==================== block 1
`src/rtl/cla_step_counter.sv`:
```
// rtl/cla_step_counter.sv - up/down step counter with a grouped carry-lookahead next-state adder
//
// cla_cpa_group : one lookahead block of W bits. Carries are flattened sum-of-products from cin.
//    a_i, b_i   operands          cin_i  group carry-in
//    sum_o      W-bit sum         cout_o group carry-out
// cla_cpa       : WIDTH-bit adder built from GROUP-bit blocks. Group carries ripple between blocks.
//                 The last block is narrower when WIDTH is not a multiple of GROUP.
//    a_i, b_i, cin_i -> sum_o, cout_o
// cla_step_counter : registered counter with load, step, wrap/saturate and flags.
//    clk, rst_n         clock (rising edge) and asynchronous active-low reset
//    en, load, load_val count enable, synchronous load strobe and load value
//    up, step           direction and unsigned step magnitude
//    sat_mode           1 = clamp at 0 / all-ones, 0 = wrap modulo 2^WIDTH
//    count, ovf, unf    registered count and one-cycle overflow / underflow pulses
//    tc                 combinational terminal count for the current direction

module cla_cpa_group #(
   parameter int W = 4
) (
   input  logic [W-1:0] a_i,
   input  logic [W-1:0] b_i,
   input  logic         cin_i,
   output logic [W-1:0] sum_o,
   output logic         cout_o
);

   logic [W-1:0] p;
   logic [W-1:0] g;
   logic [W:0]   c;

   assign p = a_i ^ b_i;
   assign g = a_i & b_i;

   // c[i+1] = G[i] | P[i]G[i-1] | ... | P[i]..P[0]cin, written out per bit so
   // no carry depends on another carry inside the block.
   always_comb begin
      logic acc;
      logic prod;
      c    = '0;
      c[0] = cin_i;
      for (int i = 0; i < W; i++) begin
         prod = cin_i;
         for (int k = 0; k <= i; k++) begin
            prod = prod & p[k];
         end
         acc = prod;
         for (int j = 0; j <= i; j++) begin
            prod = g[j];
            for (int k = j + 1; k <= i; k++) begin
               prod = prod & p[k];
            end
            acc = acc | prod;
         end
         c[i+1] = acc;
      end
   end

   assign sum_o  = p ^ c[W-1:0];
   assign cout_o = c[W];

endmodule

module cla_cpa #(
   parameter int WIDTH = 5,
   parameter int GROUP = 4
) (
   input  logic [WIDTH-1:0] a_i,
   input  logic [WIDTH-1:0] b_i,
   input  logic             cin_i,
   output logic [WIDTH-1:0] sum_o,
   output logic             cout_o
);

   localparam int NG = (WIDTH + GROUP - 1) / GROUP;

   logic [NG:0] gc;

   assign gc[0] = cin_i;

   for (genvar gi = 0; gi < NG; gi++) begin : g_grp
      localparam int LO = gi * GROUP;
      localparam int GW = ((WIDTH - LO) < GROUP) ? (WIDTH - LO) : GROUP;

      cla_cpa_group #(.W(GW)) u_grp (
         .a_i    (a_i[LO+GW-1:LO]),
         .b_i    (b_i[LO+GW-1:LO]),
         .cin_i  (gc[gi]),
         .sum_o  (sum_o[LO+GW-1:LO]),
         .cout_o (gc[gi+1])
      );
   end

   assign cout_o = gc[NG];

endmodule

module cla_step_counter #(
   parameter int               WIDTH   = 5,
   parameter int               GROUP   = 4,
   parameter logic [WIDTH-1:0] RST_VAL = '0
) (
   input  logic             clk,
   input  logic             rst_n,
   input  logic             en,
   input  logic             load,
   input  logic [WIDTH-1:0] load_val,
   input  logic             up,
   input  logic [WIDTH-1:0] step,
   input  logic             sat_mode,
   output logic [WIDTH-1:0] count,
   output logic             ovf,
   output logic             unf,
   output logic             tc
);

   logic [WIDTH-1:0] count_q, count_d;
   logic             ovf_q, ovf_d;
   logic             unf_q, unf_d;

   logic [WIDTH-1:0] add_b;
   logic             add_cin;
   logic [WIDTH-1:0] sum;
   logic             raw_cout;

   // Subtraction is count + ~step + 1, so a carry-out of 0 means a borrow.
   assign add_b   = up ? step : ~step;
   assign add_cin = ~up;

   cla_cpa #(.WIDTH(WIDTH), .GROUP(GROUP)) u_add (
      .a_i    (count_q),
      .b_i    (add_b),
      .cin_i  (add_cin),
      .sum_o  (sum),
      .cout_o (raw_cout)
   );

   always_comb begin
      count_d = count_q;
      ovf_d   = 1'b0;
      unf_d   = 1'b0;
      if (load) begin
         count_d = load_val;
      end else if (en) begin
         if (up) begin
            if (raw_cout) begin
               ovf_d   = 1'b1;
               count_d = sat_mode ? '1 : sum;
            end else begin
               count_d = sum;
            end
         end else begin
            if (!raw_cout) begin
               unf_d   = 1'b1;
               count_d = sat_mode ? '0 : sum;
            end else begin
               count_d = sum;
            end
         end
      end
   end

   always_ff @(posedge clk or negedge rst_n) begin
      if (!rst_n) begin
         count_q <= RST_VAL;
         ovf_q   <= 1'b0;
         unf_q   <= 1'b0;
      end else begin
         count_q <= count_d;
         ovf_q   <= ovf_d;
         unf_q   <= unf_d;
      end
   end

   assign count = count_q;
   assign ovf   = ovf_q;
   assign unf   = unf_q;
   assign tc    = up ? (&count_q) : ~(|count_q);

endmodule

```
`config.mk`:
```
export PLATFORM = sky130hd
export DESIGN_NAME = cla_step_counter
export DESIGN_NICKNAME = d
export VERILOG_FILES = /design/src/rtl/cla_step_counter.sv
export SDC_FILE = /design/constraint.sdc
export NUM_CORES = 1
export LEC_CHECK = 0
export ABC_CLOCK_PERIOD_IN_PS = 2100
export CAP_MARGIN = 20
export CORE_MARGIN = 1
export CORE_UTILIZATION = 39
export CTS_CLUSTER_DIAMETER = 40
export DETAILED_ROUTE_END_ITERATION = 12
export PLACE_DENSITY_LB_ADDON = 0.25
export SKIP_LAST_GASP = 1
export SLEW_MARGIN = 15
export SYNTH_ARGS = -nofsm -noshare
export SYNTH_HDL_FRONTEND = slang
export SYNTH_HIERARCHICAL = 1
export SYNTH_SLANG_ARGS = --single-unit
```
`constraint.sdc`:
```
create_clock -name clk -period 2.1 [get_ports clk]
set_input_delay 0.42 -clock clk [delete_from_list [all_inputs] [get_ports clk]]
set_output_delay 0.42 -clock clk [all_outputs]
set_load 0.02 [all_outputs]
```
==> Table 3: Implementation characteristics <==
Table: implementation figures

Parameter                              Value

Status
  Result of the run .................. finished, violations left
  Violations in the final reports .................. negative setup slack

Finish
  Total of plain and repair buffers excluding clock buffers .................. roughly 40
  Comb gate area .................. between 500 and 600 µm²
  Final cell count without fillers .................. 125
  Post-route design area .................. between 0.001 and 0.0015 mm²
  Commonest cells after routing, fill and taps aside .................. clkdlybuf4s50_1 (18), buf_4 (16), a21oi_2 (11)
  Fraction of area in multi-input gates .................. 0.4884

STA
  Setup TNS after final layout .................. -0.3788 ns
  Unrepaired setup endpoints after global routing .................. true
  Crit path setup slack, layout .................. -0.09492 ns
  Maximum clock skew at final layout .................. around 0.0054 ns
  Final critical-path required period .................. about 2.2 ns
  Setup violation total in the final timing report .................. 5

Clock tree
  Cts bufs inserted .................. 3
  Clk latency late pin .................. about 0.26 ns

Placement
  Worst slack, placed .................. -0.9362 ns

Logic synthesis
  Cell with the most instances after synthesis .................. a21oi_1
  Post-synth net total .................. 91
  Register bit total from synthesis .................. 7
  Syn. warnings .................. 6
  Instance count of the mapped netlist .................. about 68
  Fraction of synthesized cell area taken by the top area cell type .................. 0.2647
  Top cells by area .................. dfrtp_1 (26%), a21oi_1 (12%), ha_1 (9.5%)

Pwr
  Net switching share of the total power .................. 0.4056
  Power of the sequential group .................. approximately 180 µW
  Power of the combinational group .................. about 560 µW
  Internal Dissipation .................. between 500 and 600 µW
  Net switching power of the design .................. 352.2 µW

Floorplanning
  Initial core utilization .................. 0.4294
  Core area .................. 0.001541 mm²
  Horiz. Die Dim .................. 43.20 µm
  Die height .................. about 43 µm

Setup path
  Count of cells along the worst register-to-register path .................. 8
  Flop2flop setup slack .................. -0.07 ns
  R2R Path End .................. count[4]
  Crit path arrival time .................. around 2.4 ns
  Critical path data required time .................. 2.27 ns

Worst hold path
  Hold crit path type .................. in2async

Job
  Tally of OpenROAD warnings .................. 30
  Max-Cap Viols .................. 0

Routing
  Routed metal-1 wirelength .................. roughly 800 µm
  Vias per cell .................. approximately 5.5
  Met2 wire length .................. approximately 1 mm

Global routing
  Antenna violations before repair .................. 0
  Total grt overflow .................. 0
  Largest net degree at the start of global routing .................. 12
Fig. 1: block 1, met3 routing
(6 px per µm)
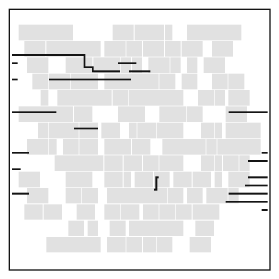
longest straight run	13.3 µm
share of all routed wire	4.8%
nets with wire on the layer	19
wire length on this layer	90.5 µm
main direction	horizontal

Fig. 2: block 1, wiring by layer
(6 px per µm)
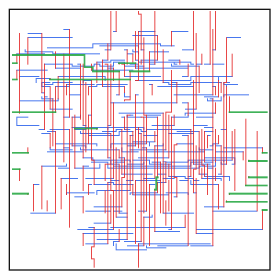
layer	color	wire length
met2	red	1000 µm
met1	blue	807 µm
met3	green	90.5 µm
WL final: 1.902 mm
Total Routing Usage GR: 0.2375
total number of vias: 689
wire per inst: 15.22 µm


==================== block 2
Fig. 3: block 2, met3 routing
(2 px per µm)
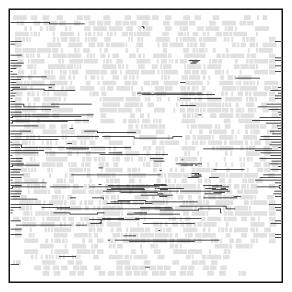
Fig. 4: block 2, clock network drawn from the DEF
(3 px per µm)
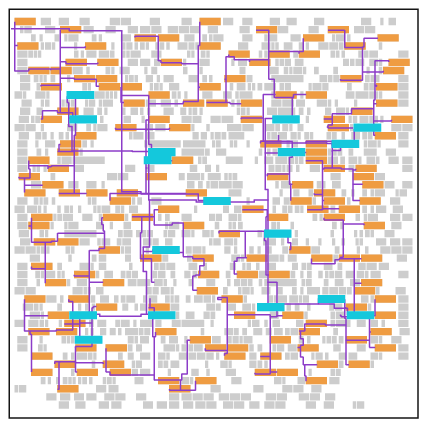
Fig. 5: block 2, register map, names as in the netlist
(2 px per µm) Other sequential cells in the stronger gray, the rest of the logic in the fainter gray.
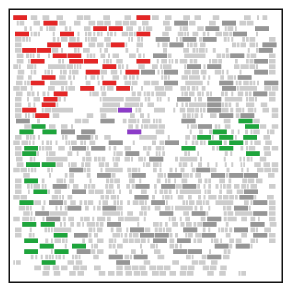
[src/rtl/riscv_pkg.sv]
// Shared definitions for the RISC-V core: datapath width, the canonical
// bubble word and the fetch-stage state encoding.
package riscv_pkg;

    localparam int XLEN = 32;

    // addi x0, x0, 0
    localparam logic [XLEN-1:0] NOP_INSN_C = 32'h0000_0013;

    typedef enum logic [1:0] {
        BOOT = 2'd0,
        RUN  = 2'd1,
        HALT = 2'd2
    } fetch_state_t;

    // Redirect targets are forced onto a word boundary.
    function automatic logic [XLEN-1:0] word_align(input logic [XLEN-1:0] i_addr);
        return i_addr & ~{{(XLEN-2){1'b0}}, 2'b11};
    endfunction

endpackage

[src/rtl/if_id_reg.sv]
// IF/ID pipeline register: holds valid/pc/pc_plus4/instr. Each edge either
// loads a fetched word, loads a bubble (valid dropped, NOP word, PCs kept),
// or holds. Bubble wins if both controls are raised.
module if_id_reg
    import riscv_pkg::*;
#(
    parameter logic [XLEN-1:0] NOP_INSN = NOP_INSN_C
) (
    input  logic            clk,
    input  logic            rst,
    input  logic            i_load,
    input  logic            i_bubble,
    input  logic [XLEN-1:0] i_pc,
    input  logic [XLEN-1:0] i_instr,
    output logic            o_valid,
    output logic [XLEN-1:0] o_pc,
    output logic [XLEN-1:0] o_pc_plus4,
    output logic [XLEN-1:0] o_instr
);

    logic            r_valid;
    logic [XLEN-1:0] r_pc;
    logic [XLEN-1:0] r_pc_plus4;
    logic [XLEN-1:0] r_instr;

    // Register set update: reset, bubble, load, otherwise hold.
    always_ff @(posedge clk) begin
        // NOTE: every register here is a plain flop, so all of them get a
        // reset value; sequential state is always written with <= so that
        // all flops sample pre-edge values regardless of statement order.
        if (rst) begin
            r_valid    <= 1'b0;
            r_pc       <= '0;
            r_pc_plus4 <= XLEN'(4);
            r_instr    <= NOP_INSN;
        end else if (i_bubble) begin
            r_valid <= 1'b0;
            r_instr <= NOP_INSN;
        end else if (i_load) begin
            r_valid    <= 1'b1;
            r_pc       <= i_pc;
            r_pc_plus4 <= i_pc + XLEN'(4);
            r_instr    <= i_instr;
        end
    end

    assign o_valid    = r_valid;
    assign o_pc       = r_pc;
    assign o_pc_plus4 = r_pc_plus4;
    assign o_instr    = r_instr;

endmodule

[src/rtl/fetch_stage.sv]
// Instruction-fetch stage: owns the PC, drives the combinational instruction
// memory, and fills the IF/ID register. Handles stall, flush, redirect from
// later stages, and freezes fetch when the halt word is captured.
module fetch_stage
    import riscv_pkg::*;
#(
    parameter logic [XLEN-1:0] RESET_PC  = 32'h0000_0000,
    parameter logic [XLEN-1:0] HALT_INSN = 32'h0000_0000,
    parameter logic [XLEN-1:0] NOP_INSN  = NOP_INSN_C
) (
    input  logic            clk,
    input  logic            rst,
    input  logic            stall,
    input  logic            flush,
    input  logic            redirect_valid,
    input  logic [XLEN-1:0] redirect_pc,
    output logic [XLEN-1:0] pc,
    input  logic [XLEN-1:0] instruction,
    output logic            if_id_valid,
    output logic [XLEN-1:0] if_id_pc,
    output logic [XLEN-1:0] if_id_pc_plus4,
    output logic [XLEN-1:0] if_id_instr,
    output logic            halted,
    output logic [XLEN-1:0] fetch_count
);

    fetch_state_t    r_state;
    fetch_state_t    w_next_state;
    logic [XLEN-1:0] r_pc;
    logic [XLEN-1:0] w_next_pc;
    logic [XLEN-1:0] w_pc_plus4;
    logic [XLEN-1:0] w_redirect_target;
    logic            r_halted;
    logic [XLEN-1:0] r_fetch_count;
    logic            w_load;
    logic            w_bubble;

    assign w_pc_plus4        = r_pc + XLEN'(4);
    assign w_redirect_target = word_align(redirect_pc);

    // Next-state, next-PC and IF/ID control. Redirect outranks stall; a
    // flush turns whatever the IF/ID register would do into a bubble.
    always_comb begin
        // NOTE: defaults first, so every path assigns every output and no
        // latch is inferred.
        w_next_state = r_state;
        w_next_pc    = r_pc;
        w_load       = 1'b0;
        w_bubble     = 1'b0;
        case (r_state)
            BOOT: begin
                // Memory gets one quiet cycle after reset release.
                w_next_state = RUN;
            end
            RUN: begin
                if (redirect_valid) begin
                    w_next_pc = w_redirect_target;
                    w_bubble  = 1'b1;
                end else if (stall) begin
                    w_bubble = flush;
                end else if (flush) begin
                    w_bubble  = 1'b1;
                    w_next_pc = w_pc_plus4;
                end else begin
                    w_load = 1'b1;
                    if (instruction == HALT_INSN) begin
                        w_next_state = HALT;
                    end else begin
                        w_next_pc = w_pc_plus4;
                    end
                end
            end
            HALT: begin
                // A redirect means the halt was on a wrong path.
                if (redirect_valid) begin
                    w_next_pc    = w_redirect_target;
                    w_bubble     = 1'b1;
                    w_next_state = RUN;
                end else if (!stall) begin
                    w_bubble = 1'b1;
                end
            end
            default: begin
                w_next_state = BOOT;
            end
        endcase
    end

    // State, PC, halt flag and delivered-instruction counter.
    always_ff @(posedge clk) begin
        if (rst) begin
            r_state       <= BOOT;
            r_pc          <= RESET_PC;
            r_halted      <= 1'b0;
            r_fetch_count <= '0;
        end else begin
            r_state  <= w_next_state;
            r_pc     <= w_next_pc;
            r_halted <= (w_next_state == HALT);
            if (w_load) begin
                r_fetch_count <= r_fetch_count + XLEN'(1);
            end
        end
    end

    if_id_reg #(
        .NOP_INSN (NOP_INSN)
    ) u_if_id_reg (
        .clk        (clk),
        .rst        (rst),
        .i_load     (w_load),
        .i_bubble   (w_bubble),
        .i_pc       (r_pc),
        .i_instr    (instruction),
        .o_valid    (if_id_valid),
        .o_pc       (if_id_pc),
        .o_pc_plus4 (if_id_pc_plus4),
        .o_instr    (if_id_instr)
    );

    assign pc          = r_pc;
    assign halted      = r_halted;
    assign fetch_count = r_fetch_count;

endmodule

[config.mk]
export PLATFORM = sky130hd
export DESIGN_NAME = fetch_stage
export DESIGN_NICKNAME = d
export VERILOG_FILES = /design/src/rtl/riscv_pkg.sv /design/src/rtl/if_id_reg.sv /design/src/rtl/fetch_stage.sv
export SDC_FILE = /design/constraint.sdc
export NUM_CORES = 1
export LEC_CHECK = 0
export ABC_AREA = 0
export CAP_MARGIN = 20
export CORE_UTILIZATION = 40
export CTS_CLUSTER_DIAMETER = 200
export CTS_CLUSTER_SIZE = 8
export DETAILED_ROUTE_END_ITERATION = 6
export GPL_TIMING_DRIVEN = 0
export PLACE_DENSITY_LB_ADDON = 0.08
export SYNTH_ARGS = -nofsm -noshare
export SYNTH_HDL_FRONTEND = slang
export SYNTH_SLANG_ARGS = --single-unit
[constraint.sdc]
create_clock -name clk -period 2.7 [get_ports clk]
set_input_delay 0.54 -clock clk [delete_from_list [all_inputs] [get_ports clk]]
set_output_delay 0.54 -clock clk [all_outputs]
set_load 0.05 [all_outputs]
==> Table 3: Implementation characteristics <==
Table: implementation figures

Parameter                              Value

Status
  Result of the run .................. finished clean

Clock tree
  Largest buffer count on any clock path .................. 2
  Cts bufs inserted .................. 17

Logic synthesis
  Ys async rst share .................. 0
  Syn. warnings .................. 0

Finish
  Layout clock area frac .................. 0.06252
  Comb_multi_in .................. between 600 and 700
  Commonest cells after routing, fill and taps aside .................. clkdlybuf4s50_1 (221), nand2_1 (170), dfxtp_1 (158)
  Sequential cells .................. 158
  Fraction of area in multi-input gates .................. 0.3557

Setup path
  CP endpoint kind .................. register
  Kind of launch point of the worst setup path .................. primary input

Placement
  Total cell area at the placement stage .................. around 0.0097 mm²

Routing
  Antenna viol nets, final .................. 0

Floorplanning
  Die height .................. between 100 and 150 µm
  Number of placed I/O pins .................. around 230

Worst hold path
  Hold path cells .................. 3
## Picture notes: Fig. 3
nets with wire on the layer	172
longest straight run	57.5 µm
share of all routed wire	9.6%
wire length on this layer	2270 µm
main direction	horizontal

## Picture notes: Fig. 4
[clock wires] purple | length: 2040 µm
[cells driving clock nets] cyan | count: 17
[flip-flops] orange | count: 158
routed clock nets	18
Clk network pwr share: 0.460
maximum clock skew at final layout: 0.007857 ns
clk latency late pin: 0.42 ns
clock network power consumption: 2.68 mW

## Picture notes: Fig. 5
name in the netlist	color	sequential cells
u_if_id_reg.o_instr	red	32
u_if_id_reg.o_pc	green	30
r_state	purple	2
not colored	94


==================== block 3
Fig. 6: block 3, track usage over the die
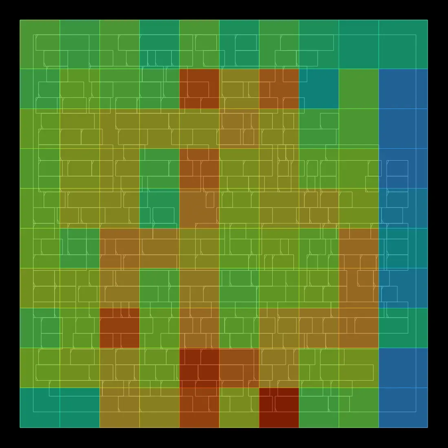
Fig. 7: block 3, clock network drawn from the DEF
(6 px per µm)
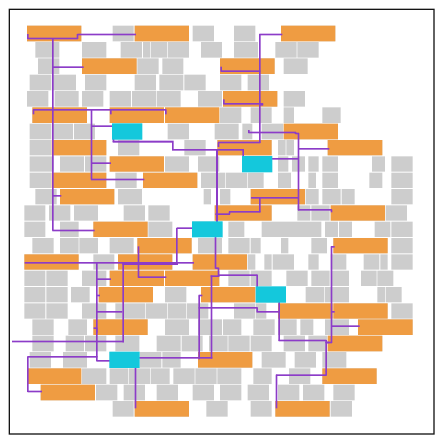
`config.mk`:
```
export PLATFORM = sky130hd
export DESIGN_NAME = jtag_shift_arbiter
export DESIGN_NICKNAME = d
export VERILOG_FILES = /design/src/rtl/jtag_pkg.sv /design/src/rtl/rr_pick.sv /design/src/rtl/jtag_shift_arbiter.sv
export SDC_FILE = /design/constraint.sdc
export NUM_CORES = 1
export LEC_CHECK = 0
export CAP_MARGIN = 15
export CORE_MARGIN = 2
export CORE_UTILIZATION = 42
export DETAILED_ROUTE_END_ITERATION = 8
export GPL_ROUTABILITY_DRIVEN = 0
export PLACE_DENSITY = 0.84
export SLEW_MARGIN = 20
export SYNTH_ARGS = -nofsm -noshare
export SYNTH_HDL_FRONTEND = slang
export SYNTH_HIERARCHICAL = 1
export SYNTH_SLANG_ARGS = --single-unit
```
`constraint.sdc`:
```
create_clock -name i_clk -period 5.2 [get_ports i_clk]
set_clock_uncertainty 0.15 [all_clocks]
set_input_delay 0.78 -clock i_clk [delete_from_list [all_inputs] [get_ports i_clk]]
set_output_delay 0.78 -clock i_clk [all_outputs]
set_load 0.01 [all_outputs]
```
`src/rtl/jtag_pkg.sv`:
```
// Shared JTAG constants for the shift arbiter and its client FSMs.
package jtag_pkg;

  localparam int unsigned DATA_WIDTH_DEF = 16;

  // Client-side IR opcodes; the arbiter treats payloads as opaque.
  localparam logic [7:0] IR_DR_SELECT = 8'h09;
  localparam logic [7:0] IR_OP_9A     = 8'h9A;
  localparam logic [7:0] IR_OP_9D     = 8'h9D;

  typedef enum logic [1:0] {
    IDLE = 2'd0,
    RUN  = 2'd1,
    ACK  = 2'd2
  } state_e;

endpackage

```
`src/rtl/rr_pick.sv`:
```
// Round-robin pick: first set candidate at or after i_ptr (wrapping), as a one-hot.
module rr_pick #(
  parameter  int unsigned NUM_CLIENTS = 2,
  localparam int unsigned PTR_W       = $clog2(NUM_CLIENTS)
) (
  input  logic [NUM_CLIENTS-1:0] i_cand,
  input  logic [PTR_W-1:0]       i_ptr,
  output logic [NUM_CLIENTS-1:0] o_winner
);

  logic [2*NUM_CLIENTS-1:0] w_dbl;
  logic [NUM_CLIENTS-1:0]   w_rot;
  logic [NUM_CLIENTS-1:0]   w_first;
  logic                     w_found;
  logic [2*NUM_CLIENTS-1:0] w_back;

  always_comb begin
    // Rotate so the pointer position lands on bit 0, pick lowest, rotate back.
    w_dbl   = {i_cand, i_cand} >> i_ptr;
    w_rot   = w_dbl[NUM_CLIENTS-1:0];
    w_first = '0;
    w_found = 1'b0;
    for (int i = 0; i < NUM_CLIENTS; i++) begin
      if (w_rot[i] && !w_found) begin
        w_first[i] = 1'b1;
        w_found    = 1'b1;
      end
    end
    w_back   = {w_first, w_first} << i_ptr;
    o_winner = w_back[2*NUM_CLIENTS-1 -: NUM_CLIENTS];
  end

endmodule

```
`src/rtl/jtag_shift_arbiter.sv`:
```
// Shares one jtag_shift engine between several requesters with round-robin and lock support.
module jtag_shift_arbiter
  import jtag_pkg::*;
#(
  parameter int unsigned NUM_CLIENTS = 2,
  parameter int unsigned DATA_WIDTH  = DATA_WIDTH_DEF
) (
  input  logic                              i_clk,
  input  logic                              i_reset,
  input  logic                              i_enable,
  input  logic [NUM_CLIENTS-1:0]            i_req,
  input  logic [NUM_CLIENTS-1:0]            i_lock,
  input  logic [NUM_CLIENTS-1:0]            i_mode,
  input  logic [NUM_CLIENTS*DATA_WIDTH-1:0] i_data_in,
  output logic [NUM_CLIENTS-1:0]            o_grant,
  output logic [NUM_CLIENTS-1:0]            o_ack,
  output logic [DATA_WIDTH-1:0]             o_data_out,
  output logic [DATA_WIDTH-1:0]             o_shift_data_in,
  output logic                              o_shift_mode,
  output logic                              o_shift_reset,
  input  logic                              i_shift_done,
  input  logic [DATA_WIDTH-1:0]             i_shift_data_out
);

  localparam int unsigned PW = $clog2(NUM_CLIENTS);

  state_e                 r_state;
  logic [NUM_CLIENTS-1:0] r_grant;
  logic [NUM_CLIENTS-1:0] r_ack;
  logic [DATA_WIDTH-1:0]  r_data_out;
  logic [DATA_WIDTH-1:0]  r_shift_data_in;
  logic                   r_shift_mode;
  logic                   r_shift_reset;
  logic [PW-1:0]          r_rr;

  logic [NUM_CLIENTS-1:0] w_cand;
  logic [NUM_CLIENTS-1:0] w_winner;
  logic [DATA_WIDTH-1:0]  w_win_data;
  logic                   w_win_mode;
  logic [PW-1:0]          w_owner_idx;
  logic [PW-1:0]          w_next_rr;
  logic                   w_owner_lock;

  always_comb begin
    // A current owner is the only candidate; otherwise everyone requesting competes.
    w_cand       = (r_grant != '0) ? (r_grant & i_req) : i_req;
    w_owner_lock = |(r_grant & i_lock);
    w_owner_idx  = '0;
    for (int i = 0; i < NUM_CLIENTS; i++) begin
      if (r_grant[i]) w_owner_idx = PW'(i);
    end
    w_next_rr  = (w_owner_idx == PW'(NUM_CLIENTS - 1)) ? '0 : w_owner_idx + PW'(1);
    w_win_data = '0;
    w_win_mode = 1'b0;
    for (int i = 0; i < NUM_CLIENTS; i++) begin
      if (w_winner[i]) begin
        w_win_data = i_data_in[i*DATA_WIDTH +: DATA_WIDTH];
        w_win_mode = i_mode[i];
      end
    end
  end

  rr_pick #(
    .NUM_CLIENTS(NUM_CLIENTS)
  ) u_rr_pick (
    .i_cand  (w_cand),
    .i_ptr   (r_rr),
    .o_winner(w_winner)
  );

  always_ff @(posedge i_clk or posedge i_reset) begin
    if (i_reset) begin
      r_state         <= IDLE;
      r_grant         <= '0;
      r_ack           <= '0;
      r_data_out      <= '0;
      r_shift_data_in <= '0;
      r_shift_mode    <= 1'b0;
      r_shift_reset   <= 1'b1;
      r_rr            <= '0;
    end else if (i_enable) begin
      unique case (r_state)
        IDLE: begin
          if ((r_grant != '0) && !w_owner_lock) begin
            // Lock dropped while idle-but-owned: release without an ack.
            r_grant <= '0;
            r_rr    <= w_next_rr;
          end else if (w_winner != '0) begin
            r_grant         <= w_winner;
            r_shift_data_in <= w_win_data;
            r_shift_mode    <= w_win_mode;
            r_shift_reset   <= 1'b0;
            r_state         <= RUN;
          end
        end
        RUN: begin
          if (i_shift_done) begin
            r_data_out    <= i_shift_data_out;
            r_ack         <= r_grant;
            r_shift_reset <= 1'b1;
            r_state       <= ACK;
          end
        end
        ACK: begin
          r_ack <= '0;
          if (!w_owner_lock) begin
            r_grant <= '0;
            r_rr    <= w_next_rr;
          end
          r_state <= IDLE;
        end
        default: r_state <= IDLE;
      endcase
    end
  end

  assign o_grant         = r_grant;
  // A frozen ACK cycle must not present a pulse; it is delivered once enable returns.
  assign o_ack           = r_ack & {NUM_CLIENTS{i_enable}};
  assign o_data_out      = r_data_out;
  assign o_shift_data_in = r_shift_data_in;
  assign o_shift_mode    = r_shift_mode;
  assign o_shift_reset   = r_shift_reset;

endmodule
```
==> Table 3: Implementation characteristics <==
Table: implementation figures

Parameter                              Value

Logic synthesis
  Simple Share, Synth .................. 0.03968
  Syn. warnings .................. 6
  Total cell area reported by yosys after synthesis .................. between 0.0015 and 0.002 mm²
  Synthesized area per cell .................. about 13 µm²
  Post-Syn Area .................. between 0.0015 and 0.002 mm²
  Cell with the most instances after synthesis .................. dfrtp_1
  Number of synthesized flops with an enable pin .................. 0
  Most used standard cells in the synthesized netlist .................. dfrtp_1 (40), mux2_2 (30), a22o_1 (18), inv_1 (6), o21ai_0 (6)
  Proportion of synthesized chip area in sequential cells .................. 0.5521

Routing
  Highest routed metal layer .................. met4
  WL final .................. about 4.5 mm

Status
  Result of the run .................. finished clean

Finish
  Count of antenna diodes in the layout .................. 0
  Inverters .................. 6
  Comb gate area .................. 768.2 µm²

Setup path
  Stages on the worst setup path .................. 6
  Beginning of the critical path .................. i_req[0]

STA
  Highest clock rate .................. around 310 MHz

Clock tree
  Cts bufs inserted .................. 5

Global routing
  Met1 capacity usage during global routing .................. 0.2277

Pwr
  Top contributor to total power .................. combinational logic

Floorplanning
  Number of well taps .................. approximately 52
  Horiz. Die Dim .................. between 70 and 80 µm

Placement
  Total cell area at the placement stage .................. ~0.0029 mm²
About Fig. 6:
most heavily used metal layer in global routing: met2
wire per inst: 15.63 µm

About Fig. 7:
[cells driving clock nets] cyan | count: 5
[flip-flops] orange | count: 41
[clock wires] purple | length: 537 µm
routed clock nets	6
flops lie	widely spread
Clk network pwr share: 0.137
clock network power consumption: 204 µW
clk latency late pin: 0.29 ns


==================== block 4
[src/rtl/vecbuf_pkg.sv]
// Shared types and sizing helpers for the ping-pong vector buffer.
package vecbuf_pkg;

    localparam int DEF_VEC_LENGTH   = 16;
    localparam int DEF_WORKING_REGS = 4;

    typedef logic signed [7:0] elem_t;
    typedef logic signed [DEF_WORKING_REGS-1:0][7:0] chunk_t;
    typedef logic bank_idx_t;

    function automatic int num_chunks(input int vec_len, input int regs);
        return vec_len / regs;
    endfunction

endpackage

[src/rtl/vec_chunk_packer.sv]
// Packs a serial stream of int8 elements into WorkingRegs-lane chunks, reporting
// each completed chunk with its index and the end of every vector.
module vec_chunk_packer
    import vecbuf_pkg::*;
#(
    parameter  int VecLength   = DEF_VEC_LENGTH,
    parameter  int WorkingRegs = DEF_WORKING_REGS,
    localparam int NumChunks   = num_chunks(VecLength, WorkingRegs),
    localparam int LaneW       = (WorkingRegs > 1) ? $clog2(WorkingRegs) : 1,
    localparam int ChunkW      = (NumChunks > 1) ? $clog2(NumChunks) : 1
) (
    input  logic                         clk,
    input  logic                         rst_n,
    input  logic                         elem_valid_i,
    input  elem_t                        elem_data_i,
    output logic                         chunk_valid_o,
    output logic [WorkingRegs-1:0][7:0]  chunk_o,
    output logic [ChunkW-1:0]            chunk_idx_o,
    output logic                         vec_done_o
);

    localparam logic [LaneW-1:0]  LastLane  = LaneW'(WorkingRegs - 1);
    localparam logic [ChunkW-1:0] LastChunk = ChunkW'(NumChunks - 1);

    logic [LaneW-1:0]                lane_q, lane_d;
    logic [ChunkW-1:0]               chunk_q, chunk_d;
    logic [WorkingRegs-1:0][7:0]     staging_q, staging_d;
    logic                            last_lane, last_chunk;

    assign last_lane   = (lane_q == LastLane);
    assign last_chunk  = (chunk_q == LastChunk);
    assign chunk_idx_o = chunk_q;

    // NOTE: every always_comb output gets a default first so no path leaves it unassigned (no latch).
    always_comb begin
        lane_d    = lane_q;
        chunk_d   = chunk_q;
        staging_d = staging_q;

        // The incoming element completes the chunk directly, so the RAM write needs no extra cycle.
        chunk_o          = staging_q;
        chunk_o[lane_q]  = elem_data_i;
        chunk_valid_o    = elem_valid_i && last_lane;
        vec_done_o       = chunk_valid_o && last_chunk;

        if (elem_valid_i) begin
            staging_d[lane_q] = elem_data_i;
            if (last_lane) begin
                lane_d  = '0;
                chunk_d = last_chunk ? '0 : chunk_q + 1'b1;
            end else begin
                lane_d  = lane_q + 1'b1;
            end
        end
    end

    // NOTE: sequential state uses non-blocking assignments so all registers update from pre-edge values.
    always_ff @(posedge clk or negedge rst_n) begin
        if (!rst_n) begin
            lane_q    <= '0;
            chunk_q   <= '0;
            staging_q <= '0;
        end else begin
            lane_q    <= lane_d;
            chunk_q   <= chunk_d;
            staging_q <= staging_d;
        end
    end

endmodule

[src/rtl/vec_pingpong_buffer.sv]
// Two-bank ping-pong vector store between MVProd stages: serial int8 writes, chunked reads.
// Optional sticky overflow_out is enabled with `define VECBUF_OVERFLOW_FLAG_EN.
module vec_pingpong_buffer
    import vecbuf_pkg::*;
#(
    parameter int VecLength   = DEF_VEC_LENGTH,
    parameter int WorkingRegs = DEF_WORKING_REGS
) (
    input  logic                               clk_in,
    input  logic                               rst_n_in,
    input  logic                               wr_valid_in,
    input  logic signed [7:0]                  wr_data_in,
    output logic                               wr_full_out,
    output logic                               rd_ready_out,
    input  logic                               rd_req_in,
    input  logic                               rd_ptr_rst_in,
    input  logic                               rd_release_in,
`ifdef VECBUF_OVERFLOW_FLAG_EN
    output logic                               overflow_out,
`endif
    output logic signed [WorkingRegs-1:0][7:0] rd_data_out
);

    localparam int NumChunks = num_chunks(VecLength, WorkingRegs);
    localparam int ChunkW    = (NumChunks > 1) ? $clog2(NumChunks) : 1;
    localparam logic [ChunkW-1:0] LastChunk = ChunkW'(NumChunks - 1);

    if (VecLength % WorkingRegs != 0) begin : g_bad_cfg
        $error("vec_pingpong_buffer: VecLength must be a multiple of WorkingRegs");
    end

    logic [1:0]                  full_q, full_d;
    bank_idx_t                   wr_bank_q, wr_bank_d;
    bank_idx_t                   rd_bank_q, rd_bank_d;
    logic [ChunkW-1:0]           rd_ptr_q, rd_ptr_d;
    logic                        rd_ready_q, wr_full_q;
    logic [WorkingRegs-1:0][7:0] rd_data_q, rd_data_d, rd_word;
    logic [WorkingRegs-1:0][7:0] mem_q [2][NumChunks];

    logic                        wr_accept, release_ok;
    logic                        chunk_valid, vec_done;
    logic [WorkingRegs-1:0][7:0] chunk;
    logic [ChunkW-1:0]           chunk_idx;

    assign wr_accept  = wr_valid_in && !full_q[wr_bank_q];
    assign release_ok = rd_release_in && rd_ready_q;

    vec_chunk_packer #(
        .VecLength   (VecLength),
        .WorkingRegs (WorkingRegs)
    ) u_packer (
        .clk           (clk_in),
        .rst_n         (rst_n_in),
        .elem_valid_i  (wr_accept),
        .elem_data_i   (wr_data_in),
        .chunk_valid_o (chunk_valid),
        .chunk_o       (chunk),
        .chunk_idx_o   (chunk_idx),
        .vec_done_o    (vec_done)
    );

    // Fill and release always target different banks, so both may land in one cycle.
    always_comb begin
        full_d    = full_q;
        wr_bank_d = wr_bank_q;
        rd_bank_d = rd_bank_q;
        rd_ptr_d  = rd_ptr_q;

        if (vec_done) begin
            full_d[wr_bank_q] = 1'b1;
            wr_bank_d         = ~wr_bank_q;
        end

        if (release_ok) begin
            full_d[rd_bank_q] = 1'b0;
            rd_bank_d         = ~rd_bank_q;
            rd_ptr_d          = '0;
        end else if (rd_ptr_rst_in) begin
            rd_ptr_d = '0;
        end else if (rd_req_in && rd_ready_q) begin
            rd_ptr_d = (rd_ptr_q == LastChunk) ? '0 : rd_ptr_q + 1'b1;
        end
    end

    // Read from the next-state address so data tracks rd_ready_out with no extra cycle;
    // a chunk being written this cycle to the same slot is forwarded.
    always_comb begin
        rd_word = mem_q[rd_bank_d][rd_ptr_d];
        if (chunk_valid && (wr_bank_q == rd_bank_d) && (chunk_idx == rd_ptr_d)) begin
            rd_word = chunk;
        end
        rd_data_d = full_d[rd_bank_d] ? rd_word : '0;
    end

    // NOTE: the bank RAM has no reset so it can map onto distributed/block RAM; full flags guard stale data.
    always_ff @(posedge clk_in) begin
        if (chunk_valid) begin
            mem_q[wr_bank_q][chunk_idx] <= chunk;
        end
    end

    always_ff @(posedge clk_in or negedge rst_n_in) begin
        if (!rst_n_in) begin
            full_q     <= '0;
            wr_bank_q  <= 1'b0;
            rd_bank_q  <= 1'b0;
            rd_ptr_q   <= '0;
            rd_ready_q <= 1'b0;
            wr_full_q  <= 1'b0;
            rd_data_q  <= '0;
        end else begin
            full_q     <= full_d;
            wr_bank_q  <= wr_bank_d;
            rd_bank_q  <= rd_bank_d;
            rd_ptr_q   <= rd_ptr_d;
            rd_ready_q <= full_d[rd_bank_d];
            wr_full_q  <= full_d[0] & full_d[1];
            rd_data_q  <= rd_data_d;
        end
    end

    assign rd_ready_out = rd_ready_q;
    assign wr_full_out  = wr_full_q;
    assign rd_data_out  = rd_data_q;

`ifdef VECBUF_OVERFLOW_FLAG_EN
    logic overflow_q;
    logic wr_drop;

    assign wr_drop = wr_valid_in && full_q[wr_bank_q];

    always_ff @(posedge clk_in or negedge rst_n_in) begin
        if (!rst_n_in) begin
            overflow_q <= 1'b0;
        end else if (wr_drop || (!rd_ready_q && (rd_req_in || rd_release_in))) begin
            overflow_q <= 1'b1;
        end
    end

    assign overflow_out = overflow_q;
`else
    // Without the flag, dropped writes and early read requests are silently ignored.
`endif

endmodule

[config.mk]
export PLATFORM = sky130hd
export DESIGN_NAME = vec_pingpong_buffer
export DESIGN_NICKNAME = d
export VERILOG_FILES = /design/src/rtl/vecbuf_pkg.sv /design/src/rtl/vec_chunk_packer.sv /design/src/rtl/vec_pingpong_buffer.sv
export SDC_FILE = /design/constraint.sdc
export NUM_CORES = 1
export LEC_CHECK = 0
export CORE_UTILIZATION = 60
export DETAILED_ROUTE_END_ITERATION = 6
export PLACE_DENSITY = 0.75
export SLEW_MARGIN = 20
export SYNTH_ARGS = -nofsm -noshare
export SYNTH_HDL_FRONTEND = slang
export SYNTH_SLANG_ARGS = --single-unit
[constraint.sdc]
create_clock -name clk_in -period 5.01 [get_ports clk_in]
set_input_delay 0.501 -clock clk_in [delete_from_list [all_inputs] [get_ports clk_in]]
set_output_delay 0.501 -clock clk_in [all_outputs]
set_load 0.02 [all_outputs]
==> Table 3: Implementation characteristics <==
Table: implementation figures

Parameter                              Value

Floorplanning
  Horiz. Die Dim .................. 153.9 µm
  Core area .................. approximately 0.023 mm²
  Number of placed I/O pins .................. roughly 48

Logic synthesis
  XOR/XNOR Area Share .................. 0.003525
  Proportion of synthesized chip area in sequential cells .................. 0.6928
  Simple Share, Synth .................. 0.02630
  Syn. warnings .................. 0
  Main flop type .................. edfxtp_1
  Post-Syn Area .................. ~0.014 mm²

Finish
  Most frequent standard cell in the layout excluding fill and tap cells .................. edfxtp_1
  Commonest cells after routing, fill and taps aside .................. edfxtp_1 (256), mux2_2 (98), dfrtp_1 (76)
  NumNets Final .................. 953
  Count of antenna diodes in the layout .................. 0

Setup path
  Cell type of the slowest stage on the worst timing path .................. a221o_1
  Worst Path Class, Setup .................. reg2reg
  CP max FO .................. 25
  Launch instance of the worst register-to-register path .................. rd_ptr_q[1]
  CP endpoint kind .................. register
  Kind of launch point of the worst setup path .................. register
  End point of the critical path .................. rd_data_out[23]

Pwr
  Static leakage power .................. ~5.2 nW
  Net switching share of the total power .................. 0.3088
  Overall power after layout .................. 8.950 mW
  Internal Dissipation .................. 6.186 mW
  Power density of the placed cells .................. 568.1 mW/mm²

Placement
  Worst slack, placed .................. between 1 and 1.5 ns
  Total cell area at the placement stage .................. around 0.015 mm²
  Port Buffers .................. 47
  Detailed Place HPWL .................. about 19 mm

Routing
  Met2 wire length .................. ~17 mm
  WL final .................. approximately 34 mm
  Routed metal-1 wirelength .................. about 14 mm
  Highest routed metal layer .................. met5
  Violation tally from detailed-route iteration zero .................. 907
  Total number of vias .................. roughly 8600

STA
  Highest clock rate .................. around 310 MHz
  Slew @ Worst Pin .................. roughly 1.2 ns
  Unrepaired setup endpoints after global routing .................. false

Worst hold path
  Hold crit path type .................. in2async

Clock tree
  Clock sink count .................. approximately 330
  Cell at the root of the clock tree .................. clkbuf_16
  Post-CTS setup-driven buffer insertion count .................. 0
  Clock tree from TritonCTS .................. built

Status
  Result of the run .................. finished clean

Global routing
  Total Routing Usage GR .................. 0.3007
Fig. 8: block 4, track usage over the die
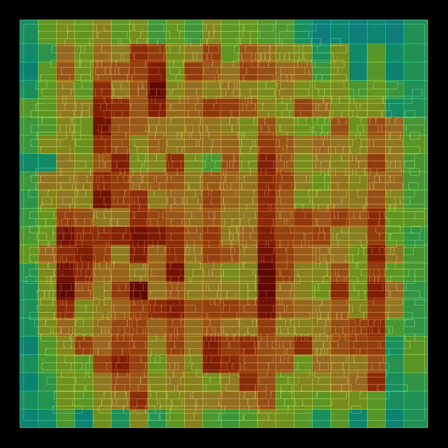
met1 capacity usage during global routing: 0.4103
most heavily used metal layer in global routing: met2
GR Util met2: 0.4768


==================== block 5
--- src/rtl/ccff_pkg.sv ---
// Shared types and constants for the CLB configuration-chain loader.
// Holds the loader FSM state type and chain-length defaults.
package ccff_pkg;

  // Each frac_lut4 holds 16 LUT SRAM bits plus 1 mode bit.
  localparam int unsigned FRAC_LUT4_CFG_BITS = 17;
  localparam int unsigned CHAIN_LEN_DEFAULT  = FRAC_LUT4_CFG_BITS;

  typedef enum logic [2:0] {
    StIdle,
    StWait,
    StShift,
    StDone,
    StErr
  } loader_state_e;

endpackage

--- src/rtl/ccff_piso.sv ---
// Parallel-in / serial-out shifter with a remaining-bit count. MSB leaves first; ser_i enters
// at the LSB, so the same block doubles as a serial-in mirror via par_o.
module ccff_piso #(
  parameter int unsigned Width = 8,
  parameter int unsigned CntW  = $clog2(Width + 1)
) (
  input  logic             clk_i,
  input  logic             rst_i,
  input  logic             load_i,
  input  logic             shift_i,
  input  logic [Width-1:0] data_i,
  input  logic [CntW-1:0]  nbits_i,
  input  logic             ser_i,
  output logic             ser_o,
  output logic [Width-1:0] par_o,
  output logic [CntW-1:0]  cnt_o
);

  logic [Width-1:0] sr_q;
  logic [CntW-1:0]  cnt_q;

  always_ff @(posedge clk_i or posedge rst_i) begin
    if (rst_i) begin
      sr_q  <= '0;
      cnt_q <= '0;
    end else if (load_i) begin
      sr_q  <= data_i;
      cnt_q <= nbits_i;
    end else if (shift_i) begin
      sr_q  <= {sr_q[Width-2:0], ser_i};
      cnt_q <= cnt_q - CntW'(1);
    end
  end

  assign ser_o = sr_q[Width-1];
  assign par_o = sr_q;
  assign cnt_o = cnt_q;

endmodule

--- src/rtl/ccff_bitstream_loader.sv ---
// Serialises word-wide config data onto a fle configuration chain and gates its prog_clk.
// Optional readback of the previous chain contents via `define CCFF_READBACK_EN.
module ccff_bitstream_loader
  import ccff_pkg::*;
#(
  parameter int unsigned WORD_W    = 8,
  parameter int unsigned CHAIN_LEN = CHAIN_LEN_DEFAULT,
  parameter int unsigned CNT_W     = $clog2(CHAIN_LEN + 1)
) (
  input  logic              prog_clk,
  input  logic              pReset,
  input  logic              start,
  input  logic              cfg_valid,
  output logic              cfg_ready,
  input  logic [WORD_W-1:0] cfg_data,
  input  logic              cfg_last,
  output logic              ccff_head,
  output logic              chain_clk_en,
  input  logic              ccff_tail,
  output logic              busy,
  output logic              done,
  output logic              err
`ifdef CCFF_READBACK_EN
  ,
  output logic              rb_valid,
  output logic [WORD_W-1:0] rb_data
`endif
);

  localparam int unsigned NbW = $clog2(WORD_W + 1);

  loader_state_e    state_q, state_d;
  logic [CNT_W-1:0] bit_cnt_q, bit_cnt_d, bits_left;
  logic             last_q, last_d;
  logic [NbW-1:0]   nbits, piso_cnt;
  logic             load, shift, word_end;
  logic [WORD_W-1:0] unused_par;

  // Final word may be partial: only the bits still owed to the chain are shifted.
  always_comb begin
    bits_left = CNT_W'(CHAIN_LEN) - bit_cnt_q;
    nbits     = (32'(bits_left) >= WORD_W) ? NbW'(WORD_W) : NbW'(bits_left);
  end

  assign word_end = (state_q == StShift) && (piso_cnt <= NbW'(1));

  always_comb begin
    state_d   = state_q;
    bit_cnt_d = bit_cnt_q;
    last_d    = last_q;
    load      = 1'b0;
    shift     = 1'b0;
    unique case (state_q)
      StIdle: begin
        if (start) state_d = StWait;
      end
      StWait: begin
        if (cfg_valid && cfg_ready) begin
          load    = 1'b1;
          last_d  = cfg_last;
          state_d = StShift;
        end
      end
      StShift: begin
        bit_cnt_d = bit_cnt_q + CNT_W'(1);
        if (!word_end) begin
          shift = 1'b1;
        end else if (bit_cnt_d == CNT_W'(CHAIN_LEN)) begin
          state_d = last_q ? StDone : StErr;
        end else begin
          state_d = last_q ? StErr : StWait;
        end
      end
      StDone, StErr: begin
        state_d   = StIdle;
        bit_cnt_d = '0;
      end
      default: state_d = StIdle;
    endcase
  end

  always_ff @(posedge prog_clk or posedge pReset) begin
    if (pReset) begin
      state_q      <= StIdle;
      bit_cnt_q    <= '0;
      last_q       <= 1'b0;
      cfg_ready    <= 1'b0;
      chain_clk_en <= 1'b0;
      busy         <= 1'b0;
      done         <= 1'b0;
      err          <= 1'b0;
    end else begin
      state_q      <= state_d;
      bit_cnt_q    <= bit_cnt_d;
      last_q       <= last_d;
      cfg_ready    <= (state_d == StWait);
      chain_clk_en <= (state_d == StShift);
      busy         <= (state_d != StIdle);
      done         <= (state_d == StDone);
      err          <= (state_d == StErr);
    end
  end

  // The last bit of a word is held on ccff_head (no shift) while the FSM moves on.
  ccff_piso #(
    .Width (WORD_W),
    .CntW  (NbW)
  ) u_piso (
    .clk_i   (prog_clk),
    .rst_i   (pReset),
    .load_i  (load),
    .shift_i (shift),
    .data_i  (cfg_data),
    .nbits_i (nbits),
    .ser_i   (1'b0),
    .ser_o   (ccff_head),
    .par_o   (unused_par),
    .cnt_o   (piso_cnt)
  );

`ifdef CCFF_READBACK_EN
  logic [NbW-1:0]    nbits_q;
  logic [WORD_W-1:0] rb_par, rb_word;
  logic              unused_rb_ser;
  logic [NbW-1:0]    unused_rb_cnt;

  // Mirror shifts in lockstep with u_piso; the final tail bit is merged at word end.
  ccff_piso #(
    .Width (WORD_W),
    .CntW  (NbW)
  ) u_rb_mirror (
    .clk_i   (prog_clk),
    .rst_i   (pReset),
    .load_i  (load),
    .shift_i (shift),
    .data_i  ('0),
    .nbits_i (nbits),
    .ser_i   (ccff_tail),
    .ser_o   (unused_rb_ser),
    .par_o   (rb_par),
    .cnt_o   (unused_rb_cnt)
  );

  // Left-justify a partial word so stale bits drop out and the low end is zero.
  assign rb_word = {rb_par[WORD_W-2:0], ccff_tail} << (NbW'(WORD_W) - nbits_q);

  always_ff @(posedge prog_clk or posedge pReset) begin
    if (pReset) begin
      nbits_q  <= '0;
      rb_valid <= 1'b0;
      rb_data  <= '0;
    end else begin
      if (load) nbits_q <= nbits;
      rb_valid <= word_end;
      if (word_end) rb_data <= rb_word;
    end
  end
`else
  logic unused_tail;
  assign unused_tail = ccff_tail;
`endif

endmodule

--- config.mk ---
export PLATFORM = sky130hd
export DESIGN_NAME = ccff_bitstream_loader
export DESIGN_NICKNAME = d
export VERILOG_FILES = /design/src/rtl/ccff_pkg.sv /design/src/rtl/ccff_piso.sv /design/src/rtl/ccff_bitstream_loader.sv
export SDC_FILE = /design/constraint.sdc
export NUM_CORES = 1
export LEC_CHECK = 0
export ABC_AREA = 1
export CAP_MARGIN = 30
export CELL_PAD_IN_SITES_DETAIL_PLACEMENT = 1
export CELL_PAD_IN_SITES_GLOBAL_PLACEMENT = 2
export CORE_MARGIN = 4
export CORE_UTILIZATION = 28
export CTS_CLUSTER_DIAMETER = 120
export DETAILED_ROUTE_END_ITERATION = 8
export PLACE_DENSITY_LB_ADDON = 0.1
export SYNTH_ARGS = -nofsm -noshare
export SYNTH_HDL_FRONTEND = slang
export SYNTH_HIERARCHICAL = 1
export SYNTH_SLANG_ARGS = --single-unit
--- constraint.sdc ---
create_clock -name prog_clk -period 1.6 [get_ports prog_clk]
set_input_delay 0.48 -clock prog_clk [delete_from_list [all_inputs] [get_ports prog_clk]]
set_output_delay 0.48 -clock prog_clk [all_outputs]
set_load 0.005 [all_outputs]
Fig. 9: block 5, met3 routing
(4 px per µm)
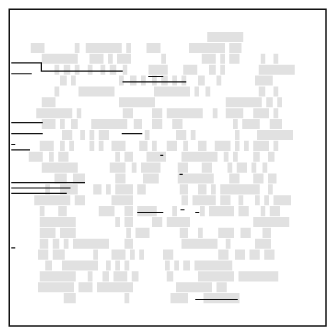
longest straight run	20.2 µm
main direction	horizontal
nets with wire on the layer	14

==> Table 3: Implementation characteristics <==
Table: implementation figures

Parameter                              Value

Floorplanning
  Std cell rows .................. 25
  Horiz. Die Dim .................. between 70 and 80 µm
  Die height .................. slightly below 80 µm
  Core area .................. between 0.004 and 0.005 mm²
  Die Size .................. a little over 0.006 mm²
  Number of well taps .................. 67

Setup path
  Count of cells along the worst register-to-register path .................. 10
  CP bufs+invs .................. 1
  Critical path data required time .................. 1.82 ns
  Beginning of the critical path .................. bit_cnt_q[1]
  Kind of cell adding the most delay to the critical path .................. simple AND/OR/NAND/NOR gates
  Cell type of the slowest stage on the worst timing path .................. dfrtp_2
  Launch instance of the worst register-to-register path .................. bit_cnt_q[1]
  Crit path arrival time .................. approximately 2.0 ns
  End point of the critical path .................. cfg_ready
  Kind of launch point of the worst setup path .................. register
  R2R Path End .................. cfg_ready

Finish
  Layout clock area frac .................. 0.02628
  Count of antenna diodes in the layout .................. 0
  NumNets Final .................. roughly 240
  Final Util .................. 0.4376
  Commonest cells after routing, fill and taps aside .................. nand2_1 (45), buf_4 (26), dfrtp_1 (25)
  Flop area .................. approximately 650 µm²
  Clock tree buffer count of the final layout .................. 4
  Filler Cells Inserted .................. about 570
  Share of the final layout cell area in sequential cells .................. 0.3112
  Final cell count without fillers .................. 286
  Fraction of area in multi-input gates .................. 0.3835

Clock tree
  Post-CTS setup-driven buffer insertion count .................. 6
  Cell at the root of the clock tree .................. clkbuf_8
  Clock sink count .................. 26
  Clk latency late pin .................. ~0.28 ns
  Clock tree from TritonCTS .................. built
  Clock H-tree levels .................. 1

Worst hold path
  Worst Hold Endpoint .................. u_piso/par_o[2]
  Worst hold path startpoint .................. u_piso/par_o[1]
  Hold crit path type .................. reg2reg

Logic synthesis
  Syn. warnings .................. 6
  Instance count of the mapped netlist .................. approximately 170

Pwr
  Power of the sequential group .................. ~1.1 mW
  Net switching power of the design .................. roughly 1.4 mW
  Power of the combinational group .................. around 1.8 mW
  Overall power after layout .................. roughly 3.4 mW
  Logic pwr share .................. 0.543
  Seq pwr share .................. 0.325
  Peak supply drop .................. just over 0.0006 V

Routing
  Met2 wire length .................. approximately 1.8 mm
  Post-route DRC violation count .................. 0
  Total number of vias .................. roughly 1300
  Violation tally from detailed-route iteration zero .................. 30
  First-pass iteration count of the detailed router .................. 4
  Routed metal-1 wirelength .................. about 1.6 mm

STA
  Final Max Slew Viols .................. 0
  Setup violation total in the final timing report .................. 10
  Maximum clock skew at final layout .................. between 0.005 and 0.006 ns
  Unrepaired setup endpoints after global routing .................. true
  Crit path setup slack, layout .................. -0.2182 ns
  Final hold vios .................. 0

Placement
  Worst slack, placed .................. -0.3457 ns
  Cell count after placement .................. 274

Status
  Violations in the final reports .................. negative setup slack
  Result of the run .................. finished, violations left

Global routing
  Antenna violations before repair .................. 0
  Largest net degree at the start of global routing .................. 15
  Most heavily used metal layer in global routing .................. met2
  Met1 capacity usage during global routing .................. 0.1499
  First-pass GRT wire length .................. ~6.3 mm

==================== block 6
Fig. 10: block 6, register map, names as in the netlist
(4 px per µm) Other sequential cells in the stronger gray, the rest of the logic in the fainter gray.
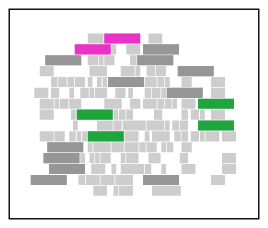
<file path="src/rtl/divider_seq.sv">
// divider_seq: restoring shift-subtract divider, one quotient bit per clock, valid/ready on both sides.
// Define DIVIDER_SEQ_SIGNED_EN for two's-complement operands with truncating sign correction.
module divider_seq #(
  parameter int N = 4
) (
  input  logic         clk,
  input  logic         rstb,
  input  logic         in_valid,
  output logic         in_ready,
  input  logic [N-1:0] dividend,
  input  logic [N-1:0] divisor,
  output logic         out_valid,
  input  logic         out_ready,
  output logic [N-1:0] quotient,
  output logic [N-1:0] remainder,
  output logic         div_by_zero
);
  localparam int CW = (N > 2) ? $clog2(N) : 1;
  typedef enum logic [1:0] {IDLE, BUSY, DONE} state_t;
  state_t state, state_nx;
  logic [N-1:0] q_reg, rem_reg, dvs, a_in, b_in, q_step, r_step, q_fin, r_fin;
  logic [CW-1:0] cnt;
  logic [N:0] t, d;
  logic dz, accept, last;
  assign in_ready    = (state == IDLE);
  assign out_valid   = (state == DONE);
  assign accept      = in_valid & in_ready;
  assign last        = (cnt == '0);
  assign quotient    = q_reg;
  assign remainder   = rem_reg;
  assign div_by_zero = dz;
  assign t      = {rem_reg, q_reg[N-1]};
  assign d      = t - {1'b0, dvs};
  assign q_step = {q_reg[N-2:0], ~d[N]};
  assign r_step = d[N] ? t[N-1:0] : d[N-1:0];
`ifdef DIVIDER_SEQ_SIGNED_EN
  logic neg_q, neg_r;
  assign a_in  = dividend[N-1] ? -dividend : dividend;
  assign b_in  = divisor[N-1] ? -divisor : divisor;
  // signs are folded back in on the final BUSY edge so DONE sees corrected values
  assign q_fin = (last && neg_q) ? -q_step : q_step;
  assign r_fin = (last && neg_r) ? -r_step : r_step;
  always_ff @(posedge clk or negedge rstb) begin
    if (!rstb) begin
      neg_q <= 1'b0;
      neg_r <= 1'b0;
    end else if (accept) begin
      neg_q <= dividend[N-1] ^ divisor[N-1];
      neg_r <= dividend[N-1];
    end
  end
`else
  assign a_in  = dividend;
  assign b_in  = divisor;
  assign q_fin = q_step;
  assign r_fin = r_step;
`endif
  always_ff @(posedge clk or negedge rstb) begin
    if (!rstb) state <= IDLE;
    else       state <= state_nx;
  end
  always_comb begin
    state_nx = state;
    if (state == IDLE)      state_nx = accept ? ((divisor == '0) ? DONE : BUSY) : IDLE;
    else if (state == BUSY) state_nx = last ? DONE : BUSY;
    else                    state_nx = out_ready ? IDLE : DONE;
  end
  always_ff @(posedge clk or negedge rstb) begin
    if (!rstb) begin
      q_reg   <= '0;
      rem_reg <= '0;
      dvs     <= '0;
      cnt     <= '0;
      dz      <= 1'b0;
    end else if (accept) begin
      dvs <= b_in;
      cnt <= CW'(N - 1);
      dz  <= (divisor == '0);
      q_reg   <= (divisor == '0) ? '1 : a_in;
      rem_reg <= (divisor == '0) ? dividend : '0;
    end else if (state == BUSY) begin
      q_reg   <= q_fin;
      rem_reg <= r_fin;
      cnt     <= last ? cnt : cnt - 1'b1;
    end
  end
endmodule

</file>
<file path="config.mk">
export PLATFORM = sky130hd
export DESIGN_NAME = divider_seq
export DESIGN_NICKNAME = d
export VERILOG_FILES = /design/src/rtl/divider_seq.sv
export SDC_FILE = /design/constraint.sdc
export NUM_CORES = 1
export LEC_CHECK = 0
export ABC_AREA = 0
export CORE_AREA = 5 5 57 47
export DETAILED_ROUTE_END_ITERATION = 10
export DIE_AREA = 0 0 62 52
export PLACE_DENSITY = 0.81
export REMOVE_ABC_BUFFERS = 1
export SETUP_SLACK_MARGIN = 0.05
export SLEW_MARGIN = 15
export SYNTH_ARGS = -nofsm -noshare
export SYNTH_HDL_FRONTEND = slang
export SYNTH_SLANG_ARGS = --single-unit
</file>
<file path="constraint.sdc">
create_clock -name clk -period 5.4 [get_ports clk]
set_clock_uncertainty 0.05 [all_clocks]
set_input_delay 1.35 -clock clk [delete_from_list [all_inputs] [get_ports clk]]
set_output_delay 1.35 -clock clk [all_outputs]
set_load 0.05 [all_outputs]
</file>
==> Table 3: Implementation characteristics <==
Table: implementation figures

Parameter                              Value

Finish
  Clock tree buffer count of the final layout .................. 4
  Layout clock area frac .................. 0.02047
  Layout cell share with drive strength beyond 1 .................. 0.09091
  NumNets Final .................. 151
  Final cell count without fillers .................. roughly 160
  Most frequent standard cell in the layout excluding fill and tap cells .................. clkdlybuf4s50_1
  Total of plain and repair buffers excluding clock buffers .................. 22
  Count of antenna diodes in the layout .................. 0
  Filler Cells Inserted .................. 177
  Post-route design area .................. 0.001284 mm²

Logic synthesis
  Post-Syn Area .................. roughly 0.0010 mm²
  Top cells by area .................. dfrtp_1 (41%), ha_1 (6.1%), nand2_1 (5.1%)
  Synthesized area per cell .................. between 9 and 10 µm²
  Cell with the most instances after synthesis .................. dfrtp_1
  Post-synth mux share .................. 0.04970
  Most used standard cells in the synthesized netlist .................. dfrtp_1 (17), nand2_1 (14), o21ai_0 (9), inv_1 (8), nor2_1 (8)
  XOR/XNOR Area Share .................. 0.03273
  Simple Share, Synth .................. 0.1685
  Logic family by area .................. AND-OR/OR-AND gates
  Count of unique library cells instantiated by Yosys .................. 34
  Instance count of the mapped netlist .................. 110

STA
  Highest clock rate .................. about 320 MHz
  Period Utilization, post-route .................. 0.5797

Clock tree
  Number of buffers added to fix hold violations after cts .................. 0
  Cts bufs inserted .................. 3
  Clock edge transition at the registers on the reported setup and hold paths .................. 0.10 ns
  Post-CTS setup-driven buffer insertion count .................. 0
  Post_cts resized .................. 0
  Clock H-tree levels .................. 1

Routing
  Vias per cell .................. about 5.6
  Total number of vias .................. ~880

Floorplanning
  Number of placed I/O pins .................. 23
  Die Size .................. 0.003224 mm²
  Initial core utilization .................. 0.4911

Worst hold path
  Hold path cells .................. 1
  Worst Hold Endpoint .................. div_by_zero

Setup path
  Worst Path Class, Setup .................. reg2out
  CP bufs+invs .................. 1
  Stages on the worst setup path .................. 2
  Critical path data required time .................. approximately 4.0 ns
  End point of the critical path .................. in_ready
  CP max FO .................. 8
  Launch instance of the worst register-to-register path .................. quotient[3]

Global routing
  GR Util met2 .................. 0.2517
  Total Routing Usage GR .................. 0.1645
  Most heavily used metal layer in global routing .................. met2
  First-pass GRT wire length .................. 3.933 mm

Placement
  Cell count after placement .................. between 150 and 200
  Placer's final routability congestion estimate .................. 0.8798

Job
  Max-Cap Viols .................. 0

Status
  Result of the run .................. finished clean
About Fig. 10:
name in the netlist	color	sequential cells
remainder	green	4
cnt	magenta	2
not colored	11
share of the final layout cell area in sequential cells: 0.3314
Flop area: 425.4 µm²
Final Util: 0.6107


==================== block 7
Fig. 11: block 7, met3 routing
(6 px per µm)
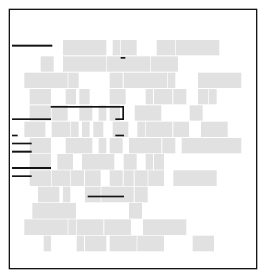
`src/rtl/e_q_bus_scheduler.sv`:
```
// e_q_bus_scheduler: 6809 quadrature E/Q clock generator and bus-cycle sequencer.
// Each bus cycle is four phases (P0..P3) of PHASE_DIV clocks each. mrdy=0 on the
// last clock of P3 stretches the E-high half. A secondary master can own P0..P1
// through dma_req/dma_gnt. run=0 parks the sequencer at the P3->P0 boundary.
// Optional feature macro: STRETCH_TIMEOUT_EN bounds a stretch to MAX_STRETCH
// clocks and latches stretch_timeout; without it stretch_timeout is tied 0.
//
// Handshake: dma_req is sampled only on the edge that enters P0. When it is 1
// there, dma_gnt is 1 from the first clock of P0 through the last clock of P1.
// The requester holds dma_req until it observes dma_gnt; changes at any other
// time are ignored until the next P0 entry.
module e_q_bus_scheduler #(
    parameter int PHASE_DIV   = 1,
    parameter int DIV_W       = 4,
    parameter int MAX_STRETCH = 15,
    parameter int STR_W       = 4
) (
    input  logic clock,
    input  logic reset_n,
    input  logic run,
    input  logic mrdy,
    input  logic dma_req,
    output logic E,
    output logic Q,
    output logic cycle_start,
    output logic cycle_end,
    output logic dma_gnt,
    output logic stretching,
    output logic stretch_timeout
);

    typedef enum logic [1:0] {P0 = 2'd0, P1 = 2'd1, P2 = 2'd2, P3 = 2'd3} phase_t;

    localparam logic [DIV_W-1:0] DIV_LAST = DIV_W'(PHASE_DIV - 1);

    phase_t           phase_q, phase_d;
    logic [DIV_W-1:0] div_q, div_d;
    logic             e_q, e_d;
    logic             qclk_q, qclk_d;
    logic             gnt_q, gnt_d;
    logic             start_q, start_d;
    // held_q: parked in P3 after a boundary with run=0, or straight out of reset
    logic             held_q, held_d;
    logic             enter_p0;
    logic             end_c;
    logic             stretch_c;
    logic             limit_hit;
    logic             done;

`ifdef STRETCH_TIMEOUT_EN
    localparam logic [STR_W-1:0] STR_MAX = STR_W'(MAX_STRETCH);
    logic [STR_W-1:0] str_cnt_q, str_cnt_d;
    logic             timeout_q, timeout_d;
    assign limit_hit = (str_cnt_q == STR_MAX);
`else
    logic unused_stretch_cfg;
    assign unused_stretch_cfg = ^{STR_W'(MAX_STRETCH)};
    assign limit_hit = 1'b0;
`endif

    assign done = mrdy | limit_hit;

    // Next-state: divider/phase advance, stretch hold, run parking and grant sampling
    always_comb begin
        phase_d   = phase_q;
        div_d     = div_q;
        held_d    = held_q;
        gnt_d     = gnt_q;
        start_d   = 1'b0;
        enter_p0  = 1'b0;
        end_c     = 1'b0;
        stretch_c = 1'b0;
`ifdef STRETCH_TIMEOUT_EN
        str_cnt_d = str_cnt_q;
        timeout_d = timeout_q;
`endif
        if (held_q) begin
            if (run) enter_p0 = 1'b1;
        end else if (div_q != DIV_LAST) begin
            div_d = div_q + DIV_W'(1);
        end else begin
            case (phase_q)
                P0: begin
                    phase_d = P1;
                    div_d   = '0;
                end
                P1: begin
                    phase_d = P2;
                    div_d   = '0;
                    gnt_d   = 1'b0;
                end
                P2: begin
                    phase_d = P3;
                    div_d   = '0;
                end
                P3: begin
                    if (!done) begin
                        stretch_c = 1'b1;
`ifdef STRETCH_TIMEOUT_EN
                        str_cnt_d = str_cnt_q + STR_W'(1);
`endif
                    end else begin
                        end_c = 1'b1;
`ifdef STRETCH_TIMEOUT_EN
                        if (limit_hit) timeout_d = 1'b1;
`endif
                        if (run) enter_p0 = 1'b1;
                        else     held_d   = 1'b1;
                    end
                end
                default: ;
            endcase
        end
        if (enter_p0) begin
            phase_d = P0;
            div_d   = '0;
            held_d  = 1'b0;
            gnt_d   = dma_req;
            start_d = 1'b1;
`ifdef STRETCH_TIMEOUT_EN
            str_cnt_d = '0;
`endif
        end
        e_d    = (phase_d == P2) || (phase_d == P3);
        qclk_d = (phase_d == P1) || (phase_d == P2);
    end

    // State and registered bus clocks; reset parks in P3 with E high
    always_ff @(posedge clock) begin
        if (!reset_n) begin
            phase_q <= P3;
            div_q   <= DIV_LAST;
            e_q     <= 1'b1;
            qclk_q  <= 1'b0;
            gnt_q   <= 1'b0;
            start_q <= 1'b0;
            held_q  <= 1'b1;
        end else begin
            phase_q <= phase_d;
            div_q   <= div_d;
            e_q     <= e_d;
            qclk_q  <= qclk_d;
            gnt_q   <= gnt_d;
            start_q <= start_d;
            held_q  <= held_d;
        end
    end

`ifdef STRETCH_TIMEOUT_EN
    // Stretch length counter and sticky timeout flag
    always_ff @(posedge clock) begin
        if (!reset_n) begin
            str_cnt_q <= '0;
            timeout_q <= 1'b0;
        end else begin
            str_cnt_q <= str_cnt_d;
            timeout_q <= timeout_d;
        end
    end
    assign stretch_timeout = timeout_q;
`else
    assign stretch_timeout = 1'b0;
`endif

    assign E           = e_q;
    assign Q           = qclk_q;
    assign dma_gnt     = gnt_q;
    assign cycle_start = start_q;
    // cycle_end and stretching depend on this clock's mrdy/run; reset overrides them
    assign cycle_end   = end_c & reset_n;
    assign stretching  = stretch_c & reset_n;

endmodule

```
`config.mk`:
```
export PLATFORM = sky130hd
export DESIGN_NAME = e_q_bus_scheduler
export DESIGN_NICKNAME = d
export VERILOG_FILES = /design/src/rtl/e_q_bus_scheduler.sv
export SDC_FILE = /design/constraint.sdc
export NUM_CORES = 1
export LEC_CHECK = 0
export CAP_MARGIN = 20
export CORE_AREA = 2 2 39 41
export CTS_BUF_LIST = sky130_fd_sc_hd__clkbuf_4 sky130_fd_sc_hd__clkbuf_8
export DETAILED_ROUTE_END_ITERATION = 8
export DIE_AREA = 0 0 41 43
export HOLD_SLACK_MARGIN = 0.05
export PLACE_DENSITY_LB_ADDON = 0.25
export SKIP_CTS_REPAIR_TIMING = 1
export SLEW_MARGIN = 25
export SYNTH_ARGS = -nofsm -noshare
export SYNTH_HDL_FRONTEND = slang
export SYNTH_SLANG_ARGS = --single-unit
```
`constraint.sdc`:
```
create_clock -name clock -period 2.3 [get_ports clock]
set_input_delay 0.345 -clock clock [delete_from_list [all_inputs] [get_ports clock]]
set_output_delay 0.345 -clock clock [all_outputs]
set_load 0.02 [all_outputs]
```
==> Table 3: Implementation characteristics <==
Table: implementation figures

Parameter                              Value

Pwr
  Power of the sequential group .................. around 220 µW
  Logic pwr share .................. 0.224
  Static leakage power .................. ~0.34 nW
  Net switching share of the total power .................. 0.2929
  Net switching power of the design .................. approximately 140 µW
  Overall power after layout .................. 472.8 µW
  Power density of the placed cells .................. approximately 600 mW/mm²

Setup path
  Worst path max stage delay .................. approximately 0.32 ns
  CP bufs+invs .................. 2
  Stages on the worst setup path .................. 6
  R2R Path End .................. E
  CP max FO .................. 4
  Cell type of the slowest stage on the worst timing path .................. dfxtp_1
  CP endpoint kind .................. output port
  End point of the critical path .................. cycle_end
  Beginning of the critical path .................. div_q[0]
  Kind of launch point of the worst setup path .................. register

Floorplanning
  Die height .................. ~43 µm
  Std cell rows .................. 14
  Number of placed I/O pins .................. 12
  Die Size .................. 0.001763 mm²

Job
  Max-Cap Viols .................. 0

Logic synthesis
  Post-synth mux share .................. 0.01584
  Proportion of synthesized chip area in sequential cells .................. 0.3485
  Main flop type .................. dfxtp_1
  XOR/XNOR Area Share .................. 0.01386
  Aoi share .................. 0.1782
  Post-synth net total .................. 76
  Logic family by area .................. simple AND/OR/NAND/NOR gates
  Synthesized area per cell .................. approximately 9.4 µm²
  Leading area contributor after synthesis .................. dfxtp_1
  Post-synthesis adder-cell area fraction .................. 0.07921

Clock tree
  Cell at the root of the clock tree .................. clkbuf_4
  Largest buffer count on any clock path .................. 2
  Clock H-tree levels .................. 1
  Cts bufs inserted .................. 3
  Clk latency late pin .................. approximately 0.28 ns
  Clock sink count .................. 11

Global routing
  Met1 capacity usage during global routing .................. 0.2085
  Via count of the first global-routing pass .................. approximately 500
  GR Util met2 .................. 0.2875
  First-pass GRT wire length .................. ~2.1 mm
  Antenna violations before repair .................. 0

Placement
  Total cell area at the placement stage .................. approximately 760 µm²
  Placer's final routability congestion estimate .................. 0.7978

Finish
  Flop area .................. about 220 µm²
  Comb gate area .................. 375.4 µm²
  Layout non-clock buf frac .................. 0.1611
  Total of plain and repair buffers excluding clock buffers .................. 13
  Inverters .................. 5
  Flip-flop count of the largest register, all copies and words added .................. 4
  Layout overhead on the synthesized area .................. 25.35%
  Layout clock area frac .................. 0.03791
  Final Util .................. 0.5723

STA
  Crit path setup slack, layout .................. 0.2419 ns
  Final Max Slew Viols .................. 0
  Setup TNS after final layout .................. 0 ns

Routing
  Antenna viol nets, final .................. 0
  Routed metal-1 wirelength .................. 556 µm
  Post-route DRC violation count .................. 0
  Sum of met3 wire segment lengths after detailed routing .................. approximately 50 µm

Status
  Result of the run .................. finished clean

Worst hold path
  Worst Hold Endpoint .................. dma_gnt
  Hold path cells .................. 2
Notes on Fig. 11 above:
share of all routed wire	4.1%
wire length on this layer	50.8 µm
longest straight run	12.0 µm
WL final: 1.234 mm
fraction of met3 tracks used by global routing: 0.04712
total number of vias: 519


==================== block 8
### src/rtl/rf_write_arbiter.sv
`default_nettype none
// ============================================================================
// Module   : rf_write_arbiter
// Purpose  : Round-robin sharing of the register-file write port among
//            NUM_REQ buffered writeback sources, with a pending-write mask.
// Revision : 1.0 - initial release
// ============================================================================
module rf_write_arbiter #(
    parameter int NUM_REQ  = 3,
    parameter int DATA_W   = 32,
    parameter int ADDR_W   = 5,
    parameter int NUM_REGS = 32
) (
    input  logic                        clk,
    input  logic                        rst,
    input  logic [NUM_REQ-1:0]          req_valid,
    output logic [NUM_REQ-1:0]          req_ready,
    input  logic [NUM_REQ*ADDR_W-1:0]   req_reg,
    input  logic [NUM_REQ*DATA_W-1:0]   req_data,
    input  logic                        rf_hold,
    output logic                        reg_write,
    output logic [ADDR_W-1:0]           write_register,
    output logic [DATA_W-1:0]           write_data,
    output logic [2:0]                  grant_id,
    output logic [NUM_REGS-1:0]         pending_mask
);

    localparam int               IDX_W  = (NUM_REQ > 1) ? $clog2(NUM_REQ) : 1;
    localparam logic [IDX_W-1:0] C_LAST = IDX_W'(NUM_REQ - 1);
    localparam logic [IDX_W:0]   C_NREQ = (IDX_W + 1)'(NUM_REQ);

    logic [NUM_REQ-1:0]   r_buf_valid;
    logic [ADDR_W-1:0]    r_buf_reg  [NUM_REQ];
    logic [DATA_W-1:0]    r_buf_data [NUM_REQ];
    logic [IDX_W-1:0]     r_rr_last;

    logic [2*NUM_REQ-1:0] w_dbl;
    logic [NUM_REQ-1:0]   w_rot;
    logic [IDX_W:0]       w_sum;
    logic [IDX_W-1:0]     w_grant_idx;
    logic                 w_grant_any;
    logic [NUM_REQ-1:0]   w_grant;

    // Rotate the valid vector so bit 0 is the requester just after rr_last,
    // pick the lowest set bit, then map it back to an absolute index.
    always_comb begin
        w_dbl       = {r_buf_valid, r_buf_valid} >> ({1'b0, r_rr_last} + 1'b1);
        w_rot       = w_dbl[NUM_REQ-1:0];
        w_sum       = '0;
        w_grant_any = 1'b0;
        for (int k = NUM_REQ - 1; k >= 0; k--) begin
            if (w_rot[k]) begin
                w_sum       = {1'b0, r_rr_last} + 1'b1 + (IDX_W + 1)'(k);
                w_grant_any = ~rf_hold;
            end
        end
        if (w_sum >= C_NREQ) begin
            w_sum = w_sum - C_NREQ;
        end
        w_grant_idx = w_sum[IDX_W-1:0];
        w_grant     = w_grant_any ? (NUM_REQ'(1) << w_grant_idx) : '0;
    end

    assign req_ready = ~r_buf_valid | w_grant;

    always_ff @(posedge clk or posedge rst) begin
        if (rst) begin
            r_buf_valid <= '0;
            for (int i = 0; i < NUM_REQ; i++) begin
                r_buf_reg[i]  <= '0;
                r_buf_data[i] <= '0;
            end
        end else begin
            for (int i = 0; i < NUM_REQ; i++) begin
                if (req_valid[i] && req_ready[i]) begin
                    r_buf_valid[i] <= 1'b1;
                    r_buf_reg[i]   <= req_reg[i*ADDR_W +: ADDR_W];
                    r_buf_data[i]  <= req_data[i*DATA_W +: DATA_W];
                end else if (w_grant[i]) begin
                    r_buf_valid[i] <= 1'b0;
                end
            end
        end
    end

    always_ff @(posedge clk or posedge rst) begin
        if (rst) begin
            r_rr_last      <= C_LAST;
            reg_write      <= 1'b0;
            write_register <= '0;
            write_data     <= '0;
            grant_id       <= '0;
        end else if (w_grant_any) begin
            r_rr_last      <= w_grant_idx;
            reg_write      <= 1'b1;
            write_register <= r_buf_reg[w_grant_idx];
            write_data     <= r_buf_data[w_grant_idx];
            grant_id       <= 3'(w_grant_idx);
        end else begin
            reg_write      <= 1'b0;
        end
    end

    // Derived from buffered/staged state only, never from the request inputs.
    always_comb begin
        pending_mask = '0;
        for (int r = 0; r < NUM_REGS; r++) begin
            for (int i = 0; i < NUM_REQ; i++) begin
                if (r_buf_valid[i] && (r_buf_reg[i] == ADDR_W'(r))) begin
                    pending_mask[r] = 1'b1;
                end
            end
            if (reg_write && (write_register == ADDR_W'(r))) begin
                pending_mask[r] = 1'b1;
            end
        end
    end

endmodule
`default_nettype wire

### config.mk
export PLATFORM = sky130hd
export DESIGN_NAME = rf_write_arbiter
export DESIGN_NICKNAME = d
export VERILOG_FILES = /design/src/rtl/rf_write_arbiter.sv
export SDC_FILE = /design/constraint.sdc
export NUM_CORES = 1
export LEC_CHECK = 0
export CORE_ASPECT_RATIO = 0.8
export CORE_UTILIZATION = 45
export DETAILED_ROUTE_END_ITERATION = 8
export PLACE_DENSITY = 0.76
export SYNTH_ARGS = -nofsm -noshare
export SYNTH_HDL_FRONTEND = slang
export SYNTH_SLANG_ARGS = --single-unit
### constraint.sdc
create_clock -name clk -period 4.55 [get_ports clk]
set_clock_uncertainty 0.05 [all_clocks]
set_input_delay 0.455 -clock clk [delete_from_list [all_inputs] [get_ports clk]]
set_output_delay 0.455 -clock clk [all_outputs]
set_load 0.03 [all_outputs]
Fig. 12: block 8, clock network drawn from the DEF
(2 px per µm)
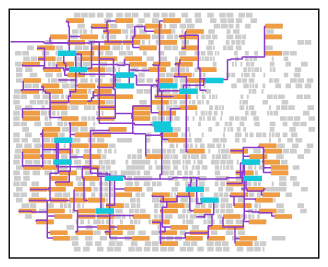
[flip-flops] orange | count: 155
[cells driving clock nets] cyan | count: 17
[clock wires] purple | length: 2040 µm
flops lie	widely spread

Fig. 13: block 8, wiring by layer
(2 px per µm)
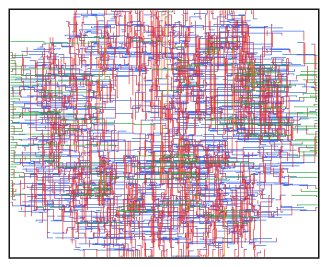
layer	color	wire length
met4	orange	398 µm
met1	blue	11800 µm
met2	red	11400 µm
met3	green	2250 µm

Fig. 14: block 8, register map, names as in the netlist
(2 px per µm) Other sequential cells in the stronger gray, the rest of the logic in the fainter gray.
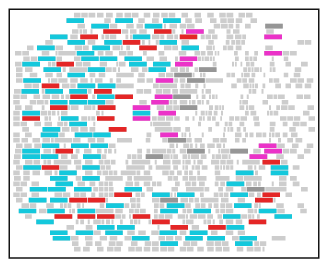
name in the netlist	color	sequential cells
write_data	red	32
r_buf_reg	magenta	15
r_buf_data	cyan	96
not colored	12
Flop area: 0.003880 mm²
Final Util: 0.6069
share of the final layout cell area in sequential cells: 0.3529
power of the sequential group: 2.84 mW

==> Table 3: Implementation characteristics <==
Table: implementation figures

Parameter                              Value

Status
  Result of the run .................. finished clean

Floorplanning
  Initial core utilization .................. 0.4595
  Number of well taps .................. approximately 230
  Die height .................. around 120 µm
  Std cell rows .................. approximately 44

STA
  Slew @ Worst Pin .................. roughly 1 ns
  Final hold vios .................. 0
  Final critical-path required period .................. about 4.4 ns

Pwr
  Clock network power consumption .................. approximately 1.4 mW
  Clk network pwr share .................. 0.144

Setup path
  CP endpoint kind .................. output port
  R2R Path End .................. r_buf_data[74]
  Crit-path cells .................. inv_1 -> ha_1 -> or3b_2 -> o22ai_1 -> a21o_1 -> nor4_2 -> o21bai_1 -> nand2_1 -> clkdlybuf4s50_1

Logic synthesis
  Fraction of synthesized cell area taken by the top area cell type .................. 0.4631

Clock tree
  Cell at the root of the clock tree .................. clkbuf_16

Finish
  Layout clock area frac .................. 0.05224

==================== block 9
Fig. 15: block 9, met3 routing
(2 px per µm)
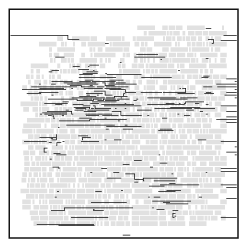
Fig. 16: block 9, wiring by layer
(2 px per µm)
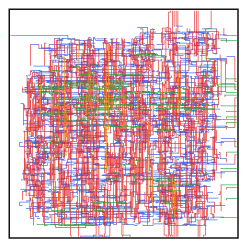
`src/rtl/sccb_init_sequencer.sv`:
```
// Walks a (register, value) table ROM and drives the SCCB controller handshake:
// START, WRITE id, WRITE reg, WRITE value, STOP per entry, plus delay and end-marker entries.
module sccb_init_sequencer #(
  parameter logic [7:0]  DEV_ID      = 8'h42,
  parameter int unsigned TBL_AW      = 8,
  parameter int unsigned DELAY_TICKS = 24000,
  parameter int unsigned ACK_TIMEOUT = 15,
  parameter int unsigned GAP_CYCLES  = 4
) (
  input  logic              sys_clk,
  input  logic              rst,
  input  logic              start,
  output logic [TBL_AW-1:0] tbl_addr,
  input  logic [15:0]       tbl_data,
  output logic              sccb_flag,
  output logic [3:0]        sccb_cmd,
  output logic [7:0]        sccb_dat,
  input  logic              sccb_busy,
  output logic              active,
  output logic              done,
  output logic              err,
  output logic [TBL_AW:0]   reg_cnt
);

  localparam int unsigned DlyW = 8 + $clog2(DELAY_TICKS + 1);
  localparam int unsigned AckW = $clog2(ACK_TIMEOUT + 1);
  localparam int unsigned GapW = $clog2(GAP_CYCLES + 1);
  localparam int unsigned MaxW = (AckW > GapW) ? AckW : GapW;
  localparam int unsigned CntW = (DlyW > MaxW) ? DlyW : MaxW;

  localparam logic [3:0] CmdStart = 4'b0001;
  localparam logic [3:0] CmdWrite = 4'b0010;
  localparam logic [3:0] CmdStop  = 4'b0110;

  typedef enum logic [3:0] {
    StIdle,
    StFetch,
    StDecode,
    StIssue,
    StWaitAck,
    StWaitDone,
    StGap,
    StDelay,
    StNext,
    StDone,
    StErr
  } state_e;

  state_e            state_q, state_d;
  logic              start_q;
  logic [TBL_AW-1:0] addr_q, addr_d;
  logic [CntW-1:0]   cnt_q, cnt_d;
  logic [2:0]        phase_q, phase_d;
  logic [7:0]        reg_q, reg_d;
  logic [7:0]        val_q, val_d;
  logic [3:0]        cmd_q, cmd_d;
  logic [7:0]        dat_q, dat_d;
  logic              active_q, active_d;
  logic              err_q, err_d;
  logic [TBL_AW:0]   reg_cnt_q, reg_cnt_d;
  logic              start_rise;

  // {cmd, dat} for each phase of a register write transaction.
  function automatic logic [11:0] phase_word(input logic [2:0] ph, input logic [7:0] r,
                                             input logic [7:0] v);
    logic [11:0] w;
    case (ph)
      3'd0:    w = {CmdStart, 8'h00};
      3'd1:    w = {CmdWrite, DEV_ID};
      3'd2:    w = {CmdWrite, r};
      3'd3:    w = {CmdWrite, v};
      default: w = {CmdStop, 8'h00};
    endcase
    return w;
  endfunction

  assign start_rise = start & ~start_q;

  always_comb begin
    state_d   = state_q;
    addr_d    = addr_q;
    cnt_d     = cnt_q;
    phase_d   = phase_q;
    reg_d     = reg_q;
    val_d     = val_q;
    cmd_d     = cmd_q;
    dat_d     = dat_q;
    active_d  = active_q;
    err_d     = err_q;
    reg_cnt_d = reg_cnt_q;

    case (state_q)
      StIdle: begin
        if (start_rise && !active_q) begin
          addr_d    = '0;
          reg_cnt_d = '0;
          err_d     = 1'b0;
          active_d  = 1'b1;
          state_d   = StFetch;
        end
      end
      StFetch: state_d = StDecode;
      StDecode: begin
        reg_d = tbl_data[15:8];
        val_d = tbl_data[7:0];
        if (tbl_data == 16'hFFFF) begin
          state_d = StDone;
        end else if (tbl_data[15:8] == 8'hFE) begin
          if (tbl_data[7:0] == 8'h00) begin
            state_d = StNext;
          end else begin
            cnt_d   = CntW'(DlyW'(tbl_data[7:0]) * DlyW'(DELAY_TICKS));
            state_d = StDelay;
          end
        end else begin
          phase_d        = 3'd0;
          {cmd_d, dat_d} = phase_word(3'd0, tbl_data[15:8], tbl_data[7:0]);
          state_d        = StIssue;
        end
      end
      StIssue: begin
        cnt_d   = '0;
        state_d = StWaitAck;
      end
      StWaitAck: begin
        if (sccb_busy) begin
          state_d = StWaitDone;
        end else if (cnt_q == CntW'(ACK_TIMEOUT - 1)) begin
          // err rises on entry to StErr so it lands ACK_TIMEOUT cycles after the wait began.
          err_d   = 1'b1;
          state_d = StErr;
        end else begin
          cnt_d = cnt_q + CntW'(1);
        end
      end
      StWaitDone: begin
        if (!sccb_busy) begin
          if (phase_q != 3'd4) begin
            phase_d        = phase_q + 3'd1;
            {cmd_d, dat_d} = phase_word(phase_q + 3'd1, reg_q, val_q);
            state_d        = StIssue;
          end else begin
            reg_cnt_d = reg_cnt_q + (TBL_AW + 1)'(1);
            cnt_d     = '0;
            state_d   = StGap;
          end
        end
      end
      StGap: begin
        if (cnt_q == CntW'(GAP_CYCLES - 1)) begin
          state_d = StNext;
        end else begin
          cnt_d = cnt_q + CntW'(1);
        end
      end
      StDelay: begin
        if (cnt_q == CntW'(1)) begin
          state_d = StNext;
        end else begin
          cnt_d = cnt_q - CntW'(1);
        end
      end
      StNext: begin
        // The last address has been consumed; stop rather than wrap.
        if (&addr_q) begin
          state_d = StDone;
        end else begin
          addr_d  = addr_q + TBL_AW'(1);
          state_d = StFetch;
        end
      end
      StDone: begin
        active_d = 1'b0;
        state_d  = StIdle;
      end
      StErr: begin
        active_d = 1'b0;
        state_d  = StIdle;
      end
      default: state_d = StIdle;
    endcase
  end

  always_ff @(posedge sys_clk or negedge rst) begin
    if (!rst) begin
      state_q   <= StIdle;
      start_q   <= 1'b0;
      addr_q    <= '0;
      cnt_q     <= '0;
      phase_q   <= 3'd0;
      reg_q     <= 8'h00;
      val_q     <= 8'h00;
      cmd_q     <= 4'h0;
      dat_q     <= 8'h00;
      active_q  <= 1'b0;
      err_q     <= 1'b0;
      reg_cnt_q <= '0;
    end else begin
      state_q   <= state_d;
      start_q   <= start;
      addr_q    <= addr_d;
      cnt_q     <= cnt_d;
      phase_q   <= phase_d;
      reg_q     <= reg_d;
      val_q     <= val_d;
      cmd_q     <= cmd_d;
      dat_q     <= dat_d;
      active_q  <= active_d;
      err_q     <= err_d;
      reg_cnt_q <= reg_cnt_d;
    end
  end

  // Strobe and done decode straight from state so reset drops them asynchronously.
  assign sccb_flag = (state_q == StIssue);
  assign done      = (state_q == StDone);
  assign tbl_addr  = addr_q;
  assign sccb_cmd  = cmd_q;
  assign sccb_dat  = dat_q;
  assign active    = active_q;
  assign err       = err_q;
  assign reg_cnt   = reg_cnt_q;

endmodule

```
`config.mk`:
```
export PLATFORM = sky130hd
export DESIGN_NAME = sccb_init_sequencer
export DESIGN_NICKNAME = d
export VERILOG_FILES = /design/src/rtl/sccb_init_sequencer.sv
export SDC_FILE = /design/constraint.sdc
export NUM_CORES = 1
export LEC_CHECK = 0
export CAP_MARGIN = 20
export CORE_MARGIN = 5
export CORE_UTILIZATION = 60
export CTS_CLUSTER_DIAMETER = 80
export CTS_CLUSTER_SIZE = 14
export DETAILED_ROUTE_END_ITERATION = 8
export MAX_ROUTING_LAYER = met4
export PLACE_DENSITY = 0.82
export SKIP_CTS_REPAIR_TIMING = 1
export SYNTH_ARGS = -nofsm -noshare
export SYNTH_HDL_FRONTEND = slang
export SYNTH_SLANG_ARGS = --single-unit
```
`constraint.sdc`:
```
create_clock -name sys_clk -period 2.8 [get_ports sys_clk]
set_input_delay 0.56 -clock sys_clk [delete_from_list [all_inputs] [get_ports sys_clk]]
set_output_delay 0.56 -clock sys_clk [all_outputs]
set_load 0.05 [all_outputs]
```
==> Table 3: Implementation characteristics <==
Table: implementation figures

Parameter                              Value

STA
  Crit path setup slack, layout .................. -1.121 ns
  Maximum clock skew at final layout .................. 0.01081 ns
  Setup violation total in the final timing report .................. 12
  Final Max Slew Viols .................. 0

Setup path
  CP max FO .................. 4
  Beginning of the critical path .................. tbl_data[6]
  Launch instance of the worst register-to-register path .................. cnt_q[17]
  Flop2flop setup slack .................. about 0.11 ns
  Crit path arrival time .................. 4.18 ns

Pwr
  Seq pwr share .................. 0.226
  Internal Dissipation .................. about 4.6 mW

Logic synthesis
  Cell with the most instances after synthesis .................. dfrtp_1
  Top cells by area .................. dfrtp_1 (30%), ha_1 (10%), fa_1 (7.5%)

Routing
  Violation tally from detailed-route iteration zero .................. around 900
  Post-route DRC violation count .................. 0

Floorplanning
  Die Size .................. approximately 0.013 mm²
  Std cell rows .................. 37

Status
  Violations in the final reports .................. negative setup slack
  Result of the run .................. finished, violations left

Finish
  Layout clock area frac .................. 0.02971
  Fraction of area in multi-input gates .................. 0.5355
  Final Util .................. 0.8046
  Final cell count without fillers .................. between 900 and 1000

Clock tree
  Cell at the root of the clock tree .................. clkbuf_8
  Clock tree from TritonCTS .................. built

Global routing
  GR Util met2 .................. 0.4998
Notes on Fig. 15 above:
longest straight run	34.3 µm
share of all routed wire	7.6%
nets with wire on the layer	147
WL final: 20.06 mm
total number of vias: 6445
fraction of met3 tracks used by global routing: 0.04562

Notes on Fig. 16 above:
layer	color	wire length
met4	orange	974 µm
met1	blue	7560 µm
met3	green	1520 µm
met2	red	10000 µm
wire per inst: 20.20 µm
Total Routing Usage GR: 0.2975


==================== block 10
==> src/rtl/tcd_dma_reader_pkg.sv <==
// Shared types and arithmetic helpers for the TCD DMA reader: FSM state
// encoding, word-alignment mask and byte-to-word rounding.
package tcd_pkg;

  typedef enum logic [2:0] {
    IDLE,
    FETCH,
    WAIT,
    SEND,
    DONE
  } tcd_state_t;

  localparam int DEF_DATA_W = 32;
  localparam int BPW        = DEF_DATA_W / 8;
  localparam int HELPER_W   = 64;

  // Mask that clears the byte-offset bits of an address for a word of 2**lg_bpw bytes.
  function automatic logic [HELPER_W-1:0] align_mask(input int lg_bpw);
    return ~((64'd1 << lg_bpw) - 64'd1);
  endfunction

  // ceil(nbytes / 2**lg_bpw) without forming nbytes + BPW - 1, so it never overflows.
  function automatic logic [HELPER_W-1:0] words_from_bytes(input logic [HELPER_W-1:0] nbytes,
                                                           input int lg_bpw);
    logic [HELPER_W-1:0] rem_mask;
    rem_mask = (64'd1 << lg_bpw) - 64'd1;
    return (nbytes >> lg_bpw) + {63'd0, |(nbytes & rem_mask)};
  endfunction

endpackage

==> src/rtl/tcd_dma_reader_if.sv <==
// Bundle of the MMIO request, memory read and packet-stream signals around the
// TCD DMA reader; master is the reader, slave is its environment.
interface tcd_dma_reader_if #(
  parameter int ADDR_W   = 32,
  parameter int DATA_W   = 32,
  parameter int NBYTES_W = 16
);

  logic [ADDR_W-1:0]   addr_in;
  logic [NBYTES_W-1:0] nbytes_in;
  logic                req_in;
  logic                ack_in;
  logic                busy_out;
  logic                done_out;
  logic                mem_enable_out;
  logic [ADDR_W-1:0]   mem_addr_out;
  logic [DATA_W-1:0]   mem_data_in;
  logic                tx_valid_out;
  logic [DATA_W-1:0]   tx_data_out;
  logic                tx_last_out;
  logic                tx_ready_in;

  modport master (
    input  addr_in, nbytes_in, req_in, ack_in, mem_data_in, tx_ready_in,
    output busy_out, done_out, mem_enable_out, mem_addr_out,
           tx_valid_out, tx_data_out, tx_last_out
  );

  modport slave (
    output addr_in, nbytes_in, req_in, ack_in, mem_data_in, tx_ready_in,
    input  busy_out, done_out, mem_enable_out, mem_addr_out,
           tx_valid_out, tx_data_out, tx_last_out
  );

endinterface

==> src/rtl/tcd_dma_reader.sv <==
// Transfer-control engine: fetches a (base, length) buffer word by word from
// data memory and streams it out, then reports completion and awaits ack.
module tcd_dma_reader
  import tcd_pkg::*;
#(
  parameter int ADDR_W      = 32,
  parameter int DATA_W      = 32,
  parameter int NBYTES_W    = 16,
  parameter int MEM_LATENCY = 1
) (
  input  logic              clock,
  input  logic              reset,
  tcd_dma_reader_if.master  bus
);

  localparam int BPW_L  = DATA_W / 8;
  localparam int LG_BPW = $clog2(BPW_L);

  tcd_state_t          r_state;
  tcd_state_t          w_state_next;
  logic [ADDR_W-1:0]   r_cur_addr;
  logic [NBYTES_W-1:0] r_words;
  logic [2:0]          r_lat;
  logic [DATA_W-1:0]   r_data;

  logic [ADDR_W-1:0]   w_addr_mask;
  logic [NBYTES_W-1:0] w_words_in;
  logic                w_handshake;
  logic                w_lat_expire;
  logic                w_last_word;

  assign w_addr_mask  = ADDR_W'(align_mask(LG_BPW));
  assign w_words_in   = NBYTES_W'(words_from_bytes(64'(bus.nbytes_in), LG_BPW));
  assign w_handshake  = (r_state == SEND) && bus.tx_ready_in;
  assign w_lat_expire = (r_lat <= 3'd1);
  assign w_last_word  = (r_words == NBYTES_W'(1));

  always_ff @(posedge clock or negedge reset) begin
    if (!reset) begin
      r_state <= IDLE;
    end else begin
      r_state <= w_state_next;
    end
  end

  always_comb begin
    w_state_next = r_state;
    case (r_state)
      IDLE: begin
        if (bus.req_in) begin
          w_state_next = (w_words_in == '0) ? DONE : FETCH;
        end
      end
      FETCH: w_state_next = WAIT;
      WAIT: begin
        if (w_lat_expire) begin
          w_state_next = SEND;
        end
      end
      SEND: begin
        if (bus.tx_ready_in) begin
          w_state_next = w_last_word ? DONE : FETCH;
        end
      end
      DONE: begin
        if (bus.ack_in) begin
          w_state_next = IDLE;
        end
      end
      default: w_state_next = IDLE;
    endcase
  end

  // Datapath: address/word counters, latency countdown and the captured read word.
  always_ff @(posedge clock or negedge reset) begin
    if (!reset) begin
      r_cur_addr <= '0;
      r_words    <= '0;
      r_lat      <= '0;
      r_data     <= '0;
    end else begin
      case (r_state)
        IDLE: begin
          if (bus.req_in) begin
            r_cur_addr <= bus.addr_in & w_addr_mask;
            r_words    <= w_words_in;
          end
        end
        FETCH: begin
          r_lat <= 3'(MEM_LATENCY);
        end
        WAIT: begin
          r_lat <= r_lat - 3'd1;
          if (w_lat_expire) begin
            r_data <= bus.mem_data_in;
          end
        end
        SEND: begin
          if (w_handshake) begin
            r_words    <= r_words - NBYTES_W'(1);
            r_cur_addr <= r_cur_addr + ADDR_W'(BPW_L);
          end
        end
        default: begin
        end
      endcase
    end
  end

  // Outputs decode straight from registered state, so an async reset clears them at once.
  assign bus.busy_out       = (r_state != IDLE);
  assign bus.done_out       = (r_state == DONE);
  assign bus.mem_enable_out = (r_state == FETCH);
  assign bus.mem_addr_out   = r_cur_addr;
  assign bus.tx_valid_out   = (r_state == SEND);
  assign bus.tx_data_out    = r_data;
  assign bus.tx_last_out    = (r_state == SEND) && w_last_word;

endmodule

==> src/flat_wrapper.sv <==
// flat-port wrapper written by rule: the top's interface ports become plain ports
module tcd_dma_reader_flat import tcd_pkg::*;
#(
  parameter int ADDR_W      = 32,
  parameter int DATA_W      = 32,
  parameter int NBYTES_W    = 16,
  parameter int MEM_LATENCY = 1
)
  (clock, reset, bus_addr_in, bus_nbytes_in, bus_req_in, bus_ack_in, bus_mem_data_in, bus_tx_ready_in, bus_busy_out, bus_done_out, bus_mem_enable_out, bus_mem_addr_out, bus_tx_valid_out, bus_tx_data_out, bus_tx_last_out);
  tcd_dma_reader_if #(.ADDR_W(ADDR_W), .DATA_W(DATA_W), .NBYTES_W(NBYTES_W)) bus_i ();
  input  logic clock;
  input  logic reset;
  input wire logic [$bits(bus_i.addr_in)-1:0] bus_addr_in;
  input wire logic [$bits(bus_i.nbytes_in)-1:0] bus_nbytes_in;
  input wire logic [$bits(bus_i.req_in)-1:0] bus_req_in;
  input wire logic [$bits(bus_i.ack_in)-1:0] bus_ack_in;
  input wire logic [$bits(bus_i.mem_data_in)-1:0] bus_mem_data_in;
  input wire logic [$bits(bus_i.tx_ready_in)-1:0] bus_tx_ready_in;
  output wire logic [$bits(bus_i.busy_out)-1:0] bus_busy_out;
  output wire logic [$bits(bus_i.done_out)-1:0] bus_done_out;
  output wire logic [$bits(bus_i.mem_enable_out)-1:0] bus_mem_enable_out;
  output wire logic [$bits(bus_i.mem_addr_out)-1:0] bus_mem_addr_out;
  output wire logic [$bits(bus_i.tx_valid_out)-1:0] bus_tx_valid_out;
  output wire logic [$bits(bus_i.tx_data_out)-1:0] bus_tx_data_out;
  output wire logic [$bits(bus_i.tx_last_out)-1:0] bus_tx_last_out;
  assign bus_i.addr_in = bus_addr_in;
  assign bus_i.nbytes_in = bus_nbytes_in;
  assign bus_i.req_in = bus_req_in;
  assign bus_i.ack_in = bus_ack_in;
  assign bus_i.mem_data_in = bus_mem_data_in;
  assign bus_i.tx_ready_in = bus_tx_ready_in;
  assign bus_busy_out = bus_i.busy_out;
  assign bus_done_out = bus_i.done_out;
  assign bus_mem_enable_out = bus_i.mem_enable_out;
  assign bus_mem_addr_out = bus_i.mem_addr_out;
  assign bus_tx_valid_out = bus_i.tx_valid_out;
  assign bus_tx_data_out = bus_i.tx_data_out;
  assign bus_tx_last_out = bus_i.tx_last_out;
  tcd_dma_reader #(.ADDR_W(ADDR_W), .DATA_W(DATA_W), .NBYTES_W(NBYTES_W), .MEM_LATENCY(MEM_LATENCY)) u_core (.clock(clock), .reset(reset), .bus(bus_i));
endmodule
==> config.mk <==
export PLATFORM = sky130hd
export DESIGN_NAME = tcd_dma_reader_flat
export DESIGN_NICKNAME = d
export VERILOG_FILES = /design/src/rtl/tcd_dma_reader_pkg.sv /design/src/rtl/tcd_dma_reader_if.sv /design/src/rtl/tcd_dma_reader.sv /design/src/flat_wrapper.sv
export SDC_FILE = /design/constraint.sdc
export NUM_CORES = 1
export LEC_CHECK = 0
export CAP_MARGIN = 30
export CORE_MARGIN = 2
export CORE_UTILIZATION = 52
export CTS_BUF_LIST = sky130_fd_sc_hd__clkbuf_4
export DETAILED_ROUTE_END_ITERATION = 10
export HOLD_SLACK_MARGIN = 0.03
export PLACE_DENSITY_LB_ADDON = 0.3
export SYNTH_ARGS = -nofsm -noshare
export SYNTH_HDL_FRONTEND = slang
export SYNTH_SLANG_ARGS = --single-unit
==> constraint.sdc <==
create_clock -name clock -period 2.7 [get_ports clock]
set_clock_uncertainty 0.1 [all_clocks]
set_input_delay 0.54 -clock clock [delete_from_list [all_inputs] [get_ports clock]]
set_output_delay 0.54 -clock clock [all_outputs]
set_load 0.02 [all_outputs]
Fig. 17: block 10, track usage over the die
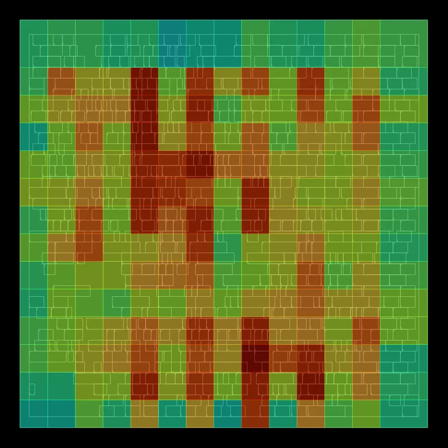
Final Util: 0.7468
fraction of met3 tracks used by global routing: 0.04279

Fig. 18: block 10, wiring by layer
(3 px per µm)
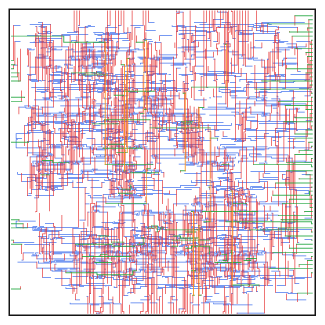
layer	color	wire length
met1	blue	5700 µm
met3	green	859 µm
met4	orange	326 µm
met2	red	7010 µm
Total Routing Usage GR: 0.2663
WL final: 13.89 mm
wire per inst: 17.15 µm
total number of vias: 4785

Fig. 19: block 10, met3 routing
(3 px per µm)
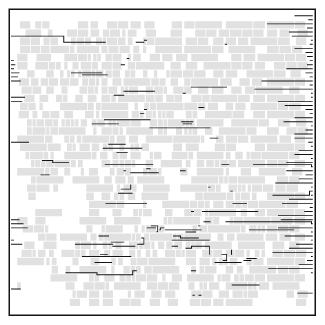
share of all routed wire	6.2%
longest straight run	28.5 µm

==> Table 3: Implementation characteristics <==
Table: implementation figures

Parameter                              Value

Status
  Result of the run .................. finished clean

Setup path
  End point of the critical path .................. u_core.r_state[0]
  Launch instance of the worst register-to-register path .................. u_core.bus.mem_addr_out[2]
  Crit path arrival time .................. between 2 and 3 ns
  Beginning of the critical path .................. bus_nbytes_in[1]
  CP max FO .................. 2
  Kind of cell adding the most delay to the critical path .................. simple AND/OR/NAND/NOR gates

Worst hold path
  Worst Hold Endpoint .................. u_core.bus.tx_data_out[13]
  Hold crit path type .................. reg2reg
  Worst hold path startpoint .................. u_core.bus.tx_data_out[13]

Global routing
  Largest net degree at the start of global routing .................. approximately 40
  Total grt overflow .................. 0
  GR Util met2 .................. 0.4539

STA
  Unrepaired setup endpoints after global routing .................. true
  Smallest hold slack .................. ~0.42 ns
  Normalized max-slew margin .................. 0.6043
  Crit path setup slack, layout .................. slightly above 0.08 ns
  Setup violation total in the final timing report .................. 0
  Period Utilization, post-route .................. 0.9694

Clock tree
  Clock sink count .................. 84
  Number of buffers added to fix hold violations after cts .................. 1
  Clock H-tree levels .................. 3
  Largest buffer count on any clock path .................. 2
  Clock tree from TritonCTS .................. built

Logic synthesis
  Post-synth mux share .................. 0.08297
  Register bit total from synthesis .................. 84
  Most used standard cells in the synthesized netlist .................. dfrtp_1 (84), nand2_1 (55), o21ai_0 (34), mux2_2 (32), nand3_1 (25)
  Post-synthesis adder-cell area fraction .................. 0.01771
  Simple Share, Synth .................. 0.2224
  Fraction of synthesized cell area taken by the top area cell type .................. 0.4250
  Total cell area reported by yosys after synthesis .................. ~0.005 mm²

Placement
  Worst slack, placed .................. -0.4273 ns
  Total cell area at the placement stage .................. ~0.0067 mm²

Routing
  Antenna viol nets, final .................. 0
  Post-route DRC violation count .................. 0
  Highest routed metal layer .................. met4

Pwr
  Seq pwr share .................. 0.346
  Net switching power of the design .................. approximately 3.0 mW
  Top contributor to total power .................. combinational logic
  Internal Dissipation .................. 4.022 mW
  Power density of the placed cells .................. 1019 mW/mm²
  Net switching share of the total power .................. 0.4281
  Power of the sequential group .................. around 2.4 mW
  Logic pwr share .................. 0.547

Floorplanning
  Number of placed I/O pins .................. between 150 and 200
  Die height .................. 101.5 µm
  Initial core utilization .................. 0.5353
  Std cell rows .................. 35

Finish
  Total of plain and repair buffers excluding clock buffers .................. approximately 190
  Final cell count without fillers .................. 810
  Inverters .................. 15
  Area-dominant class .................. multi-input combinational cells
  NumNets Final .................. 768
  Flop area .................. roughly 0.0021 mm²
  Layout cell share with drive strength beyond 1 .................. 0.1645

Job
  Max-Cap Viols .................. 0

==================== block 11
[config.mk]
export PLATFORM = sky130hd
export DESIGN_NAME = framebuffer_scanout
export DESIGN_NICKNAME = d
export VERILOG_FILES = /design/src/rtl/typhoon_pkg.sv /design/src/rtl/scanout_fifo.sv /design/src/rtl/framebuffer_scanout.sv
export SDC_FILE = /design/constraint.sdc
export NUM_CORES = 1
export LEC_CHECK = 0
export CAP_MARGIN = 20
export CORE_MARGIN = 4
export CORE_UTILIZATION = 28
export CTS_CLUSTER_SIZE = 30
export DETAILED_ROUTE_END_ITERATION = 8
export PLACE_DENSITY = 0.48
export SETUP_SLACK_MARGIN = 0.02
export SYNTH_ARGS = -nofsm -noshare
export SYNTH_HDL_FRONTEND = slang
export SYNTH_SLANG_ARGS = --single-unit
[constraint.sdc]
create_clock -name BOARD_CLK -period 4.74 [get_ports BOARD_CLK]
set_input_delay 0.474 -clock BOARD_CLK [delete_from_list [all_inputs] [get_ports BOARD_CLK]]
set_output_delay 0.474 -clock BOARD_CLK [all_outputs]
set_load 0.03 [all_outputs]
[src/rtl/typhoon_pkg.sv]
// typhoon_pkg: shared types and defaults for the framebuffer scanout path.
package typhoon_pkg;
    typedef enum logic [1:0] {IDLE, REQ, WAIT} fetch_state_t;
    typedef struct packed {
        logic [4:0] r;
        logic [5:0] g;
        logic [4:0] b;
    } rgb565_t;
    localparam int DEF_H_ACTIVE = 640;
    localparam int DEF_V_ACTIVE = 480;
    // Replicate MSBs into the low bits so full-scale 565 maps to full-scale 888.
    function automatic logic [23:0] rgb888(rgb565_t p);
        return {p.r, p.r[4:2], p.g, p.g[5:4], p.b, p.b[4:2]};
    endfunction
endpackage

[src/rtl/scanout_fifo.sv]
// scanout_fifo: synchronous show-ahead FIFO with flush; push on full is accepted only alongside a pop.
module scanout_fifo #(
    parameter int DEPTH = 16,
    parameter int WIDTH = 16
) (
    input  logic                     i_clk,
    input  logic                     i_rst,
    input  logic                     i_flush,
    input  logic                     i_push,
    input  logic [WIDTH-1:0]         i_data,
    input  logic                     i_pop,
    output logic [WIDTH-1:0]         o_data,
    output logic [$clog2(DEPTH):0]   o_count,
    output logic                     o_empty,
    output logic                     o_full
);
    localparam int AW = $clog2(DEPTH);
    localparam int CW = AW + 1;
    logic [WIDTH-1:0] r_mem [DEPTH];
    logic [AW-1:0]    r_wr, r_rd;
    logic [CW-1:0]    r_count;
    logic             w_push, w_pop;
    assign o_count = r_count;
    assign o_empty = r_count == '0;
    assign o_full  = r_count == CW'(DEPTH);
    assign o_data  = r_mem[r_rd];
    assign w_pop   = i_pop && !o_empty;
    assign w_push  = i_push && (!o_full || w_pop);
    always_ff @(posedge i_clk) begin
        if (w_push) r_mem[r_wr] <= i_data;
    end
    always_ff @(posedge i_clk) begin
        if (i_rst || i_flush) begin
            r_wr    <= '0;
            r_rd    <= '0;
            r_count <= '0;
        end else begin
            r_wr    <= r_wr + AW'(w_push);
            r_rd    <= r_rd + AW'(w_pop);
            r_count <= r_count + CW'(w_push) - CW'(w_pop);
        end
    end
endmodule

[src/rtl/framebuffer_scanout.sv]
// framebuffer_scanout: prefetches RGB565 words from SRAM and pops one per active pixel onto 8:8:8 VGA outputs.
// The front buffer is chosen at each frame boundary; at most one SRAM read is outstanding.
module framebuffer_scanout
    import typhoon_pkg::*;
#(
    parameter int          H_ACTIVE   = DEF_H_ACTIVE,
    parameter int          V_ACTIVE   = DEF_V_ACTIVE,
    parameter int          FIFO_DEPTH = 16,
    parameter logic [19:0] BUF0_BASE  = 20'h00000,
    parameter logic [19:0] BUF1_BASE  = 20'h4B000
) (
    input  logic        BOARD_CLK,
    input  logic        Reset,
    input  logic [9:0]  VGA_SCAN_X,
    input  logic [9:0]  VGA_SCAN_Y,
    input  logic        doubleBuffer,
    input  logic [15:0] framebufferData,
    input  logic        dataReady,
    output logic [19:0] framebufferAddress,
    output logic        queueRead,
    output logic [7:0]  VGA_R,
    output logic [7:0]  VGA_G,
    output logic [7:0]  VGA_B,
    output logic        underflow
);
    localparam logic [9:0]  H_LIM = 10'(H_ACTIVE);
    localparam logic [9:0]  V_LIM = 10'(V_ACTIVE);
    localparam logic [18:0] TOTAL = 19'(H_ACTIVE * V_ACTIVE);
    localparam int          CW    = $clog2(FIFO_DEPTH) + 1;
    fetch_state_t  r_state, w_next;
    logic [9:0]    r_prev_x, r_prev_y;
    logic [18:0]   r_word_cnt, r_skip;
    logic [19:0]   r_addr;
    logic [23:0]   r_rgb;
    logic          r_buf_sel, r_discard, r_queue_read, r_underflow;
    logic          w_active, w_adv, w_frame, w_issue, w_ret, w_keep;
    logic          w_push, w_pop, w_starve, w_drop_skip, w_empty, w_full;
    logic [CW-1:0] w_count;
    rgb565_t       w_head;
    assign w_active    = (VGA_SCAN_X < H_LIM) && (VGA_SCAN_Y < V_LIM);
    assign w_adv       = w_active && (VGA_SCAN_X != r_prev_x || VGA_SCAN_Y != r_prev_y);
    assign w_frame     = (VGA_SCAN_Y >= V_LIM) && (r_prev_y < V_LIM);
    assign w_issue     = r_state == REQ && !w_frame && w_count < CW'(FIFO_DEPTH);
    assign w_ret       = r_state == WAIT && dataReady;
    // A returning word belongs to the current frame only if no boundary intervened.
    assign w_keep      = w_ret && !r_discard && !w_frame;
    assign w_drop_skip = w_keep && r_skip != '0;
    assign w_pop       = w_adv && !w_empty;
    assign w_starve    = w_adv && w_empty;
    assign w_push      = w_keep && r_skip == '0 && (!w_full || w_pop);
    scanout_fifo #(.DEPTH(FIFO_DEPTH), .WIDTH(16)) u_fifo (
        .i_clk   (BOARD_CLK),
        .i_rst   (Reset),
        .i_flush (w_frame),
        .i_push  (w_push),
        .i_data  (framebufferData),
        .i_pop   (w_pop),
        .o_data  (w_head),
        .o_count (w_count),
        .o_empty (w_empty),
        .o_full  (w_full)
    );
    always_comb begin
        w_next = r_state;
        unique case (r_state)
            IDLE:    w_next = w_frame ? REQ : IDLE;
            REQ:     w_next = w_issue ? WAIT : REQ;
            WAIT:    w_next = !w_ret ? WAIT : (w_frame || r_word_cnt != TOTAL) ? REQ : IDLE;
            default: w_next = IDLE;
        endcase
    end
    always_ff @(posedge BOARD_CLK) begin
        if (Reset) begin
            r_state      <= IDLE;
            r_prev_x     <= V_LIM;
            r_prev_y     <= V_LIM;
            r_word_cnt   <= '0;
            r_skip       <= '0;
            r_addr       <= '0;
            r_rgb        <= '0;
            r_buf_sel    <= 1'b0;
            r_discard    <= 1'b0;
            r_queue_read <= 1'b0;
            r_underflow  <= 1'b0;
        end else begin
            r_state      <= w_next;
            r_prev_x     <= VGA_SCAN_X;
            r_prev_y     <= VGA_SCAN_Y;
            r_queue_read <= w_issue;
            r_word_cnt   <= w_frame ? '0 : r_word_cnt + 19'(w_issue);
            r_skip       <= w_frame ? '0 : r_skip + 19'(w_starve && r_skip != '1) - 19'(w_drop_skip);
            r_discard    <= w_ret ? 1'b0 : (w_frame && r_state == WAIT) ? 1'b1 : r_discard;
            r_underflow  <= r_underflow || w_starve;
            r_rgb        <= w_adv ? (w_empty ? 24'h0 : rgb888(w_head)) : (w_active ? r_rgb : 24'h0);
            if (w_issue) r_addr <= (r_buf_sel ? BUF1_BASE : BUF0_BASE) + {1'b0, r_word_cnt};
            if (w_frame) r_buf_sel <= doubleBuffer;
        end
    end
    assign queueRead          = r_queue_read;
    assign framebufferAddress = r_addr;
    assign underflow          = r_underflow;
    assign {VGA_R, VGA_G, VGA_B} = r_rgb;
endmodule

Fig. 20: block 11, clock network drawn from the DEF
(1.5 px per µm)
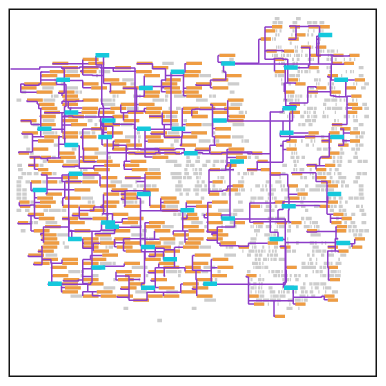
[cells driving clock nets] cyan | count: 40
[flip-flops] orange | count: 369
[clock wires] purple | length: 4960 µm
routed clock nets	41
maximum clock skew at final layout: 0.01269 ns
clk latency late pin: 0.56 ns
clock network power consumption: 2.99 mW
Clk network pwr share: 0.363

==> Table 3: Implementation characteristics <==
Table: implementation figures

Parameter                              Value

Floorplanning
  Number of placed I/O pins .................. between 80 and 90
  Initial core utilization .................. 0.2824
  Horiz. Die Dim .................. between 200 and 250 µm
  Number of well taps .................. ~750

Setup path
  Count of cells along the worst register-to-register path .................. 17
  Beginning of the critical path .................. VGA_SCAN_Y[8]
  Launch instance of the worst register-to-register path .................. r_prev_x[2]
  Flop2flop setup slack .................. 0.86 ns
  Worst Path Class, Setup .................. in2reg
  CP endpoint kind .................. register

Pwr
  Static leakage power .................. between 6 and 7 nW
  Net switching share of the total power .................. 0.2744

Placement
  Worst slack, placed .................. 0.2864 ns
  Placer's final routability congestion estimate .................. ~0.75
  Detailed Place HPWL .................. 22.45 mm

Logic synthesis
  Logic family by area .................. multiplexers
  Total cell area reported by yosys after synthesis .................. roughly 0.016 mm²
  Number of synthesized flops with an enable pin .................. approximately 260
  Post-synth mux share .................. 0.1049
  Main flop type .................. edfxtp_1
  Post-synth net total .................. ~1200
  Simple Share, Synth .................. 0.08508
  Syn. warnings .................. 0
  Post-synthesis adder-cell area fraction .................. 0.04487
  Aoi share .................. 0.06450

Finish
  Area-dominant class .................. sequential cells
  Comb_multi_in .................. 596
  Total of plain and repair buffers excluding clock buffers .................. 120
  Comb gate area .................. 0.005258 mm²
  Layout non-clock buf frac .................. 0.06141
  Share of the final layout cell area in sequential cells .................. 0.5317

Routing
  Wire per inst .................. 18.96 µm
  First-pass iteration count of the detailed router .................. 5
  Met2 wire length .................. ~17 mm

Status
  Result of the run .................. finished clean

STA
  Unrepaired setup endpoints after global routing .................. false

Worst hold path
  Hold crit path type .................. reg2reg

Clock tree
  Number of buffers added to fix hold violations after cts .................. 0
  Clock tree from TritonCTS .................. built
  Cts bufs inserted .................. 40

Global routing
  GR Util met2 .................. 0.1937
  Total Routing Usage GR .................. 0.1233

==================== block 12
===== src/rtl/bram_io_pkg.sv =====
// Shared types and width helpers for the BRAM writer/reader path.
package bram_io_pkg;

  typedef enum logic [1:0] {
    IDLE = 2'd0,
    FILL = 2'd1,
    DONE = 2'd2
  } wr_state_t;

  // Address width never drops below one bit, even for a single-word RAM.
  function automatic int addr_bits(input int depth);
    return (depth > 1) ? $clog2(depth) : 1;
  endfunction

  function automatic int count_bits(input int depth);
    return $clog2(depth + 1);
  endfunction

endpackage


===== src/rtl/sdp_bram.sv =====
// Simple-dual-port RAM: one write port, one registered read-first read port.
module sdp_bram
  import bram_io_pkg::*;
#(
  parameter int DEPTH = 19,
  parameter int WIDTH = 32,
  localparam int AW = addr_bits(DEPTH)
) (
  input  logic             clk,
  input  logic             reset,
  input  logic             wr_en,
  input  logic [AW-1:0]    wr_addr,
  input  logic [WIDTH-1:0] wr_data,
  input  logic [AW-1:0]    rd_addr,
  output logic [WIDTH-1:0] rd_data
);

  logic [WIDTH-1:0] mem [DEPTH];

  // Array has no reset so the tool can map it onto block RAM.
  always_ff @(posedge clk) begin
    if (wr_en) begin
      mem[wr_addr] <= wr_data;
    end
  end

  // Non-blocking read of the array gives read-first behaviour on collisions.
  always_ff @(posedge clk) begin
    if (!reset) begin
      rd_data <= '0;
    end else begin
      rd_data <= mem[rd_addr];
    end
  end

endmodule


===== src/rtl/bram_word_writer.sv =====
// Stream-to-BRAM writer: arms on start_in, stores words from address 0 until
// in_last or a full RAM, then pulses done_out.
module bram_word_writer
  import bram_io_pkg::*;
#(
  parameter int NUM_DATA_BITS = 32,
  parameter int NUM_RAM_WORDS = 19,
  localparam int AW = addr_bits(NUM_RAM_WORDS),
  localparam int CW = count_bits(NUM_RAM_WORDS)
) (
  input  logic                     clk,
  input  logic                     reset,
  input  logic                     start_in,
  input  logic [NUM_DATA_BITS-1:0] in_data,
  input  logic                     in_valid,
  input  logic                     in_last,
  output logic                     in_ready,
  input  logic [AW-1:0]            rd_addr_in,
  output logic [NUM_DATA_BITS-1:0] rd_data_out,
  output logic [CW-1:0]            words_written_out,
  output logic                     busy_out,
  output logic                     done_out,
  output logic [1:0]               state_out
);

  // Handshake: a word transfers on a rising edge where in_valid && in_ready;
  // in_ready does not depend on in_valid, and a start_in in the same cycle
  // cancels the transfer.

  wr_state_t     state, state_next;
  logic [AW-1:0] addr;
  logic [CW-1:0] count;
  logic          transfer;
  logic          restart;

  always_comb begin
    state_next = state;
    in_ready   = 1'b0;
    busy_out   = 1'b0;
    done_out   = 1'b0;
    transfer   = 1'b0;
    restart    = 1'b0;
    case (state)
      IDLE: begin
        if (start_in) begin
          state_next = FILL;
          restart    = 1'b1;
        end
      end
      FILL: begin
        in_ready = 1'b1;
        busy_out = 1'b1;
        if (start_in) begin
          restart = 1'b1;
        end else if (in_valid) begin
          transfer = 1'b1;
          if (in_last || count == CW'(NUM_RAM_WORDS - 1)) begin
            state_next = DONE;
          end
        end
      end
      DONE: begin
        done_out   = 1'b1;
        state_next = IDLE;
      end
      default: state_next = IDLE;
    endcase
  end

  always_ff @(posedge clk) begin
    if (!reset) begin
      state <= IDLE;
      addr  <= '0;
      count <= '0;
    end else begin
      state <= state_next;
      if (restart) begin
        addr  <= '0;
        count <= '0;
      end else if (transfer) begin
        addr  <= addr + AW'(1);
        count <= count + CW'(1);
      end
    end
  end

  assign words_written_out = count;
  assign state_out         = state;

  sdp_bram #(
    .DEPTH (NUM_RAM_WORDS),
    .WIDTH (NUM_DATA_BITS)
  ) u_ram (
    .clk     (clk),
    .reset   (reset),
    .wr_en   (transfer),
    .wr_addr (addr),
    .wr_data (in_data),
    .rd_addr (rd_addr_in),
    .rd_data (rd_data_out)
  );

endmodule


===== config.mk =====
export PLATFORM = sky130hd
export DESIGN_NAME = bram_word_writer
export DESIGN_NICKNAME = d
export VERILOG_FILES = /design/src/rtl/bram_io_pkg.sv /design/src/rtl/sdp_bram.sv /design/src/rtl/bram_word_writer.sv
export SDC_FILE = /design/constraint.sdc
export NUM_CORES = 1
export LEC_CHECK = 0
export CAP_MARGIN = 20
export CORE_MARGIN = 2
export CORE_UTILIZATION = 60
export CTS_BUF_LIST = sky130_fd_sc_hd__clkbuf_8 sky130_fd_sc_hd__clkbuf_16
export CTS_CLUSTER_DIAMETER = 150
export CTS_CLUSTER_SIZE = 25
export DETAILED_ROUTE_END_ITERATION = 10
export GPL_ROUTABILITY_DRIVEN = 0
export PLACE_DENSITY = 0.76
export SETUP_SLACK_MARGIN = 0.05
export SLEW_MARGIN = 20
export SYNTH_ARGS = -nofsm -noshare
export SYNTH_HDL_FRONTEND = slang
export SYNTH_SLANG_ARGS = --single-unit

===== constraint.sdc =====
create_clock -name clk -period 7.78 [get_ports clk]
set_input_delay 0.778 -clock clk [delete_from_list [all_inputs] [get_ports clk]]
set_output_delay 0.778 -clock clk [all_outputs]
set_load 0.005 [all_outputs]

Fig. 21: block 12, wiring by layer
(1.5 px per µm)
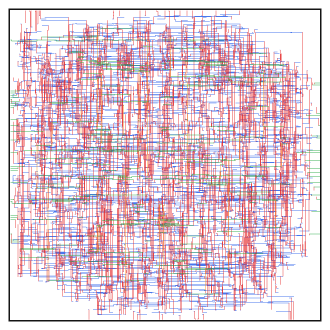
layer	color	wire length
met4	orange	926 µm
met2	red	25.1 mm
met1	blue	20.7 mm
met3	green	3320 µm

Fig. 22: block 12, register map, names as in the netlist
(1.5 px per µm) Other sequential cells in the stronger gray, the rest of the logic in the fainter gray.
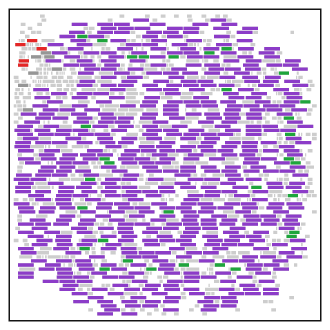
name in the netlist	color	sequential cells	where
words_written_out	red	5	north-west
u_ram.rd_data	green	32	widely spread
u_ram.mem	purple	608	widely spread
not colored	7
share of the final layout cell area in sequential cells: 0.7029
Flop area: 0.01914 mm²
power of the sequential group: 3.85 mW
Final Util: 0.6683

==> Table 3: Implementation characteristics <==
Table: implementation figures

Parameter                              Value

Status
  Result of the run .................. finished clean

Floorplanning
  Initial core utilization .................. 0.6052
  Number of well taps .................. around 530
  Std cell rows .................. ~74

Finish
  Fraction of area in multi-input gates .................. 0.1920
  Commonest cells after routing, fill and taps aside .................. edfxtp_1 (608), mux2i_1 (160), clkdlybuf4s50_1 (80)
  Layout overhead on the synthesized area .................. 10.43%
  Area-dominant class .................. sequential cells
  Layout clock area frac .................. 0.03290
  Filler Cells Inserted .................. 2654
  Count of antenna diodes in the layout .................. 0

Logic synthesis
  Leading area contributor after synthesis .................. edfxtp_1
  Syn. warnings .................. 0
  Cell with the most instances after synthesis .................. edfxtp_1
  Top cells by area .................. edfxtp_1 (74%), mux2i_1 (6.5%), mux4_2 (5.8%)
  XOR/XNOR Area Share .................. 0.002842
  Post-synthesis adder-cell area fraction .................. 0.003045
  Total cell area reported by yosys after synthesis .................. about 0.025 mm²
  Synthesized area per cell .................. between 15 and 20 µm²
  Aoi share .................. 0.04050
  Proportion of synthesized chip area in sequential cells .................. 0.7762

Setup path
  CP max FO .................. slightly below 70
  Kind of cell adding the most delay to the critical path .................. buffers and inverters
  Crit-path cells .................. buf_4 -> nand2_1 -> buf_4 -> o2111ai_1 -> o221ai_1
  Crit path arrival time .................. 3.36 ns
  Kind of launch point of the worst setup path .................. primary input
  CP endpoint kind .................. register
  Launch instance of the worst register-to-register path .................. state_out[1]
  Stages on the worst setup path .................. 5
  Worst path max stage delay .................. around 0.83 ns

Global routing
  Largest net degree at the start of global routing .................. 97
  Fraction of met3 tracks used by global routing .................. 0.03187
  GR Util met2 .................. 0.4074
  Met1 capacity usage during global routing .................. 0.3470
  Via count of the first global-routing pass .................. around 12000
  Most heavily used metal layer in global routing .................. met2

Routing
  First-pass iteration count of the detailed router .................. 5
  Total number of vias .................. 11990
  Highest routed metal layer .................. met4
  Routed metal-1 wirelength .................. approximately 21 mm
  Sum of met3 wire segment lengths after detailed routing .................. around 3.3 mm
  Vias per cell .................. 6.373
  Violation tally from detailed-route iteration zero .................. ~1200
  Post-route DRC violation count .................. 0

Clock tree
  Post-CTS setup-driven buffer insertion count .................. 0
  Largest buffer count on any clock path .................. 3
  Clk latency late pin .................. 0.61 ns
  Clock sink count .................. 652
  Post_cts resized .................. 0

Job
  Max-Cap Viols .................. 0

STA
  Final hold vios .................. 0
  Crit path setup slack, layout .................. ~5 ns
  Setup TNS after final layout .................. 0 ns
  Final Max Slew Viols .................. 0
  Slew @ Worst Pin .................. roughly 1.0 ns
  Setup violation total in the final timing report .................. 0
  Normalized max-slew margin .................. 0.3010

Pwr
  Peak supply drop .................. 0.0002246 V
  Clk network pwr share .................. 0.296
  Logic pwr share .................. 0.052
  Clock network power consumption .................. approximately 1.8 mW
  Power density of the placed cells .................. 217.1 mW/mm²

Placement
  Cell count after placement .................. around 1800

Worst hold path
  Worst hold path startpoint .................. words_written_out[4]

==================== block 13
Fig. 23: block 13, clock network drawn from the DEF
(3 px per µm)
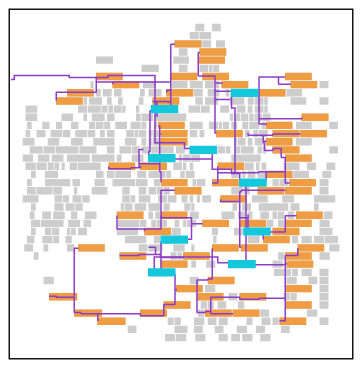
Fig. 24: block 13, track usage over the die
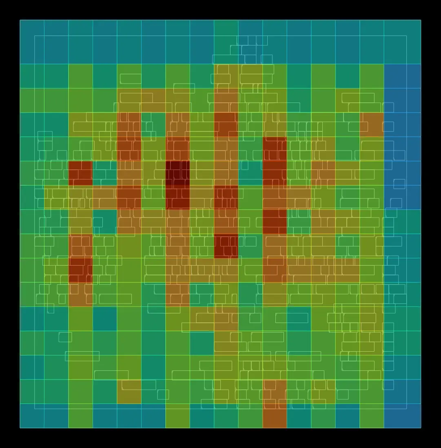
Fig. 25: block 13, wiring by layer
(2 px per µm)
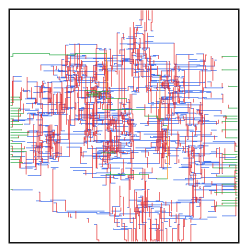
--- src/rtl/fb_scaler_fetch.sv ---
// Display-side pixel fetch: integer-upscales an RGB565 frame buffer into a centred window
// of the 1080p raster and drives RGB888 with de/sync delayed to stay aligned with the pixels.
module fb_scaler_fetch #(
  parameter int          SRC_W  = 320,
  parameter int          SRC_H  = 240,
  parameter int          SCALE  = 4,
  parameter int          WIN_X0 = 320,
  parameter int          WIN_Y0 = 60,
  parameter int          ADDR_W = 17,
  parameter logic [23:0] BORDER = 24'h000000
) (
  input  logic              clk,
  input  logic              reset,
  input  logic [11:0]       h_cnt,
  input  logic [11:0]       v_cnt,
  input  logic              de_in,
  input  logic              sync_in,
  output logic [ADDR_W-1:0] rd_addr,
  input  logic [15:0]       rd_data,
  output logic [23:0]       rgb_out,
  output logic              de_out,
  output logic              sync_out
);

  localparam int SX_W = $clog2(SRC_W + 1);

  localparam logic [11:0]       X0        = 12'(WIN_X0);
  localparam logic [11:0]       X1        = 12'(WIN_X0 + SRC_W * SCALE);
  localparam logic [11:0]       Y0        = 12'(WIN_Y0);
  localparam logic [11:0]       Y1        = 12'(WIN_Y0 + SRC_H * SCALE);
  localparam logic [11:0]       Y_ARM     = 12'(WIN_Y0 - 1);
  localparam logic [11:0]       Y_LAST    = 12'(WIN_Y0 + SRC_H * SCALE - 1);
  localparam logic [3:0]        REP_MAX   = 4'(SCALE - 1);
  localparam logic [SX_W-1:0]   SX_LAST   = SX_W'(SRC_W - 1);
  localparam logic [SX_W-1:0]   SX_ONE    = SX_W'(1);
  localparam logic [ADDR_W-1:0] LINE_STEP = ADDR_W'(SRC_W);

  function automatic logic [23:0] expand565(input logic [15:0] px);
    return {px[15:11], px[15:13], px[10:5], px[10:9], px[4:0], px[4:2]};
  endfunction

  logic              win_h;
  logic              win_v;
  logic              win;
  logic [SX_W-1:0]   src_x;
  logic [3:0]        x_rep;
  logic [ADDR_W-1:0] line_base;
  logic [3:0]        y_rep;
  logic [1:0]        win_d;
  logic [1:0]        de_d;
  logic [1:0]        sync_d;
  logic [23:0]       rgb_next;

  assign win_h = (h_cnt >= X0) && (h_cnt < X1);
  assign win_v = (v_cnt >= Y0) && (v_cnt < Y1);
  assign win   = win_h & win_v & de_in;

  // Horizontal walk: each source pixel is fetched for SCALE consecutive columns.
  always_ff @(posedge clk or negedge reset) begin
    if (!reset) begin
      src_x   <= '0;
      x_rep   <= 4'd0;
      rd_addr <= '0;
    end else if (win) begin
      rd_addr <= line_base + ADDR_W'(src_x);
      if (x_rep == REP_MAX) begin
        x_rep <= 4'd0;
        // Saturate so the final SCALE columns keep fetching the last source pixel.
        if (src_x != SX_LAST) begin
          src_x <= src_x + SX_ONE;
        end else begin
          src_x <= src_x;
        end
      end else begin
        x_rep <= x_rep + 4'd1;
      end
    end else begin
      src_x <= '0;
      x_rep <= 4'd0;
    end
  end

  // Vertical walk, evaluated once per line at the window exit column.
  always_ff @(posedge clk or negedge reset) begin
    if (!reset) begin
      line_base <= '0;
      y_rep     <= 4'd0;
    end else if (h_cnt == X1) begin
      if (v_cnt == Y_ARM) begin
        line_base <= '0;
        y_rep     <= 4'd0;
      end else if ((v_cnt >= Y0) && (v_cnt < Y_LAST)) begin
        if (y_rep == REP_MAX) begin
          y_rep     <= 4'd0;
          line_base <= line_base + LINE_STEP;
        end else begin
          y_rep <= y_rep + 4'd1;
        end
      end else begin
        line_base <= line_base;
      end
    end else begin
      line_base <= line_base;
    end
  end

  // Output select: de/win taps have reached the same cycle as rd_data.
  always_comb begin
    rgb_next = 24'h000000;
    if (de_d[1] && win_d[1]) begin
      rgb_next = expand565(rd_data);
    end else if (de_d[1]) begin
      rgb_next = BORDER;
    end else begin
      rgb_next = 24'h000000;
    end
  end

  // Alignment taps and registered outputs.
  always_ff @(posedge clk or negedge reset) begin
    if (!reset) begin
      win_d    <= 2'b00;
      de_d     <= 2'b00;
      sync_d   <= 2'b11;
      rgb_out  <= 24'h000000;
      de_out   <= 1'b0;
      sync_out <= 1'b1;
    end else begin
      win_d    <= {win_d[0], win};
      de_d     <= {de_d[0], de_in};
      sync_d   <= {sync_d[0], sync_in};
      rgb_out  <= rgb_next;
      de_out   <= de_d[1];
      sync_out <= sync_d[1];
    end
  end

endmodule

--- config.mk ---
export PLATFORM = sky130hd
export DESIGN_NAME = fb_scaler_fetch
export DESIGN_NICKNAME = d
export VERILOG_FILES = /design/src/rtl/fb_scaler_fetch.sv
export SDC_FILE = /design/constraint.sdc
export NUM_CORES = 1
export LEC_CHECK = 0
export CAP_MARGIN = 25
export CORE_AREA = 4 4 110 112
export CTS_CLUSTER_SIZE = 14
export DETAILED_ROUTE_END_ITERATION = 8
export DIE_AREA = 0 0 114 116
export PLACE_DENSITY = 0.6
export SETUP_SLACK_MARGIN = 0.05
export SYNTH_ARGS = -nofsm -noshare
export SYNTH_HDL_FRONTEND = slang
export SYNTH_SLANG_ARGS = --single-unit
--- constraint.sdc ---
create_clock -name clk -period 2.1 [get_ports clk]
set_clock_uncertainty 0.15 [all_clocks]
set_input_delay 0.63 -clock clk [delete_from_list [all_inputs] [get_ports clk]]
set_output_delay 0.63 -clock clk [all_outputs]
set_load 0.02 [all_outputs]
==> Table 3: Implementation characteristics <==
Table: implementation figures

Parameter                              Value

Setup path
  R2R Path End .................. line_base[16]

Clock tree
  Clock tree from TritonCTS .................. built

Status
  Violations in the final reports .................. negative setup slack
  Result of the run .................. finished, violations left

STA
  Slew @ Worst Pin .................. roughly 0.49 ns
  Setup violation total in the final timing report .................. 22
  Crit path setup slack, layout .................. -0.1024 ns

Worst hold path
  Hold crit path type .................. in2async

Logic synthesis
  Instance count of the mapped netlist .................. around 300
  Post-Syn Area .................. about 0.0033 mm²

Global routing
  Most heavily used metal layer in global routing .................. met2
  Antenna violations before repair .................. 0

Placement
  Port Buffers .................. between 80 and 90
  Cell count after placement .................. 553

Finish
  Layout overhead on the synthesized area .................. 59.64%
  Commonest cells after routing, fill and taps aside .................. dfrtp_1 (66), dlygate4sd2_1 (42), buf_4 (27)

Pwr
  Power of the combinational group .................. roughly 280 µW

Floorplanning
  Die Size .................. around 0.013 mm²
  Horiz. Die Dim .................. about 110 µm
About Fig. 23:
[clock wires] purple | length: 919 µm
[cells driving clock nets] cyan | count: 9
[flip-flops] orange | count: 69
routed clock nets	10
clock network power consumption: 1.55 mW
Clk network pwr share: 0.484
clk latency late pin: 0.33 ns

About Fig. 24:
Total Routing Usage GR: 0.1274
met1 capacity usage during global routing: 0.1593
GR Util met2: 0.2170

About Fig. 25:
layer	color	wire length
met2	red	4100 µm
met1	blue	3610 µm
met3	green	428 µm
met4	orange	70.7 µm
wire per inst: 14.10 µm
total number of vias: 2805
WL final: 8.206 mm


==================== block 14
==> src/rtl/fp_pkg.sv <==
// Shared widths, constants and enums for the iterative single-precision divider
// and its rounding stage.
package fp_pkg;
   localparam int N    = 32;
   localparam int ES   = 8;
   localparam int M    = N - ES - 1;
   localparam int BIAS = 2**(ES-1) - 1;
   localparam int EW   = ES + 2;          // signed working exponent
   localparam int QW   = M + 4;           // quotient bits: 24 + guard + round + one spare
   localparam int RW   = M + 2;           // partial remainder width
   localparam int CW   = $clog2(M + 3);

   localparam logic [N-1:0] QNAN = {1'b0, {ES{1'b1}}, 1'b1, {(M-1){1'b0}}};
   localparam logic [N-2:0] INF  = {{ES{1'b1}}, {M{1'b0}}};

   localparam int F_INVALID = 4;
   localparam int F_DIVZ    = 3;
   localparam int F_OVF     = 2;
   localparam int F_UNF     = 1;
   localparam int F_INX     = 0;

   typedef enum logic [2:0] {IDLE, PREP, DIV, ROUND, DONE} state_t;

   typedef enum logic [2:0] {SP_NONE, SP_NAN, SP_DIVZ, SP_INF, SP_ZERO} special_t;
endpackage

==> src/rtl/fp_div_round.sv <==
// Combinational back end: normalize raw quotient, round to nearest even,
// range-check the exponent (flush-to-zero) and build the flag vector.
module fp_div_round
   import fp_pkg::*;
(
   input  logic                 sign,
   input  special_t             special,
   input  logic signed [EW-1:0] exp_in,
   input  logic [QW-1:0]        q,
   input  logic                 rem_nz,
   output logic [N-1:0]         r,
   output logic [4:0]           flags
);
   localparam logic signed [EW-1:0] ONE_E  = EW'(1);
   localparam logic signed [EW-1:0] ZERO_E = '0;
   localparam logic signed [EW-1:0] E_TOP  = EW'(2**ES - 1);

   logic [QW-1:0]        qn;
   logic signed [EW-1:0] e1, e2;
   logic [M:0]           mant, mant_r;
   logic [M+1:0]         sum;
   logic                 guard, rnd, sticky, up, inexact;

   always_comb begin
      qn      = q[QW-1] ? q : (q << 1);
      e1      = q[QW-1] ? exp_in : (exp_in - ONE_E);
      mant    = qn[QW-1 -: M+1];
      guard   = qn[2];
      rnd     = qn[1];
      sticky  = qn[0] | rem_nz;
      up      = guard & (rnd | sticky | mant[0]);
      inexact = guard | rnd | sticky;
      sum     = {1'b0, mant} + {{(M+1){1'b0}}, up};
      // carry out of the mantissa means it rounded up to exactly 2.0
      if (sum[M+1]) begin
         mant_r = sum[M+1:1];
         e2     = e1 + ONE_E;
      end else begin
         mant_r = sum[M:0];
         e2     = e1;
      end

      r     = '0;
      flags = '0;
      case (special)
         SP_NAN: begin
            r                = QNAN;
            flags[F_INVALID] = 1'b1;
         end
         SP_DIVZ: begin
            r             = {sign, INF};
            flags[F_DIVZ] = 1'b1;
         end
         SP_INF:  r = {sign, INF};
         SP_ZERO: r = {sign, {(N-1){1'b0}}};
         default: begin
            if (e2 >= E_TOP) begin
               r            = {sign, INF};
               flags[F_OVF] = 1'b1;
               flags[F_INX] = 1'b1;
            end else if (e2 <= ZERO_E) begin
               r            = {sign, {(N-1){1'b0}}};
               flags[F_UNF] = 1'b1;
               flags[F_INX] = 1'b1;
            end else begin
               r            = {sign, e2[ES-1:0], mant_r[M-1:0]};
               flags[F_INX] = inexact;
            end
         end
      endcase
   end
endmodule

==> src/rtl/fp_div_32b_iter.sv <==
// Iterative IEEE-754 single-precision divider: restoring radix-2, one quotient
// bit per clock, fixed 29-clock latency from accept to out_valid.
//
//   state | meaning
//   IDLE  | in_ready high, waiting for operands
//   PREP  | unpack latched operands, classify, seed remainder/divisor/exponent
//   DIV   | one restoring step per clock, 27 quotient bits
//   ROUND | register normalized/rounded result and flags
//   DONE  | out_valid held until out_ready
module fp_div_32b_iter
   import fp_pkg::*;
(
   input  logic         clk,
   input  logic         rst,
   input  logic         in_valid,
   output logic         in_ready,
   input  logic [N-1:0] a,
   input  logic [N-1:0] b,
   output logic         out_valid,
   input  logic         out_ready,
   output logic [N-1:0] r,
   output logic [4:0]   flags
);
   localparam logic signed [EW-1:0] BIAS_E = EW'(BIAS);

   state_t               state, state_nxt;
   logic [N-1:0]         a_q, b_q;
   logic [CW-1:0]        cnt;
   logic [RW-1:0]        rem, rem_nxt;
   logic [M:0]           dvs;
   logic [QW-1:0]        q;
   logic signed [EW-1:0] exp_r, exp_prep;
   logic                 sign_r, ge;
   special_t             spec_r, spec_nxt;
   logic [ES-1:0]        ea, eb;
   logic [M-1:0]         fa, fb;
   logic                 a_nan, a_inf, a_zero, b_nan, b_inf, b_zero;
   logic [N-1:0]         r_rnd;
   logic [4:0]           flags_rnd;

   assign ea = a_q[N-2:M];
   assign eb = b_q[N-2:M];
   assign fa = a_q[M-1:0];
   assign fb = b_q[M-1:0];

   // exponent field of zero covers subnormals too: they are flushed to zero
   assign a_nan  = (&ea) & (|fa);
   assign a_inf  = (&ea) & ~(|fa);
   assign a_zero = ~(|ea);
   assign b_nan  = (&eb) & (|fb);
   assign b_inf  = (&eb) & ~(|fb);
   assign b_zero = ~(|eb);

   assign exp_prep = $signed({2'b00, ea}) - $signed({2'b00, eb}) + BIAS_E;

   assign ge      = rem >= {1'b0, dvs};
   assign rem_nxt = (ge ? (rem - {1'b0, dvs}) : rem) << 1;

   assign in_ready  = (state == IDLE);
   assign out_valid = (state == DONE);

   always_comb begin
      spec_nxt = SP_NONE;
      if (a_nan | b_nan | (a_zero & b_zero) | (a_inf & b_inf))
         spec_nxt = SP_NAN;
      else if (b_zero & ~a_inf)
         spec_nxt = SP_DIVZ;
      else if (a_inf)
         spec_nxt = SP_INF;
      else if (b_inf | a_zero)
         spec_nxt = SP_ZERO;
   end

   always_comb begin
      state_nxt = state;
      case (state)
         IDLE:    if (in_valid) state_nxt = PREP;
         PREP:    state_nxt = DIV;
         DIV:     if (cnt == '0) state_nxt = ROUND;
         ROUND:   state_nxt = DONE;
         DONE:    if (out_ready) state_nxt = IDLE;
         default: state_nxt = IDLE;
      endcase
   end

   always_ff @(posedge clk) begin
      if (rst) state <= IDLE;
      else     state <= state_nxt;
   end

   always_ff @(posedge clk) begin
      if (rst) begin
         a_q    <= '0;
         b_q    <= '0;
         cnt    <= '0;
         rem    <= '0;
         dvs    <= '0;
         q      <= '0;
         exp_r  <= '0;
         sign_r <= 1'b0;
         spec_r <= SP_NONE;
         r      <= '0;
         flags  <= '0;
      end else begin
         case (state)
            IDLE: begin
               if (in_valid) begin
                  a_q <= a;
                  b_q <= b;
               end
            end
            PREP: begin
               rem    <= {2'b01, fa};
               dvs    <= {1'b1, fb};
               q      <= '0;
               exp_r  <= exp_prep;
               sign_r <= a_q[N-1] ^ b_q[N-1];
               spec_r <= spec_nxt;
               cnt    <= CW'(QW - 1);
            end
            DIV: begin
               q   <= {q[QW-2:0], ge};
               rem <= rem_nxt;
               if (cnt != '0) cnt <= cnt - 1'b1;
            end
            ROUND: begin
               r     <= r_rnd;
               flags <= flags_rnd;
            end
            default: ;
         endcase
      end
   end

   fp_div_round u_round (
      .sign    (sign_r),
      .special (spec_r),
      .exp_in  (exp_r),
      .q       (q),
      .rem_nz  (|rem),
      .r       (r_rnd),
      .flags   (flags_rnd)
   );
endmodule

==> config.mk <==
export PLATFORM = sky130hd
export DESIGN_NAME = fp_div_32b_iter
export DESIGN_NICKNAME = d
export VERILOG_FILES = /design/src/rtl/fp_pkg.sv /design/src/rtl/fp_div_round.sv /design/src/rtl/fp_div_32b_iter.sv
export SDC_FILE = /design/constraint.sdc
export NUM_CORES = 1
export LEC_CHECK = 0
export ABC_AREA = 1
export CAP_MARGIN = 20
export CORE_ASPECT_RATIO = 0.5
export CORE_MARGIN = 2
export CORE_UTILIZATION = 45
export DETAILED_ROUTE_END_ITERATION = 12
export PLACE_DENSITY_LB_ADDON = 0.3
export SLEW_MARGIN = 40
export SYNTH_ARGS = -nofsm -noshare
export SYNTH_HDL_FRONTEND = slang
export SYNTH_HIERARCHICAL = 1
export SYNTH_SLANG_ARGS = --single-unit
==> constraint.sdc <==
create_clock -name clk -period 6.3 [get_ports clk]
set_input_delay 1.26 -clock clk [delete_from_list [all_inputs] [get_ports clk]]
set_output_delay 1.26 -clock clk [all_outputs]
set_load 0.01 [all_outputs]
Fig. 26: block 14, register map, names as in the netlist
(1.5 px per µm) Other sequential cells in the stronger gray, the rest of the logic in the fainter gray.
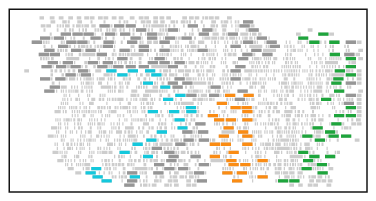
name in the netlist	color	sequential cells
rem	cyan	25
r	green	32
q	orange	27
power of the sequential group: 1.61 mW
Final Util: 0.5281
Flop area: 0.003984 mm²
share of the final layout cell area in sequential cells: 0.2831

Fig. 27: block 14, met3 routing
(1.5 px per µm)
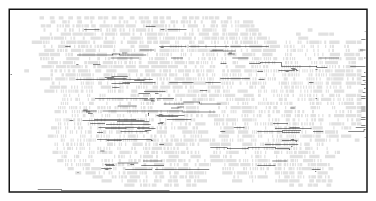
main direction	horizontal
wire length on this layer	1570 µm
nets with wire on the layer	109
longest straight run	71.8 µm
share of all routed wire	4.9%

Fig. 28: block 14, wiring by layer
(1.5 px per µm)
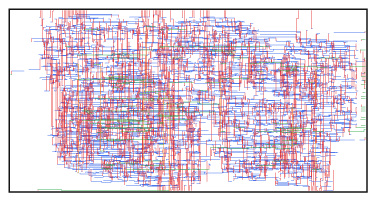
layer	color	wire length
met3	green	1570 µm
met1	blue	16000 µm
met2	red	13900 µm
met4	orange	471 µm
WL final: 31.91 mm
wire per inst: 13.58 µm
total number of vias: 11910
Total Routing Usage GR: 0.2261

==> Table 3: Implementation characteristics <==
Table: implementation figures

Parameter                              Value

Setup path
  Cell type of the slowest stage on the worst timing path .................. dfxtp_1
  CP bufs+invs .................. 3
  Worst path max stage delay .................. roughly 0.55 ns

Logic synthesis
  Yosys stat cell total .................. a little under 2000
  Syn. warnings .................. 6
  Post-Syn Area .................. about 0.012 mm²
  Number of synthesized flops with an enable pin .................. 0
  Proportion of synthesized chip area in sequential cells .................. 0.3246
  Simple Share, Synth .................. 0.3376

Pwr
  Internal Dissipation .................. roughly 3.4 mW
  Static leakage power .................. about 6.4 nW
  Net switching power of the design .................. between 3 and 4 mW
  Logic pwr share .................. 0.613
  Power of the combinational group .................. 4.30 mW
  Net switching share of the total power .................. 0.5158

Placement
  Port Buffers .................. 106
  Total cell area at the placement stage .................. ~0.013 mm²
  Detailed Place HPWL .................. approximately 24 mm

Finish
  Most frequent standard cell in the layout excluding fill and tap cells .................. nand2_1
  Filler Cells Inserted .................. 2671
  Largest registers ranked by flip-flop count .................. a_q: 32 flops, b_q: 32 flops, r: 32 flops
  Fraction of area in multi-input gates .................. 0.4813
  Layout cell share with drive strength beyond 1 .................. 0.06109

Routing
  Antenna viol nets, final .................. 0

STA
  Period Utilization, post-route .................. 0.5607
  Slew @ Worst Pin .................. 0.7986 ns

Worst hold path
  Hold crit path type .................. reg2reg

Job
  Tally of OpenROAD warnings .................. 30

Clock tree
  Cts bufs inserted .................. 17
  Cell at the root of the clock tree .................. clkbuf_16
  Clock edge transition at the registers on the reported setup and hold paths .................. approximately 0.080 ns

Global routing
  Antenna violations before repair .................. 0

Status
  Result of the run .................. finished clean

==================== block 15
===== src/rtl/edge_pkg.sv =====
// Shared constants and types for the Sobel edge-detection datapath.
package edge_pkg;

    localparam int IMG_WIDTH  = 352;
    localparam int IMG_HEIGHT = 288;
    localparam int BASE_ADDR  = 0;
    localparam int WPR        = IMG_WIDTH / 4;
    localparam int RESULT_W   = 10;

    typedef logic [7:0]          pixel_t;
    typedef logic [31:0]         word_t;
    typedef logic [15:0]         addr_t;
    typedef logic [RESULT_W-1:0] result_t;

    typedef enum logic [2:0] {
        S_IDLE,
        S_F0,
        S_F1,
        S_F2,
        S_F3,
        S_EMIT,
        S_DONE
    } feeder_state_t;

    // Pixel 0 is the leftmost pixel and sits in the least significant byte.
    function automatic pixel_t get_pixel(word_t word, logic [1:0] idx);
        return word[{idx, 3'b000} +: 8];
    endfunction

endpackage


===== src/rtl/sobel_column_feeder.sv =====
// Fetches rows y-1, y, y+1 one word column at a time and streams vertical
// pixel triplets to the a + 2b + c ALU over a valid/ready handshake.
module sobel_column_feeder #(
    parameter int IMG_WIDTH  = edge_pkg::IMG_WIDTH,
    parameter int IMG_HEIGHT = edge_pkg::IMG_HEIGHT,
    parameter int BASE_ADDR  = edge_pkg::BASE_ADDR
) (
    input  logic        clk,
    input  logic        rst,
    input  logic        start,
    input  logic [8:0]  row,
    output logic        busy,
    output logic        done,
    output logic        mem_en,
    output logic [15:0] mem_addr,
    input  logic [31:0] mem_data_r,
    output logic [7:0]  a,
    output logic [7:0]  b,
    output logic [7:0]  c,
    output logic [8:0]  col_index,
    output logic        col_valid,
    input  logic        col_ready
);
    import edge_pkg::*;

    // col_index is 9 bits wide, so the word column always fits in 7 bits.
    localparam int            ROW_WORDS  = IMG_WIDTH / 4;
    localparam int            WW         = 7;
    localparam logic [WW-1:0] LAST_W     = WW'(ROW_WORDS - 1);
    localparam addr_t         ROW_STRIDE = addr_t'(ROW_WORDS);
    localparam logic [8:0]    MAX_ROW    = 9'(IMG_HEIGHT - 2);

    feeder_state_t state;
    logic [WW-1:0] w;
    logic [1:0]    k;
    logic [1:0]    k_next;
    word_t         above_w;
    word_t         center_w;
    word_t         below_w;
    addr_t         word_addr;
    addr_t         start_addr;
    logic          row_ok;

    // The only multiply: top-row base address, taken once when a row starts.
    assign start_addr = addr_t'(BASE_ADDR) + addr_t'(row - 9'd1) * ROW_STRIDE;
    assign row_ok     = (row >= 9'd1) && (row <= MAX_ROW);
    assign k_next     = 2'(k + 2'd1);

    always_ff @(posedge clk) begin
        if (rst) begin
            state     <= S_IDLE;
            w         <= '0;
            k         <= '0;
            above_w   <= '0;
            center_w  <= '0;
            below_w   <= '0;
            word_addr <= '0;
            busy      <= 1'b0;
            done      <= 1'b0;
            mem_en    <= 1'b0;
            mem_addr  <= '0;
            a         <= '0;
            b         <= '0;
            c         <= '0;
            col_index <= '0;
            col_valid <= 1'b0;
        end else begin
            case (state)
                S_IDLE: begin
                    done <= 1'b0;
                    if (start) begin
                        busy <= 1'b1;
                        if (row_ok) begin
                            state     <= S_F0;
                            w         <= '0;
                            k         <= '0;
                            word_addr <= start_addr;
                            mem_addr  <= start_addr;
                            mem_en    <= 1'b1;
                        end else begin
                            state <= S_DONE;
                            done  <= 1'b1;
                        end
                    end
                end
                S_F0: begin
                    state    <= S_F1;
                    mem_addr <= mem_addr + ROW_STRIDE;
                end
                S_F1: begin
                    above_w  <= mem_data_r;
                    state    <= S_F2;
                    mem_addr <= mem_addr + ROW_STRIDE;
                end
                S_F2: begin
                    center_w <= mem_data_r;
                    state    <= S_F3;
                    mem_en   <= 1'b0;
                end
                S_F3: begin
                    below_w   <= mem_data_r;
                    state     <= S_EMIT;
                    k         <= '0;
                    col_valid <= 1'b1;
                    a         <= get_pixel(above_w, 2'd0);
                    b         <= get_pixel(center_w, 2'd0);
                    c         <= get_pixel(mem_data_r, 2'd0);
                    col_index <= {w, 2'b00};
                end
                S_EMIT: begin
                    if (col_ready) begin
                        if (k != 2'd3) begin
                            k         <= k_next;
                            a         <= get_pixel(above_w, k_next);
                            b         <= get_pixel(center_w, k_next);
                            c         <= get_pixel(below_w, k_next);
                            col_index <= col_index + 9'd1;
                        end else begin
                            col_valid <= 1'b0;
                            if (w != LAST_W) begin
                                w         <= w + 1'b1;
                                word_addr <= word_addr + 16'd1;
                                mem_addr  <= word_addr + 16'd1;
                                mem_en    <= 1'b1;
                                state     <= S_F0;
                            end else begin
                                state <= S_DONE;
                                done  <= 1'b1;
                            end
                        end
                    end
                end
                S_DONE: begin
                    done  <= 1'b0;
                    busy  <= 1'b0;
                    state <= S_IDLE;
                end
                default: state <= S_IDLE;
            endcase
        end
    end

endmodule


===== config.mk =====
export PLATFORM = sky130hd
export DESIGN_NAME = sobel_column_feeder
export DESIGN_NICKNAME = d
export VERILOG_FILES = /design/src/rtl/edge_pkg.sv /design/src/rtl/sobel_column_feeder.sv
export SDC_FILE = /design/constraint.sdc
export NUM_CORES = 1
export LEC_CHECK = 0
export CAP_MARGIN = 25
export CORE_ASPECT_RATIO = 0.7
export CORE_MARGIN = 3
export CORE_UTILIZATION = 39
export DETAILED_ROUTE_END_ITERATION = 8
export PLACE_DENSITY_LB_ADDON = 0.12
export SYNTH_ARGS = -nofsm -noshare
export SYNTH_HDL_FRONTEND = slang
export SYNTH_SLANG_ARGS = --single-unit

===== constraint.sdc =====
create_clock -name clk -period 5.23 [get_ports clk]
set_input_delay 1.046 -clock clk [delete_from_list [all_inputs] [get_ports clk]]
set_output_delay 1.046 -clock clk [all_outputs]
set_load 0.05 [all_outputs]

Fig. 29: block 15, clock network drawn from the DEF
(2 px per µm)
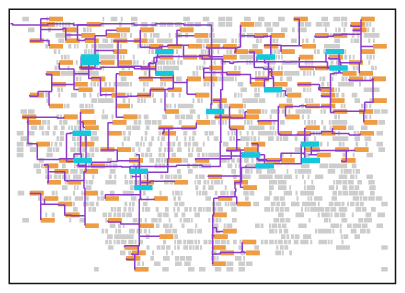
[flip-flops] orange | count: 177
[clock wires] purple | length: 2460 µm
[cells driving clock nets] cyan | count: 17
routed clock nets	18

==> Table 3: Implementation characteristics <==
Table: implementation figures

Parameter                              Value

Finish
  Layout cell share with drive strength beyond 1 .................. 0.1031
  Sequential cells .................. between 150 and 200
  Post-route design area .................. 0.01136 mm²
  Total of plain and repair buffers excluding clock buffers .................. 143
  Final Util .................. 0.4784
  Comb gate area .................. 0.005311 mm²
  NumNets Final .................. about 1300
  Layout clock area frac .................. 0.05053
  Share of the final layout cell area in sequential cells .................. 0.3119
  Largest registers ranked by flip-flop count .................. above_w: 32 flops, below_w: 32 flops, center_w: 32 flops
  Fraction of area in multi-input gates .................. 0.4674

Pwr
  Peak supply drop .................. between 0.0002 and 0.0003 V
  Internal Dissipation .................. 3.249 mW
  Top contributor to total power .................. combinational logic
  Power of the sequential group .................. between 1.5 and 2 mW

Floorplanning
  Number of well taps .................. 318
  Horiz. Die Dim .................. just under 200 µm
  Core area .................. 0.02376 mm²
  Std cell rows .................. about 47
  Number of placed I/O pins .................. about 100

Setup path
  Cell repeated most along the worst path .................. inv_1
  Kind of cell adding the most delay to the critical path .................. adder cells
  Worst Path Class, Setup .................. in2reg
  CP endpoint kind .................. register
  Crit-path cells .................. clkdlybuf4s50_1 -> inv_1 -> ha_1 -> or4b_4 -> or2_2 -> xor2_1 -> inv_1 -> ha_1 -> inv_1 -> fa_1 -> inv_1 -> ha_1 -> buf_4 -> and3_1 -> a211oi_1 -> buf_4 -> a221oi_1 -> nor3_1
  Crit path arrival time .................. 5.22 ns
  R2R Path End .................. word_addr[13]
  Cell type of the slowest stage on the worst timing path .................. fa_1

STA
  Final hold vios .................. 0
  Unrepaired setup endpoints after global routing .................. false
  Highest clock rate .................. 206.0 MHz

Clock tree
  Clock H-tree levels .................. 4
  Largest buffer count on any clock path .................. 2
  Clock edge transition at the registers on the reported setup and hold paths .................. roughly 0.070 ns
  Cell at the root of the clock tree .................. clkbuf_16
  Cts bufs inserted .................. 17
  Clock tree from TritonCTS .................. built
  Post-CTS setup-driven buffer insertion count .................. 0
  Post_cts resized .................. 0

Worst hold path
  Worst hold path startpoint .................. c[0]
  Hold crit path type .................. reg2reg
  Worst Hold Endpoint .................. c[0]
  Hold path cells .................. 2

Logic synthesis
  Synthesized area per cell .................. ~8 µm²
  Leading area contributor after synthesis .................. dfxtp_1
  Count of unique library cells instantiated by Yosys .................. 75
  Top cells by area .................. dfxtp_1 (37%), nand2_1 (10%), a21oi_1 (8.9%)
  Number of synthesized flops with an enable pin .................. 0
  Total cell area reported by yosys after synthesis .................. around 0.0095 mm²
  Yosys stat cell total .................. ~1200
  Post-synthesis adder-cell area fraction .................. 0.05440

Placement
  Port Buffers .................. about 97
  Worst slack, placed .................. -0.04898 ns
  Cell count after placement .................. about 1500
  Detailed Place HPWL .................. roughly 20 mm
  Total cell area at the placement stage .................. ~0.011 mm²

Routing
  Violation tally from detailed-route iteration zero .................. about 780
  Total number of vias .................. around 8700
  Wire per inst .................. roughly 19 µm
  Vias per cell .................. around 5.5
  Met2 wire length .................. 11.82 mm
  Sum of met3 wire segment lengths after detailed routing .................. about 2.1 mm
  First-pass iteration count of the detailed router .................. 5

Status
  Result of the run .................. finished clean

Global routing
  Fraction of met3 tracks used by global routing .................. 0.05567
  Most heavily used metal layer in global routing .................. met1
  Met1 capacity usage during global routing .................. 0.3596
  Antenna violations before repair .................. 1
  Total Routing Usage GR .................. 0.2241
  Largest net degree at the start of global routing .................. ~96

==================== block 16
Fig. 30: block 16, wiring by layer
(3 px per µm)
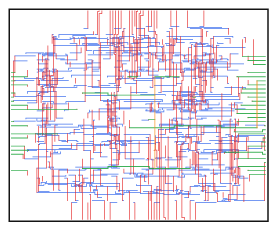
$ cat config.mk
export PLATFORM = sky130hd
export DESIGN_NAME = alu_request_driver
export DESIGN_NICKNAME = d
export VERILOG_FILES = /design/src/rtl/alu_request_driver.sv
export SDC_FILE = /design/constraint.sdc
export NUM_CORES = 1
export LEC_CHECK = 0
export CORE_ASPECT_RATIO = 0.8
export CORE_MARGIN = 4
export CORE_UTILIZATION = 47
export DETAILED_ROUTE_END_ITERATION = 8
export GPL_TIMING_DRIVEN = 1
export PLACE_DENSITY = 0.85
export SETUP_SLACK_MARGIN = 0.2
export SLEW_MARGIN = 20
export SYNTH_ARGS = -nofsm -noshare
export SYNTH_HDL_FRONTEND = slang
export SYNTH_SLANG_ARGS = --single-unit
$ cat constraint.sdc
create_clock -name i_clk -period 3.5 [get_ports i_clk]
set_input_delay 0.7 -clock i_clk [delete_from_list [all_inputs] [get_ports i_clk]]
set_output_delay 0.7 -clock i_clk [all_outputs]
set_load 0.02 [all_outputs]
$ cat src/rtl/alu_request_driver.sv
// -----------------------------------------------------------------------------
// alu_request_driver
//
// Sequential initiator for a bank of combinational ALU submodules. A command
// (operands + submodule select) is accepted over a valid/ready handshake and
// registered onto the submodule inputs. The operands are held for SETTLE
// cycles, then the selected submodule's result and status are captured and
// offered downstream over a second valid/ready handshake. Captured statuses
// are OR-accumulated into sticky flags, and completed output handshakes are
// counted.
//
// Parameters
//   M       operand width (two's complement, passed through untouched)
//   K       result width
//   SETTLE  cycles operands are held before capture, legal range 1..15
//
// Ports
//   i_clk, i_rst_n              clock, asynchronous active-low reset
//   i_cmd_valid / o_cmd_ready   command handshake
//   i_cmd_op, i_cmd_A, i_cmd_B  command payload
//   o_arg_A, o_arg_B, o_op      registered drive into the submodule bank
//   i_result, i_status          selected submodule response (status[3]=ovf)
//   o_valid / i_ready           result handshake
//   o_result, o_status          captured response
//   o_sticky, i_clr_sticky      accumulated status flags and their clear
//   o_count                     completed result handshakes, wraps at 2^16
// -----------------------------------------------------------------------------
module alu_request_driver #(
  parameter int M      = 8,
  parameter int K      = 8,
  parameter int SETTLE = 1
) (
  input  logic         i_clk,
  input  logic         i_rst_n,
  input  logic         i_cmd_valid,
  output logic         o_cmd_ready,
  input  logic [1:0]   i_cmd_op,
  input  logic [M-1:0] i_cmd_A,
  input  logic [M-1:0] i_cmd_B,
  output logic [M-1:0] o_arg_A,
  output logic [M-1:0] o_arg_B,
  output logic [1:0]   o_op,
  input  logic [K-1:0] i_result,
  input  logic [3:0]   i_status,
  output logic         o_valid,
  input  logic         i_ready,
  output logic [K-1:0] o_result,
  output logic [3:0]   o_status,
  output logic [3:0]   o_sticky,
  input  logic         i_clr_sticky,
  output logic [15:0]  o_count
);

  if (SETTLE < 1 || SETTLE > 15) begin : g_bad_settle
    $error("alu_request_driver: SETTLE must be in 1..15");
  end

  typedef enum logic [1:0] {
    ST_IDLE  = 2'd0,
    ST_DRIVE = 2'd1,
    ST_HOLD  = 2'd2
  } state_e;

  // The counter is loaded with SETTLE-1 so that capture lands exactly
  // SETTLE edges after the accepting edge.
  localparam logic [3:0] SETTLE_LOAD = 4'(SETTLE - 1);

  state_e         state_q,  state_d;
  logic [3:0]     cnt_q,    cnt_d;
  logic [M-1:0]   arg_a_q,  arg_a_d;
  logic [M-1:0]   arg_b_q,  arg_b_d;
  logic [1:0]     op_q,     op_d;
  logic [K-1:0]   result_q, result_d;
  logic [3:0]     status_q, status_d;
  logic [3:0]     sticky_q, sticky_d;
  logic [15:0]    count_q,  count_d;
  logic           capture;

  // Next-state and datapath decode.
  // NOTE: every signal gets a default before the case so no path leaves it
  // unassigned; that is what keeps this block free of inferred latches.
  always_comb begin
    state_d  = state_q;
    cnt_d    = cnt_q;
    arg_a_d  = arg_a_q;
    arg_b_d  = arg_b_q;
    op_d     = op_q;
    result_d = result_q;
    status_d = status_q;
    count_d  = count_q;
    capture  = 1'b0;

    unique case (state_q)
      ST_IDLE: begin
        if (i_cmd_valid) begin
          arg_a_d = i_cmd_A;
          arg_b_d = i_cmd_B;
          op_d    = i_cmd_op;
          cnt_d   = SETTLE_LOAD;
          state_d = ST_DRIVE;
        end
      end
      ST_DRIVE: begin
        if (cnt_q == 4'd0) begin
          capture  = 1'b1;
          result_d = i_result;
          status_d = i_status;
          state_d  = ST_HOLD;
        end else begin
          cnt_d = cnt_q - 4'd1;
        end
      end
      ST_HOLD: begin
        // i_ready is only looked at here, so an early i_ready is harmless.
        if (i_ready) begin
          count_d = count_q + 16'd1;
          state_d = ST_IDLE;
        end
      end
      default: state_d = ST_IDLE;
    endcase

    // A clear in the capture cycle wipes the old flags but keeps the new
    // status; outside a capture the clear simply zeroes the flags.
    sticky_d = (i_clr_sticky ? 4'h0 : sticky_q) | (capture ? i_status : 4'h0);
  end

  // NOTE: state registers use non-blocking assignments so every flop samples
  // the pre-edge values regardless of evaluation order.
  always_ff @(posedge i_clk or negedge i_rst_n) begin
    if (!i_rst_n) begin
      state_q  <= ST_IDLE;
      cnt_q    <= 4'd0;
      arg_a_q  <= '0;
      arg_b_q  <= '0;
      op_q     <= 2'd0;
      result_q <= '0;
      status_q <= 4'h0;
      sticky_q <= 4'h0;
      count_q  <= 16'd0;
    end else begin
      state_q  <= state_d;
      cnt_q    <= cnt_d;
      arg_a_q  <= arg_a_d;
      arg_b_q  <= arg_b_d;
      op_q     <= op_d;
      result_q <= result_d;
      status_q <= status_d;
      sticky_q <= sticky_d;
      count_q  <= count_d;
    end
  end

  // Handshake outputs depend on state only, never on the incoming valid/ready.
  assign o_cmd_ready = (state_q == ST_IDLE);
  assign o_valid     = (state_q == ST_HOLD);
  assign o_arg_A     = arg_a_q;
  assign o_arg_B     = arg_b_q;
  assign o_op        = op_q;
  assign o_result    = result_q;
  assign o_status    = status_q;
  assign o_sticky    = sticky_q;
  assign o_count     = count_q;

endmodule

==> Table 3: Implementation characteristics <==
Table: implementation figures

Parameter                              Value

Finish
  Layout overhead on the synthesized area .................. 43.28%
  Final cell count without fillers .................. around 380

Setup path
  End point of the critical path .................. o_valid
  CP max FO .................. 4
  R2R Path End .................. cnt_q[2]

Routing
  Highest routed metal layer .................. met4
  Met2 wire length .................. 2.242 mm

Logic synthesis
  Yosys stat cell total .................. 229
  Simple Share, Synth .................. 0.2572
  Cell with the most instances after synthesis .................. nand2_1

STA
  Highest clock rate .................. approximately 430 MHz
  Maximum clock skew at final layout .................. ~0.0068 ns

Status
  Result of the run .................. finished clean

Floorplanning
  Die Size .................. about 0.006 mm²

Global routing
  GR Util met2 .................. 0.2690

Placement
  Placer's final routability congestion estimate .................. around 0.77
## Picture notes: Fig. 30
layer	color	wire length
met3	green	390 µm
met2	red	2240 µm
met1	blue	2300 µm
met4	orange	46.2 µm
Total Routing Usage GR: 0.1782
total number of vias: 1782
wire per inst: 13.28 µm
WL final: 4.980 mm


==================== block 17
Fig. 31: block 17, register map, names as in the netlist
(3 px per µm) Other sequential cells in the stronger gray, the rest of the logic in the fainter gray.
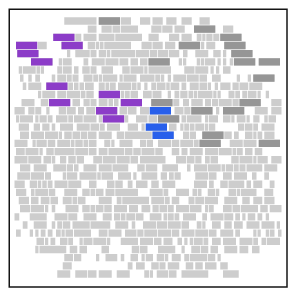
Fig. 32: block 17, track usage over the die
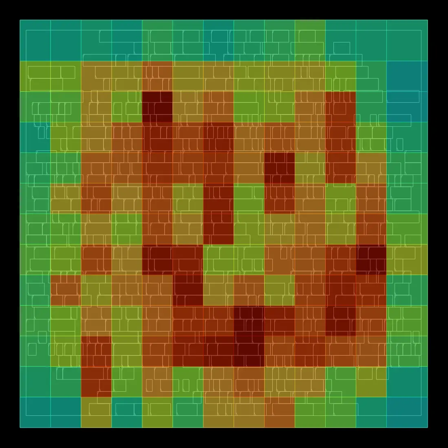
==> config.mk <==
export PLATFORM = sky130hd
export DESIGN_NAME = snake_display
export DESIGN_NICKNAME = d
export VERILOG_FILES = /design/src/rtl/snake_display.sv
export SDC_FILE = /design/constraint.sdc
export NUM_CORES = 1
export LEC_CHECK = 0
export CAP_MARGIN = 40
export CORE_UTILIZATION = 50
export CTS_CLUSTER_DIAMETER = 120
export DETAILED_ROUTE_END_ITERATION = 10
export PLACE_DENSITY = 0.78
export SETUP_SLACK_MARGIN = 0.2
export SLEW_MARGIN = 0
export SYNTH_ARGS = -nofsm -noshare
export SYNTH_HDL_FRONTEND = slang
export SYNTH_SLANG_ARGS = --single-unit
==> constraint.sdc <==
create_clock -name clk -period 2.8 [get_ports clk]
set_input_delay 0.7 -clock clk [delete_from_list [all_inputs] [get_ports clk]]
set_output_delay 0.7 -clock clk [all_outputs]
set_load 0.01 [all_outputs]
==> src/rtl/snake_display.sv <==
// SVGA timing generator that draws the snake head, apple and score bar, and
// reports vblank plus a sticky head/apple collision flag to the update FSM.
module snake_display #(
    parameter int unsigned H_VIS    = 800,
    parameter int unsigned H_SYNC_S = 856,
    parameter int unsigned H_SYNC_E = 976,
    parameter int unsigned H_TOT    = 1040,
    parameter int unsigned V_VIS    = 600,
    parameter int unsigned V_SYNC_S = 637,
    parameter int unsigned V_SYNC_E = 643,
    parameter int unsigned V_TOT    = 666,
    parameter int unsigned OBJ      = 20,
    parameter int unsigned BAR_W    = 20
) (
    input  logic        clk,
    input  logic        rst,
    input  logic [19:0] snake_head,
    input  logic [19:0] apple_pos,
    input  logic        vis_apple,
    input  logic        hCol,
    input  logic [3:0]  points,
    output logic        hsync,
    output logic        vsync,
    output logic [11:0] rgb,
    output logic        is_listening,
    output logic        apple_bite
);

    localparam int unsigned CW    = 11;
    localparam int unsigned BAR_H = 10;

    typedef enum logic {
        CLEAR,
        PENDING
    } bite_state_t;

    logic [CW-1:0] hcnt;
    logic [CW-1:0] vcnt;
    logic [CW-1:0] head_x;
    logic [CW-1:0] head_y;
    logic [CW-1:0] apple_x;
    logic [CW-1:0] apple_y;
    logic [CW-1:0] bar_len;
    logic          visible;
    logic          in_head;
    logic          in_apple;
    logic          in_bar;
    logic          collide;
    logic          frame_start;
    logic          latch_pt;
    logic          hcol_q;
    logic          hcol_rise;
    logic          hit_acc;
    logic [11:0]   pixel;
    bite_state_t   state;

    // Pixel and line counters
    always_ff @(posedge clk) begin
        if (rst) begin
            hcnt <= '0;
            vcnt <= '0;
        end else if (hcnt == CW'(H_TOT - 1)) begin
            hcnt <= '0;
            vcnt <= (vcnt == CW'(V_TOT - 1)) ? '0 : vcnt + CW'(1);
        end else begin
            hcnt <= hcnt + CW'(1);
        end
    end

    // 11-bit coordinates so the +OBJ edges cannot wrap
    assign head_x  = CW'(snake_head[19:10]);
    assign head_y  = CW'(snake_head[9:0]);
    assign apple_x = CW'(apple_pos[19:10]);
    assign apple_y = CW'(apple_pos[9:0]);
    assign bar_len = CW'(points) * CW'(BAR_W);

    assign visible  = (hcnt < CW'(H_VIS)) && (vcnt < CW'(V_VIS));
    assign in_head  = (hcnt >= head_x) && (hcnt < head_x + CW'(OBJ)) &&
                      (vcnt >= head_y) && (vcnt < head_y + CW'(OBJ));
    assign in_apple = (hcnt >= apple_x) && (hcnt < apple_x + CW'(OBJ)) &&
                      (vcnt >= apple_y) && (vcnt < apple_y + CW'(OBJ));
    assign in_bar   = (vcnt < CW'(BAR_H)) && (hcnt < bar_len);

    // Collision ignores vis_apple so a blinking apple still gets eaten
    assign collide     = visible && in_head && in_apple;
    assign frame_start = (hcnt == '0) && (vcnt == '0);
    assign latch_pt    = (hcnt == '0) && (vcnt == CW'(V_VIS));
    assign hcol_rise   = hCol && !hcol_q;

    always_comb begin
        pixel = 12'h000;
        if (visible) begin
            if (in_head) begin
                pixel = 12'h0F0;
            end else if (in_apple && vis_apple) begin
                pixel = 12'hF00;
            end else if (in_bar) begin
                pixel = 12'hFFF;
            end
        end
    end

    // Video outputs, all one clock behind the counters
    always_ff @(posedge clk) begin
        if (rst) begin
            hsync        <= 1'b0;
            vsync        <= 1'b0;
            rgb          <= 12'h000;
            is_listening <= 1'b0;
        end else begin
            hsync        <= (hcnt >= CW'(H_SYNC_S)) && (hcnt < CW'(H_SYNC_E));
            vsync        <= (vcnt >= CW'(V_SYNC_S)) && (vcnt < CW'(V_SYNC_E));
            rgb          <= pixel;
            is_listening <= (vcnt >= CW'(V_VIS));
        end
    end

    // Collision accumulator and apple_bite handshake; hCol clear beats the latch
    always_ff @(posedge clk) begin
        if (rst) begin
            state      <= CLEAR;
            apple_bite <= 1'b0;
            hit_acc    <= 1'b0;
            hcol_q     <= 1'b1;
        end else begin
            hcol_q <= hCol;
            if (frame_start) begin
                hit_acc <= collide;
            end else if (collide) begin
                hit_acc <= 1'b1;
            end
            case (state)
                CLEAR: begin
                    if (latch_pt) begin
                        if (hcol_rise) begin
                            hit_acc <= 1'b0;
                        end else if (hit_acc) begin
                            state      <= PENDING;
                            apple_bite <= 1'b1;
                        end
                    end
                end
                PENDING: begin
                    if (hcol_rise) begin
                        state      <= CLEAR;
                        apple_bite <= 1'b0;
                        hit_acc    <= 1'b0;
                    end
                end
            endcase
        end
    end

endmodule

==> Table 3: Implementation characteristics <==
Table: implementation figures

Parameter                              Value

Status
  Result of the run .................. finished, violations left
  Violations in the final reports .................. negative setup slack

Finish
  Share of the final layout cell area in sequential cells .................. 0.1131
  Fraction of area in multi-input gates .................. 0.6067
  Comb gate area .................. 0.003437 mm²
  Layout overhead on the synthesized area .................. 39.67%
  Layout non-clock buf frac .................. 0.2005
  Area-dominant class .................. multi-input combinational cells
  Post-route design area .................. between 0.005 and 0.006 mm²

Placement
  Cell count after placement .................. just over 700
  Port Buffers .................. approximately 63
  Detailed Place HPWL .................. just under 9 mm

Global routing
  Total Routing Usage GR .................. 0.2736
  Met1 capacity usage during global routing .................. 0.3047
  First-pass GRT wire length .................. ~19 mm

STA
  Final critical-path required period .................. slightly below 3 ns
  Slew @ Worst Pin .................. 0.6281 ns
  Setup violation total in the final timing report .................. 3
  Crit path setup slack, layout .................. -0.08887 ns

Worst hold path
  Worst hold path startpoint .................. hcnt[0]

Logic synthesis
  Instance count of the mapped netlist .................. about 500
  Cell with the most instances after synthesis .................. ha_1
  Simple Share, Synth .................. 0.2045
  Post-Syn Area .................. roughly 0.004 mm²
  Post-synth mux share .................. 0.002468
  Aoi share .................. 0.1740

Routing
  Violation tally from detailed-route iteration zero .................. roughly 130

Setup path
  CP endpoint kind .................. register
  Worst path max stage delay .................. roughly 0.46 ns
  CP bufs+invs .................. 2
  Worst Path Class, Setup .................. in2reg

Pwr
  Top contributor to total power .................. sequential cells
  Logic pwr share .................. 0.331
  Power of the combinational group .................. between 400 and 500 µW

Floorplanning
  Initial core utilization .................. 0.5222
  Core area .................. 0.007767 mm²

Clock tree
  Cell at the root of the clock tree .................. clkbuf_8
  Post-CTS setup-driven buffer insertion count .................. 6

Job
  Max-Cap Viols .................. 0
Notes on Fig. 31 above:
name in the netlist	color	sequential cells
rgb	blue	3
hcnt	purple	11
not colored	18

Notes on Fig. 32 above:
fraction of met3 tracks used by global routing: 0.04395
wire per inst: 16.22 µm
most heavily used metal layer in global routing: met2


==================== block 18
Fig. 33: block 18, met3 routing
(3 px per µm)
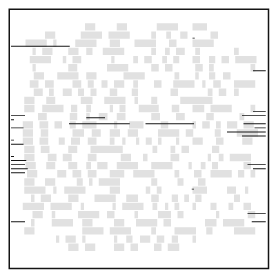
Fig. 34: block 18, track usage over the die
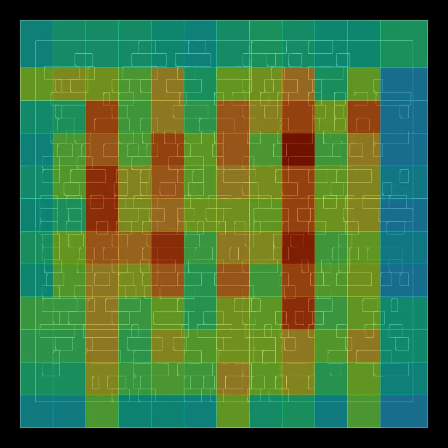
<file path="config.mk">
export PLATFORM = sky130hd
export DESIGN_NAME = hazard_scoreboard
export DESIGN_NICKNAME = d
export VERILOG_FILES = /design/src/rtl/hazard_pkg.sv /design/src/rtl/hazard_src_check.sv /design/src/rtl/hazard_scoreboard.sv
export SDC_FILE = /design/constraint.sdc
export NUM_CORES = 1
export LEC_CHECK = 0
export ABC_CLOCK_PERIOD_IN_PS = 3500
export CELL_PAD_IN_SITES_DETAIL_PLACEMENT = 2
export CELL_PAD_IN_SITES_GLOBAL_PLACEMENT = 2
export CORE_MARGIN = 3
export CORE_UTILIZATION = 30
export DETAILED_ROUTE_END_ITERATION = 8
export PLACE_DENSITY_LB_ADDON = 0.1
export SLEW_MARGIN = 40
export SYNTH_ARGS = -nofsm -noshare
export SYNTH_HDL_FRONTEND = slang
export SYNTH_SLANG_ARGS = --single-unit
export TNS_END_PERCENT = 5
</file>
<file path="constraint.sdc">
create_clock -name clk -period 3.5 [get_ports clk]
set_clock_uncertainty 0.2 [all_clocks]
set_input_delay 0.525 -clock clk [delete_from_list [all_inputs] [get_ports clk]]
set_output_delay 0.525 -clock clk [all_outputs]
set_load 0.1 [all_outputs]
</file>
<file path="src/rtl/hazard_pkg.sv">
// Shared types and helpers for the ID-stage hazard/forwarding controller.
//   track_entry_t : one in-flight writeback tracked after ID
//                   {valid, wb_en, mem_read, dest}; dest is sized for the
//                   widest supported register index and zero-extended.
//   FWD_RF        : forwarding select meaning "read the register file".
//   sel_width()   : width of a select that encodes 0..stages.
package hazard_pkg;

  localparam int MAX_REG_W = 8;
  localparam int FWD_RF    = 0;

  typedef struct packed {
    logic                 valid;
    logic                 wb_en;
    logic                 mem_read;
    logic [MAX_REG_W-1:0] dest;
  } track_entry_t;

  function automatic int sel_width(input int stages);
    return $clog2(stages + 1);
  endfunction

endpackage

</file>
<file path="src/rtl/hazard_src_check.sv">
// Per-source dependency check against the writeback tracker.
//   tracker   in  : STAGES entries, index 0 = youngest (EXE)
//   src       in  : source register index
//   src_en    in  : source is a real operand
//   match     out : per-stage match vector
//   any_match out : at least one stage matches
//   youngest  out : lowest matching stage index (0 when no match)
//   load_use  out : youngest match is a load still in stage 0
module hazard_src_check
  import hazard_pkg::*;
#(
  parameter int REG_W  = 4,
  parameter int STAGES = 3,
  parameter int IDX_W  = 2
) (
  input  track_entry_t [STAGES-1:0] tracker,
  input  logic [REG_W-1:0]          src,
  input  logic                      src_en,
  output logic [STAGES-1:0]         match,
  output logic                      any_match,
  output logic [IDX_W-1:0]          youngest,
  output logic                      load_use
);

  logic [MAX_REG_W-1:0] src_ext;

  assign src_ext = MAX_REG_W'(src);

  always_comb begin
    match = '0;
    for (int unsigned k = 0; k < STAGES; k++) begin
      match[k] = src_en & tracker[k].valid & tracker[k].wb_en &
                 (tracker[k].dest == src_ext);
    end
  end

  // Scan oldest to youngest so the lowest matching index wins.
  always_comb begin
    youngest = '0;
    for (int unsigned i = 0; i < STAGES; i++) begin
      if (match[STAGES-1-i]) begin
        youngest = IDX_W'(STAGES - 1 - i);
      end
    end
  end

  assign any_match = |match;
  // If stage 0 matches at all it is necessarily the youngest match.
  assign load_use  = match[0] & tracker[0].mem_read;

endmodule

</file>
<file path="src/rtl/hazard_scoreboard.sv">
// Hazard and forwarding controller for the ID stage.
// Keeps a shadow pipeline of in-flight writebacks for STAGES stages after
// ID, raises a stall on read-after-write conflicts (all of them in
// stall-only mode, load-use only in forwarding mode), drives per-source
// forwarding selects and counts stall cycles.
//   clk, rst        : clock, synchronous active-high reset
//   id_valid        : instruction present in ID
//   src1, src2      : source registers; src2 used only when two_src=1
//   id_dest         : destination of the ID instruction
//   id_wb_en        : ID instruction writes back
//   id_mem_read     : ID instruction is a load
//   forward_en      : 1 = forwarding mode, 0 = stall-only mode
//   flush           : discard the ID instruction (insert bubble)
//   mem_stall       : pipeline freeze; tracker and counter hold
//   hazard_detected : freeze PC and IF/ID, insert bubble
//   fwd_sel1/2      : 0 = register file, k = result of tracked stage k-1
//   stall_count     : saturating count of stall cycles
module hazard_scoreboard
  import hazard_pkg::*;
#(
  parameter  int REG_W  = 4,
  parameter  int STAGES = 3,
  parameter  int CNT_W  = 16,
  localparam int SEL_W  = sel_width(STAGES)
) (
  input  logic             clk,
  input  logic             rst,
  input  logic             id_valid,
  input  logic [REG_W-1:0] src1,
  input  logic [REG_W-1:0] src2,
  input  logic             two_src,
  input  logic [REG_W-1:0] id_dest,
  input  logic             id_wb_en,
  input  logic             id_mem_read,
  input  logic             forward_en,
  input  logic             flush,
  input  logic             mem_stall,
  output logic             hazard_detected,
  output logic [SEL_W-1:0] fwd_sel1,
  output logic [SEL_W-1:0] fwd_sel2,
  output logic [CNT_W-1:0] stall_count
);

  track_entry_t [STAGES-1:0] tracker;
  track_entry_t              next_entry;

  logic [STAGES-1:0] match1, match2;
  logic              any1, any2;
  logic [SEL_W-1:0]  young1, young2;
  logic              lu1, lu2;
  logic              haz1, haz2;

  hazard_src_check #(
    .REG_W  (REG_W),
    .STAGES (STAGES),
    .IDX_W  (SEL_W)
  ) u_chk1 (
    .tracker   (tracker),
    .src       (src1),
    .src_en    (1'b1),
    .match     (match1),
    .any_match (any1),
    .youngest  (young1),
    .load_use  (lu1)
  );

  hazard_src_check #(
    .REG_W  (REG_W),
    .STAGES (STAGES),
    .IDX_W  (SEL_W)
  ) u_chk2 (
    .tracker   (tracker),
    .src       (src2),
    .src_en    (two_src),
    .match     (match2),
    .any_match (any2),
    .youngest  (young2),
    .load_use  (lu2)
  );

  always_comb begin
    haz1     = 1'b0;
    haz2     = 1'b0;
    fwd_sel1 = SEL_W'(FWD_RF);
    fwd_sel2 = SEL_W'(FWD_RF);
    if (forward_en) begin
      haz1 = lu1;
      haz2 = lu2;
      // A load still in stage 0 has no result yet, so it is not forwarded.
      if (any1 && !lu1) fwd_sel1 = young1 + SEL_W'(1);
      if (any2 && !lu2) fwd_sel2 = young2 + SEL_W'(1);
    end else begin
      haz1 = any1;
      haz2 = any2;
    end
    hazard_detected = id_valid & (haz1 | haz2);
  end

  always_comb begin
    next_entry          = '0;
    next_entry.valid    = id_valid & ~hazard_detected & ~flush;
    next_entry.wb_en    = id_wb_en;
    next_entry.mem_read = id_mem_read;
    next_entry.dest     = MAX_REG_W'(id_dest);
  end

  always_ff @(posedge clk) begin
    if (rst) begin
      tracker     <= '0;
      stall_count <= '0;
    end else if (!mem_stall) begin
      for (int unsigned i = 1; i < STAGES; i++) begin
        tracker[i] <= tracker[i-1];
      end
      tracker[0] <= next_entry;
      if (hazard_detected && (stall_count != '1)) begin
        stall_count <= stall_count + CNT_W'(1);
      end
    end
  end

endmodule

</file>
==> Table 3: Implementation characteristics <==
Table: implementation figures

Parameter                              Value

Routing
  Violation tally from detailed-route iteration zero .................. 37
  Highest routed metal layer .................. met4
  Post-route DRC violation count .................. 0
  Antenna viol nets, final .................. 0
  Met2 wire length .................. around 3 mm

Finish
  Layout overhead on the synthesized area .................. 33.53%
  Layout non-clock buf frac .................. 0.1733
  Layout clock area frac .................. 0.05335
  Sequential cells .................. 35
  Fraction of area in multi-input gates .................. 0.4596
  Flip-flop count of the largest register, all copies and words added .................. 19
  Post-route design area .................. approximately 0.0026 mm²
  Filler Cells Inserted .................. roughly 700
  Most frequent standard cell in the layout excluding fill and tap cells .................. dfxtp_1
  Count of antenna diodes in the layout .................. 0
  Comb gate area .................. roughly 0.0012 mm²
  Largest registers ranked by flip-flop count .................. tracker: 19 flops, stall_count: 16 flops
  Final cell count without fillers .................. around 340
  Layout cell share with drive strength beyond 1 .................. 0.1686

Logic synthesis
  Top cells by area .................. dfxtp_1 (37%), mux2i_1 (9.9%), xor2_1 (8.2%)
  Simple Share, Synth .................. 0.2529
  Yosys stat cell total .................. approximately 220
  Main flop type .................. dfxtp_1
  Post-synth mux share .................. 0.1170
  Cell with the most instances after synthesis .................. dfxtp_1
  Post-synth net total .................. about 240
  Most used standard cells in the synthesized netlist .................. dfxtp_1 (35), nor2_1 (27), mux2i_1 (19), xor2_1 (18), a21oi_1 (15)
  Synthesized area per cell .................. about 8.9 µm²
  Number of synthesized flops with an enable pin .................. 0
  Register bit total from synthesis .................. 35

STA
  Slew @ Worst Pin .................. 0.5217 ns
  Final hold vios .................. 0
  Highest clock rate .................. between 200 and 300 MHz
  Crit path setup slack, layout .................. about 0.15 ns
  Setup TNS after final layout .................. 0 ns
  Normalized max-slew margin .................. 0.6520

Setup path
  R2R Path End .................. tracker[10]
  Crit-path cells .................. clkdlybuf4s50_1 -> xor2_1 -> or4_4 -> a31o_1 -> o21bai_4 -> nor2_2 -> buf_12
  Launch instance of the worst register-to-register path .................. tracker[3]
  Kind of cell adding the most delay to the critical path .................. simple AND/OR/NAND/NOR gates
  CP bufs+invs .................. 2
  CP endpoint kind .................. output port

Clock tree
  Post_cts resized .................. 0
  Number of buffers added to fix hold violations after cts .................. 0
  Clock H-tree levels .................. 2
  Cell at the root of the clock tree .................. clkbuf_8
  Clk latency late pin .................. about 0.30 ns
  Clock edge transition at the registers on the reported setup and hold paths .................. about 0.080 ns
  Clock tree from TritonCTS .................. built

Status
  Result of the run .................. finished clean

Floorplanning
  Initial core utilization .................. 0.3159
  Die Size .................. about 0.0074 mm²
  Horiz. Die Dim .................. 85.88 µm
  Core area .................. between 0.006 and 0.007 mm²

Pwr
  Power of the combinational group .................. approximately 90 µW
  Static leakage power .................. ~1.1 nW
  Net switching share of the total power .................. 0.2306
  Power of the sequential group .................. roughly 420 µW
  Seq pwr share .................. 0.435

Placement
  Port Buffers .................. around 41
  Total cell area at the placement stage .................. ~0.0024 mm²

Worst hold path
  Worst Hold Endpoint .................. stall_count[11]

Job
  Max-Cap Viols .................. 0
About Fig. 33:
longest straight run	20.0 µm
main direction	horizontal
wire length on this layer	165 µm
share of all routed wire	2.9%
fraction of met3 tracks used by global routing: 0.02978
total number of vias: 1786
WL final: 5.713 mm

About Fig. 34:
most heavily used metal layer in global routing: met2
wire per inst: 17.00 µm
GR Util met2: 0.2922
Final Util: 0.4218
Total Routing Usage GR: 0.1622


==================== block 19
Fig. 35: block 19, clock network drawn from the DEF
(4 px per µm)
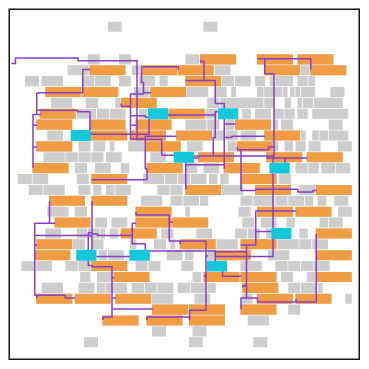
Fig. 36: block 19, track usage over the die
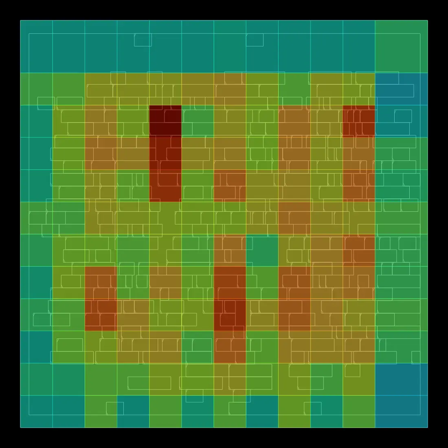
$ cat config.mk
export PLATFORM = sky130hd
export DESIGN_NAME = inv_rho_serial
export DESIGN_NICKNAME = d
export VERILOG_FILES = /design/src/rtl/inv_rho_serial.sv
export SDC_FILE = /design/constraint.sdc
export NUM_CORES = 1
export LEC_CHECK = 0
export CORE_MARGIN = 1.5
export CORE_UTILIZATION = 50
export CTS_BUF_LIST = sky130_fd_sc_hd__clkbuf_8
export DETAILED_ROUTE_END_ITERATION = 10
export HOLD_SLACK_MARGIN = 0.08
export PLACE_DENSITY = 0.78
export SYNTH_ARGS = -nofsm -noshare
export SYNTH_HDL_FRONTEND = slang
export SYNTH_SLANG_ARGS = --single-unit
$ cat constraint.sdc
create_clock -name clk -period 2.8 [get_ports clk]
set_input_delay 0.56 -clock clk [delete_from_list [all_inputs] [get_ports clk]]
set_output_delay 0.56 -clock clk [all_outputs]
set_load 0.02 [all_outputs]
$ cat src/rtl/inv_rho_serial.sv
// Serial inverse-rho: collects a word beat by beat, mixes each column with the column parity, and streams the result back out.
// Latency: 1 XFORM cycle between the last input beat and out_valid. Backpressure: out_col and beat count hold while out_valid && !out_ready.
module inv_rho_serial #(
    parameter int BLOCK_SIZE  = 64,
    parameter int SIDE_SIZE   = BLOCK_SIZE / 2,
    parameter int COLUMN_SIZE = SIDE_SIZE / 4
) (
    input  logic                   clk,
    input  logic                   rst_n,
    input  logic                   in_valid,
    output logic                   in_ready,
    input  logic [0:COLUMN_SIZE-1] in_col,
    output logic                   out_valid,
    input  logic                   out_ready,
    output logic [0:COLUMN_SIZE-1] out_col,
    output logic                   busy
);

    localparam int         NUM_COLS  = SIDE_SIZE / COLUMN_SIZE;
    localparam logic [1:0] LAST_BEAT = 2'(NUM_COLS - 1);

    typedef enum logic [1:0] {
        LOAD  = 2'd0,
        XFORM = 2'd1,
        SEND  = 2'd2
    } state_t;

    state_t                 state;
    logic [1:0]             beat_cnt;
    logic [0:SIDE_SIZE-1]   in_word;
    logic [0:SIDE_SIZE-1]   out_word;
    logic [0:SIDE_SIZE-1]   inv_word;
    logic [0:COLUMN_SIZE-1] col_par;

    // rho XORs the parity of all columns into every column; with an even
    // column count the parity of the result equals the original parity, so
    // applying the same mix again recovers the input.
    always_comb begin
        col_par  = '0;
        inv_word = '0;
        for (int k = 0; k < NUM_COLS; k++) begin
            col_par = col_par ^ in_word[k*COLUMN_SIZE +: COLUMN_SIZE];
        end
        for (int k = 0; k < NUM_COLS; k++) begin
            inv_word[k*COLUMN_SIZE +: COLUMN_SIZE] = in_word[k*COLUMN_SIZE +: COLUMN_SIZE] ^ col_par;
        end
    end

    assign out_col = out_word[0:COLUMN_SIZE-1];
    assign busy    = (state != LOAD) || (beat_cnt != 2'd0);

    always_ff @(posedge clk or negedge rst_n) begin
        if (!rst_n) begin
            state     <= LOAD;
            beat_cnt  <= 2'd0;
            in_word   <= '0;
            out_word  <= '0;
            in_ready  <= 1'b0;
            out_valid <= 1'b0;
        end else begin
            case (state)
                LOAD: begin
                    in_ready <= 1'b1;
                    if (in_valid && in_ready) begin
                        in_word <= {in_word[COLUMN_SIZE:SIDE_SIZE-1], in_col};
                        if (beat_cnt == LAST_BEAT) begin
                            beat_cnt <= 2'd0;
                            in_ready <= 1'b0;
                            state    <= XFORM;
                        end else begin
                            beat_cnt <= beat_cnt + 2'd1;
                        end
                    end
                end
                XFORM: begin
                    out_word  <= inv_word;
                    out_valid <= 1'b1;
                    state     <= SEND;
                end
                SEND: begin
                    if (out_valid && out_ready) begin
                        out_word <= {out_word[COLUMN_SIZE:SIDE_SIZE-1], {COLUMN_SIZE{1'b0}}};
                        if (beat_cnt == LAST_BEAT) begin
                            beat_cnt  <= 2'd0;
                            out_valid <= 1'b0;
                            in_ready  <= 1'b1;
                            state     <= LOAD;
                        end else begin
                            beat_cnt <= beat_cnt + 2'd1;
                        end
                    end
                end
                default: begin
                    state     <= LOAD;
                    beat_cnt  <= 2'd0;
                    in_ready  <= 1'b0;
                    out_valid <= 1'b0;
                end
            endcase
        end
    end

endmodule

==> Table 3: Implementation characteristics <==
Table: implementation figures

Parameter                              Value

Status
  Result of the run .................. finished clean

STA
  Final hold vios .................. 0
  Slew @ Worst Pin .................. between 0.6 and 0.7 ns
  Unrepaired setup endpoints after global routing .................. false
  Crit path setup slack, layout .................. ~0.6 ns
  Maximum clock skew at final layout .................. between 0.007 and 0.008 ns

Finish
  Flop area .................. 0.001752 mm²
  Area-dominant class .................. sequential cells
  Total of plain and repair buffers excluding clock buffers .................. 28
  Most frequent standard cell in the layout excluding fill and tap cells .................. dfrtp_1
  Layout non-clock buf frac .................. 0.06976
  Comb_multi_in .................. between 150 and 200
  Inverters .................. 3
  Comb gate area .................. approximately 0.0016 mm²
  Fraction of area in multi-input gates .................. 0.4003
  Commonest cells after routing, fill and taps aside .................. dfrtp_1 (70), xnor2_1 (48), or3_1 (24), o221a_2 (24), clkdlybuf4s50_1 (21)
  Final cell count without fillers .................. between 300 and 400
  Sequential cells .................. roughly 70
  Count of antenna diodes in the layout .................. 0

Logic synthesis
  Most used standard cells in the synthesized netlist .................. dfrtp_1 (70), xnor2_1 (48), o221a_2 (24), or3_1 (24), mux2_4 (20)
  Post-synth mux share .................. 0.1230
  Main flop type .................. dfrtp_1
  Post-Syn Area .................. 0.003540 mm²
  Total cell area reported by yosys after synthesis .................. roughly 0.0035 mm²
  Post-synth net total .................. 281
  Instance count of the mapped netlist .................. between 200 and 300
  Yosys stat cell total .................. ~270
  XOR/XNOR Area Share .................. 0.1188
  Number of synthesized flops with an enable pin .................. 0
  Proportion of synthesized chip area in sequential cells .................. 0.4949

Global routing
  First-pass GRT wire length .................. just over 10 mm
  Total grt overflow .................. 0
  GR Util met2 .................. 0.2840
  Via count of the first global-routing pass .................. 2133

Job
  Max-Cap Viols .................. 0
  Tally of OpenROAD warnings .................. 27

Pwr
  Logic pwr share .................. 0.020
  Top contributor to total power .................. sequential cells
  Static leakage power .................. approximately 1.8 nW
  Overall power after layout .................. between 1.5 and 2 mW

Routing
  WL final .................. 5.754 mm
  Met2 wire length .................. ~2.8 mm

Clock tree
  Post_cts resized .................. 0
  Number of buffers added to fix hold violations after cts .................. 0
  Post-CTS setup-driven buffer insertion count .................. 0
  Clock sink count .................. approximately 70
  Largest buffer count on any clock path .................. 2
  Clock edge transition at the registers on the reported setup and hold paths .................. roughly 0.070 ns
  Clock H-tree levels .................. 3

Setup path
  End point of the critical path .................. busy
  Crit path arrival time .................. 1.66 ns
  Stages on the worst setup path .................. 3

Floorplanning
  Core area .................. between 0.006 and 0.007 mm²
  Die height .................. 87.14 µm
About Fig. 35:
[flip-flops] orange | count: 70
[cells driving clock nets] cyan | count: 9
[clock wires] purple | length: 842 µm
routed clock nets	10
flops lie	widely spread

About Fig. 36:
Final Util: 0.5723
wire per inst: 15.14 µm
most heavily used metal layer in global routing: met2
Total Routing Usage GR: 0.1741


==================== block 20
Fig. 37: block 20, register map, names as in the netlist
(4 px per µm) Other sequential cells in the stronger gray, the rest of the logic in the fainter gray.
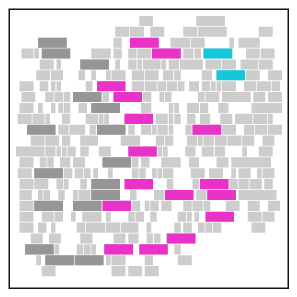
Fig. 38: block 20, track usage over the die
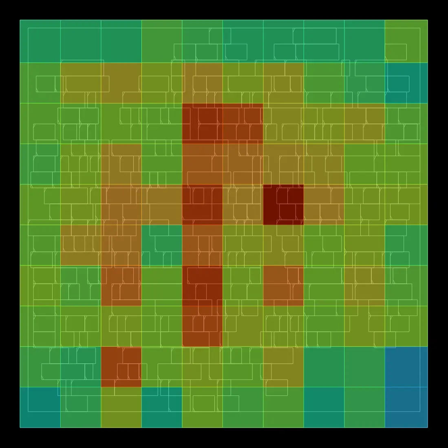
<file path="config.mk">
export PLATFORM = sky130hd
export DESIGN_NAME = load_use_interlock
export DESIGN_NICKNAME = d
export VERILOG_FILES = /design/src/rtl/load_use_interlock.sv
export SDC_FILE = /design/constraint.sdc
export NUM_CORES = 1
export LEC_CHECK = 0
export CAP_MARGIN = 20
export CORE_UTILIZATION = 40
export DETAILED_ROUTE_END_ITERATION = 10
export PLACE_DENSITY = 0.78
export SYNTH_ARGS = -nofsm -noshare
export SYNTH_HDL_FRONTEND = slang
export SYNTH_SLANG_ARGS = --single-unit
</file>
<file path="constraint.sdc">
create_clock -name clk -period 2.7 [get_ports clk]
set_input_delay 0.54 -clock clk [delete_from_list [all_inputs] [get_ports clk]]
set_output_delay 0.54 -clock clk [all_outputs]
set_load 0.05 [all_outputs]
</file>
<file path="src/rtl/load_use_interlock.sv">
// ---------------------------------------------------------------------------
// load_use_interlock
//
// Pipeline interlock controller for the hazards the forwarding network cannot
// cover. It compares the decoded instruction in ID against the instruction in
// EX. It then drives the PC / IF-ID freeze, ID/EX bubble insertion and the
// taken-branch flush. It also keeps saturating stall and flush event counters
// for performance debug.
//
// Register field packing (W = REG_ADDR_WIDTH), for both rf_id and rf_ex:
//   [3W+2] Rw_d  [3W+1] Rw_n  [3W] Rw_m  (the field is really defined or used)
//   [3W-1:2W] Rd  [2W-1:W] Rn  [W-1:0] Rm
// Flag packing, for both mf_id and mf_ex:
//   {BLS, BS, 0, DPF, MWE, WBS, IS, RFWE}
//
// Ports:
//   clk, rst        pipeline clock, synchronous active-high reset
//   rf_id/mf_id     ID-stage register fields and flags
//   vf_id           ID holds a valid instruction
//   rf_ex/mf_ex     EX-stage register fields and flags
//   vf_ex           EX holds a valid instruction
//   branch_taken    branch in EX resolved taken this cycle
//   cnt_clr         synchronous clear of both event counters
//   pc_stall        hold PC this cycle
//   ifid_stall      hold the IF/ID register this cycle
//   idex_bubble     load a NOP (valid=0) into ID/EX this cycle
//   flush_ifid      invalidate IF/ID contents this cycle
//   state           current FSM state: 0 RUN, 1 LSTALL, 2 FLUSH
//   stall_cnt       number of load-use stalls taken (saturating)
//   flush_cnt       number of taken-branch flushes (saturating)
//
// Handshake / timing contract: there is no valid/ready handshake here. All
// control outputs are combinational from the current inputs and the
// registered state. They are valid in the same cycle the hazard is presented,
// and the pipeline consumes them at the next rising edge of clk. While rst is
// high, every control output is held at 0.
// ---------------------------------------------------------------------------
module load_use_interlock #(
    parameter int REG_ADDR_WIDTH = 4,
    parameter int CNT_WIDTH      = 16
) (
    input  logic                        clk,
    input  logic                        rst,
    input  logic [3*REG_ADDR_WIDTH+2:0] rf_id,
    input  logic [7:0]                  mf_id,
    input  logic                        vf_id,
    input  logic [3*REG_ADDR_WIDTH+2:0] rf_ex,
    input  logic [7:0]                  mf_ex,
    input  logic                        vf_ex,
    input  logic                        branch_taken,
    input  logic                        cnt_clr,
    output logic                        pc_stall,
    output logic                        ifid_stall,
    output logic                        idex_bubble,
    output logic                        flush_ifid,
    output logic [1:0]                  state,
    output logic [CNT_WIDTH-1:0]        stall_cnt,
    output logic [CNT_WIDTH-1:0]        flush_cnt
);

    localparam int W = REG_ADDR_WIDTH;

    localparam logic [CNT_WIDTH-1:0] CNT_MAX = {CNT_WIDTH{1'b1}};
    localparam logic [CNT_WIDTH-1:0] CNT_ONE = {{(CNT_WIDTH-1){1'b0}}, 1'b1};

    // Flag bit positions inside mf_*.
    localparam int MF_MWE  = 3;
    localparam int MF_WBS  = 2;
    localparam int MF_RFWE = 0;

    typedef enum logic [1:0] {
        ST_RUN    = 2'd0,
        ST_LSTALL = 2'd1,
        ST_FLUSH  = 2'd2
    } state_t;

    state_t               state_q, state_d;
    logic [CNT_WIDTH-1:0] stall_cnt_q, stall_cnt_d;
    logic [CNT_WIDTH-1:0] flush_cnt_q, flush_cnt_d;

    // ------------------------------------------------------------------
    // Field extraction
    // ------------------------------------------------------------------
    logic [W-1:0] rd_ex;
    logic         rwd_ex;
    logic [W-1:0] rn_id;
    logic [W-1:0] rm_id;
    logic         rwn_id;
    logic         rwm_id;

    assign rd_ex  = rf_ex[3*W-1:2*W];
    assign rwd_ex = rf_ex[3*W+2];
    assign rn_id  = rf_id[2*W-1:W];
    assign rm_id  = rf_id[W-1:0];
    assign rwn_id = rf_id[3*W+1];
    assign rwm_id = rf_id[3*W];

    // Fields that play no part in the interlock decision are collected here
    // so that it is explicit they are ignored on purpose.
    logic unused_fields;
    assign unused_fields = ^{rf_id[3*W+2], rf_id[3*W-1:2*W],
                             rf_ex[3*W+1:3*W], rf_ex[2*W-1:0],
                             mf_id[7:4], mf_id[2:0],
                             mf_ex[7:3], mf_ex[1]};

    // ------------------------------------------------------------------
    // Hazard detection
    // ------------------------------------------------------------------
    logic load_in_ex;
    logic conflict;
    logic load_use;
    logic flush_ev;
    logic stall_ev;

    always_comb begin
        // A load is a valid EX instruction that writes the register file
        // from the memory stage into a really defined destination.
        load_in_ex = vf_ex & mf_ex[MF_WBS] & mf_ex[MF_RFWE] & rwd_ex;

        // Only the source fields that ID actually reads count as a match.
        conflict = ((rd_ex == rn_id) & rwn_id) |
                   ((rd_ex == rm_id) & rwm_id);

        // A store consumer is served by the WB->MEM bypass and never stalls.
        load_use = load_in_ex & vf_id & conflict & ~mf_id[MF_MWE];

        // A taken branch is honoured in any state and overrides a load-use
        // stall in the same cycle, because the stalled slot is squashed anyway.
        flush_ev = ~rst & branch_taken & vf_ex;

        // Load-use detection runs only in RUN. In LSTALL the load has already
        // cost its bubble, and in FLUSH the ID slot holds a squashed
        // instruction.
        stall_ev = ~rst & load_use & (state_q == ST_RUN) & ~flush_ev;
    end

    // ------------------------------------------------------------------
    // Control outputs (combinational, zero-latency)
    // ------------------------------------------------------------------
    always_comb begin
        pc_stall    = stall_ev;
        ifid_stall  = stall_ev;
        idex_bubble = stall_ev | flush_ev;
        flush_ifid  = flush_ev;
    end

    // ------------------------------------------------------------------
    // Next-state and counter logic
    // ------------------------------------------------------------------
    always_comb begin
        state_d = ST_RUN;
        if (flush_ev) begin
            // Includes FLUSH -> FLUSH on back-to-back taken branches.
            state_d = ST_FLUSH;
        end else if (stall_ev) begin
            state_d = ST_LSTALL;
        end
    end

    always_comb begin
        stall_cnt_d = stall_cnt_q;
        flush_cnt_d = flush_cnt_q;
        // A clear wins over an increment in the same cycle.
        if (cnt_clr) begin
            stall_cnt_d = '0;
            flush_cnt_d = '0;
        end else begin
            if (stall_ev && (stall_cnt_q != CNT_MAX)) begin
                stall_cnt_d = stall_cnt_q + CNT_ONE;
            end
            if (flush_ev && (flush_cnt_q != CNT_MAX)) begin
                flush_cnt_d = flush_cnt_q + CNT_ONE;
            end
        end
    end

    // ------------------------------------------------------------------
    // State registers
    // ------------------------------------------------------------------
    always_ff @(posedge clk) begin
        if (rst) begin
            state_q     <= ST_RUN;
            stall_cnt_q <= '0;
            flush_cnt_q <= '0;
        end else begin
            state_q     <= state_d;
            stall_cnt_q <= stall_cnt_d;
            flush_cnt_q <= flush_cnt_d;
        end
    end

    assign state     = state_q;
    assign stall_cnt = stall_cnt_q;
    assign flush_cnt = flush_cnt_q;

endmodule

</file>
==> Table 3: Implementation characteristics <==
Table: implementation figures

Parameter                              Value

STA
  Crit path setup slack, layout .................. approximately 0.11 ns

Floorplanning
  Die Size .................. ~0.0048 mm²
  Initial core utilization .................. 0.4170
  Core area .................. 0.004354 mm²

Pwr
  Net switching power of the design .................. approximately 240 µW
  Internal Dissipation .................. around 760 µW
  Static leakage power .................. 0.9124 nW

Clock tree
  Cts bufs inserted .................. 5
  Clk latency late pin .................. roughly 0.29 ns
  Clock edge transition at the registers on the reported setup and hold paths .................. ~0.07 ns
  Clock sink count .................. 34
  Post_cts resized .................. 10

Status
  Result of the run .................. finished clean

Logic synthesis
  Proportion of synthesized chip area in sequential cells .................. 0.3749
  Most used standard cells in the synthesized netlist .................. dfxtp_1 (34), nor2_1 (22), nand2_1 (21), a21oi_1 (15)
  Yosys stat cell total .................. roughly 220
  Synthesized area per cell .................. around 8.3 µm²
  Fraction of synthesized cell area taken by the top area cell type .................. 0.3749
  Main flop type .................. dfxtp_1
  Ys async rst share .................. 0
  Post-synth net total .................. roughly 270

Setup path
  Kind of launch point of the worst setup path .................. primary input
  CP bufs+invs .................. 2
  End point of the critical path .................. pc_stall
  Launch instance of the worst register-to-register path .................. stall_cnt[0]
  CP endpoint kind .................. output port

Finish
  Flop area .................. between 600 and 700 µm²
  Layout non-clock buf frac .................. 0.2738
  Inverters .................. 7
  Post-route design area .................. ~0.0027 mm²
  Layout cell share with drive strength beyond 1 .................. 0.1229
  Most frequent standard cell in the layout excluding fill and tap cells .................. clkdlybuf4s50_1
  Count of antenna diodes in the layout .................. 0

Routing
  Violation tally from detailed-route iteration zero .................. between 60 and 70
  WL final .................. around 4.5 mm

Placement
  Port Buffers .................. 61

Global routing
  Fraction of met3 tracks used by global routing .................. 0.05959
Notes on Fig. 37 above:
name in the netlist	color	sequential cells
stall_cnt	magenta	16
state	cyan	2
not colored	16
Final Util: 0.6244
power of the sequential group: 503 µW
share of the final layout cell area in sequential cells: 0.2503

Notes on Fig. 38 above:
wire per inst: 13.00 µm
GR Util met2: 0.3172
Total Routing Usage GR: 0.1896


==================== block 21
Fig. 39: block 21, wiring by layer
(4 px per µm)
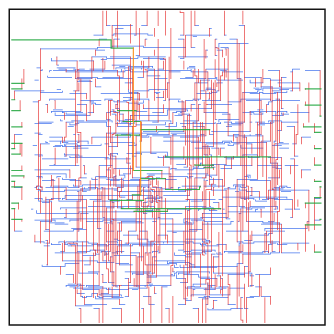
Fig. 40: block 21, register map, names as in the netlist
(4 px per µm) Other sequential cells in the stronger gray, the rest of the logic in the fainter gray.
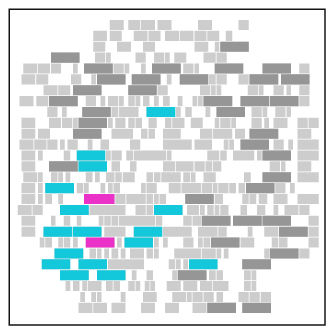
$ cat src/rtl/multi_cycle_adder.sv
// rtl/multi_cycle_adder.sv - chunked multi-cycle add/subtract unit with valid/ready handshakes
module multi_cycle_adder #(
    parameter int WIDTH = 16,
    parameter int CHUNK = 4
) (
    input  logic             clk,
    input  logic             rst,
    input  logic             in_valid,
    output logic             in_ready,
    input  logic [WIDTH-1:0] a,
    input  logic [WIDTH-1:0] b,
    input  logic             cin,
    input  logic             sub,
    output logic             out_valid,
    input  logic             out_ready,
    output logic [WIDTH-1:0] sum,
    output logic             cout,
    output logic             ovf
);

    localparam int N  = WIDTH / CHUNK;
    localparam int CW = (N > 1) ? $clog2(N) : 1;

    generate
        if (CHUNK < 1 || (WIDTH % CHUNK) != 0) begin : g_bad_params
            $error("multi_cycle_adder: WIDTH must be a positive multiple of CHUNK");
        end
    endgenerate

    typedef enum logic [1:0] {
        IDLE = 2'd0,
        RUN  = 2'd1,
        DONE = 2'd2
    } state_t;

    state_t             state;
    logic [WIDTH-1:0]   a_reg;
    logic [WIDTH-1:0]   b_reg;
    logic               carry;
    logic [CW-1:0]      cnt;
    logic [CHUNK-1:0]   a_chunk;
    logic [CHUNK-1:0]   b_chunk;
    logic [CHUNK-1:0]   res;
    logic               c_next;
    logic               last;

    assign in_ready = (state == IDLE) && !rst;
    assign last     = (cnt == CW'(N - 1));

    // Select the operand slice addressed by the chunk counter, LSB chunk first.
    always_comb begin
        a_chunk = '0;
        b_chunk = '0;
        for (int i = 0; i < N; i++) begin
            if (cnt == CW'(i)) begin
                a_chunk = a_reg[i*CHUNK +: CHUNK];
                b_chunk = b_reg[i*CHUNK +: CHUNK];
            end
        end
        {c_next, res} = {1'b0, a_chunk} + {1'b0, b_chunk} + {{CHUNK{1'b0}}, carry};
    end

    always_ff @(posedge clk) begin
        if (rst) begin
            state     <= IDLE;
            out_valid <= 1'b0;
            sum       <= '0;
            cout      <= 1'b0;
            ovf       <= 1'b0;
            cnt       <= '0;
            carry     <= 1'b0;
            a_reg     <= '0;
            b_reg     <= '0;
        end else begin
            case (state)
                IDLE: begin
                    out_valid <= 1'b0;
                    if (in_valid) begin
                        a_reg <= a;
                        b_reg <= sub ? ~b : b;
                        carry <= sub ? ~cin : cin;
                        cnt   <= '0;
                        state <= RUN;
                    end
                end
                RUN: begin
                    for (int i = 0; i < N; i++) begin
                        if (cnt == CW'(i)) begin
                            sum[i*CHUNK +: CHUNK] <= res;
                        end
                    end
                    carry <= c_next;
                    if (last) begin
                        cout      <= c_next;
                        // The top chunk result is still combinational here, so use res for the sign bit.
                        ovf       <= (a_reg[WIDTH-1] == b_reg[WIDTH-1]) &&
                                     (res[CHUNK-1] != a_reg[WIDTH-1]);
                        out_valid <= 1'b1;
                        state     <= DONE;
                    end else begin
                        cnt <= cnt + CW'(1);
                    end
                end
                DONE: begin
                    if (out_ready) begin
                        out_valid <= 1'b0;
                        state     <= IDLE;
                    end
                end
                default: begin
                    out_valid <= 1'b0;
                    state     <= IDLE;
                end
            endcase
        end
    end

endmodule

$ cat config.mk
export PLATFORM = sky130hd
export DESIGN_NAME = multi_cycle_adder
export DESIGN_NICKNAME = d
export VERILOG_FILES = /design/src/rtl/multi_cycle_adder.sv
export SDC_FILE = /design/constraint.sdc
export NUM_CORES = 1
export LEC_CHECK = 0
export ABC_CLOCK_PERIOD_IN_PS = 3100
export CAP_MARGIN = 40
export CORE_UTILIZATION = 45
export CTS_CLUSTER_DIAMETER = 80
export CTS_CLUSTER_SIZE = 14
export DETAILED_ROUTE_END_ITERATION = 12
export PLACE_DENSITY_LB_ADDON = 0.25
export SETUP_SLACK_MARGIN = 0.05
export SYNTH_ARGS = -nofsm -noshare
export SYNTH_HDL_FRONTEND = slang
export SYNTH_SLANG_ARGS = --single-unit
$ cat constraint.sdc
create_clock -name clk -period 3.1 [get_ports clk]
set_clock_uncertainty 0.1 [all_clocks]
set_input_delay 0.31 -clock clk [delete_from_list [all_inputs] [get_ports clk]]
set_output_delay 0.31 -clock clk [all_outputs]
set_load 0.1 [all_outputs]
==> Table 3: Implementation characteristics <==
Table: implementation figures

Parameter                              Value

Status
  Result of the run .................. finished clean

Logic synthesis
  Top cells by area .................. dfxtp_1 (43%), a21oi_1 (7.8%), a211oi_1 (7.1%)
  Simple Share, Synth .................. 0.2084
  Post-synthesis adder-cell area fraction .................. 0.04841
  Main flop type .................. dfxtp_1
  Proportion of synthesized chip area in sequential cells .................. 0.4252
  Number of synthesized flops with an enable pin .................. 0

Finish
  Comb_multi_in .................. around 230

STA
  Final hold vios .................. 0
  Final critical-path required period .................. 2.892 ns
  Slew @ Worst Pin .................. around 0.57 ns
  Smallest hold slack .................. 0.3269 ns
  Crit path setup slack, layout .................. roughly 0.21 ns
  Setup violation total in the final timing report .................. 0

Pwr
  Logic pwr share .................. 0.235
  Internal Dissipation .................. ~1.1 mW
  Static leakage power .................. between 1 and 1.5 nW

Routing
  Violation tally from detailed-route iteration zero .................. 109
  Sum of met3 wire segment lengths after detailed routing .................. between 200 and 250 µm
  Met2 wire length .................. approximately 2.9 mm

Placement
  Cell count after placement .................. 431
  Worst slack, placed .................. 0.01065 ns
  Placer's final routability congestion estimate .................. ~0.84

Job
  Tally of OpenROAD warnings .................. 30

Setup path
  Crit-path cells .................. inv_1 -> ha_4 -> nand3b_1 -> a21oi_1 -> a21oi_1 -> o21ai_0 -> ha_1 -> and3b_1 -> or3_1 -> a21o_1 -> a311oi_2
  CP max FO .................. 9
  Stages on the worst setup path .................. 11

Global routing
  Total grt overflow .................. 0
  Met1 capacity usage during global routing .................. 0.2471

Clock tree
  Clock sink count .................. ~56
  Clk latency late pin .................. 0.30 ns
## Picture notes: Fig. 39
layer	color	wire length
met2	red	2850 µm
met4	orange	49.0 µm
met3	green	224 µm
met1	blue	2550 µm
Total Routing Usage GR: 0.1937
wire per inst: 12.88 µm
total number of vias: 2289
WL final: 5.678 mm

## Picture notes: Fig. 40
name in the netlist	color	sequential cells
cnt	magenta	2
a_reg	cyan	16
not colored	38
power of the sequential group: 790 µW
Flop area: 0.001122 mm²
Final Util: 0.6123


==================== block 22
Fig. 41: block 22, met3 routing
(4 px per µm)
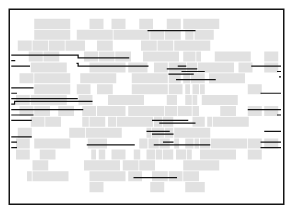
Fig. 42: block 22, clock network drawn from the DEF
(6 px per µm)
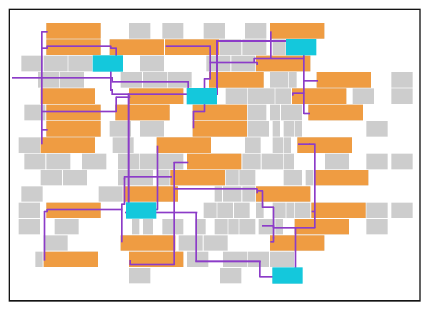
===== config.mk =====
export PLATFORM = sky130hd
export DESIGN_NAME = cpu_control_unit
export DESIGN_NICKNAME = d
export VERILOG_FILES = /design/src/rtl/cpu_control_unit.sv
export SDC_FILE = /design/constraint.sdc
export NUM_CORES = 1
export LEC_CHECK = 0
export CORE_ASPECT_RATIO = 0.7
export CORE_UTILIZATION = 43
export CTS_BUF_LIST = sky130_fd_sc_hd__clkbuf_4 sky130_fd_sc_hd__clkbuf_8 sky130_fd_sc_hd__clkbuf_16
export CTS_CLUSTER_SIZE = 12
export DETAILED_ROUTE_END_ITERATION = 16
export PLACE_DENSITY = 0.76
export SETUP_SLACK_MARGIN = 0.1
export SYNTH_ARGS = -nofsm -noshare
export SYNTH_HDL_FRONTEND = slang
export SYNTH_SLANG_ARGS = --single-unit

===== constraint.sdc =====
create_clock -name clk_i -period 2.1 [get_ports clk_i]
set_input_delay 0.21 -clock clk_i [delete_from_list [all_inputs] [get_ports clk_i]]
set_output_delay 0.21 -clock clk_i [all_outputs]
set_load 0.005 [all_outputs]

===== src/rtl/cpu_control_unit.sv =====
// rtl/cpu_control_unit.sv - multi-cycle control sequencer for the 4-bit computer
// Optional build macro CU_SINGLE_STEP_EN adds a Step input and a PAUSE state
// between instructions.
module cpu_control_unit #(
    parameter int N   = 4,
    parameter int PCW = 4
) (
    input  logic           clk_i,
    input  logic           rst_i,
    input  logic           run_i,
`ifdef CU_SINGLE_STEP_EN
    input  logic           step_i,
`endif
    input  logic [10:0]    instr_i,
    input  logic           zero_i,
    output logic [PCW-1:0] pc_o,
    output logic [1:0]     alu_op_o,
    output logic [1:0]     rd_addr_o,
    output logic [1:0]     rs_addr_o,
    output logic [N-1:0]   imm_o,
    output logic           wb_sel_o,
    output logic           reg_write_o,
    output logic           zflag_o,
    output logic           halted_o
);

    localparam logic [2:0] S_IDLE      = 3'd0;
    localparam logic [2:0] S_FETCH     = 3'd1;
    localparam logic [2:0] S_DECODE    = 3'd2;
    localparam logic [2:0] S_EXECUTE   = 3'd3;
    localparam logic [2:0] S_WRITEBACK = 3'd4;
    localparam logic [2:0] S_HALTED    = 3'd5;
`ifdef CU_SINGLE_STEP_EN
    localparam logic [2:0] S_PAUSE     = 3'd6;
`endif

    logic [2:0]     state_q, state_d;
    logic [10:0]    ir_q, ir_d;
    logic [PCW-1:0] pc_q, pc_d;
    logic [1:0]     alu_op_q, alu_op_d;
    logic [1:0]     rd_q, rd_d;
    logic [1:0]     rs_q, rs_d;
    logic [N-1:0]   imm_q, imm_d;
    logic           wb_sel_q, wb_sel_d;
    logic           reg_write_q, reg_write_d;
    logic           zflag_q, zflag_d;
    logic           halted_q, halted_d;

    logic [2:0]     opc;
    logic           is_alu, is_ldi, is_brz, is_halt;
    logic [N-1:0]   imm_ext;
    logic [PCW-1:0] br_target;

    assign opc     = ir_q[10:8];
    assign is_alu  = ~opc[2];
    assign is_ldi  = (opc == 3'b100);
    assign is_brz  = (opc == 3'b101);
    assign is_halt = (opc == 3'b111);

    // Immediate field zero-extended (or truncated) to the data and PC widths
    always_comb begin
        imm_ext   = '0;
        br_target = '0;
        for (int b = 0; b < N; b++)
            imm_ext[b] = (b < 4) ? ir_q[b % 4] : 1'b0;
        for (int b = 0; b < PCW; b++)
            br_target[b] = (b < 4) ? ir_q[b % 4] : 1'b0;
    end

    // Sequencer next-state: one instruction per FETCH/DECODE/EXECUTE/WRITEBACK pass
    always_comb begin
        state_d     = state_q;
        ir_d        = ir_q;
        pc_d        = pc_q;
        alu_op_d    = alu_op_q;
        rd_d        = rd_q;
        rs_d        = rs_q;
        imm_d       = imm_q;
        wb_sel_d    = wb_sel_q;
        reg_write_d = 1'b0;
        zflag_d     = zflag_q;
        halted_d    = halted_q;
        case (state_q)
            S_IDLE: begin
                if (run_i) state_d = S_FETCH;
            end
            S_FETCH: begin
                ir_d    = instr_i;
                state_d = S_DECODE;
            end
            S_DECODE: begin
                rd_d     = ir_q[7:6];
                rs_d     = ir_q[5:4];
                imm_d    = imm_ext;
                wb_sel_d = is_ldi;
                if (is_alu) alu_op_d = opc[1:0];
                state_d  = S_EXECUTE;
            end
            S_EXECUTE: begin
                // Strobe is registered, so it is raised here to be high during WRITEBACK
                reg_write_d = is_alu | is_ldi;
                state_d     = S_WRITEBACK;
            end
            S_WRITEBACK: begin
                if (is_alu) zflag_d = zero_i;
                pc_d = (is_brz && zflag_q) ? br_target : pc_q + PCW'(1);
                if (is_halt) begin
                    state_d  = S_HALTED;
                    halted_d = 1'b1;
                end else if (run_i) begin
`ifdef CU_SINGLE_STEP_EN
                    state_d = S_PAUSE;
`else
                    state_d = S_FETCH;
`endif
                end else begin
                    state_d = S_IDLE;
                end
            end
            S_HALTED: begin
                halted_d = 1'b1;
            end
`ifdef CU_SINGLE_STEP_EN
            S_PAUSE: begin
                if (!run_i)      state_d = S_IDLE;
                else if (step_i) state_d = S_FETCH;
            end
`endif
            default: state_d = S_IDLE;
        endcase
    end

    // State and output registers, cleared asynchronously on reset
    always_ff @(posedge clk_i or posedge rst_i) begin
        if (rst_i) begin
            state_q     <= S_IDLE;
            ir_q        <= '0;
            pc_q        <= '0;
            alu_op_q    <= '0;
            rd_q        <= '0;
            rs_q        <= '0;
            imm_q       <= '0;
            wb_sel_q    <= 1'b0;
            reg_write_q <= 1'b0;
            zflag_q     <= 1'b0;
            halted_q    <= 1'b0;
        end else begin
            state_q     <= state_d;
            ir_q        <= ir_d;
            pc_q        <= pc_d;
            alu_op_q    <= alu_op_d;
            rd_q        <= rd_d;
            rs_q        <= rs_d;
            imm_q       <= imm_d;
            wb_sel_q    <= wb_sel_d;
            reg_write_q <= reg_write_d;
            zflag_q     <= zflag_d;
            halted_q    <= halted_d;
        end
    end

    assign pc_o        = pc_q;
    assign alu_op_o    = alu_op_q;
    assign rd_addr_o   = rd_q;
    assign rs_addr_o   = rs_q;
    assign imm_o       = imm_q;
    assign wb_sel_o    = wb_sel_q;
    assign reg_write_o = reg_write_q;
    assign zflag_o     = zflag_q;
    assign halted_o    = halted_q;

endmodule


==> Table 3: Implementation characteristics <==
Table: implementation figures

Parameter                              Value

Setup path
  CP bufs+invs .................. 0
  Crit-path cells .................. or3b_1 -> nor2_1 -> mux2_2

Finish
  Flop area .................. between 800 and 900 µm²
  Filler Cells Inserted .................. between 200 and 250
  Post-route design area .................. between 0.0015 and 0.002 mm²

Logic synthesis
  XOR/XNOR Area Share .................. 0
  Number of synthesized flops with an enable pin .................. 0
  Main flop type .................. dfrtp_1
  Aoi share .................. 0.05687
  Post-synthesis adder-cell area fraction .................. 0.009479
  Simple Share, Synth .................. 0.09479

STA
  Unrepaired setup endpoints after global routing .................. false
  Slew @ Worst Pin .................. roughly 0.57 ns
  Setup violation total in the final timing report .................. 0

Job
  Tally of OpenROAD warnings .................. 26

Placement
  Cell count after placement .................. ~170
  Placer's final routability congestion estimate .................. 0.8734
  Total cell area at the placement stage .................. about 0.0017 mm²

Clock tree
  Post-CTS setup-driven buffer insertion count .................. 0
  Clock edge transition at the registers on the reported setup and hold paths .................. around 0.07 ns

Global routing
  Met1 capacity usage during global routing .................. 0.2618

Pwr
  Power density of the placed cells .................. between 1000 and 1500 mW/mm²
  Internal Dissipation .................. 1.851 mW
  Static leakage power .................. between 0.7 and 0.8 nW
  Overall power after layout .................. ~2.7 mW
  Power of the combinational group .................. a little over 1 mW

Status
  Result of the run .................. finished clean

Floorplanning
  Die height .................. a little under 50 µm
Notes on Fig. 41 above:
longest straight run	19.3 µm
share of all routed wire	11%
fraction of met3 tracks used by global routing: 0.07783
WL final: 2.599 mm

Notes on Fig. 42 above:
[clock wires] purple | length: 389 µm
[cells driving clock nets] cyan | count: 5
[flip-flops] orange | count: 32
flops lie	widely spread
maximum clock skew at final layout: 0.009027 ns
clk latency late pin: 0.29 ns


==================== block 23
===== config.mk =====
export PLATFORM = sky130hd
export DESIGN_NAME = pp_mult_arbiter
export DESIGN_NICKNAME = d
export VERILOG_FILES = /design/src/rtl/mult_arb_pkg.sv /design/src/rtl/mult_arb_fifo.sv /design/src/rtl/pp_mult_arbiter.sv
export SDC_FILE = /design/constraint.sdc
export NUM_CORES = 1
export LEC_CHECK = 0
export CORE_ASPECT_RATIO = 0.6
export CORE_MARGIN = 10
export CORE_UTILIZATION = 40
export CTS_CLUSTER_SIZE = 25
export DETAILED_ROUTE_END_ITERATION = 12
export GPL_TIMING_DRIVEN = 0
export PLACE_DENSITY = 0.69
export SLEW_MARGIN = 5
export SYNTH_ARGS = -nofsm -noshare
export SYNTH_HDL_FRONTEND = slang
export SYNTH_HIERARCHICAL = 1
export SYNTH_SLANG_ARGS = --single-unit
export TNS_END_PERCENT = 20

===== constraint.sdc =====
create_clock -name clk -period 2.6 [get_ports clk]
set_input_delay 0.52 -clock clk [delete_from_list [all_inputs] [get_ports clk]]
set_output_delay 0.52 -clock clk [all_outputs]
set_load 0.05 [all_outputs]

===== src/rtl/mult_arb_pkg.sv =====
// Shared widths and the response-queue entry type for the multiplier arbiter.
package mult_arb_pkg;

  localparam int unsigned OP_W   = 8;
  localparam int unsigned P_W    = 16;
  localparam int unsigned STAT_W = 16;
  // Wide enough for the largest supported requester count (8).
  localparam int unsigned ID_W   = 3;

  typedef struct packed {
    logic [ID_W-1:0] id;
    logic [P_W-1:0]  p;
  } rsp_entry_t;

endpackage


===== src/rtl/mult_arb_fifo.sv =====
// Synchronous response FIFO of rsp_entry_t; pointers wrap modulo DEPTH (any depth, not just 2^n).
module mult_arb_fifo
  import mult_arb_pkg::*;
#(
  parameter int unsigned DEPTH = 4,
  localparam int unsigned CW   = $clog2(DEPTH + 1)
) (
  input  logic          clk,
  input  logic          rst,
  input  logic          push,
  input  rsp_entry_t    din,
  input  logic          pop,
  output rsp_entry_t    dout,
  output logic [CW-1:0] count,
  output logic          full,
  output logic          empty
);

  localparam int unsigned PW = (DEPTH > 1) ? $clog2(DEPTH) : 1;

  rsp_entry_t    mem [DEPTH];
  logic [PW-1:0] wr_ptr, rd_ptr;
  logic          do_pop;

  function automatic logic [PW-1:0] ptr_inc(input logic [PW-1:0] p);
    return (int'(p) == int'(DEPTH) - 1) ? '0 : p + PW'(1);
  endfunction

  assign do_pop = pop && !empty;
  assign full   = (count == CW'(DEPTH));
  assign empty  = (count == '0);
  assign dout   = mem[rd_ptr];

  always_ff @(posedge clk or posedge rst) begin
    if (rst) begin
      wr_ptr <= '0;
      rd_ptr <= '0;
      count  <= '0;
      for (int i = 0; i < int'(DEPTH); i++) mem[i] <= '0;
    end else begin
      if (push) begin
        mem[wr_ptr] <= din;
        wr_ptr      <= ptr_inc(wr_ptr);
      end
      if (do_pop) rd_ptr <= ptr_inc(rd_ptr);
      case ({push, do_pop})
        2'b10:   count <= count + CW'(1);
        2'b01:   count <= count - CW'(1);
        default: count <= count;
      endcase
    end
  end

  // The credit scheme must never let a capture land on a full queue.
  always @(posedge clk) begin
    if (!rst) assert (!(push && full));
  end

endmodule


===== src/rtl/pp_mult_arbiter.sv =====
// Round-robin arbiter sharing one pipelined 8x8 multiplier datapath among NREQ requesters.
// Optional per-requester grant counters are enabled by defining PP_MULT_ARB_STATS_EN.
module pp_mult_arbiter
  import mult_arb_pkg::*;
#(
  parameter int unsigned NREQ       = 4,
  parameter int unsigned PIPE_LAT   = 2,
  parameter int unsigned FIFO_DEPTH = PIPE_LAT + 2
) (
  input  logic                      clk,
  input  logic                      rst,
  input  logic [NREQ-1:0]           req_valid,
  output logic [NREQ-1:0]           req_ready,
  input  logic [OP_W*NREQ-1:0]      req_a,
  input  logic [OP_W*NREQ-1:0]      req_b,
  output logic [OP_W-1:0]           mul_a,
  output logic [OP_W-1:0]           mul_b,
  input  logic [P_W-1:0]            mul_p,
  output logic                      rsp_valid,
  input  logic                      rsp_ready,
  output logic [$clog2(NREQ)-1:0]   rsp_id,
  output logic [P_W-1:0]            rsp_p
`ifdef PP_MULT_ARB_STATS_EN
  ,
  input  logic                      stat_clr,
  output logic [NREQ*STAT_W-1:0]    stat_grants
`endif
);

  localparam int unsigned IDX_W = $clog2(NREQ);
  localparam int unsigned CW    = $clog2(FIFO_DEPTH + 1);

  logic [IDX_W-1:0] rr_ptr;
  logic [IDX_W-1:0] grant_idx, cand;
  logic             grant_any;
  logic [CW-1:0]    inflight, fifo_count;
  logic             issue_ok;
  logic             cap_valid;
  logic [IDX_W-1:0] cap_tag;
  logic             fifo_full, fifo_empty;
  rsp_entry_t       push_entry, head_entry;

  // Credits come from registered state only, so a pop frees its slot one cycle later.
  assign issue_ok = (int'(inflight) + int'(fifo_count)) < int'(FIFO_DEPTH);

  always_comb begin
    req_ready = '0;
    grant_idx = '0;
    grant_any = 1'b0;
    cand      = '0;
    if (issue_ok && !rst) begin
      for (int k = 1; k <= int'(NREQ); k++) begin
        cand = IDX_W'((int'(rr_ptr) + k) % int'(NREQ));
        if (!grant_any && req_valid[cand]) begin
          grant_any = 1'b1;
          grant_idx = cand;
        end
      end
      if (grant_any) req_ready[grant_idx] = 1'b1;
    end
  end

  assign mul_a = grant_any ? req_a[grant_idx*OP_W +: OP_W] : '0;
  assign mul_b = grant_any ? req_b[grant_idx*OP_W +: OP_W] : '0;

  always_ff @(posedge clk or posedge rst) begin
    if (rst) begin
      rr_ptr   <= IDX_W'(NREQ - 1);
      inflight <= '0;
    end else begin
      if (grant_any) rr_ptr <= grant_idx;
      case ({grant_any, cap_valid})
        2'b10:   inflight <= inflight + CW'(1);
        2'b01:   inflight <= inflight - CW'(1);
        default: inflight <= inflight;
      endcase
    end
  end

  if (PIPE_LAT == 0) begin : g_comb
    assign cap_valid = grant_any;
    assign cap_tag   = grant_idx;
  end else begin : g_pipe
    logic [PIPE_LAT-1:0] vld_q;
    logic [IDX_W-1:0]    tag_q [PIPE_LAT];

    always_ff @(posedge clk or posedge rst) begin
      if (rst) begin
        vld_q <= '0;
        for (int s = 0; s < int'(PIPE_LAT); s++) tag_q[s] <= '0;
      end else begin
        vld_q[0] <= grant_any;
        tag_q[0] <= grant_idx;
        for (int s = 1; s < int'(PIPE_LAT); s++) begin
          vld_q[s] <= vld_q[s-1];
          tag_q[s] <= tag_q[s-1];
        end
      end
    end

    assign cap_valid = vld_q[PIPE_LAT-1];
    assign cap_tag   = tag_q[PIPE_LAT-1];
  end

  assign push_entry = '{id: ID_W'(cap_tag), p: mul_p};

  mult_arb_fifo #(
    .DEPTH (FIFO_DEPTH)
  ) u_fifo (
    .clk   (clk),
    .rst   (rst),
    .push  (cap_valid),
    .din   (push_entry),
    .pop   (rsp_ready),
    .dout  (head_entry),
    .count (fifo_count),
    .full  (fifo_full),
    .empty (fifo_empty)
  );

  assign rsp_valid = !fifo_empty;
  assign rsp_id    = head_entry.id[IDX_W-1:0];
  assign rsp_p     = head_entry.p;

`ifdef PP_MULT_ARB_STATS_EN
  logic [STAT_W-1:0] stat_q [NREQ];

  always_ff @(posedge clk or posedge rst) begin
    if (rst) begin
      for (int i = 0; i < int'(NREQ); i++) stat_q[i] <= '0;
    end else if (stat_clr) begin
      for (int i = 0; i < int'(NREQ); i++) stat_q[i] <= '0;
    end else if (grant_any && (stat_q[grant_idx] != '1)) begin
      stat_q[grant_idx] <= stat_q[grant_idx] + STAT_W'(1);
    end
  end

  for (genvar g = 0; g < int'(NREQ); g++) begin : g_stat
    assign stat_grants[g*STAT_W +: STAT_W] = stat_q[g];
  end
`endif

endmodule


Fig. 43: block 23, clock network drawn from the DEF
(2 px per µm)
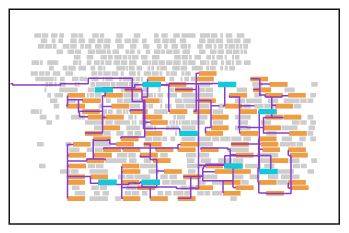
[clock wires] purple | length: 1170 µm
[cells driving clock nets] cyan | count: 9
[flip-flops] orange | count: 90
routed clock nets	10

Fig. 44: block 23, met3 routing
(1.5 px per µm)
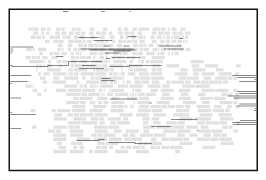
longest straight run	35.0 µm
share of all routed wire	4.9%
wire length on this layer	660 µm
nets with wire on the layer	44
total number of vias: 3544
fraction of met3 tracks used by global routing: 0.04507
WL final: 13.59 mm

Fig. 45: block 23, track usage over the die
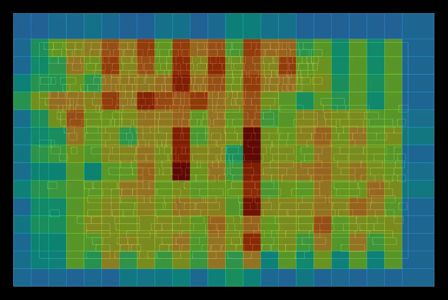
wire per inst: 19.95 µm
Total Routing Usage GR: 0.1590
Final Util: 0.5890
GR Util met2: 0.2470

==> Table 3: Implementation characteristics <==
Table: implementation figures

Parameter                              Value

Finish
  Count of antenna diodes in the layout .................. 0
  Area-dominant class .................. multi-input combinational cells
  Layout non-clock buf frac .................. 0.2411
  Post-route design area .................. roughly 0.007 mm²
  Sequential cells .................. ~90

Clock tree
  Cell at the root of the clock tree .................. clkbuf_16
  Clock H-tree levels .................. 3
  Clock tree from TritonCTS .................. built
  Post-CTS setup-driven buffer insertion count .................. 15
  Number of buffers added to fix hold violations after cts .................. 0

STA
  Crit path setup slack, layout .................. -0.1781 ns
  Normalized max-slew margin .................. 0.6391
  Highest clock rate .................. 360.0 MHz
  Period Utilization, post-route .................. 1.069
  Setup violation total in the final timing report .................. 18

Routing
  Routed metal-1 wirelength .................. between 6 and 7 mm
  Violation tally from detailed-route iteration zero .................. ~190
  Post-route DRC violation count .................. 0

Logic synthesis
  Post-Syn Area .................. around 0.005 mm²

Pwr
  Power of the combinational group .................. roughly 5.7 mW
  Overall power after layout .................. about 9.7 mW
  Internal Dissipation .................. 5.696 mW
  Net switching power of the design .................. 3.998 mW
  Power density of the placed cells .................. around 1400 mW/mm²
  Seq pwr share .................. 0.260

Setup path
  Flop2flop setup slack .................. between 0.15 and 0.2 ns
  Crit-path cells .................. clkdlybuf4s15_2 -> or2_4 -> a311oi_4 -> buf_4 -> nor2_4 -> and2_4 -> a211o_1 -> buf_6

Worst hold path
  Hold crit path type .................. in2async

Floorplanning
  Number of well taps .................. around 170

Status
  Violations in the final reports .................. negative setup slack
  Result of the run .................. finished, violations left

Placement
  Port Buffers .................. around 130

==================== block 24
Fig. 46: block 24, wiring by layer
(1 px per µm)
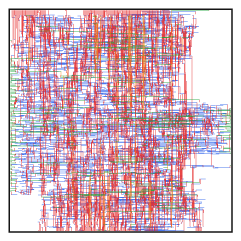
Fig. 47: block 24, register map, names as in the netlist
(1 px per µm) Other sequential cells in the stronger gray, the rest of the logic in the fainter gray.
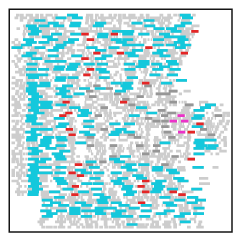
### config.mk
export PLATFORM = sky130hd
export DESIGN_NAME = fc_result_reader
export DESIGN_NICKNAME = d
export VERILOG_FILES = /design/src/rtl/fc_result_reader_pkg.sv /design/src/rtl/fc_result_reader_score_key_cmp.sv /design/src/rtl/fc_result_reader.sv
export SDC_FILE = /design/constraint.sdc
export NUM_CORES = 1
export LEC_CHECK = 0
export CORE_UTILIZATION = 45
export DETAILED_ROUTE_END_ITERATION = 12
export PLACE_DENSITY = 0.7
export SLEW_MARGIN = 30
export SYNTH_ARGS = -nofsm -noshare
export SYNTH_HDL_FRONTEND = slang
export SYNTH_SLANG_ARGS = --single-unit
### constraint.sdc
create_clock -name clk -period 9.4 [get_ports clk]
set_input_delay 0.94 -clock clk [delete_from_list [all_inputs] [get_ports clk]]
set_output_delay 0.94 -clock clk [all_outputs]
set_load 0.02 [all_outputs]
### src/rtl/fc_result_reader_pkg.sv
// rtl/fc_result_reader_pkg.sv - shared FSM encoding and read-map constants for the FC result reader
package fc_result_reader_pkg;

    typedef enum logic [1:0] {
        ST_IDLE    = 2'd0,
        ST_CAPTURE = 2'd1,
        ST_SCAN    = 2'd2,
        ST_DONE    = 2'd3
    } frr_state_t;

    localparam int         FRR_NUM_CLASSES = 10;
    localparam logic [3:0] FRR_ADDR_CLASS  = 4'd10;
    localparam logic [3:0] FRR_ADDR_STATUS = 4'd11;

endpackage

### src/rtl/fc_result_reader_score_key_cmp.sv
// rtl/fc_result_reader_score_key_cmp.sv - combinational score comparator, a strictly greater than b
module score_key_cmp #(
    parameter int ARITH_TYPE = 1,
    parameter int DATA_WIDTH = 32
) (
    input  logic [DATA_WIDTH-1:0] i_a,
    input  logic [DATA_WIDTH-1:0] i_b,
    output logic                  o_a_gt_b
);

    generate
        if (ARITH_TYPE == 1) begin : g_float
            // Maps IEEE-754 bit patterns onto a monotonic unsigned key; NaNs fall where their bits put them.
            logic [DATA_WIDTH-1:0] w_key_a;
            logic [DATA_WIDTH-1:0] w_key_b;
            assign w_key_a  = i_a[DATA_WIDTH-1] ? ~i_a : {1'b1, i_a[DATA_WIDTH-2:0]};
            assign w_key_b  = i_b[DATA_WIDTH-1] ? ~i_b : {1'b1, i_b[DATA_WIDTH-2:0]};
            assign o_a_gt_b = w_key_a > w_key_b;
        end else begin : g_fixed
            assign o_a_gt_b = $signed(i_a) > $signed(i_b);
        end
    endgenerate

endmodule

### src/rtl/fc_result_reader.sv
// rtl/fc_result_reader.sv - captures FC2 scores, runs a sequential argmax, exposes results to the host
module fc_result_reader
    import fc_result_reader_pkg::*;
#(
    parameter int ARITH_TYPE   = 1,
    parameter int DATA_WIDTH   = 32,
    parameter int NUM_CLASSES  = FRR_NUM_CLASSES,
    parameter int INDEX_WIDTH  = $clog2(NUM_CLASSES),
    parameter int ADDRESS_BITS = 15
) (
    input  logic                    clk,
    input  logic                    reset,
    input  logic                    start_from_previous,
    input  logic [DATA_WIDTH-1:0]   data_in_1,
    input  logic [DATA_WIDTH-1:0]   data_in_2,
    input  logic [DATA_WIDTH-1:0]   data_in_3,
    input  logic [DATA_WIDTH-1:0]   data_in_4,
    input  logic [DATA_WIDTH-1:0]   data_in_5,
    input  logic [DATA_WIDTH-1:0]   data_in_6,
    input  logic [DATA_WIDTH-1:0]   data_in_7,
    input  logic [DATA_WIDTH-1:0]   data_in_8,
    input  logic [DATA_WIDTH-1:0]   data_in_9,
    input  logic [DATA_WIDTH-1:0]   data_in_10,
    output logic                    end_to_previous,
    input  logic [ADDRESS_BITS-1:0] riscv_address,
    input  logic                    riscv_rd_en,
    output logic [DATA_WIDTH-1:0]   riscv_rdata,
    input  logic                    riscv_clear,
    output logic                    busy,
    output logic                    result_valid,
    output logic [INDEX_WIDTH-1:0]  class_index,
    output logic                    done_irq
);

    localparam logic [INDEX_WIDTH-1:0] LAST_IDX = INDEX_WIDTH'(NUM_CLASSES - 1);

    frr_state_t            r_state;
    frr_state_t            w_next;
    logic [DATA_WIDTH-1:0] r_score [NUM_CLASSES];
    logic [DATA_WIDTH-1:0] w_in [FRR_NUM_CLASSES];
    logic [DATA_WIDTH-1:0] r_best;
    logic [DATA_WIDTH-1:0] r_rdata;
    logic [DATA_WIDTH-1:0] w_rd_data;
    logic [INDEX_WIDTH-1:0] r_idx;
    logic [INDEX_WIDTH-1:0] r_best_idx;
    logic [INDEX_WIDTH-1:0] r_class_index;
    logic [3:0]            w_rd_sel;
    logic                  r_done_irq;
    logic                  w_gt;
    logic                  w_capture;
    logic                  w_last;
    logic                  w_unused_addr;

    assign w_in[0] = data_in_1;
    assign w_in[1] = data_in_2;
    assign w_in[2] = data_in_3;
    assign w_in[3] = data_in_4;
    assign w_in[4] = data_in_5;
    assign w_in[5] = data_in_6;
    assign w_in[6] = data_in_7;
    assign w_in[7] = data_in_8;
    assign w_in[8] = data_in_9;
    assign w_in[9] = data_in_10;

    // Scores are latched on the edge that leaves IDLE/DONE, while FC2 still drives them.
    assign w_capture     = start_from_previous && (r_state == ST_IDLE || r_state == ST_DONE);
    assign w_last        = (r_idx == LAST_IDX);
    assign w_rd_sel      = riscv_address[3:0];
    assign w_unused_addr = ^riscv_address[ADDRESS_BITS-1:4];

    score_key_cmp #(
        .ARITH_TYPE (ARITH_TYPE),
        .DATA_WIDTH (DATA_WIDTH)
    ) u_cmp (
        .i_a      (r_score[r_idx]),
        .i_b      (r_best),
        .o_a_gt_b (w_gt)
    );

    always_ff @(posedge clk) begin
        if (reset) r_state <= ST_IDLE;
        else       r_state <= w_next;
    end

    always_comb begin
        w_next = r_state;
        case (r_state)
            ST_IDLE:    if (start_from_previous) w_next = ST_CAPTURE;
            ST_CAPTURE: w_next = ST_SCAN;
            ST_SCAN:    if (w_last) w_next = ST_DONE;
            ST_DONE: begin
                if (start_from_previous) w_next = ST_CAPTURE;
                else if (riscv_clear)    w_next = ST_IDLE;
            end
            default:    w_next = ST_IDLE;
        endcase
    end

    always_comb begin
        end_to_previous = (r_state == ST_CAPTURE);
        busy            = (r_state == ST_CAPTURE) || (r_state == ST_SCAN);
        result_valid    = (r_state == ST_DONE);
        done_irq        = r_done_irq;
        class_index     = r_class_index;
        riscv_rdata     = r_rdata;
    end

    always_comb begin
        w_rd_data = '0;
        if (32'(w_rd_sel) < NUM_CLASSES)      w_rd_data = r_score[w_rd_sel];
        else if (w_rd_sel == FRR_ADDR_CLASS)  w_rd_data = DATA_WIDTH'(r_class_index);
        else if (w_rd_sel == FRR_ADDR_STATUS) w_rd_data = DATA_WIDTH'({busy, result_valid});
    end

    always_ff @(posedge clk) begin
        if (reset) begin
            for (int i = 0; i < NUM_CLASSES; i++) r_score[i] <= '0;
            r_best        <= '0;
            r_best_idx    <= '0;
            r_idx         <= '0;
            r_class_index <= '0;
            r_done_irq    <= 1'b0;
            r_rdata       <= '0;
        end else begin
            r_done_irq <= 1'b0;
            if (w_capture) begin
                for (int i = 0; i < NUM_CLASSES; i++) r_score[i] <= w_in[i];
            end
            if (r_state == ST_CAPTURE) begin
                r_best     <= r_score[0];
                r_best_idx <= '0;
                r_idx      <= INDEX_WIDTH'(1);
            end else if (r_state == ST_SCAN) begin
                if (w_gt) begin
                    r_best     <= r_score[r_idx];
                    r_best_idx <= r_idx;
                end
                r_idx <= r_idx + 1'b1;
                if (w_last) begin
                    r_class_index <= w_gt ? r_idx : r_best_idx;
                    r_done_irq    <= 1'b1;
                end
            end
            if (riscv_rd_en) r_rdata <= w_rd_data;
        end
    end

endmodule

==> Table 3: Implementation characteristics <==
Table: implementation figures

Parameter                              Value

Global routing
  First-pass GRT wire length .................. around 93 mm
  Fraction of met3 tracks used by global routing .................. 0.04767
  Antenna violations before repair .................. 17
  Total grt overflow .................. 0
  Total Routing Usage GR .................. 0.2539

Pwr
  Seq pwr share .................. 0.383
  Net switching power of the design .................. 2.669 mW
  Peak supply drop .................. roughly 0.00018 V
  Power density of the placed cells .................. around 280 mW/mm²

Status
  Result of the run .................. finished clean

Routing
  Sum of met3 wire segment lengths after detailed routing .................. 4.336 mm
  Highest routed metal layer .................. met4
  Met2 wire length .................. around 30 mm
  Post-route DRC violation count .................. 0

Clock tree
  Largest buffer count on any clock path .................. 3
  Clock sink count .................. ~400
  Post_cts resized .................. 0
  Clock edge transition at the registers on the reported setup and hold paths .................. roughly 0.06 ns
  Post-CTS setup-driven buffer insertion count .................. 0
  Cts bufs inserted .................. ~45

Logic synthesis
  Post-synthesis adder-cell area fraction .................. 0.02255
  Ys async rst share .................. 0
  Post-Syn Area .................. around 0.022 mm²
  Most used standard cells in the synthesized netlist .................. and2_1 (323), edfxtp_1 (320), mux4_2 (130), clkbuf_1 (100), nand2_1 (83)
  Main flop type .................. edfxtp_1
  Count of unique library cells instantiated by Yosys .................. about 48
  Cell with the most instances after synthesis .................. and2_1
  Logic family by area .................. multiplexers
  Syn. warnings .................. 0
  Instance count of the mapped netlist .................. ~1700

Placement
  Port Buffers .................. ~370
  Placer's final routability congestion estimate .................. 0.8971
  Cell count after placement .................. between 2000 and 3000

Setup path
  Beginning of the critical path .................. r_idx[1]
  CP max FO .................. around 44
  CP bufs+invs .................. 2
  Worst Path Class, Setup .................. reg2reg
  Kind of launch point of the worst setup path .................. register
  Critical path data required time .................. 9.83 ns
  Stages on the worst setup path .................. 13

Finish
  Most frequent standard cell in the layout excluding fill and tap cells .................. clkdlybuf4s50_1
  Area-dominant class .................. sequential cells
  Clock tree buffer count of the final layout .................. slightly above 60
  Total of plain and repair buffers excluding clock buffers .................. between 300 and 400
  Count of antenna diodes in the layout .................. 15

STA
  Final critical-path required period .................. slightly below 6 ns
  Period Utilization, post-route .................. 0.6349
  Setup violation total in the final timing report .................. 0
About Fig. 46:
layer	color	wire length
met2	red	29.5 mm
met4	orange	2290 µm
met1	blue	26.4 mm
met3	green	4340 µm

About Fig. 47:
name in the netlist	color	sequential cells
r_score	cyan	320
riscv_rdata	red	32
class_index	magenta	4
not colored	43


==================== block 25
Fig. 48: block 25, wiring heat map
(4 px per µm) 18 x 20 tiles, from dark purple (low) to yellow (high), scaled to the fullest tile. Values are wire area over tile area, all layers added.
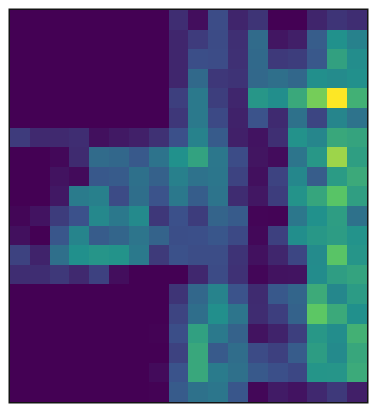
Fig. 49: block 25, clock network drawn from the DEF
(4 px per µm)
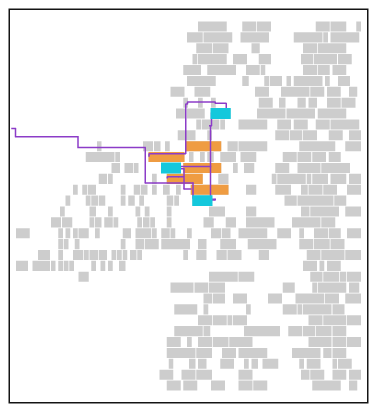
[config.mk]
export PLATFORM = sky130hd
export DESIGN_NAME = rr_chan_arbiter
export DESIGN_NICKNAME = d
export VERILOG_FILES = /design/src/rtl/rr_chan_arbiter_pkg.sv /design/src/rtl/rr_chan_arbiter_rr_pick.sv /design/src/rtl/rr_chan_arbiter.sv
export SDC_FILE = /design/constraint.sdc
export NUM_CORES = 1
export LEC_CHECK = 0
export ABC_AREA = 1
export CELL_PAD_IN_SITES_DETAIL_PLACEMENT = 0
export CELL_PAD_IN_SITES_GLOBAL_PLACEMENT = 2
export CORE_ASPECT_RATIO = 1.1
export CORE_UTILIZATION = 13
export CTS_CLUSTER_DIAMETER = 200
export DETAILED_ROUTE_END_ITERATION = 6
export PLACE_DENSITY = 0.87
export SLEW_MARGIN = 10
export SYNTH_ARGS = -nofsm -noshare
export SYNTH_HDL_FRONTEND = slang
export SYNTH_SLANG_ARGS = --single-unit
[constraint.sdc]
create_clock -name clk -period 1.7 [get_ports clk]
set_input_delay 0.255 -clock clk [delete_from_list [all_inputs] [get_ports clk]]
set_output_delay 0.255 -clock clk [all_outputs]
set_load 0.05 [all_outputs]
[src/rtl/rr_chan_arbiter_pkg.sv]
// Shared helpers for the round-robin channel arbiter.
// Width derivation lives here so select and counter widths agree across files.
package rr_chan_arbiter_pkg;

    // ceil(log2(n)) clamped to at least 1 so select/counter vectors never collapse to zero width.
    function automatic int ceil_log2(input int n);
        int r;
        r = 0;
        while ((1 << r) < n) r = r + 1;
        return (r < 1) ? 1 : r;
    endfunction

endpackage

[src/rtl/rr_chan_arbiter_rr_pick.sv]
// Rotating priority encoder: first requester at or after ptr_i, wrapping modulo NCH.
// Purely combinational; any_o low when no request is present.
module rr_chan_arbiter_rr_pick #(
    parameter int NCH  = 4,
    parameter int NSEL = 2
) (
    input  logic [NCH-1:0]  req_i,
    input  logic [NSEL-1:0] ptr_i,
    output logic [NSEL-1:0] idx_o,
    output logic            any_o
);

    always_comb begin
        int c;
        c     = 0;
        idx_o = '0;
        any_o = 1'b0;
        for (int i = 0; i < NCH; i++) begin
            c = int'(ptr_i) + i;
            if (c >= NCH) c = c - NCH;
            if (!any_o && req_i[c]) begin
                any_o = 1'b1;
                idx_o = NSEL'(c);
            end
        end
    end

endmodule

[src/rtl/rr_chan_arbiter.sv]
// Round-robin burst arbiter: one granted channel streams words to a shared valid/ready port.
// Grant latency 1 cycle, at least one idle cycle between bursts. ARB_TIMEOUT_EN adds a stall release.
module rr_chan_arbiter
    import rr_chan_arbiter_pkg::*;
#(
    parameter int WIDTH   = 16,
    parameter int NCH     = 4,
    parameter int TIMEOUT = 255,
    localparam int NSEL   = ceil_log2(NCH)
) (
    input  logic                 clk,
    input  logic                 rst,
    input  logic [NCH-1:0]       req,
    input  logic [NCH-1:0]       last,
    input  logic [NCH*WIDTH-1:0] in,
    output logic [NCH-1:0]       ack,
    output logic                 out_valid,
    output logic [WIDTH-1:0]     out_data,
    output logic                 out_last,
    input  logic                 out_ready,
    output logic [NSEL-1:0]      out_sel,
    output logic                 busy,
    output logic                 err
);

    typedef enum logic {
        ST_IDLE = 1'b0,
        ST_XFER = 1'b1
    } state_e;

    state_e          state_q, state_d;
    logic [NSEL-1:0] ptr_q, ptr_d;
    logic [NSEL-1:0] sel_q, sel_d;
    logic [NSEL-1:0] pick_idx;
    logic            pick_any;
    logic [NSEL-1:0] ptr_wrap;
    logic            xfer;
    logic            fire;
    logic            timeout_hit;

    if (NCH < 2 || TIMEOUT < 1) begin : g_cfg_check
        $error("rr_chan_arbiter: NCH must be >= 2 and TIMEOUT >= 1");
    end

    rr_chan_arbiter_rr_pick #(
        .NCH  (NCH),
        .NSEL (NSEL)
    ) u_pick (
        .req_i (req),
        .ptr_i (ptr_q),
        .idx_o (pick_idx),
        .any_o (pick_any)
    );

    // A dropped request mid-burst only gates valid; the grant itself is never revoked.
    assign xfer      = (state_q == ST_XFER);
    assign out_valid = xfer & req[sel_q];
    assign out_data  = in[sel_q*WIDTH +: WIDTH];
    assign out_last  = last[sel_q] & out_valid;
    assign fire      = out_valid & out_ready;
    assign busy      = xfer;
    assign out_sel   = sel_q;
    assign ptr_wrap  = (sel_q == NSEL'(NCH - 1)) ? '0 : sel_q + 1'b1;

    always_comb begin
        ack = '0;
        if (fire) ack[sel_q] = 1'b1;
    end

`ifdef ARB_TIMEOUT_EN
    localparam int STALL_W = ceil_log2(TIMEOUT + 1);

    logic [STALL_W-1:0] stall_q, stall_d;

    // Fires on the TIMEOUT-th consecutive cycle without an accepted word.
    assign timeout_hit = xfer & ~fire & (stall_q == STALL_W'(TIMEOUT - 1));
    assign err         = timeout_hit;

    always_comb begin
        stall_d = stall_q;
        if (!xfer || fire || timeout_hit) stall_d = '0;
        else                              stall_d = stall_q + 1'b1;
    end

    always_ff @(posedge clk or posedge rst) begin
        if (rst) stall_q <= '0;
        else     stall_q <= stall_d;
    end
`else
    assign timeout_hit = 1'b0;
    assign err         = 1'b0;
`endif

    always_comb begin
        state_d = state_q;
        ptr_d   = ptr_q;
        sel_d   = sel_q;
        case (state_q)
            ST_IDLE: begin
                if (pick_any) begin
                    sel_d   = pick_idx;
                    state_d = ST_XFER;
                end
            end
            ST_XFER: begin
                if ((fire && last[sel_q]) || timeout_hit) begin
                    state_d = ST_IDLE;
                    ptr_d   = ptr_wrap;
                end
            end
            default: state_d = ST_IDLE;
        endcase
    end

    always_ff @(posedge clk or posedge rst) begin
        if (rst) begin
            state_q <= ST_IDLE;
            ptr_q   <= '0;
            sel_q   <= '0;
        end else begin
            state_q <= state_d;
            ptr_q   <= ptr_d;
            sel_q   <= sel_d;
        end
    end

endmodule

==> Table 3: Implementation characteristics <==
Table: implementation figures

Parameter                              Value

Finish
  Share of the final layout cell area in sequential cells .................. 0.04038
  Layout overhead on the synthesized area .................. 190.3%
  Most frequent standard cell in the layout excluding fill and tap cells .................. clkdlybuf4s50_1
  Filler Cells Inserted .................. ~830
  Final Util .................. 0.3952
  Area-dominant class .................. non-clock buffers
  NumNets Final .................. around 400
  Commonest cells after routing, fill and taps aside .................. clkdlybuf4s50_1 (71), nand2_1 (44), buf_12 (19)

Pwr
  Net switching share of the total power .................. 0.5474
  Peak supply drop .................. between 0.0004 and 0.0005 V
  Net switching power of the design .................. 3.421 mW
  Seq pwr share .................. 0.045
  Power of the sequential group .................. between 200 and 300 µW
  Logic pwr share .................. 0.919
  Internal Dissipation .................. about 2.8 mW

Logic synthesis
  Aoi share .................. 0.2897
  Register bit total from synthesis .................. 5
  Syn. warnings .................. 0
  Yosys stat cell total .................. slightly above 200
  Leading area contributor after synthesis .................. o21ai_0
  Proportion of synthesized chip area in sequential cells .................. 0.1149
  Fraction of synthesized cell area taken by the top area cell type .................. 0.1701

Worst hold path
  Hold crit path type .................. in2async

STA
  Smallest hold slack .................. between 0.2 and 0.25 ns
  Crit path setup slack, layout .................. -0.08132 ns
  Setup violation total in the final timing report .................. 9
  Setup TNS after final layout .................. -0.4689 ns

Global routing
  Total Routing Usage GR .................. 0.1186
  Via count of the first global-routing pass .................. around 1800
  Total grt overflow .................. 0

Clock tree
  Clock edge transition at the registers on the reported setup and hold paths .................. around 0.040 ns
  Post_cts resized .................. 41
  Clock H-tree levels .................. 1

Floorplanning
  Number of placed I/O pins .................. between 100 and 150
  Die height .................. 97.97 µm
  Horiz. Die Dim .................. approximately 89 µm

Routing
  Met2 wire length .................. roughly 2.9 mm
  Post-route DRC violation count .................. 0
  Vias per cell .................. roughly 4.2
  Sum of met3 wire segment lengths after detailed routing .................. around 650 µm
  Violation tally from detailed-route iteration zero .................. 21

Setup path
  Beginning of the critical path .................. out_sel[1]
  Kind of launch point of the worst setup path .................. register
  Worst path max stage delay .................. ~0.44 ns
  Count of cells along the worst register-to-register path .................. 11
  End point of the critical path .................. ack[1]
  Critical path data required time .................. approximately 1.4 ns
  CP endpoint kind .................. output port

Placement
  Port Buffers .................. just under 100
  Cell count after placement .................. between 400 and 500

Status
  Violations in the final reports .................. negative setup slack
  Result of the run .................. finished, violations left

Job
  Max-Cap Viols .................. 0
About Fig. 48:
tiles over half the peak	13%
mean over tiles	0.11
emptiest ninth of the die	north-west

About Fig. 49:
[clock wires] purple | length: 149 µm
[cells driving clock nets] cyan | count: 3
[flip-flops] orange | count: 5
routed clock nets	4
flops lie	center


==================== block 26
--- src/rtl/spike_rate_monitor.sv ---
// Spike rate monitor: counts rising edges of spike_in over fixed windows and
// publishes a saturating count with saturation and burst flags at each window end.
module spike_rate_monitor #(
  parameter int unsigned WINDOW_LEN = 1000,
  parameter int unsigned CNT_W      = 8
) (
  input  logic             clk,
  input  logic             reset,
  input  logic             enable,
  input  logic             spike_in,
  input  logic [CNT_W-1:0] burst_thresh,
  output logic [CNT_W-1:0] rate_count,
  output logic             rate_valid,
  output logic             rate_sat,
  output logic             rate_burst,
  output logic [7:0]       window_idx
);

  localparam int unsigned      WIN_W   = (WINDOW_LEN > 2) ? $clog2(WINDOW_LEN) : 1;
  localparam logic [WIN_W-1:0] LAST    = WIN_W'(WINDOW_LEN - 1);
  localparam logic [CNT_W-1:0] CNT_MAX = {CNT_W{1'b1}};

  typedef enum logic {IDLE, COUNT} state_t;

  state_t           state, state_d;
  logic             spike_prev;
  logic             spike_edge;
  logic [WIN_W-1:0] win_cnt, win_cnt_d;
  logic [CNT_W-1:0] acc, acc_d;
  logic             sat_acc, sat_acc_d;
  logic [CNT_W:0]   sum_c;
  logic [CNT_W-1:0] fin_c;
  logic             sat_fin_c;
  logic [CNT_W-1:0] rate_count_d;
  logic             rate_valid_d, rate_sat_d, rate_burst_d;
  logic [7:0]       window_idx_d;

  assign spike_edge = spike_in & ~spike_prev;

  // Window-end result: the final cycle's edge can still push the count into saturation.
  always_comb begin
    sum_c     = {1'b0, acc} + (CNT_W + 1)'(spike_edge);
    fin_c     = sum_c[CNT_W] ? CNT_MAX : sum_c[CNT_W-1:0];
    sat_fin_c = sum_c[CNT_W] | sat_acc;
  end

  always_comb begin
    state_d      = state;
    win_cnt_d    = win_cnt;
    acc_d        = acc;
    sat_acc_d    = sat_acc;
    rate_count_d = rate_count;
    rate_valid_d = 1'b0;
    rate_sat_d   = rate_sat;
    rate_burst_d = rate_burst;
    window_idx_d = window_idx;
    case (state)
      IDLE: begin
        win_cnt_d = '0;
        acc_d     = '0;
        sat_acc_d = 1'b0;
        if (enable) state_d = COUNT;
      end
      COUNT: begin
        if (!enable) begin
          state_d   = IDLE;
          win_cnt_d = '0;
          acc_d     = '0;
          sat_acc_d = 1'b0;
        end else if (win_cnt == LAST) begin
          rate_count_d = fin_c;
          rate_sat_d   = sat_fin_c;
          rate_burst_d = (fin_c >= burst_thresh);
          rate_valid_d = 1'b1;
          window_idx_d = window_idx + 8'd1;
          win_cnt_d    = '0;
          acc_d        = '0;
          sat_acc_d    = 1'b0;
        end else begin
          win_cnt_d = win_cnt + WIN_W'(1);
          if (spike_edge) begin
            if (acc == CNT_MAX) sat_acc_d = 1'b1;
            else                acc_d     = acc + CNT_W'(1);
          end
        end
      end
      default: state_d = IDLE;
    endcase
  end

  always_ff @(posedge clk) begin
    if (reset) begin
      state      <= IDLE;
      spike_prev <= 1'b0;
      win_cnt    <= '0;
      acc        <= '0;
      sat_acc    <= 1'b0;
      rate_count <= '0;
      rate_valid <= 1'b0;
      rate_sat   <= 1'b0;
      rate_burst <= 1'b0;
      window_idx <= '0;
    end else begin
      state      <= state_d;
      spike_prev <= spike_in;
      win_cnt    <= win_cnt_d;
      acc        <= acc_d;
      sat_acc    <= sat_acc_d;
      rate_count <= rate_count_d;
      rate_valid <= rate_valid_d;
      rate_sat   <= rate_sat_d;
      rate_burst <= rate_burst_d;
      window_idx <= window_idx_d;
    end
  end

endmodule

--- config.mk ---
export PLATFORM = sky130hd
export DESIGN_NAME = spike_rate_monitor
export DESIGN_NICKNAME = d
export VERILOG_FILES = /design/src/rtl/spike_rate_monitor.sv
export SDC_FILE = /design/constraint.sdc
export NUM_CORES = 1
export LEC_CHECK = 0
export CELL_PAD_IN_SITES_DETAIL_PLACEMENT = 0
export CELL_PAD_IN_SITES_GLOBAL_PLACEMENT = 1
export CORE_MARGIN = 3
export CORE_UTILIZATION = 40
export DETAILED_ROUTE_END_ITERATION = 12
export PLACE_DENSITY = 0.79
export SLEW_MARGIN = 20
export SYNTH_ARGS = -nofsm -noshare
export SYNTH_HDL_FRONTEND = slang
export SYNTH_SLANG_ARGS = --single-unit
--- constraint.sdc ---
create_clock -name clk -period 8.4 [get_ports clk]
set_input_delay 2.1 -clock clk [delete_from_list [all_inputs] [get_ports clk]]
set_output_delay 2.1 -clock clk [all_outputs]
set_load 0.03 [all_outputs]
Fig. 50: block 26, clock network drawn from the DEF
(4 px per µm)
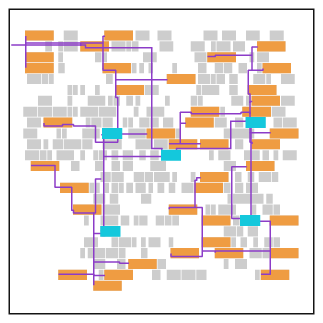
[clock wires] purple | length: 535 µm
[cells driving clock nets] cyan | count: 5
[flip-flops] orange | count: 40
routed clock nets	6

Fig. 51: block 26, register map, names as in the netlist
(4 px per µm) Other sequential cells in the stronger gray, the rest of the logic in the fainter gray.
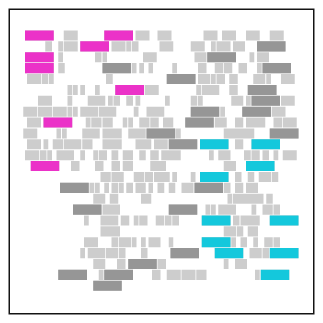
name in the netlist	color	sequential cells
rate_count	magenta	8
win_cnt	cyan	10
not colored	22
Flop area: 800.8 µm²
share of the final layout cell area in sequential cells: 0.3342
power of the sequential group: 191 µW
Final Util: 0.5284

Fig. 52: block 26, track usage over the die
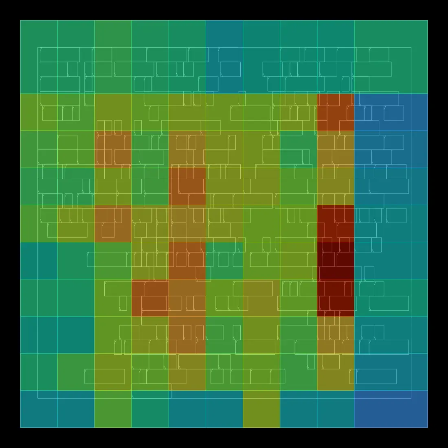
Total Routing Usage GR: 0.1495
met1 capacity usage during global routing: 0.1917
GR Util met2: 0.2329
most heavily used metal layer in global routing: met2
wire per inst: 12.31 µm

==> Table 3: Implementation characteristics <==
Table: implementation figures

Parameter                              Value

Global routing
  Total grt overflow .................. 0
  Largest net degree at the start of global routing .................. 25
  Via count of the first global-routing pass .................. ~1400

Pwr
  Net switching power of the design .................. 75.50 µW
  Overall power after layout .................. between 300 and 400 µW
  Static leakage power .................. approximately 0.9 nW

Routing
  Antenna viol nets, final .................. 0
  First-pass iteration count of the detailed router .................. 4
  WL final .................. slightly below 4 mm

Status
  Result of the run .................. finished clean

Setup path
  Stages on the worst setup path .................. 12
  Crit path arrival time .................. 4.88 ns
  R2R Path End .................. rate_burst

Logic synthesis
  Yosys stat cell total .................. 223

Finish
  Area-dominant class .................. multi-input combinational cells

Placement
  Detailed Place HPWL .................. around 2.9 mm

Clock tree
  Clock sink count .................. roughly 40
  Clock edge transition at the registers on the reported setup and hold paths .................. about 0.080 ns

STA
  Smallest hold slack .................. ~0.45 ns

==================== block 27
Fig. 53: block 27, track usage over the die
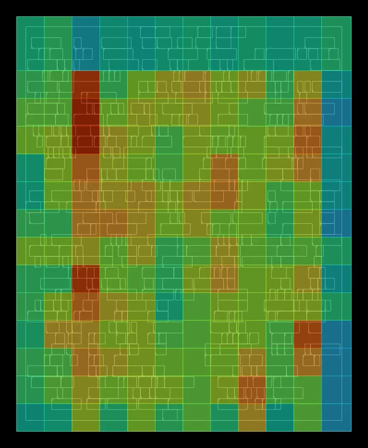
Fig. 54: block 27, register map, names as in the netlist
(3 px per µm) Other sequential cells in the stronger gray, the rest of the logic in the fainter gray.
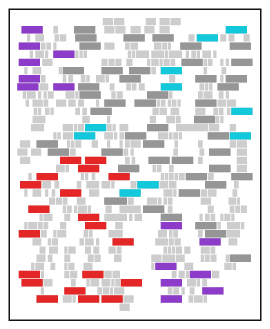
Fig. 55: block 27, sequential cells colored by instance or generate block
(4 px per µm) Other sequential cells in the stronger gray, the rest of the logic in the fainter gray.
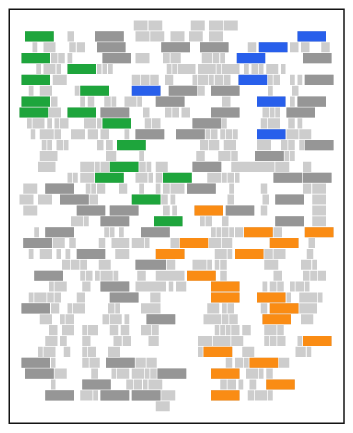
**src/rtl/btn_mode_controller.sv**
```systemverilog
// Button front-end and mode controller: tick divider, per-button sync/debounce/hold
// channels, and registered per-mode run/dir/clr/ld actions.

module btn_chan #(
  parameter int DEBOUNCE_TICKS  = 2,
  parameter int LONGPRESS_TICKS = 100,
  parameter int REPEAT_TICKS    = 10
) (
  input  logic clk,
  input  logic rst,
  input  logic tick,
  input  logic raw,
  output logic press,
  output logic rel,
  output logic lng,
  output logic rpt,
  output logic long_seen
);
  localparam int DW = $clog2(DEBOUNCE_TICKS + 1);
  localparam int HW = $clog2(LONGPRESS_TICKS + 1);
  localparam int RW = $clog2(REPEAT_TICKS + 1);

  logic [1:0]    sync;
  logic          armed, stable, stable_q, long_done;
  logic [DW-1:0] db_cnt;
  logic [HW-1:0] hold;
  logic [RW-1:0] rcnt;

  // A button still held through reset stays locked out until it is seen low on a tick.
  always_ff @(posedge clk) begin
    if (rst) begin
      sync     <= '0;
      armed    <= 1'b0;
      stable   <= 1'b0;
      stable_q <= 1'b0;
      db_cnt   <= '0;
    end else begin
      sync     <= {sync[0], raw};
      stable_q <= stable;
      if (tick) begin
        if (!armed) begin
          armed <= ~sync[1];
        end else if (sync[1] != stable) begin
          if (db_cnt == DW'(DEBOUNCE_TICKS - 1)) begin
            stable <= ~stable;
            db_cnt <= '0;
          end else begin
            db_cnt <= db_cnt + 1'b1;
          end
        end else begin
          db_cnt <= '0;
        end
      end
    end
  end

  assign press     = stable & ~stable_q;
  assign rel       = ~stable & stable_q;
  assign lng       = tick & stable & ~long_done & (hold == HW'(LONGPRESS_TICKS - 1));
  assign rpt       = tick & stable & long_done & (rcnt == RW'(REPEAT_TICKS - 1));
  assign long_seen = long_done;

  always_ff @(posedge clk) begin
    if (rst) begin
      hold      <= '0;
      rcnt      <= '0;
      long_done <= 1'b0;
    end else if (press) begin
      hold      <= '0;
      rcnt      <= '0;
      long_done <= 1'b0;
    end else if (tick && stable) begin
      if (hold != HW'(LONGPRESS_TICKS)) hold <= hold + 1'b1;
      if (lng) begin
        long_done <= 1'b1;
        rcnt      <= '0;
      end else if (long_done) begin
        rcnt <= rpt ? '0 : rcnt + 1'b1;
      end
    end
  end
endmodule

module btn_mode_controller #(
  parameter int CLK_DIV         = 1_000_000,
  parameter int NUM_MODES       = 3,
  parameter int DEBOUNCE_TICKS  = 2,
  parameter int LONGPRESS_TICKS = 100,
  parameter int REPEAT_TICKS    = 10,
  parameter int MODE_W          = (NUM_MODES > 2) ? $clog2(NUM_MODES) : 1
) (
  input  logic                 clk,
  input  logic                 rst,
  input  logic                 btnu,
  input  logic                 btnd,
  input  logic                 btnc,
  input  logic                 btnl,
  input  logic                 btnr,
  output logic                 tick,
  output logic [MODE_W-1:0]    mode,
  output logic [NUM_MODES-1:0] run,
  output logic [NUM_MODES-1:0] dir,
  output logic [NUM_MODES-1:0] clr,
  output logic [NUM_MODES-1:0] ld
);
  localparam int CW = $clog2(CLK_DIV);
  localparam int NB = 5;
  localparam int BU = 0, BD = 1, BC = 2, BL = 3, BR = 4;

  logic [CW-1:0] div_cnt;

  always_ff @(posedge clk) begin
    if (rst) begin
      div_cnt <= '0;
      tick    <= 1'b0;
    end else begin
      tick    <= (div_cnt == CW'(CLK_DIV - 1));
      div_cnt <= (div_cnt == CW'(CLK_DIV - 1)) ? '0 : div_cnt + 1'b1;
    end
  end

  logic [NB-1:0] raw, press, rel, lng, rpt, lseen;
  assign raw = {btnr, btnl, btnc, btnd, btnu};

  for (genvar i = 0; i < NB; i++) begin : g_btn
    btn_chan #(
      .DEBOUNCE_TICKS (DEBOUNCE_TICKS),
      .LONGPRESS_TICKS(LONGPRESS_TICKS),
      .REPEAT_TICKS   (REPEAT_TICKS)
    ) u_chan (
      .clk      (clk),
      .rst      (rst),
      .tick     (tick),
      .raw      (raw[i]),
      .press    (press[i]),
      .rel      (rel[i]),
      .lng      (lng[i]),
      .rpt      (rpt[i]),
      .long_seen(lseen[i])
    );
  end

  logic unused_evt;
  assign unused_evt = ^{press[BC], rel[BU], rel[BD], rel[BL], rel[BR],
                        lng[BU], lng[BD], lng[BL], rpt[BU], rpt[BD], rpt[BC], rpt[BL],
                        lseen[BU], lseen[BD], lseen[BL], lseen[BR]};

  logic [NUM_MODES-1:0] sel;
  assign sel = NUM_MODES'(1) << mode;

  // All actions use the mode as it was before this cycle's update.
  always_ff @(posedge clk) begin
    if (rst) begin
      mode <= '0;
      run  <= '0;
      dir  <= '0;
      clr  <= '0;
      ld   <= '0;
    end else begin
      clr <= press[BD] ? sel : '0;
      ld  <= (press[BR] | lng[BR] | rpt[BR]) ? sel : '0;
      if (lng[BC])
        mode <= '0;
      else if (rel[BC] && !lseen[BC])
        mode <= (mode == MODE_W'(NUM_MODES - 1)) ? '0 : mode + 1'b1;
      if (press[BD])
        run <= run & ~sel;
      else if (press[BU])
        run <= run ^ sel;
      if (press[BL])
        dir <= dir ^ sel;
    end
  end
endmodule

```
**config.mk**
```make
export PLATFORM = sky130hd
export DESIGN_NAME = btn_mode_controller
export DESIGN_NICKNAME = d
export VERILOG_FILES = /design/src/rtl/btn_mode_controller.sv
export SDC_FILE = /design/constraint.sdc
export NUM_CORES = 1
export LEC_CHECK = 0
export CAP_MARGIN = 20
export CELL_PAD_IN_SITES_DETAIL_PLACEMENT = 0
export CELL_PAD_IN_SITES_GLOBAL_PLACEMENT = 1
export CORE_ASPECT_RATIO = 1.25
export CORE_MARGIN = 2
export CORE_UTILIZATION = 47
export CTS_BUF_LIST = sky130_fd_sc_hd__clkbuf_2
export DETAILED_ROUTE_END_ITERATION = 8
export PLACE_DENSITY_LB_ADDON = 0.1
export SKIP_CTS_REPAIR_TIMING = 1
export SLEW_MARGIN = 10
export SYNTH_ARGS = -nofsm -noshare
export SYNTH_HDL_FRONTEND = slang
export SYNTH_SLANG_ARGS = --single-unit
```
**constraint.sdc**
```tcl
create_clock -name clk -period 2.4 [get_ports clk]
set_clock_uncertainty 0.05 [all_clocks]
set_input_delay 0.48 -clock clk [delete_from_list [all_inputs] [get_ports clk]]
set_output_delay 0.48 -clock clk [all_outputs]
set_load 0.01 [all_outputs]
```
==> Table 3: Implementation characteristics <==
Table: implementation figures

Parameter                              Value

STA
  Crit path setup slack, layout .................. ~0.22 ns
  Highest clock rate .................. ~460 MHz
  Period Utilization, post-route .................. 0.9094
  Smallest hold slack .................. between 0.4 and 0.5 ns

Floorplanning
  Number of placed I/O pins .................. 22
  Die Size .................. roughly 0.0086 mm²
  Initial core utilization .................. 0.4799

Finish
  Comb gate area .................. approximately 0.0018 mm²
  Inverters .................. 23
  Total of plain and repair buffers excluding clock buffers .................. 25
  Sequential cells .................. 90
  Final cell count without fillers .................. ~540
  Largest registers ranked by flip-flop count .................. div_cnt: 20 flops, g_btn.u_chan.hold: 14 flops
  Layout clock area frac .................. 0.02725
  NumNets Final .................. 455
  Filler Cells Inserted .................. around 740
  Count of antenna diodes in the layout .................. 0
  Layout overhead on the synthesized area .................. 11.81%

Clock tree
  Cts bufs inserted .................. 9
  Clock tree from TritonCTS .................. built
  Clock edge transition at the registers on the reported setup and hold paths .................. between 0.2 and 0.25 ns
  Clock sink count .................. 90
  Clk latency late pin .................. 0.52 ns

Pwr
  Static leakage power .................. 1.431 nW
  Power density of the placed cells .................. 561.6 mW/mm²

Setup path
  Worst path max stage delay .................. 0.60 ns
  CP bufs+invs .................. 1
  End point of the critical path .................. tick
  Cell type of the slowest stage on the worst timing path .................. clkdlybuf4s50_1
  Launch instance of the worst register-to-register path .................. div_cnt[2]
  Flop2flop setup slack .................. 0.58 ns

Worst hold path
  Worst Hold Endpoint .................. g_btn[1].u_chan.sync[1]
  Worst hold path startpoint .................. g_btn[1].u_chan.sync[0]

Placement
  Cell count after placement .................. around 520
  Worst slack, placed .................. roughly 0.48 ns

Logic synthesis
  Post-synthesis adder-cell area fraction .................. 0.03385
  Post-synth mux share .................. 0.01083
  Total cell area reported by yosys after synthesis .................. 0.003696 mm²
  Count of unique library cells instantiated by Yosys .................. 46
  Leading area contributor after synthesis .................. dfxtp_1
  Most used standard cells in the synthesized netlist .................. dfxtp_1 (90), nor2_1 (60), a21oi_1 (32), nand2_1 (30), inv_1 (22)

Global routing
  Total grt overflow .................. 0
  Met1 capacity usage during global routing .................. 0.2071
  Fraction of met3 tracks used by global routing .................. 0.02562

Job
  Tally of OpenROAD warnings .................. 29
  Max-Cap Viols .................. 0

Routing
  Violation tally from detailed-route iteration zero .................. 94
  Post-route DRC violation count .................. 0
  WL final .................. around 6.6 mm

Status
  Result of the run .................. finished clean
About Fig. 53:
most heavily used metal layer in global routing: met2
Final Util: 0.5366

About Fig. 54:
name in the netlist	color	sequential cells
div_cnt	red	20
g_btn.u_chan.sync	cyan	10
g_btn.u_chan.hold	purple	14
not colored	46
Flop area: 0.001803 mm²
power of the sequential group: 1.52 mW
share of the final layout cell area in sequential cells: 0.4363

About Fig. 55:
scope	color	sequential cells
g_btn[2]	green	15
g_btn[1]	blue	7
g_btn[4]	orange	19
not colored	49



==> notes/layouts.md <==
Pictures saved along the way, in no particular order.

Clock network drawn from the DEF.
image #1
(1.5 px per µm)
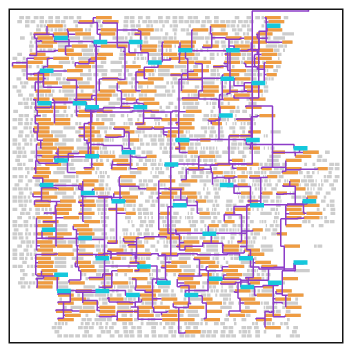
image #2
(4 px per µm)
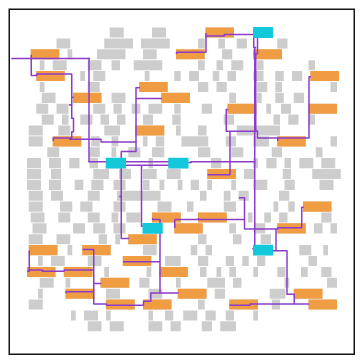
image #3
(8 px per µm)
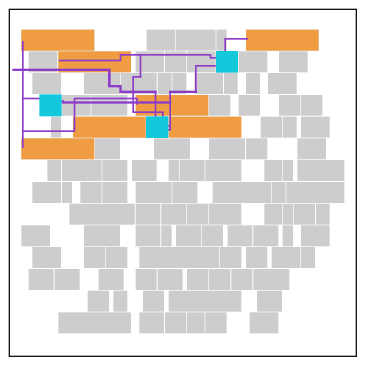
image #4
(3 px per µm)
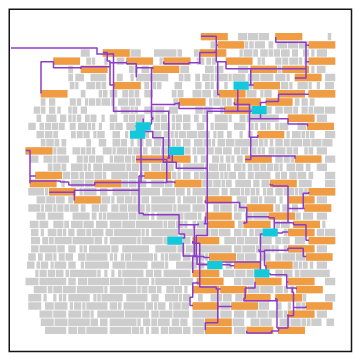
image #5
(4 px per µm)
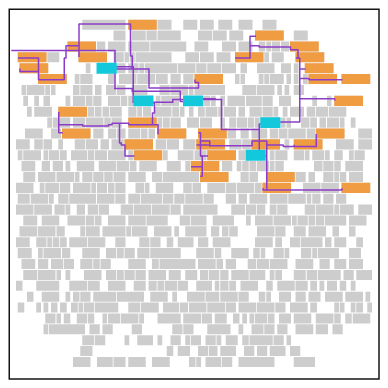
image #6
(8 px per µm)
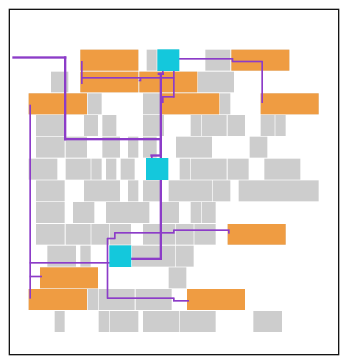
The one with the largest die is image #1.
The one with the most sequential cells is image #1.
block 18 -> image #2
block 7 -> image #6
block 17 -> image #5
block 24 -> image #1
block 1 -> image #3
block 9 -> image #4

Key to image #3:
[cells driving clock nets] cyan | count: 3
[flip-flops] orange | count: 7
[clock wires] purple | length: 134 µm
routed clock nets	4


## Gallery

Clock network drawn from the DEF.
Plate I
(4 px per µm)
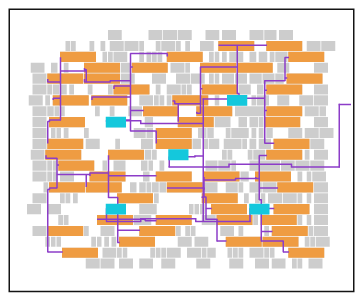
Plate II
(2 px per µm)
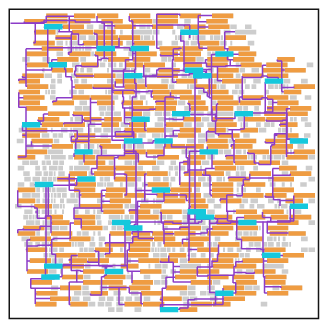
Plate III
(2 px per µm)
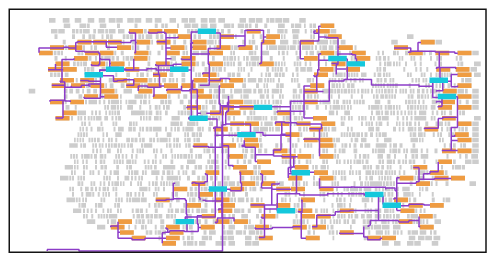
Plate IV
(2 px per µm)
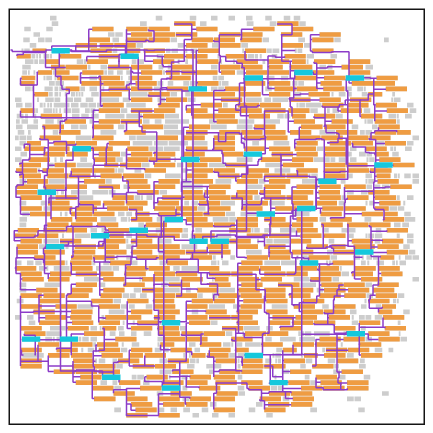
Plate V
(4 px per µm)
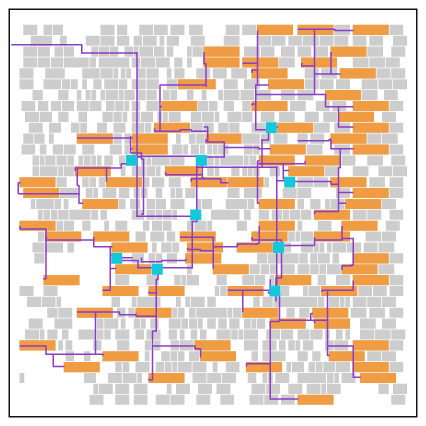
Plate VI
(6 px per µm)
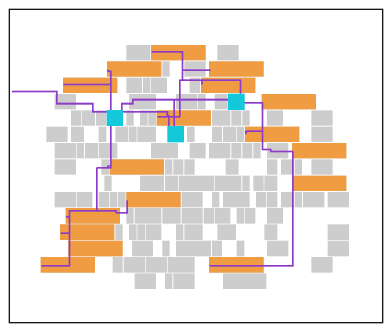
Block 6 is Plate VI.
Block 12 is Plate IV.
Block 4 is Plate II.
Block 10 is Plate V.
Block 14 is Plate III.
Block 16 is Plate I.

Power figures rest on the tool's default switching activity, not on a simulated workload.
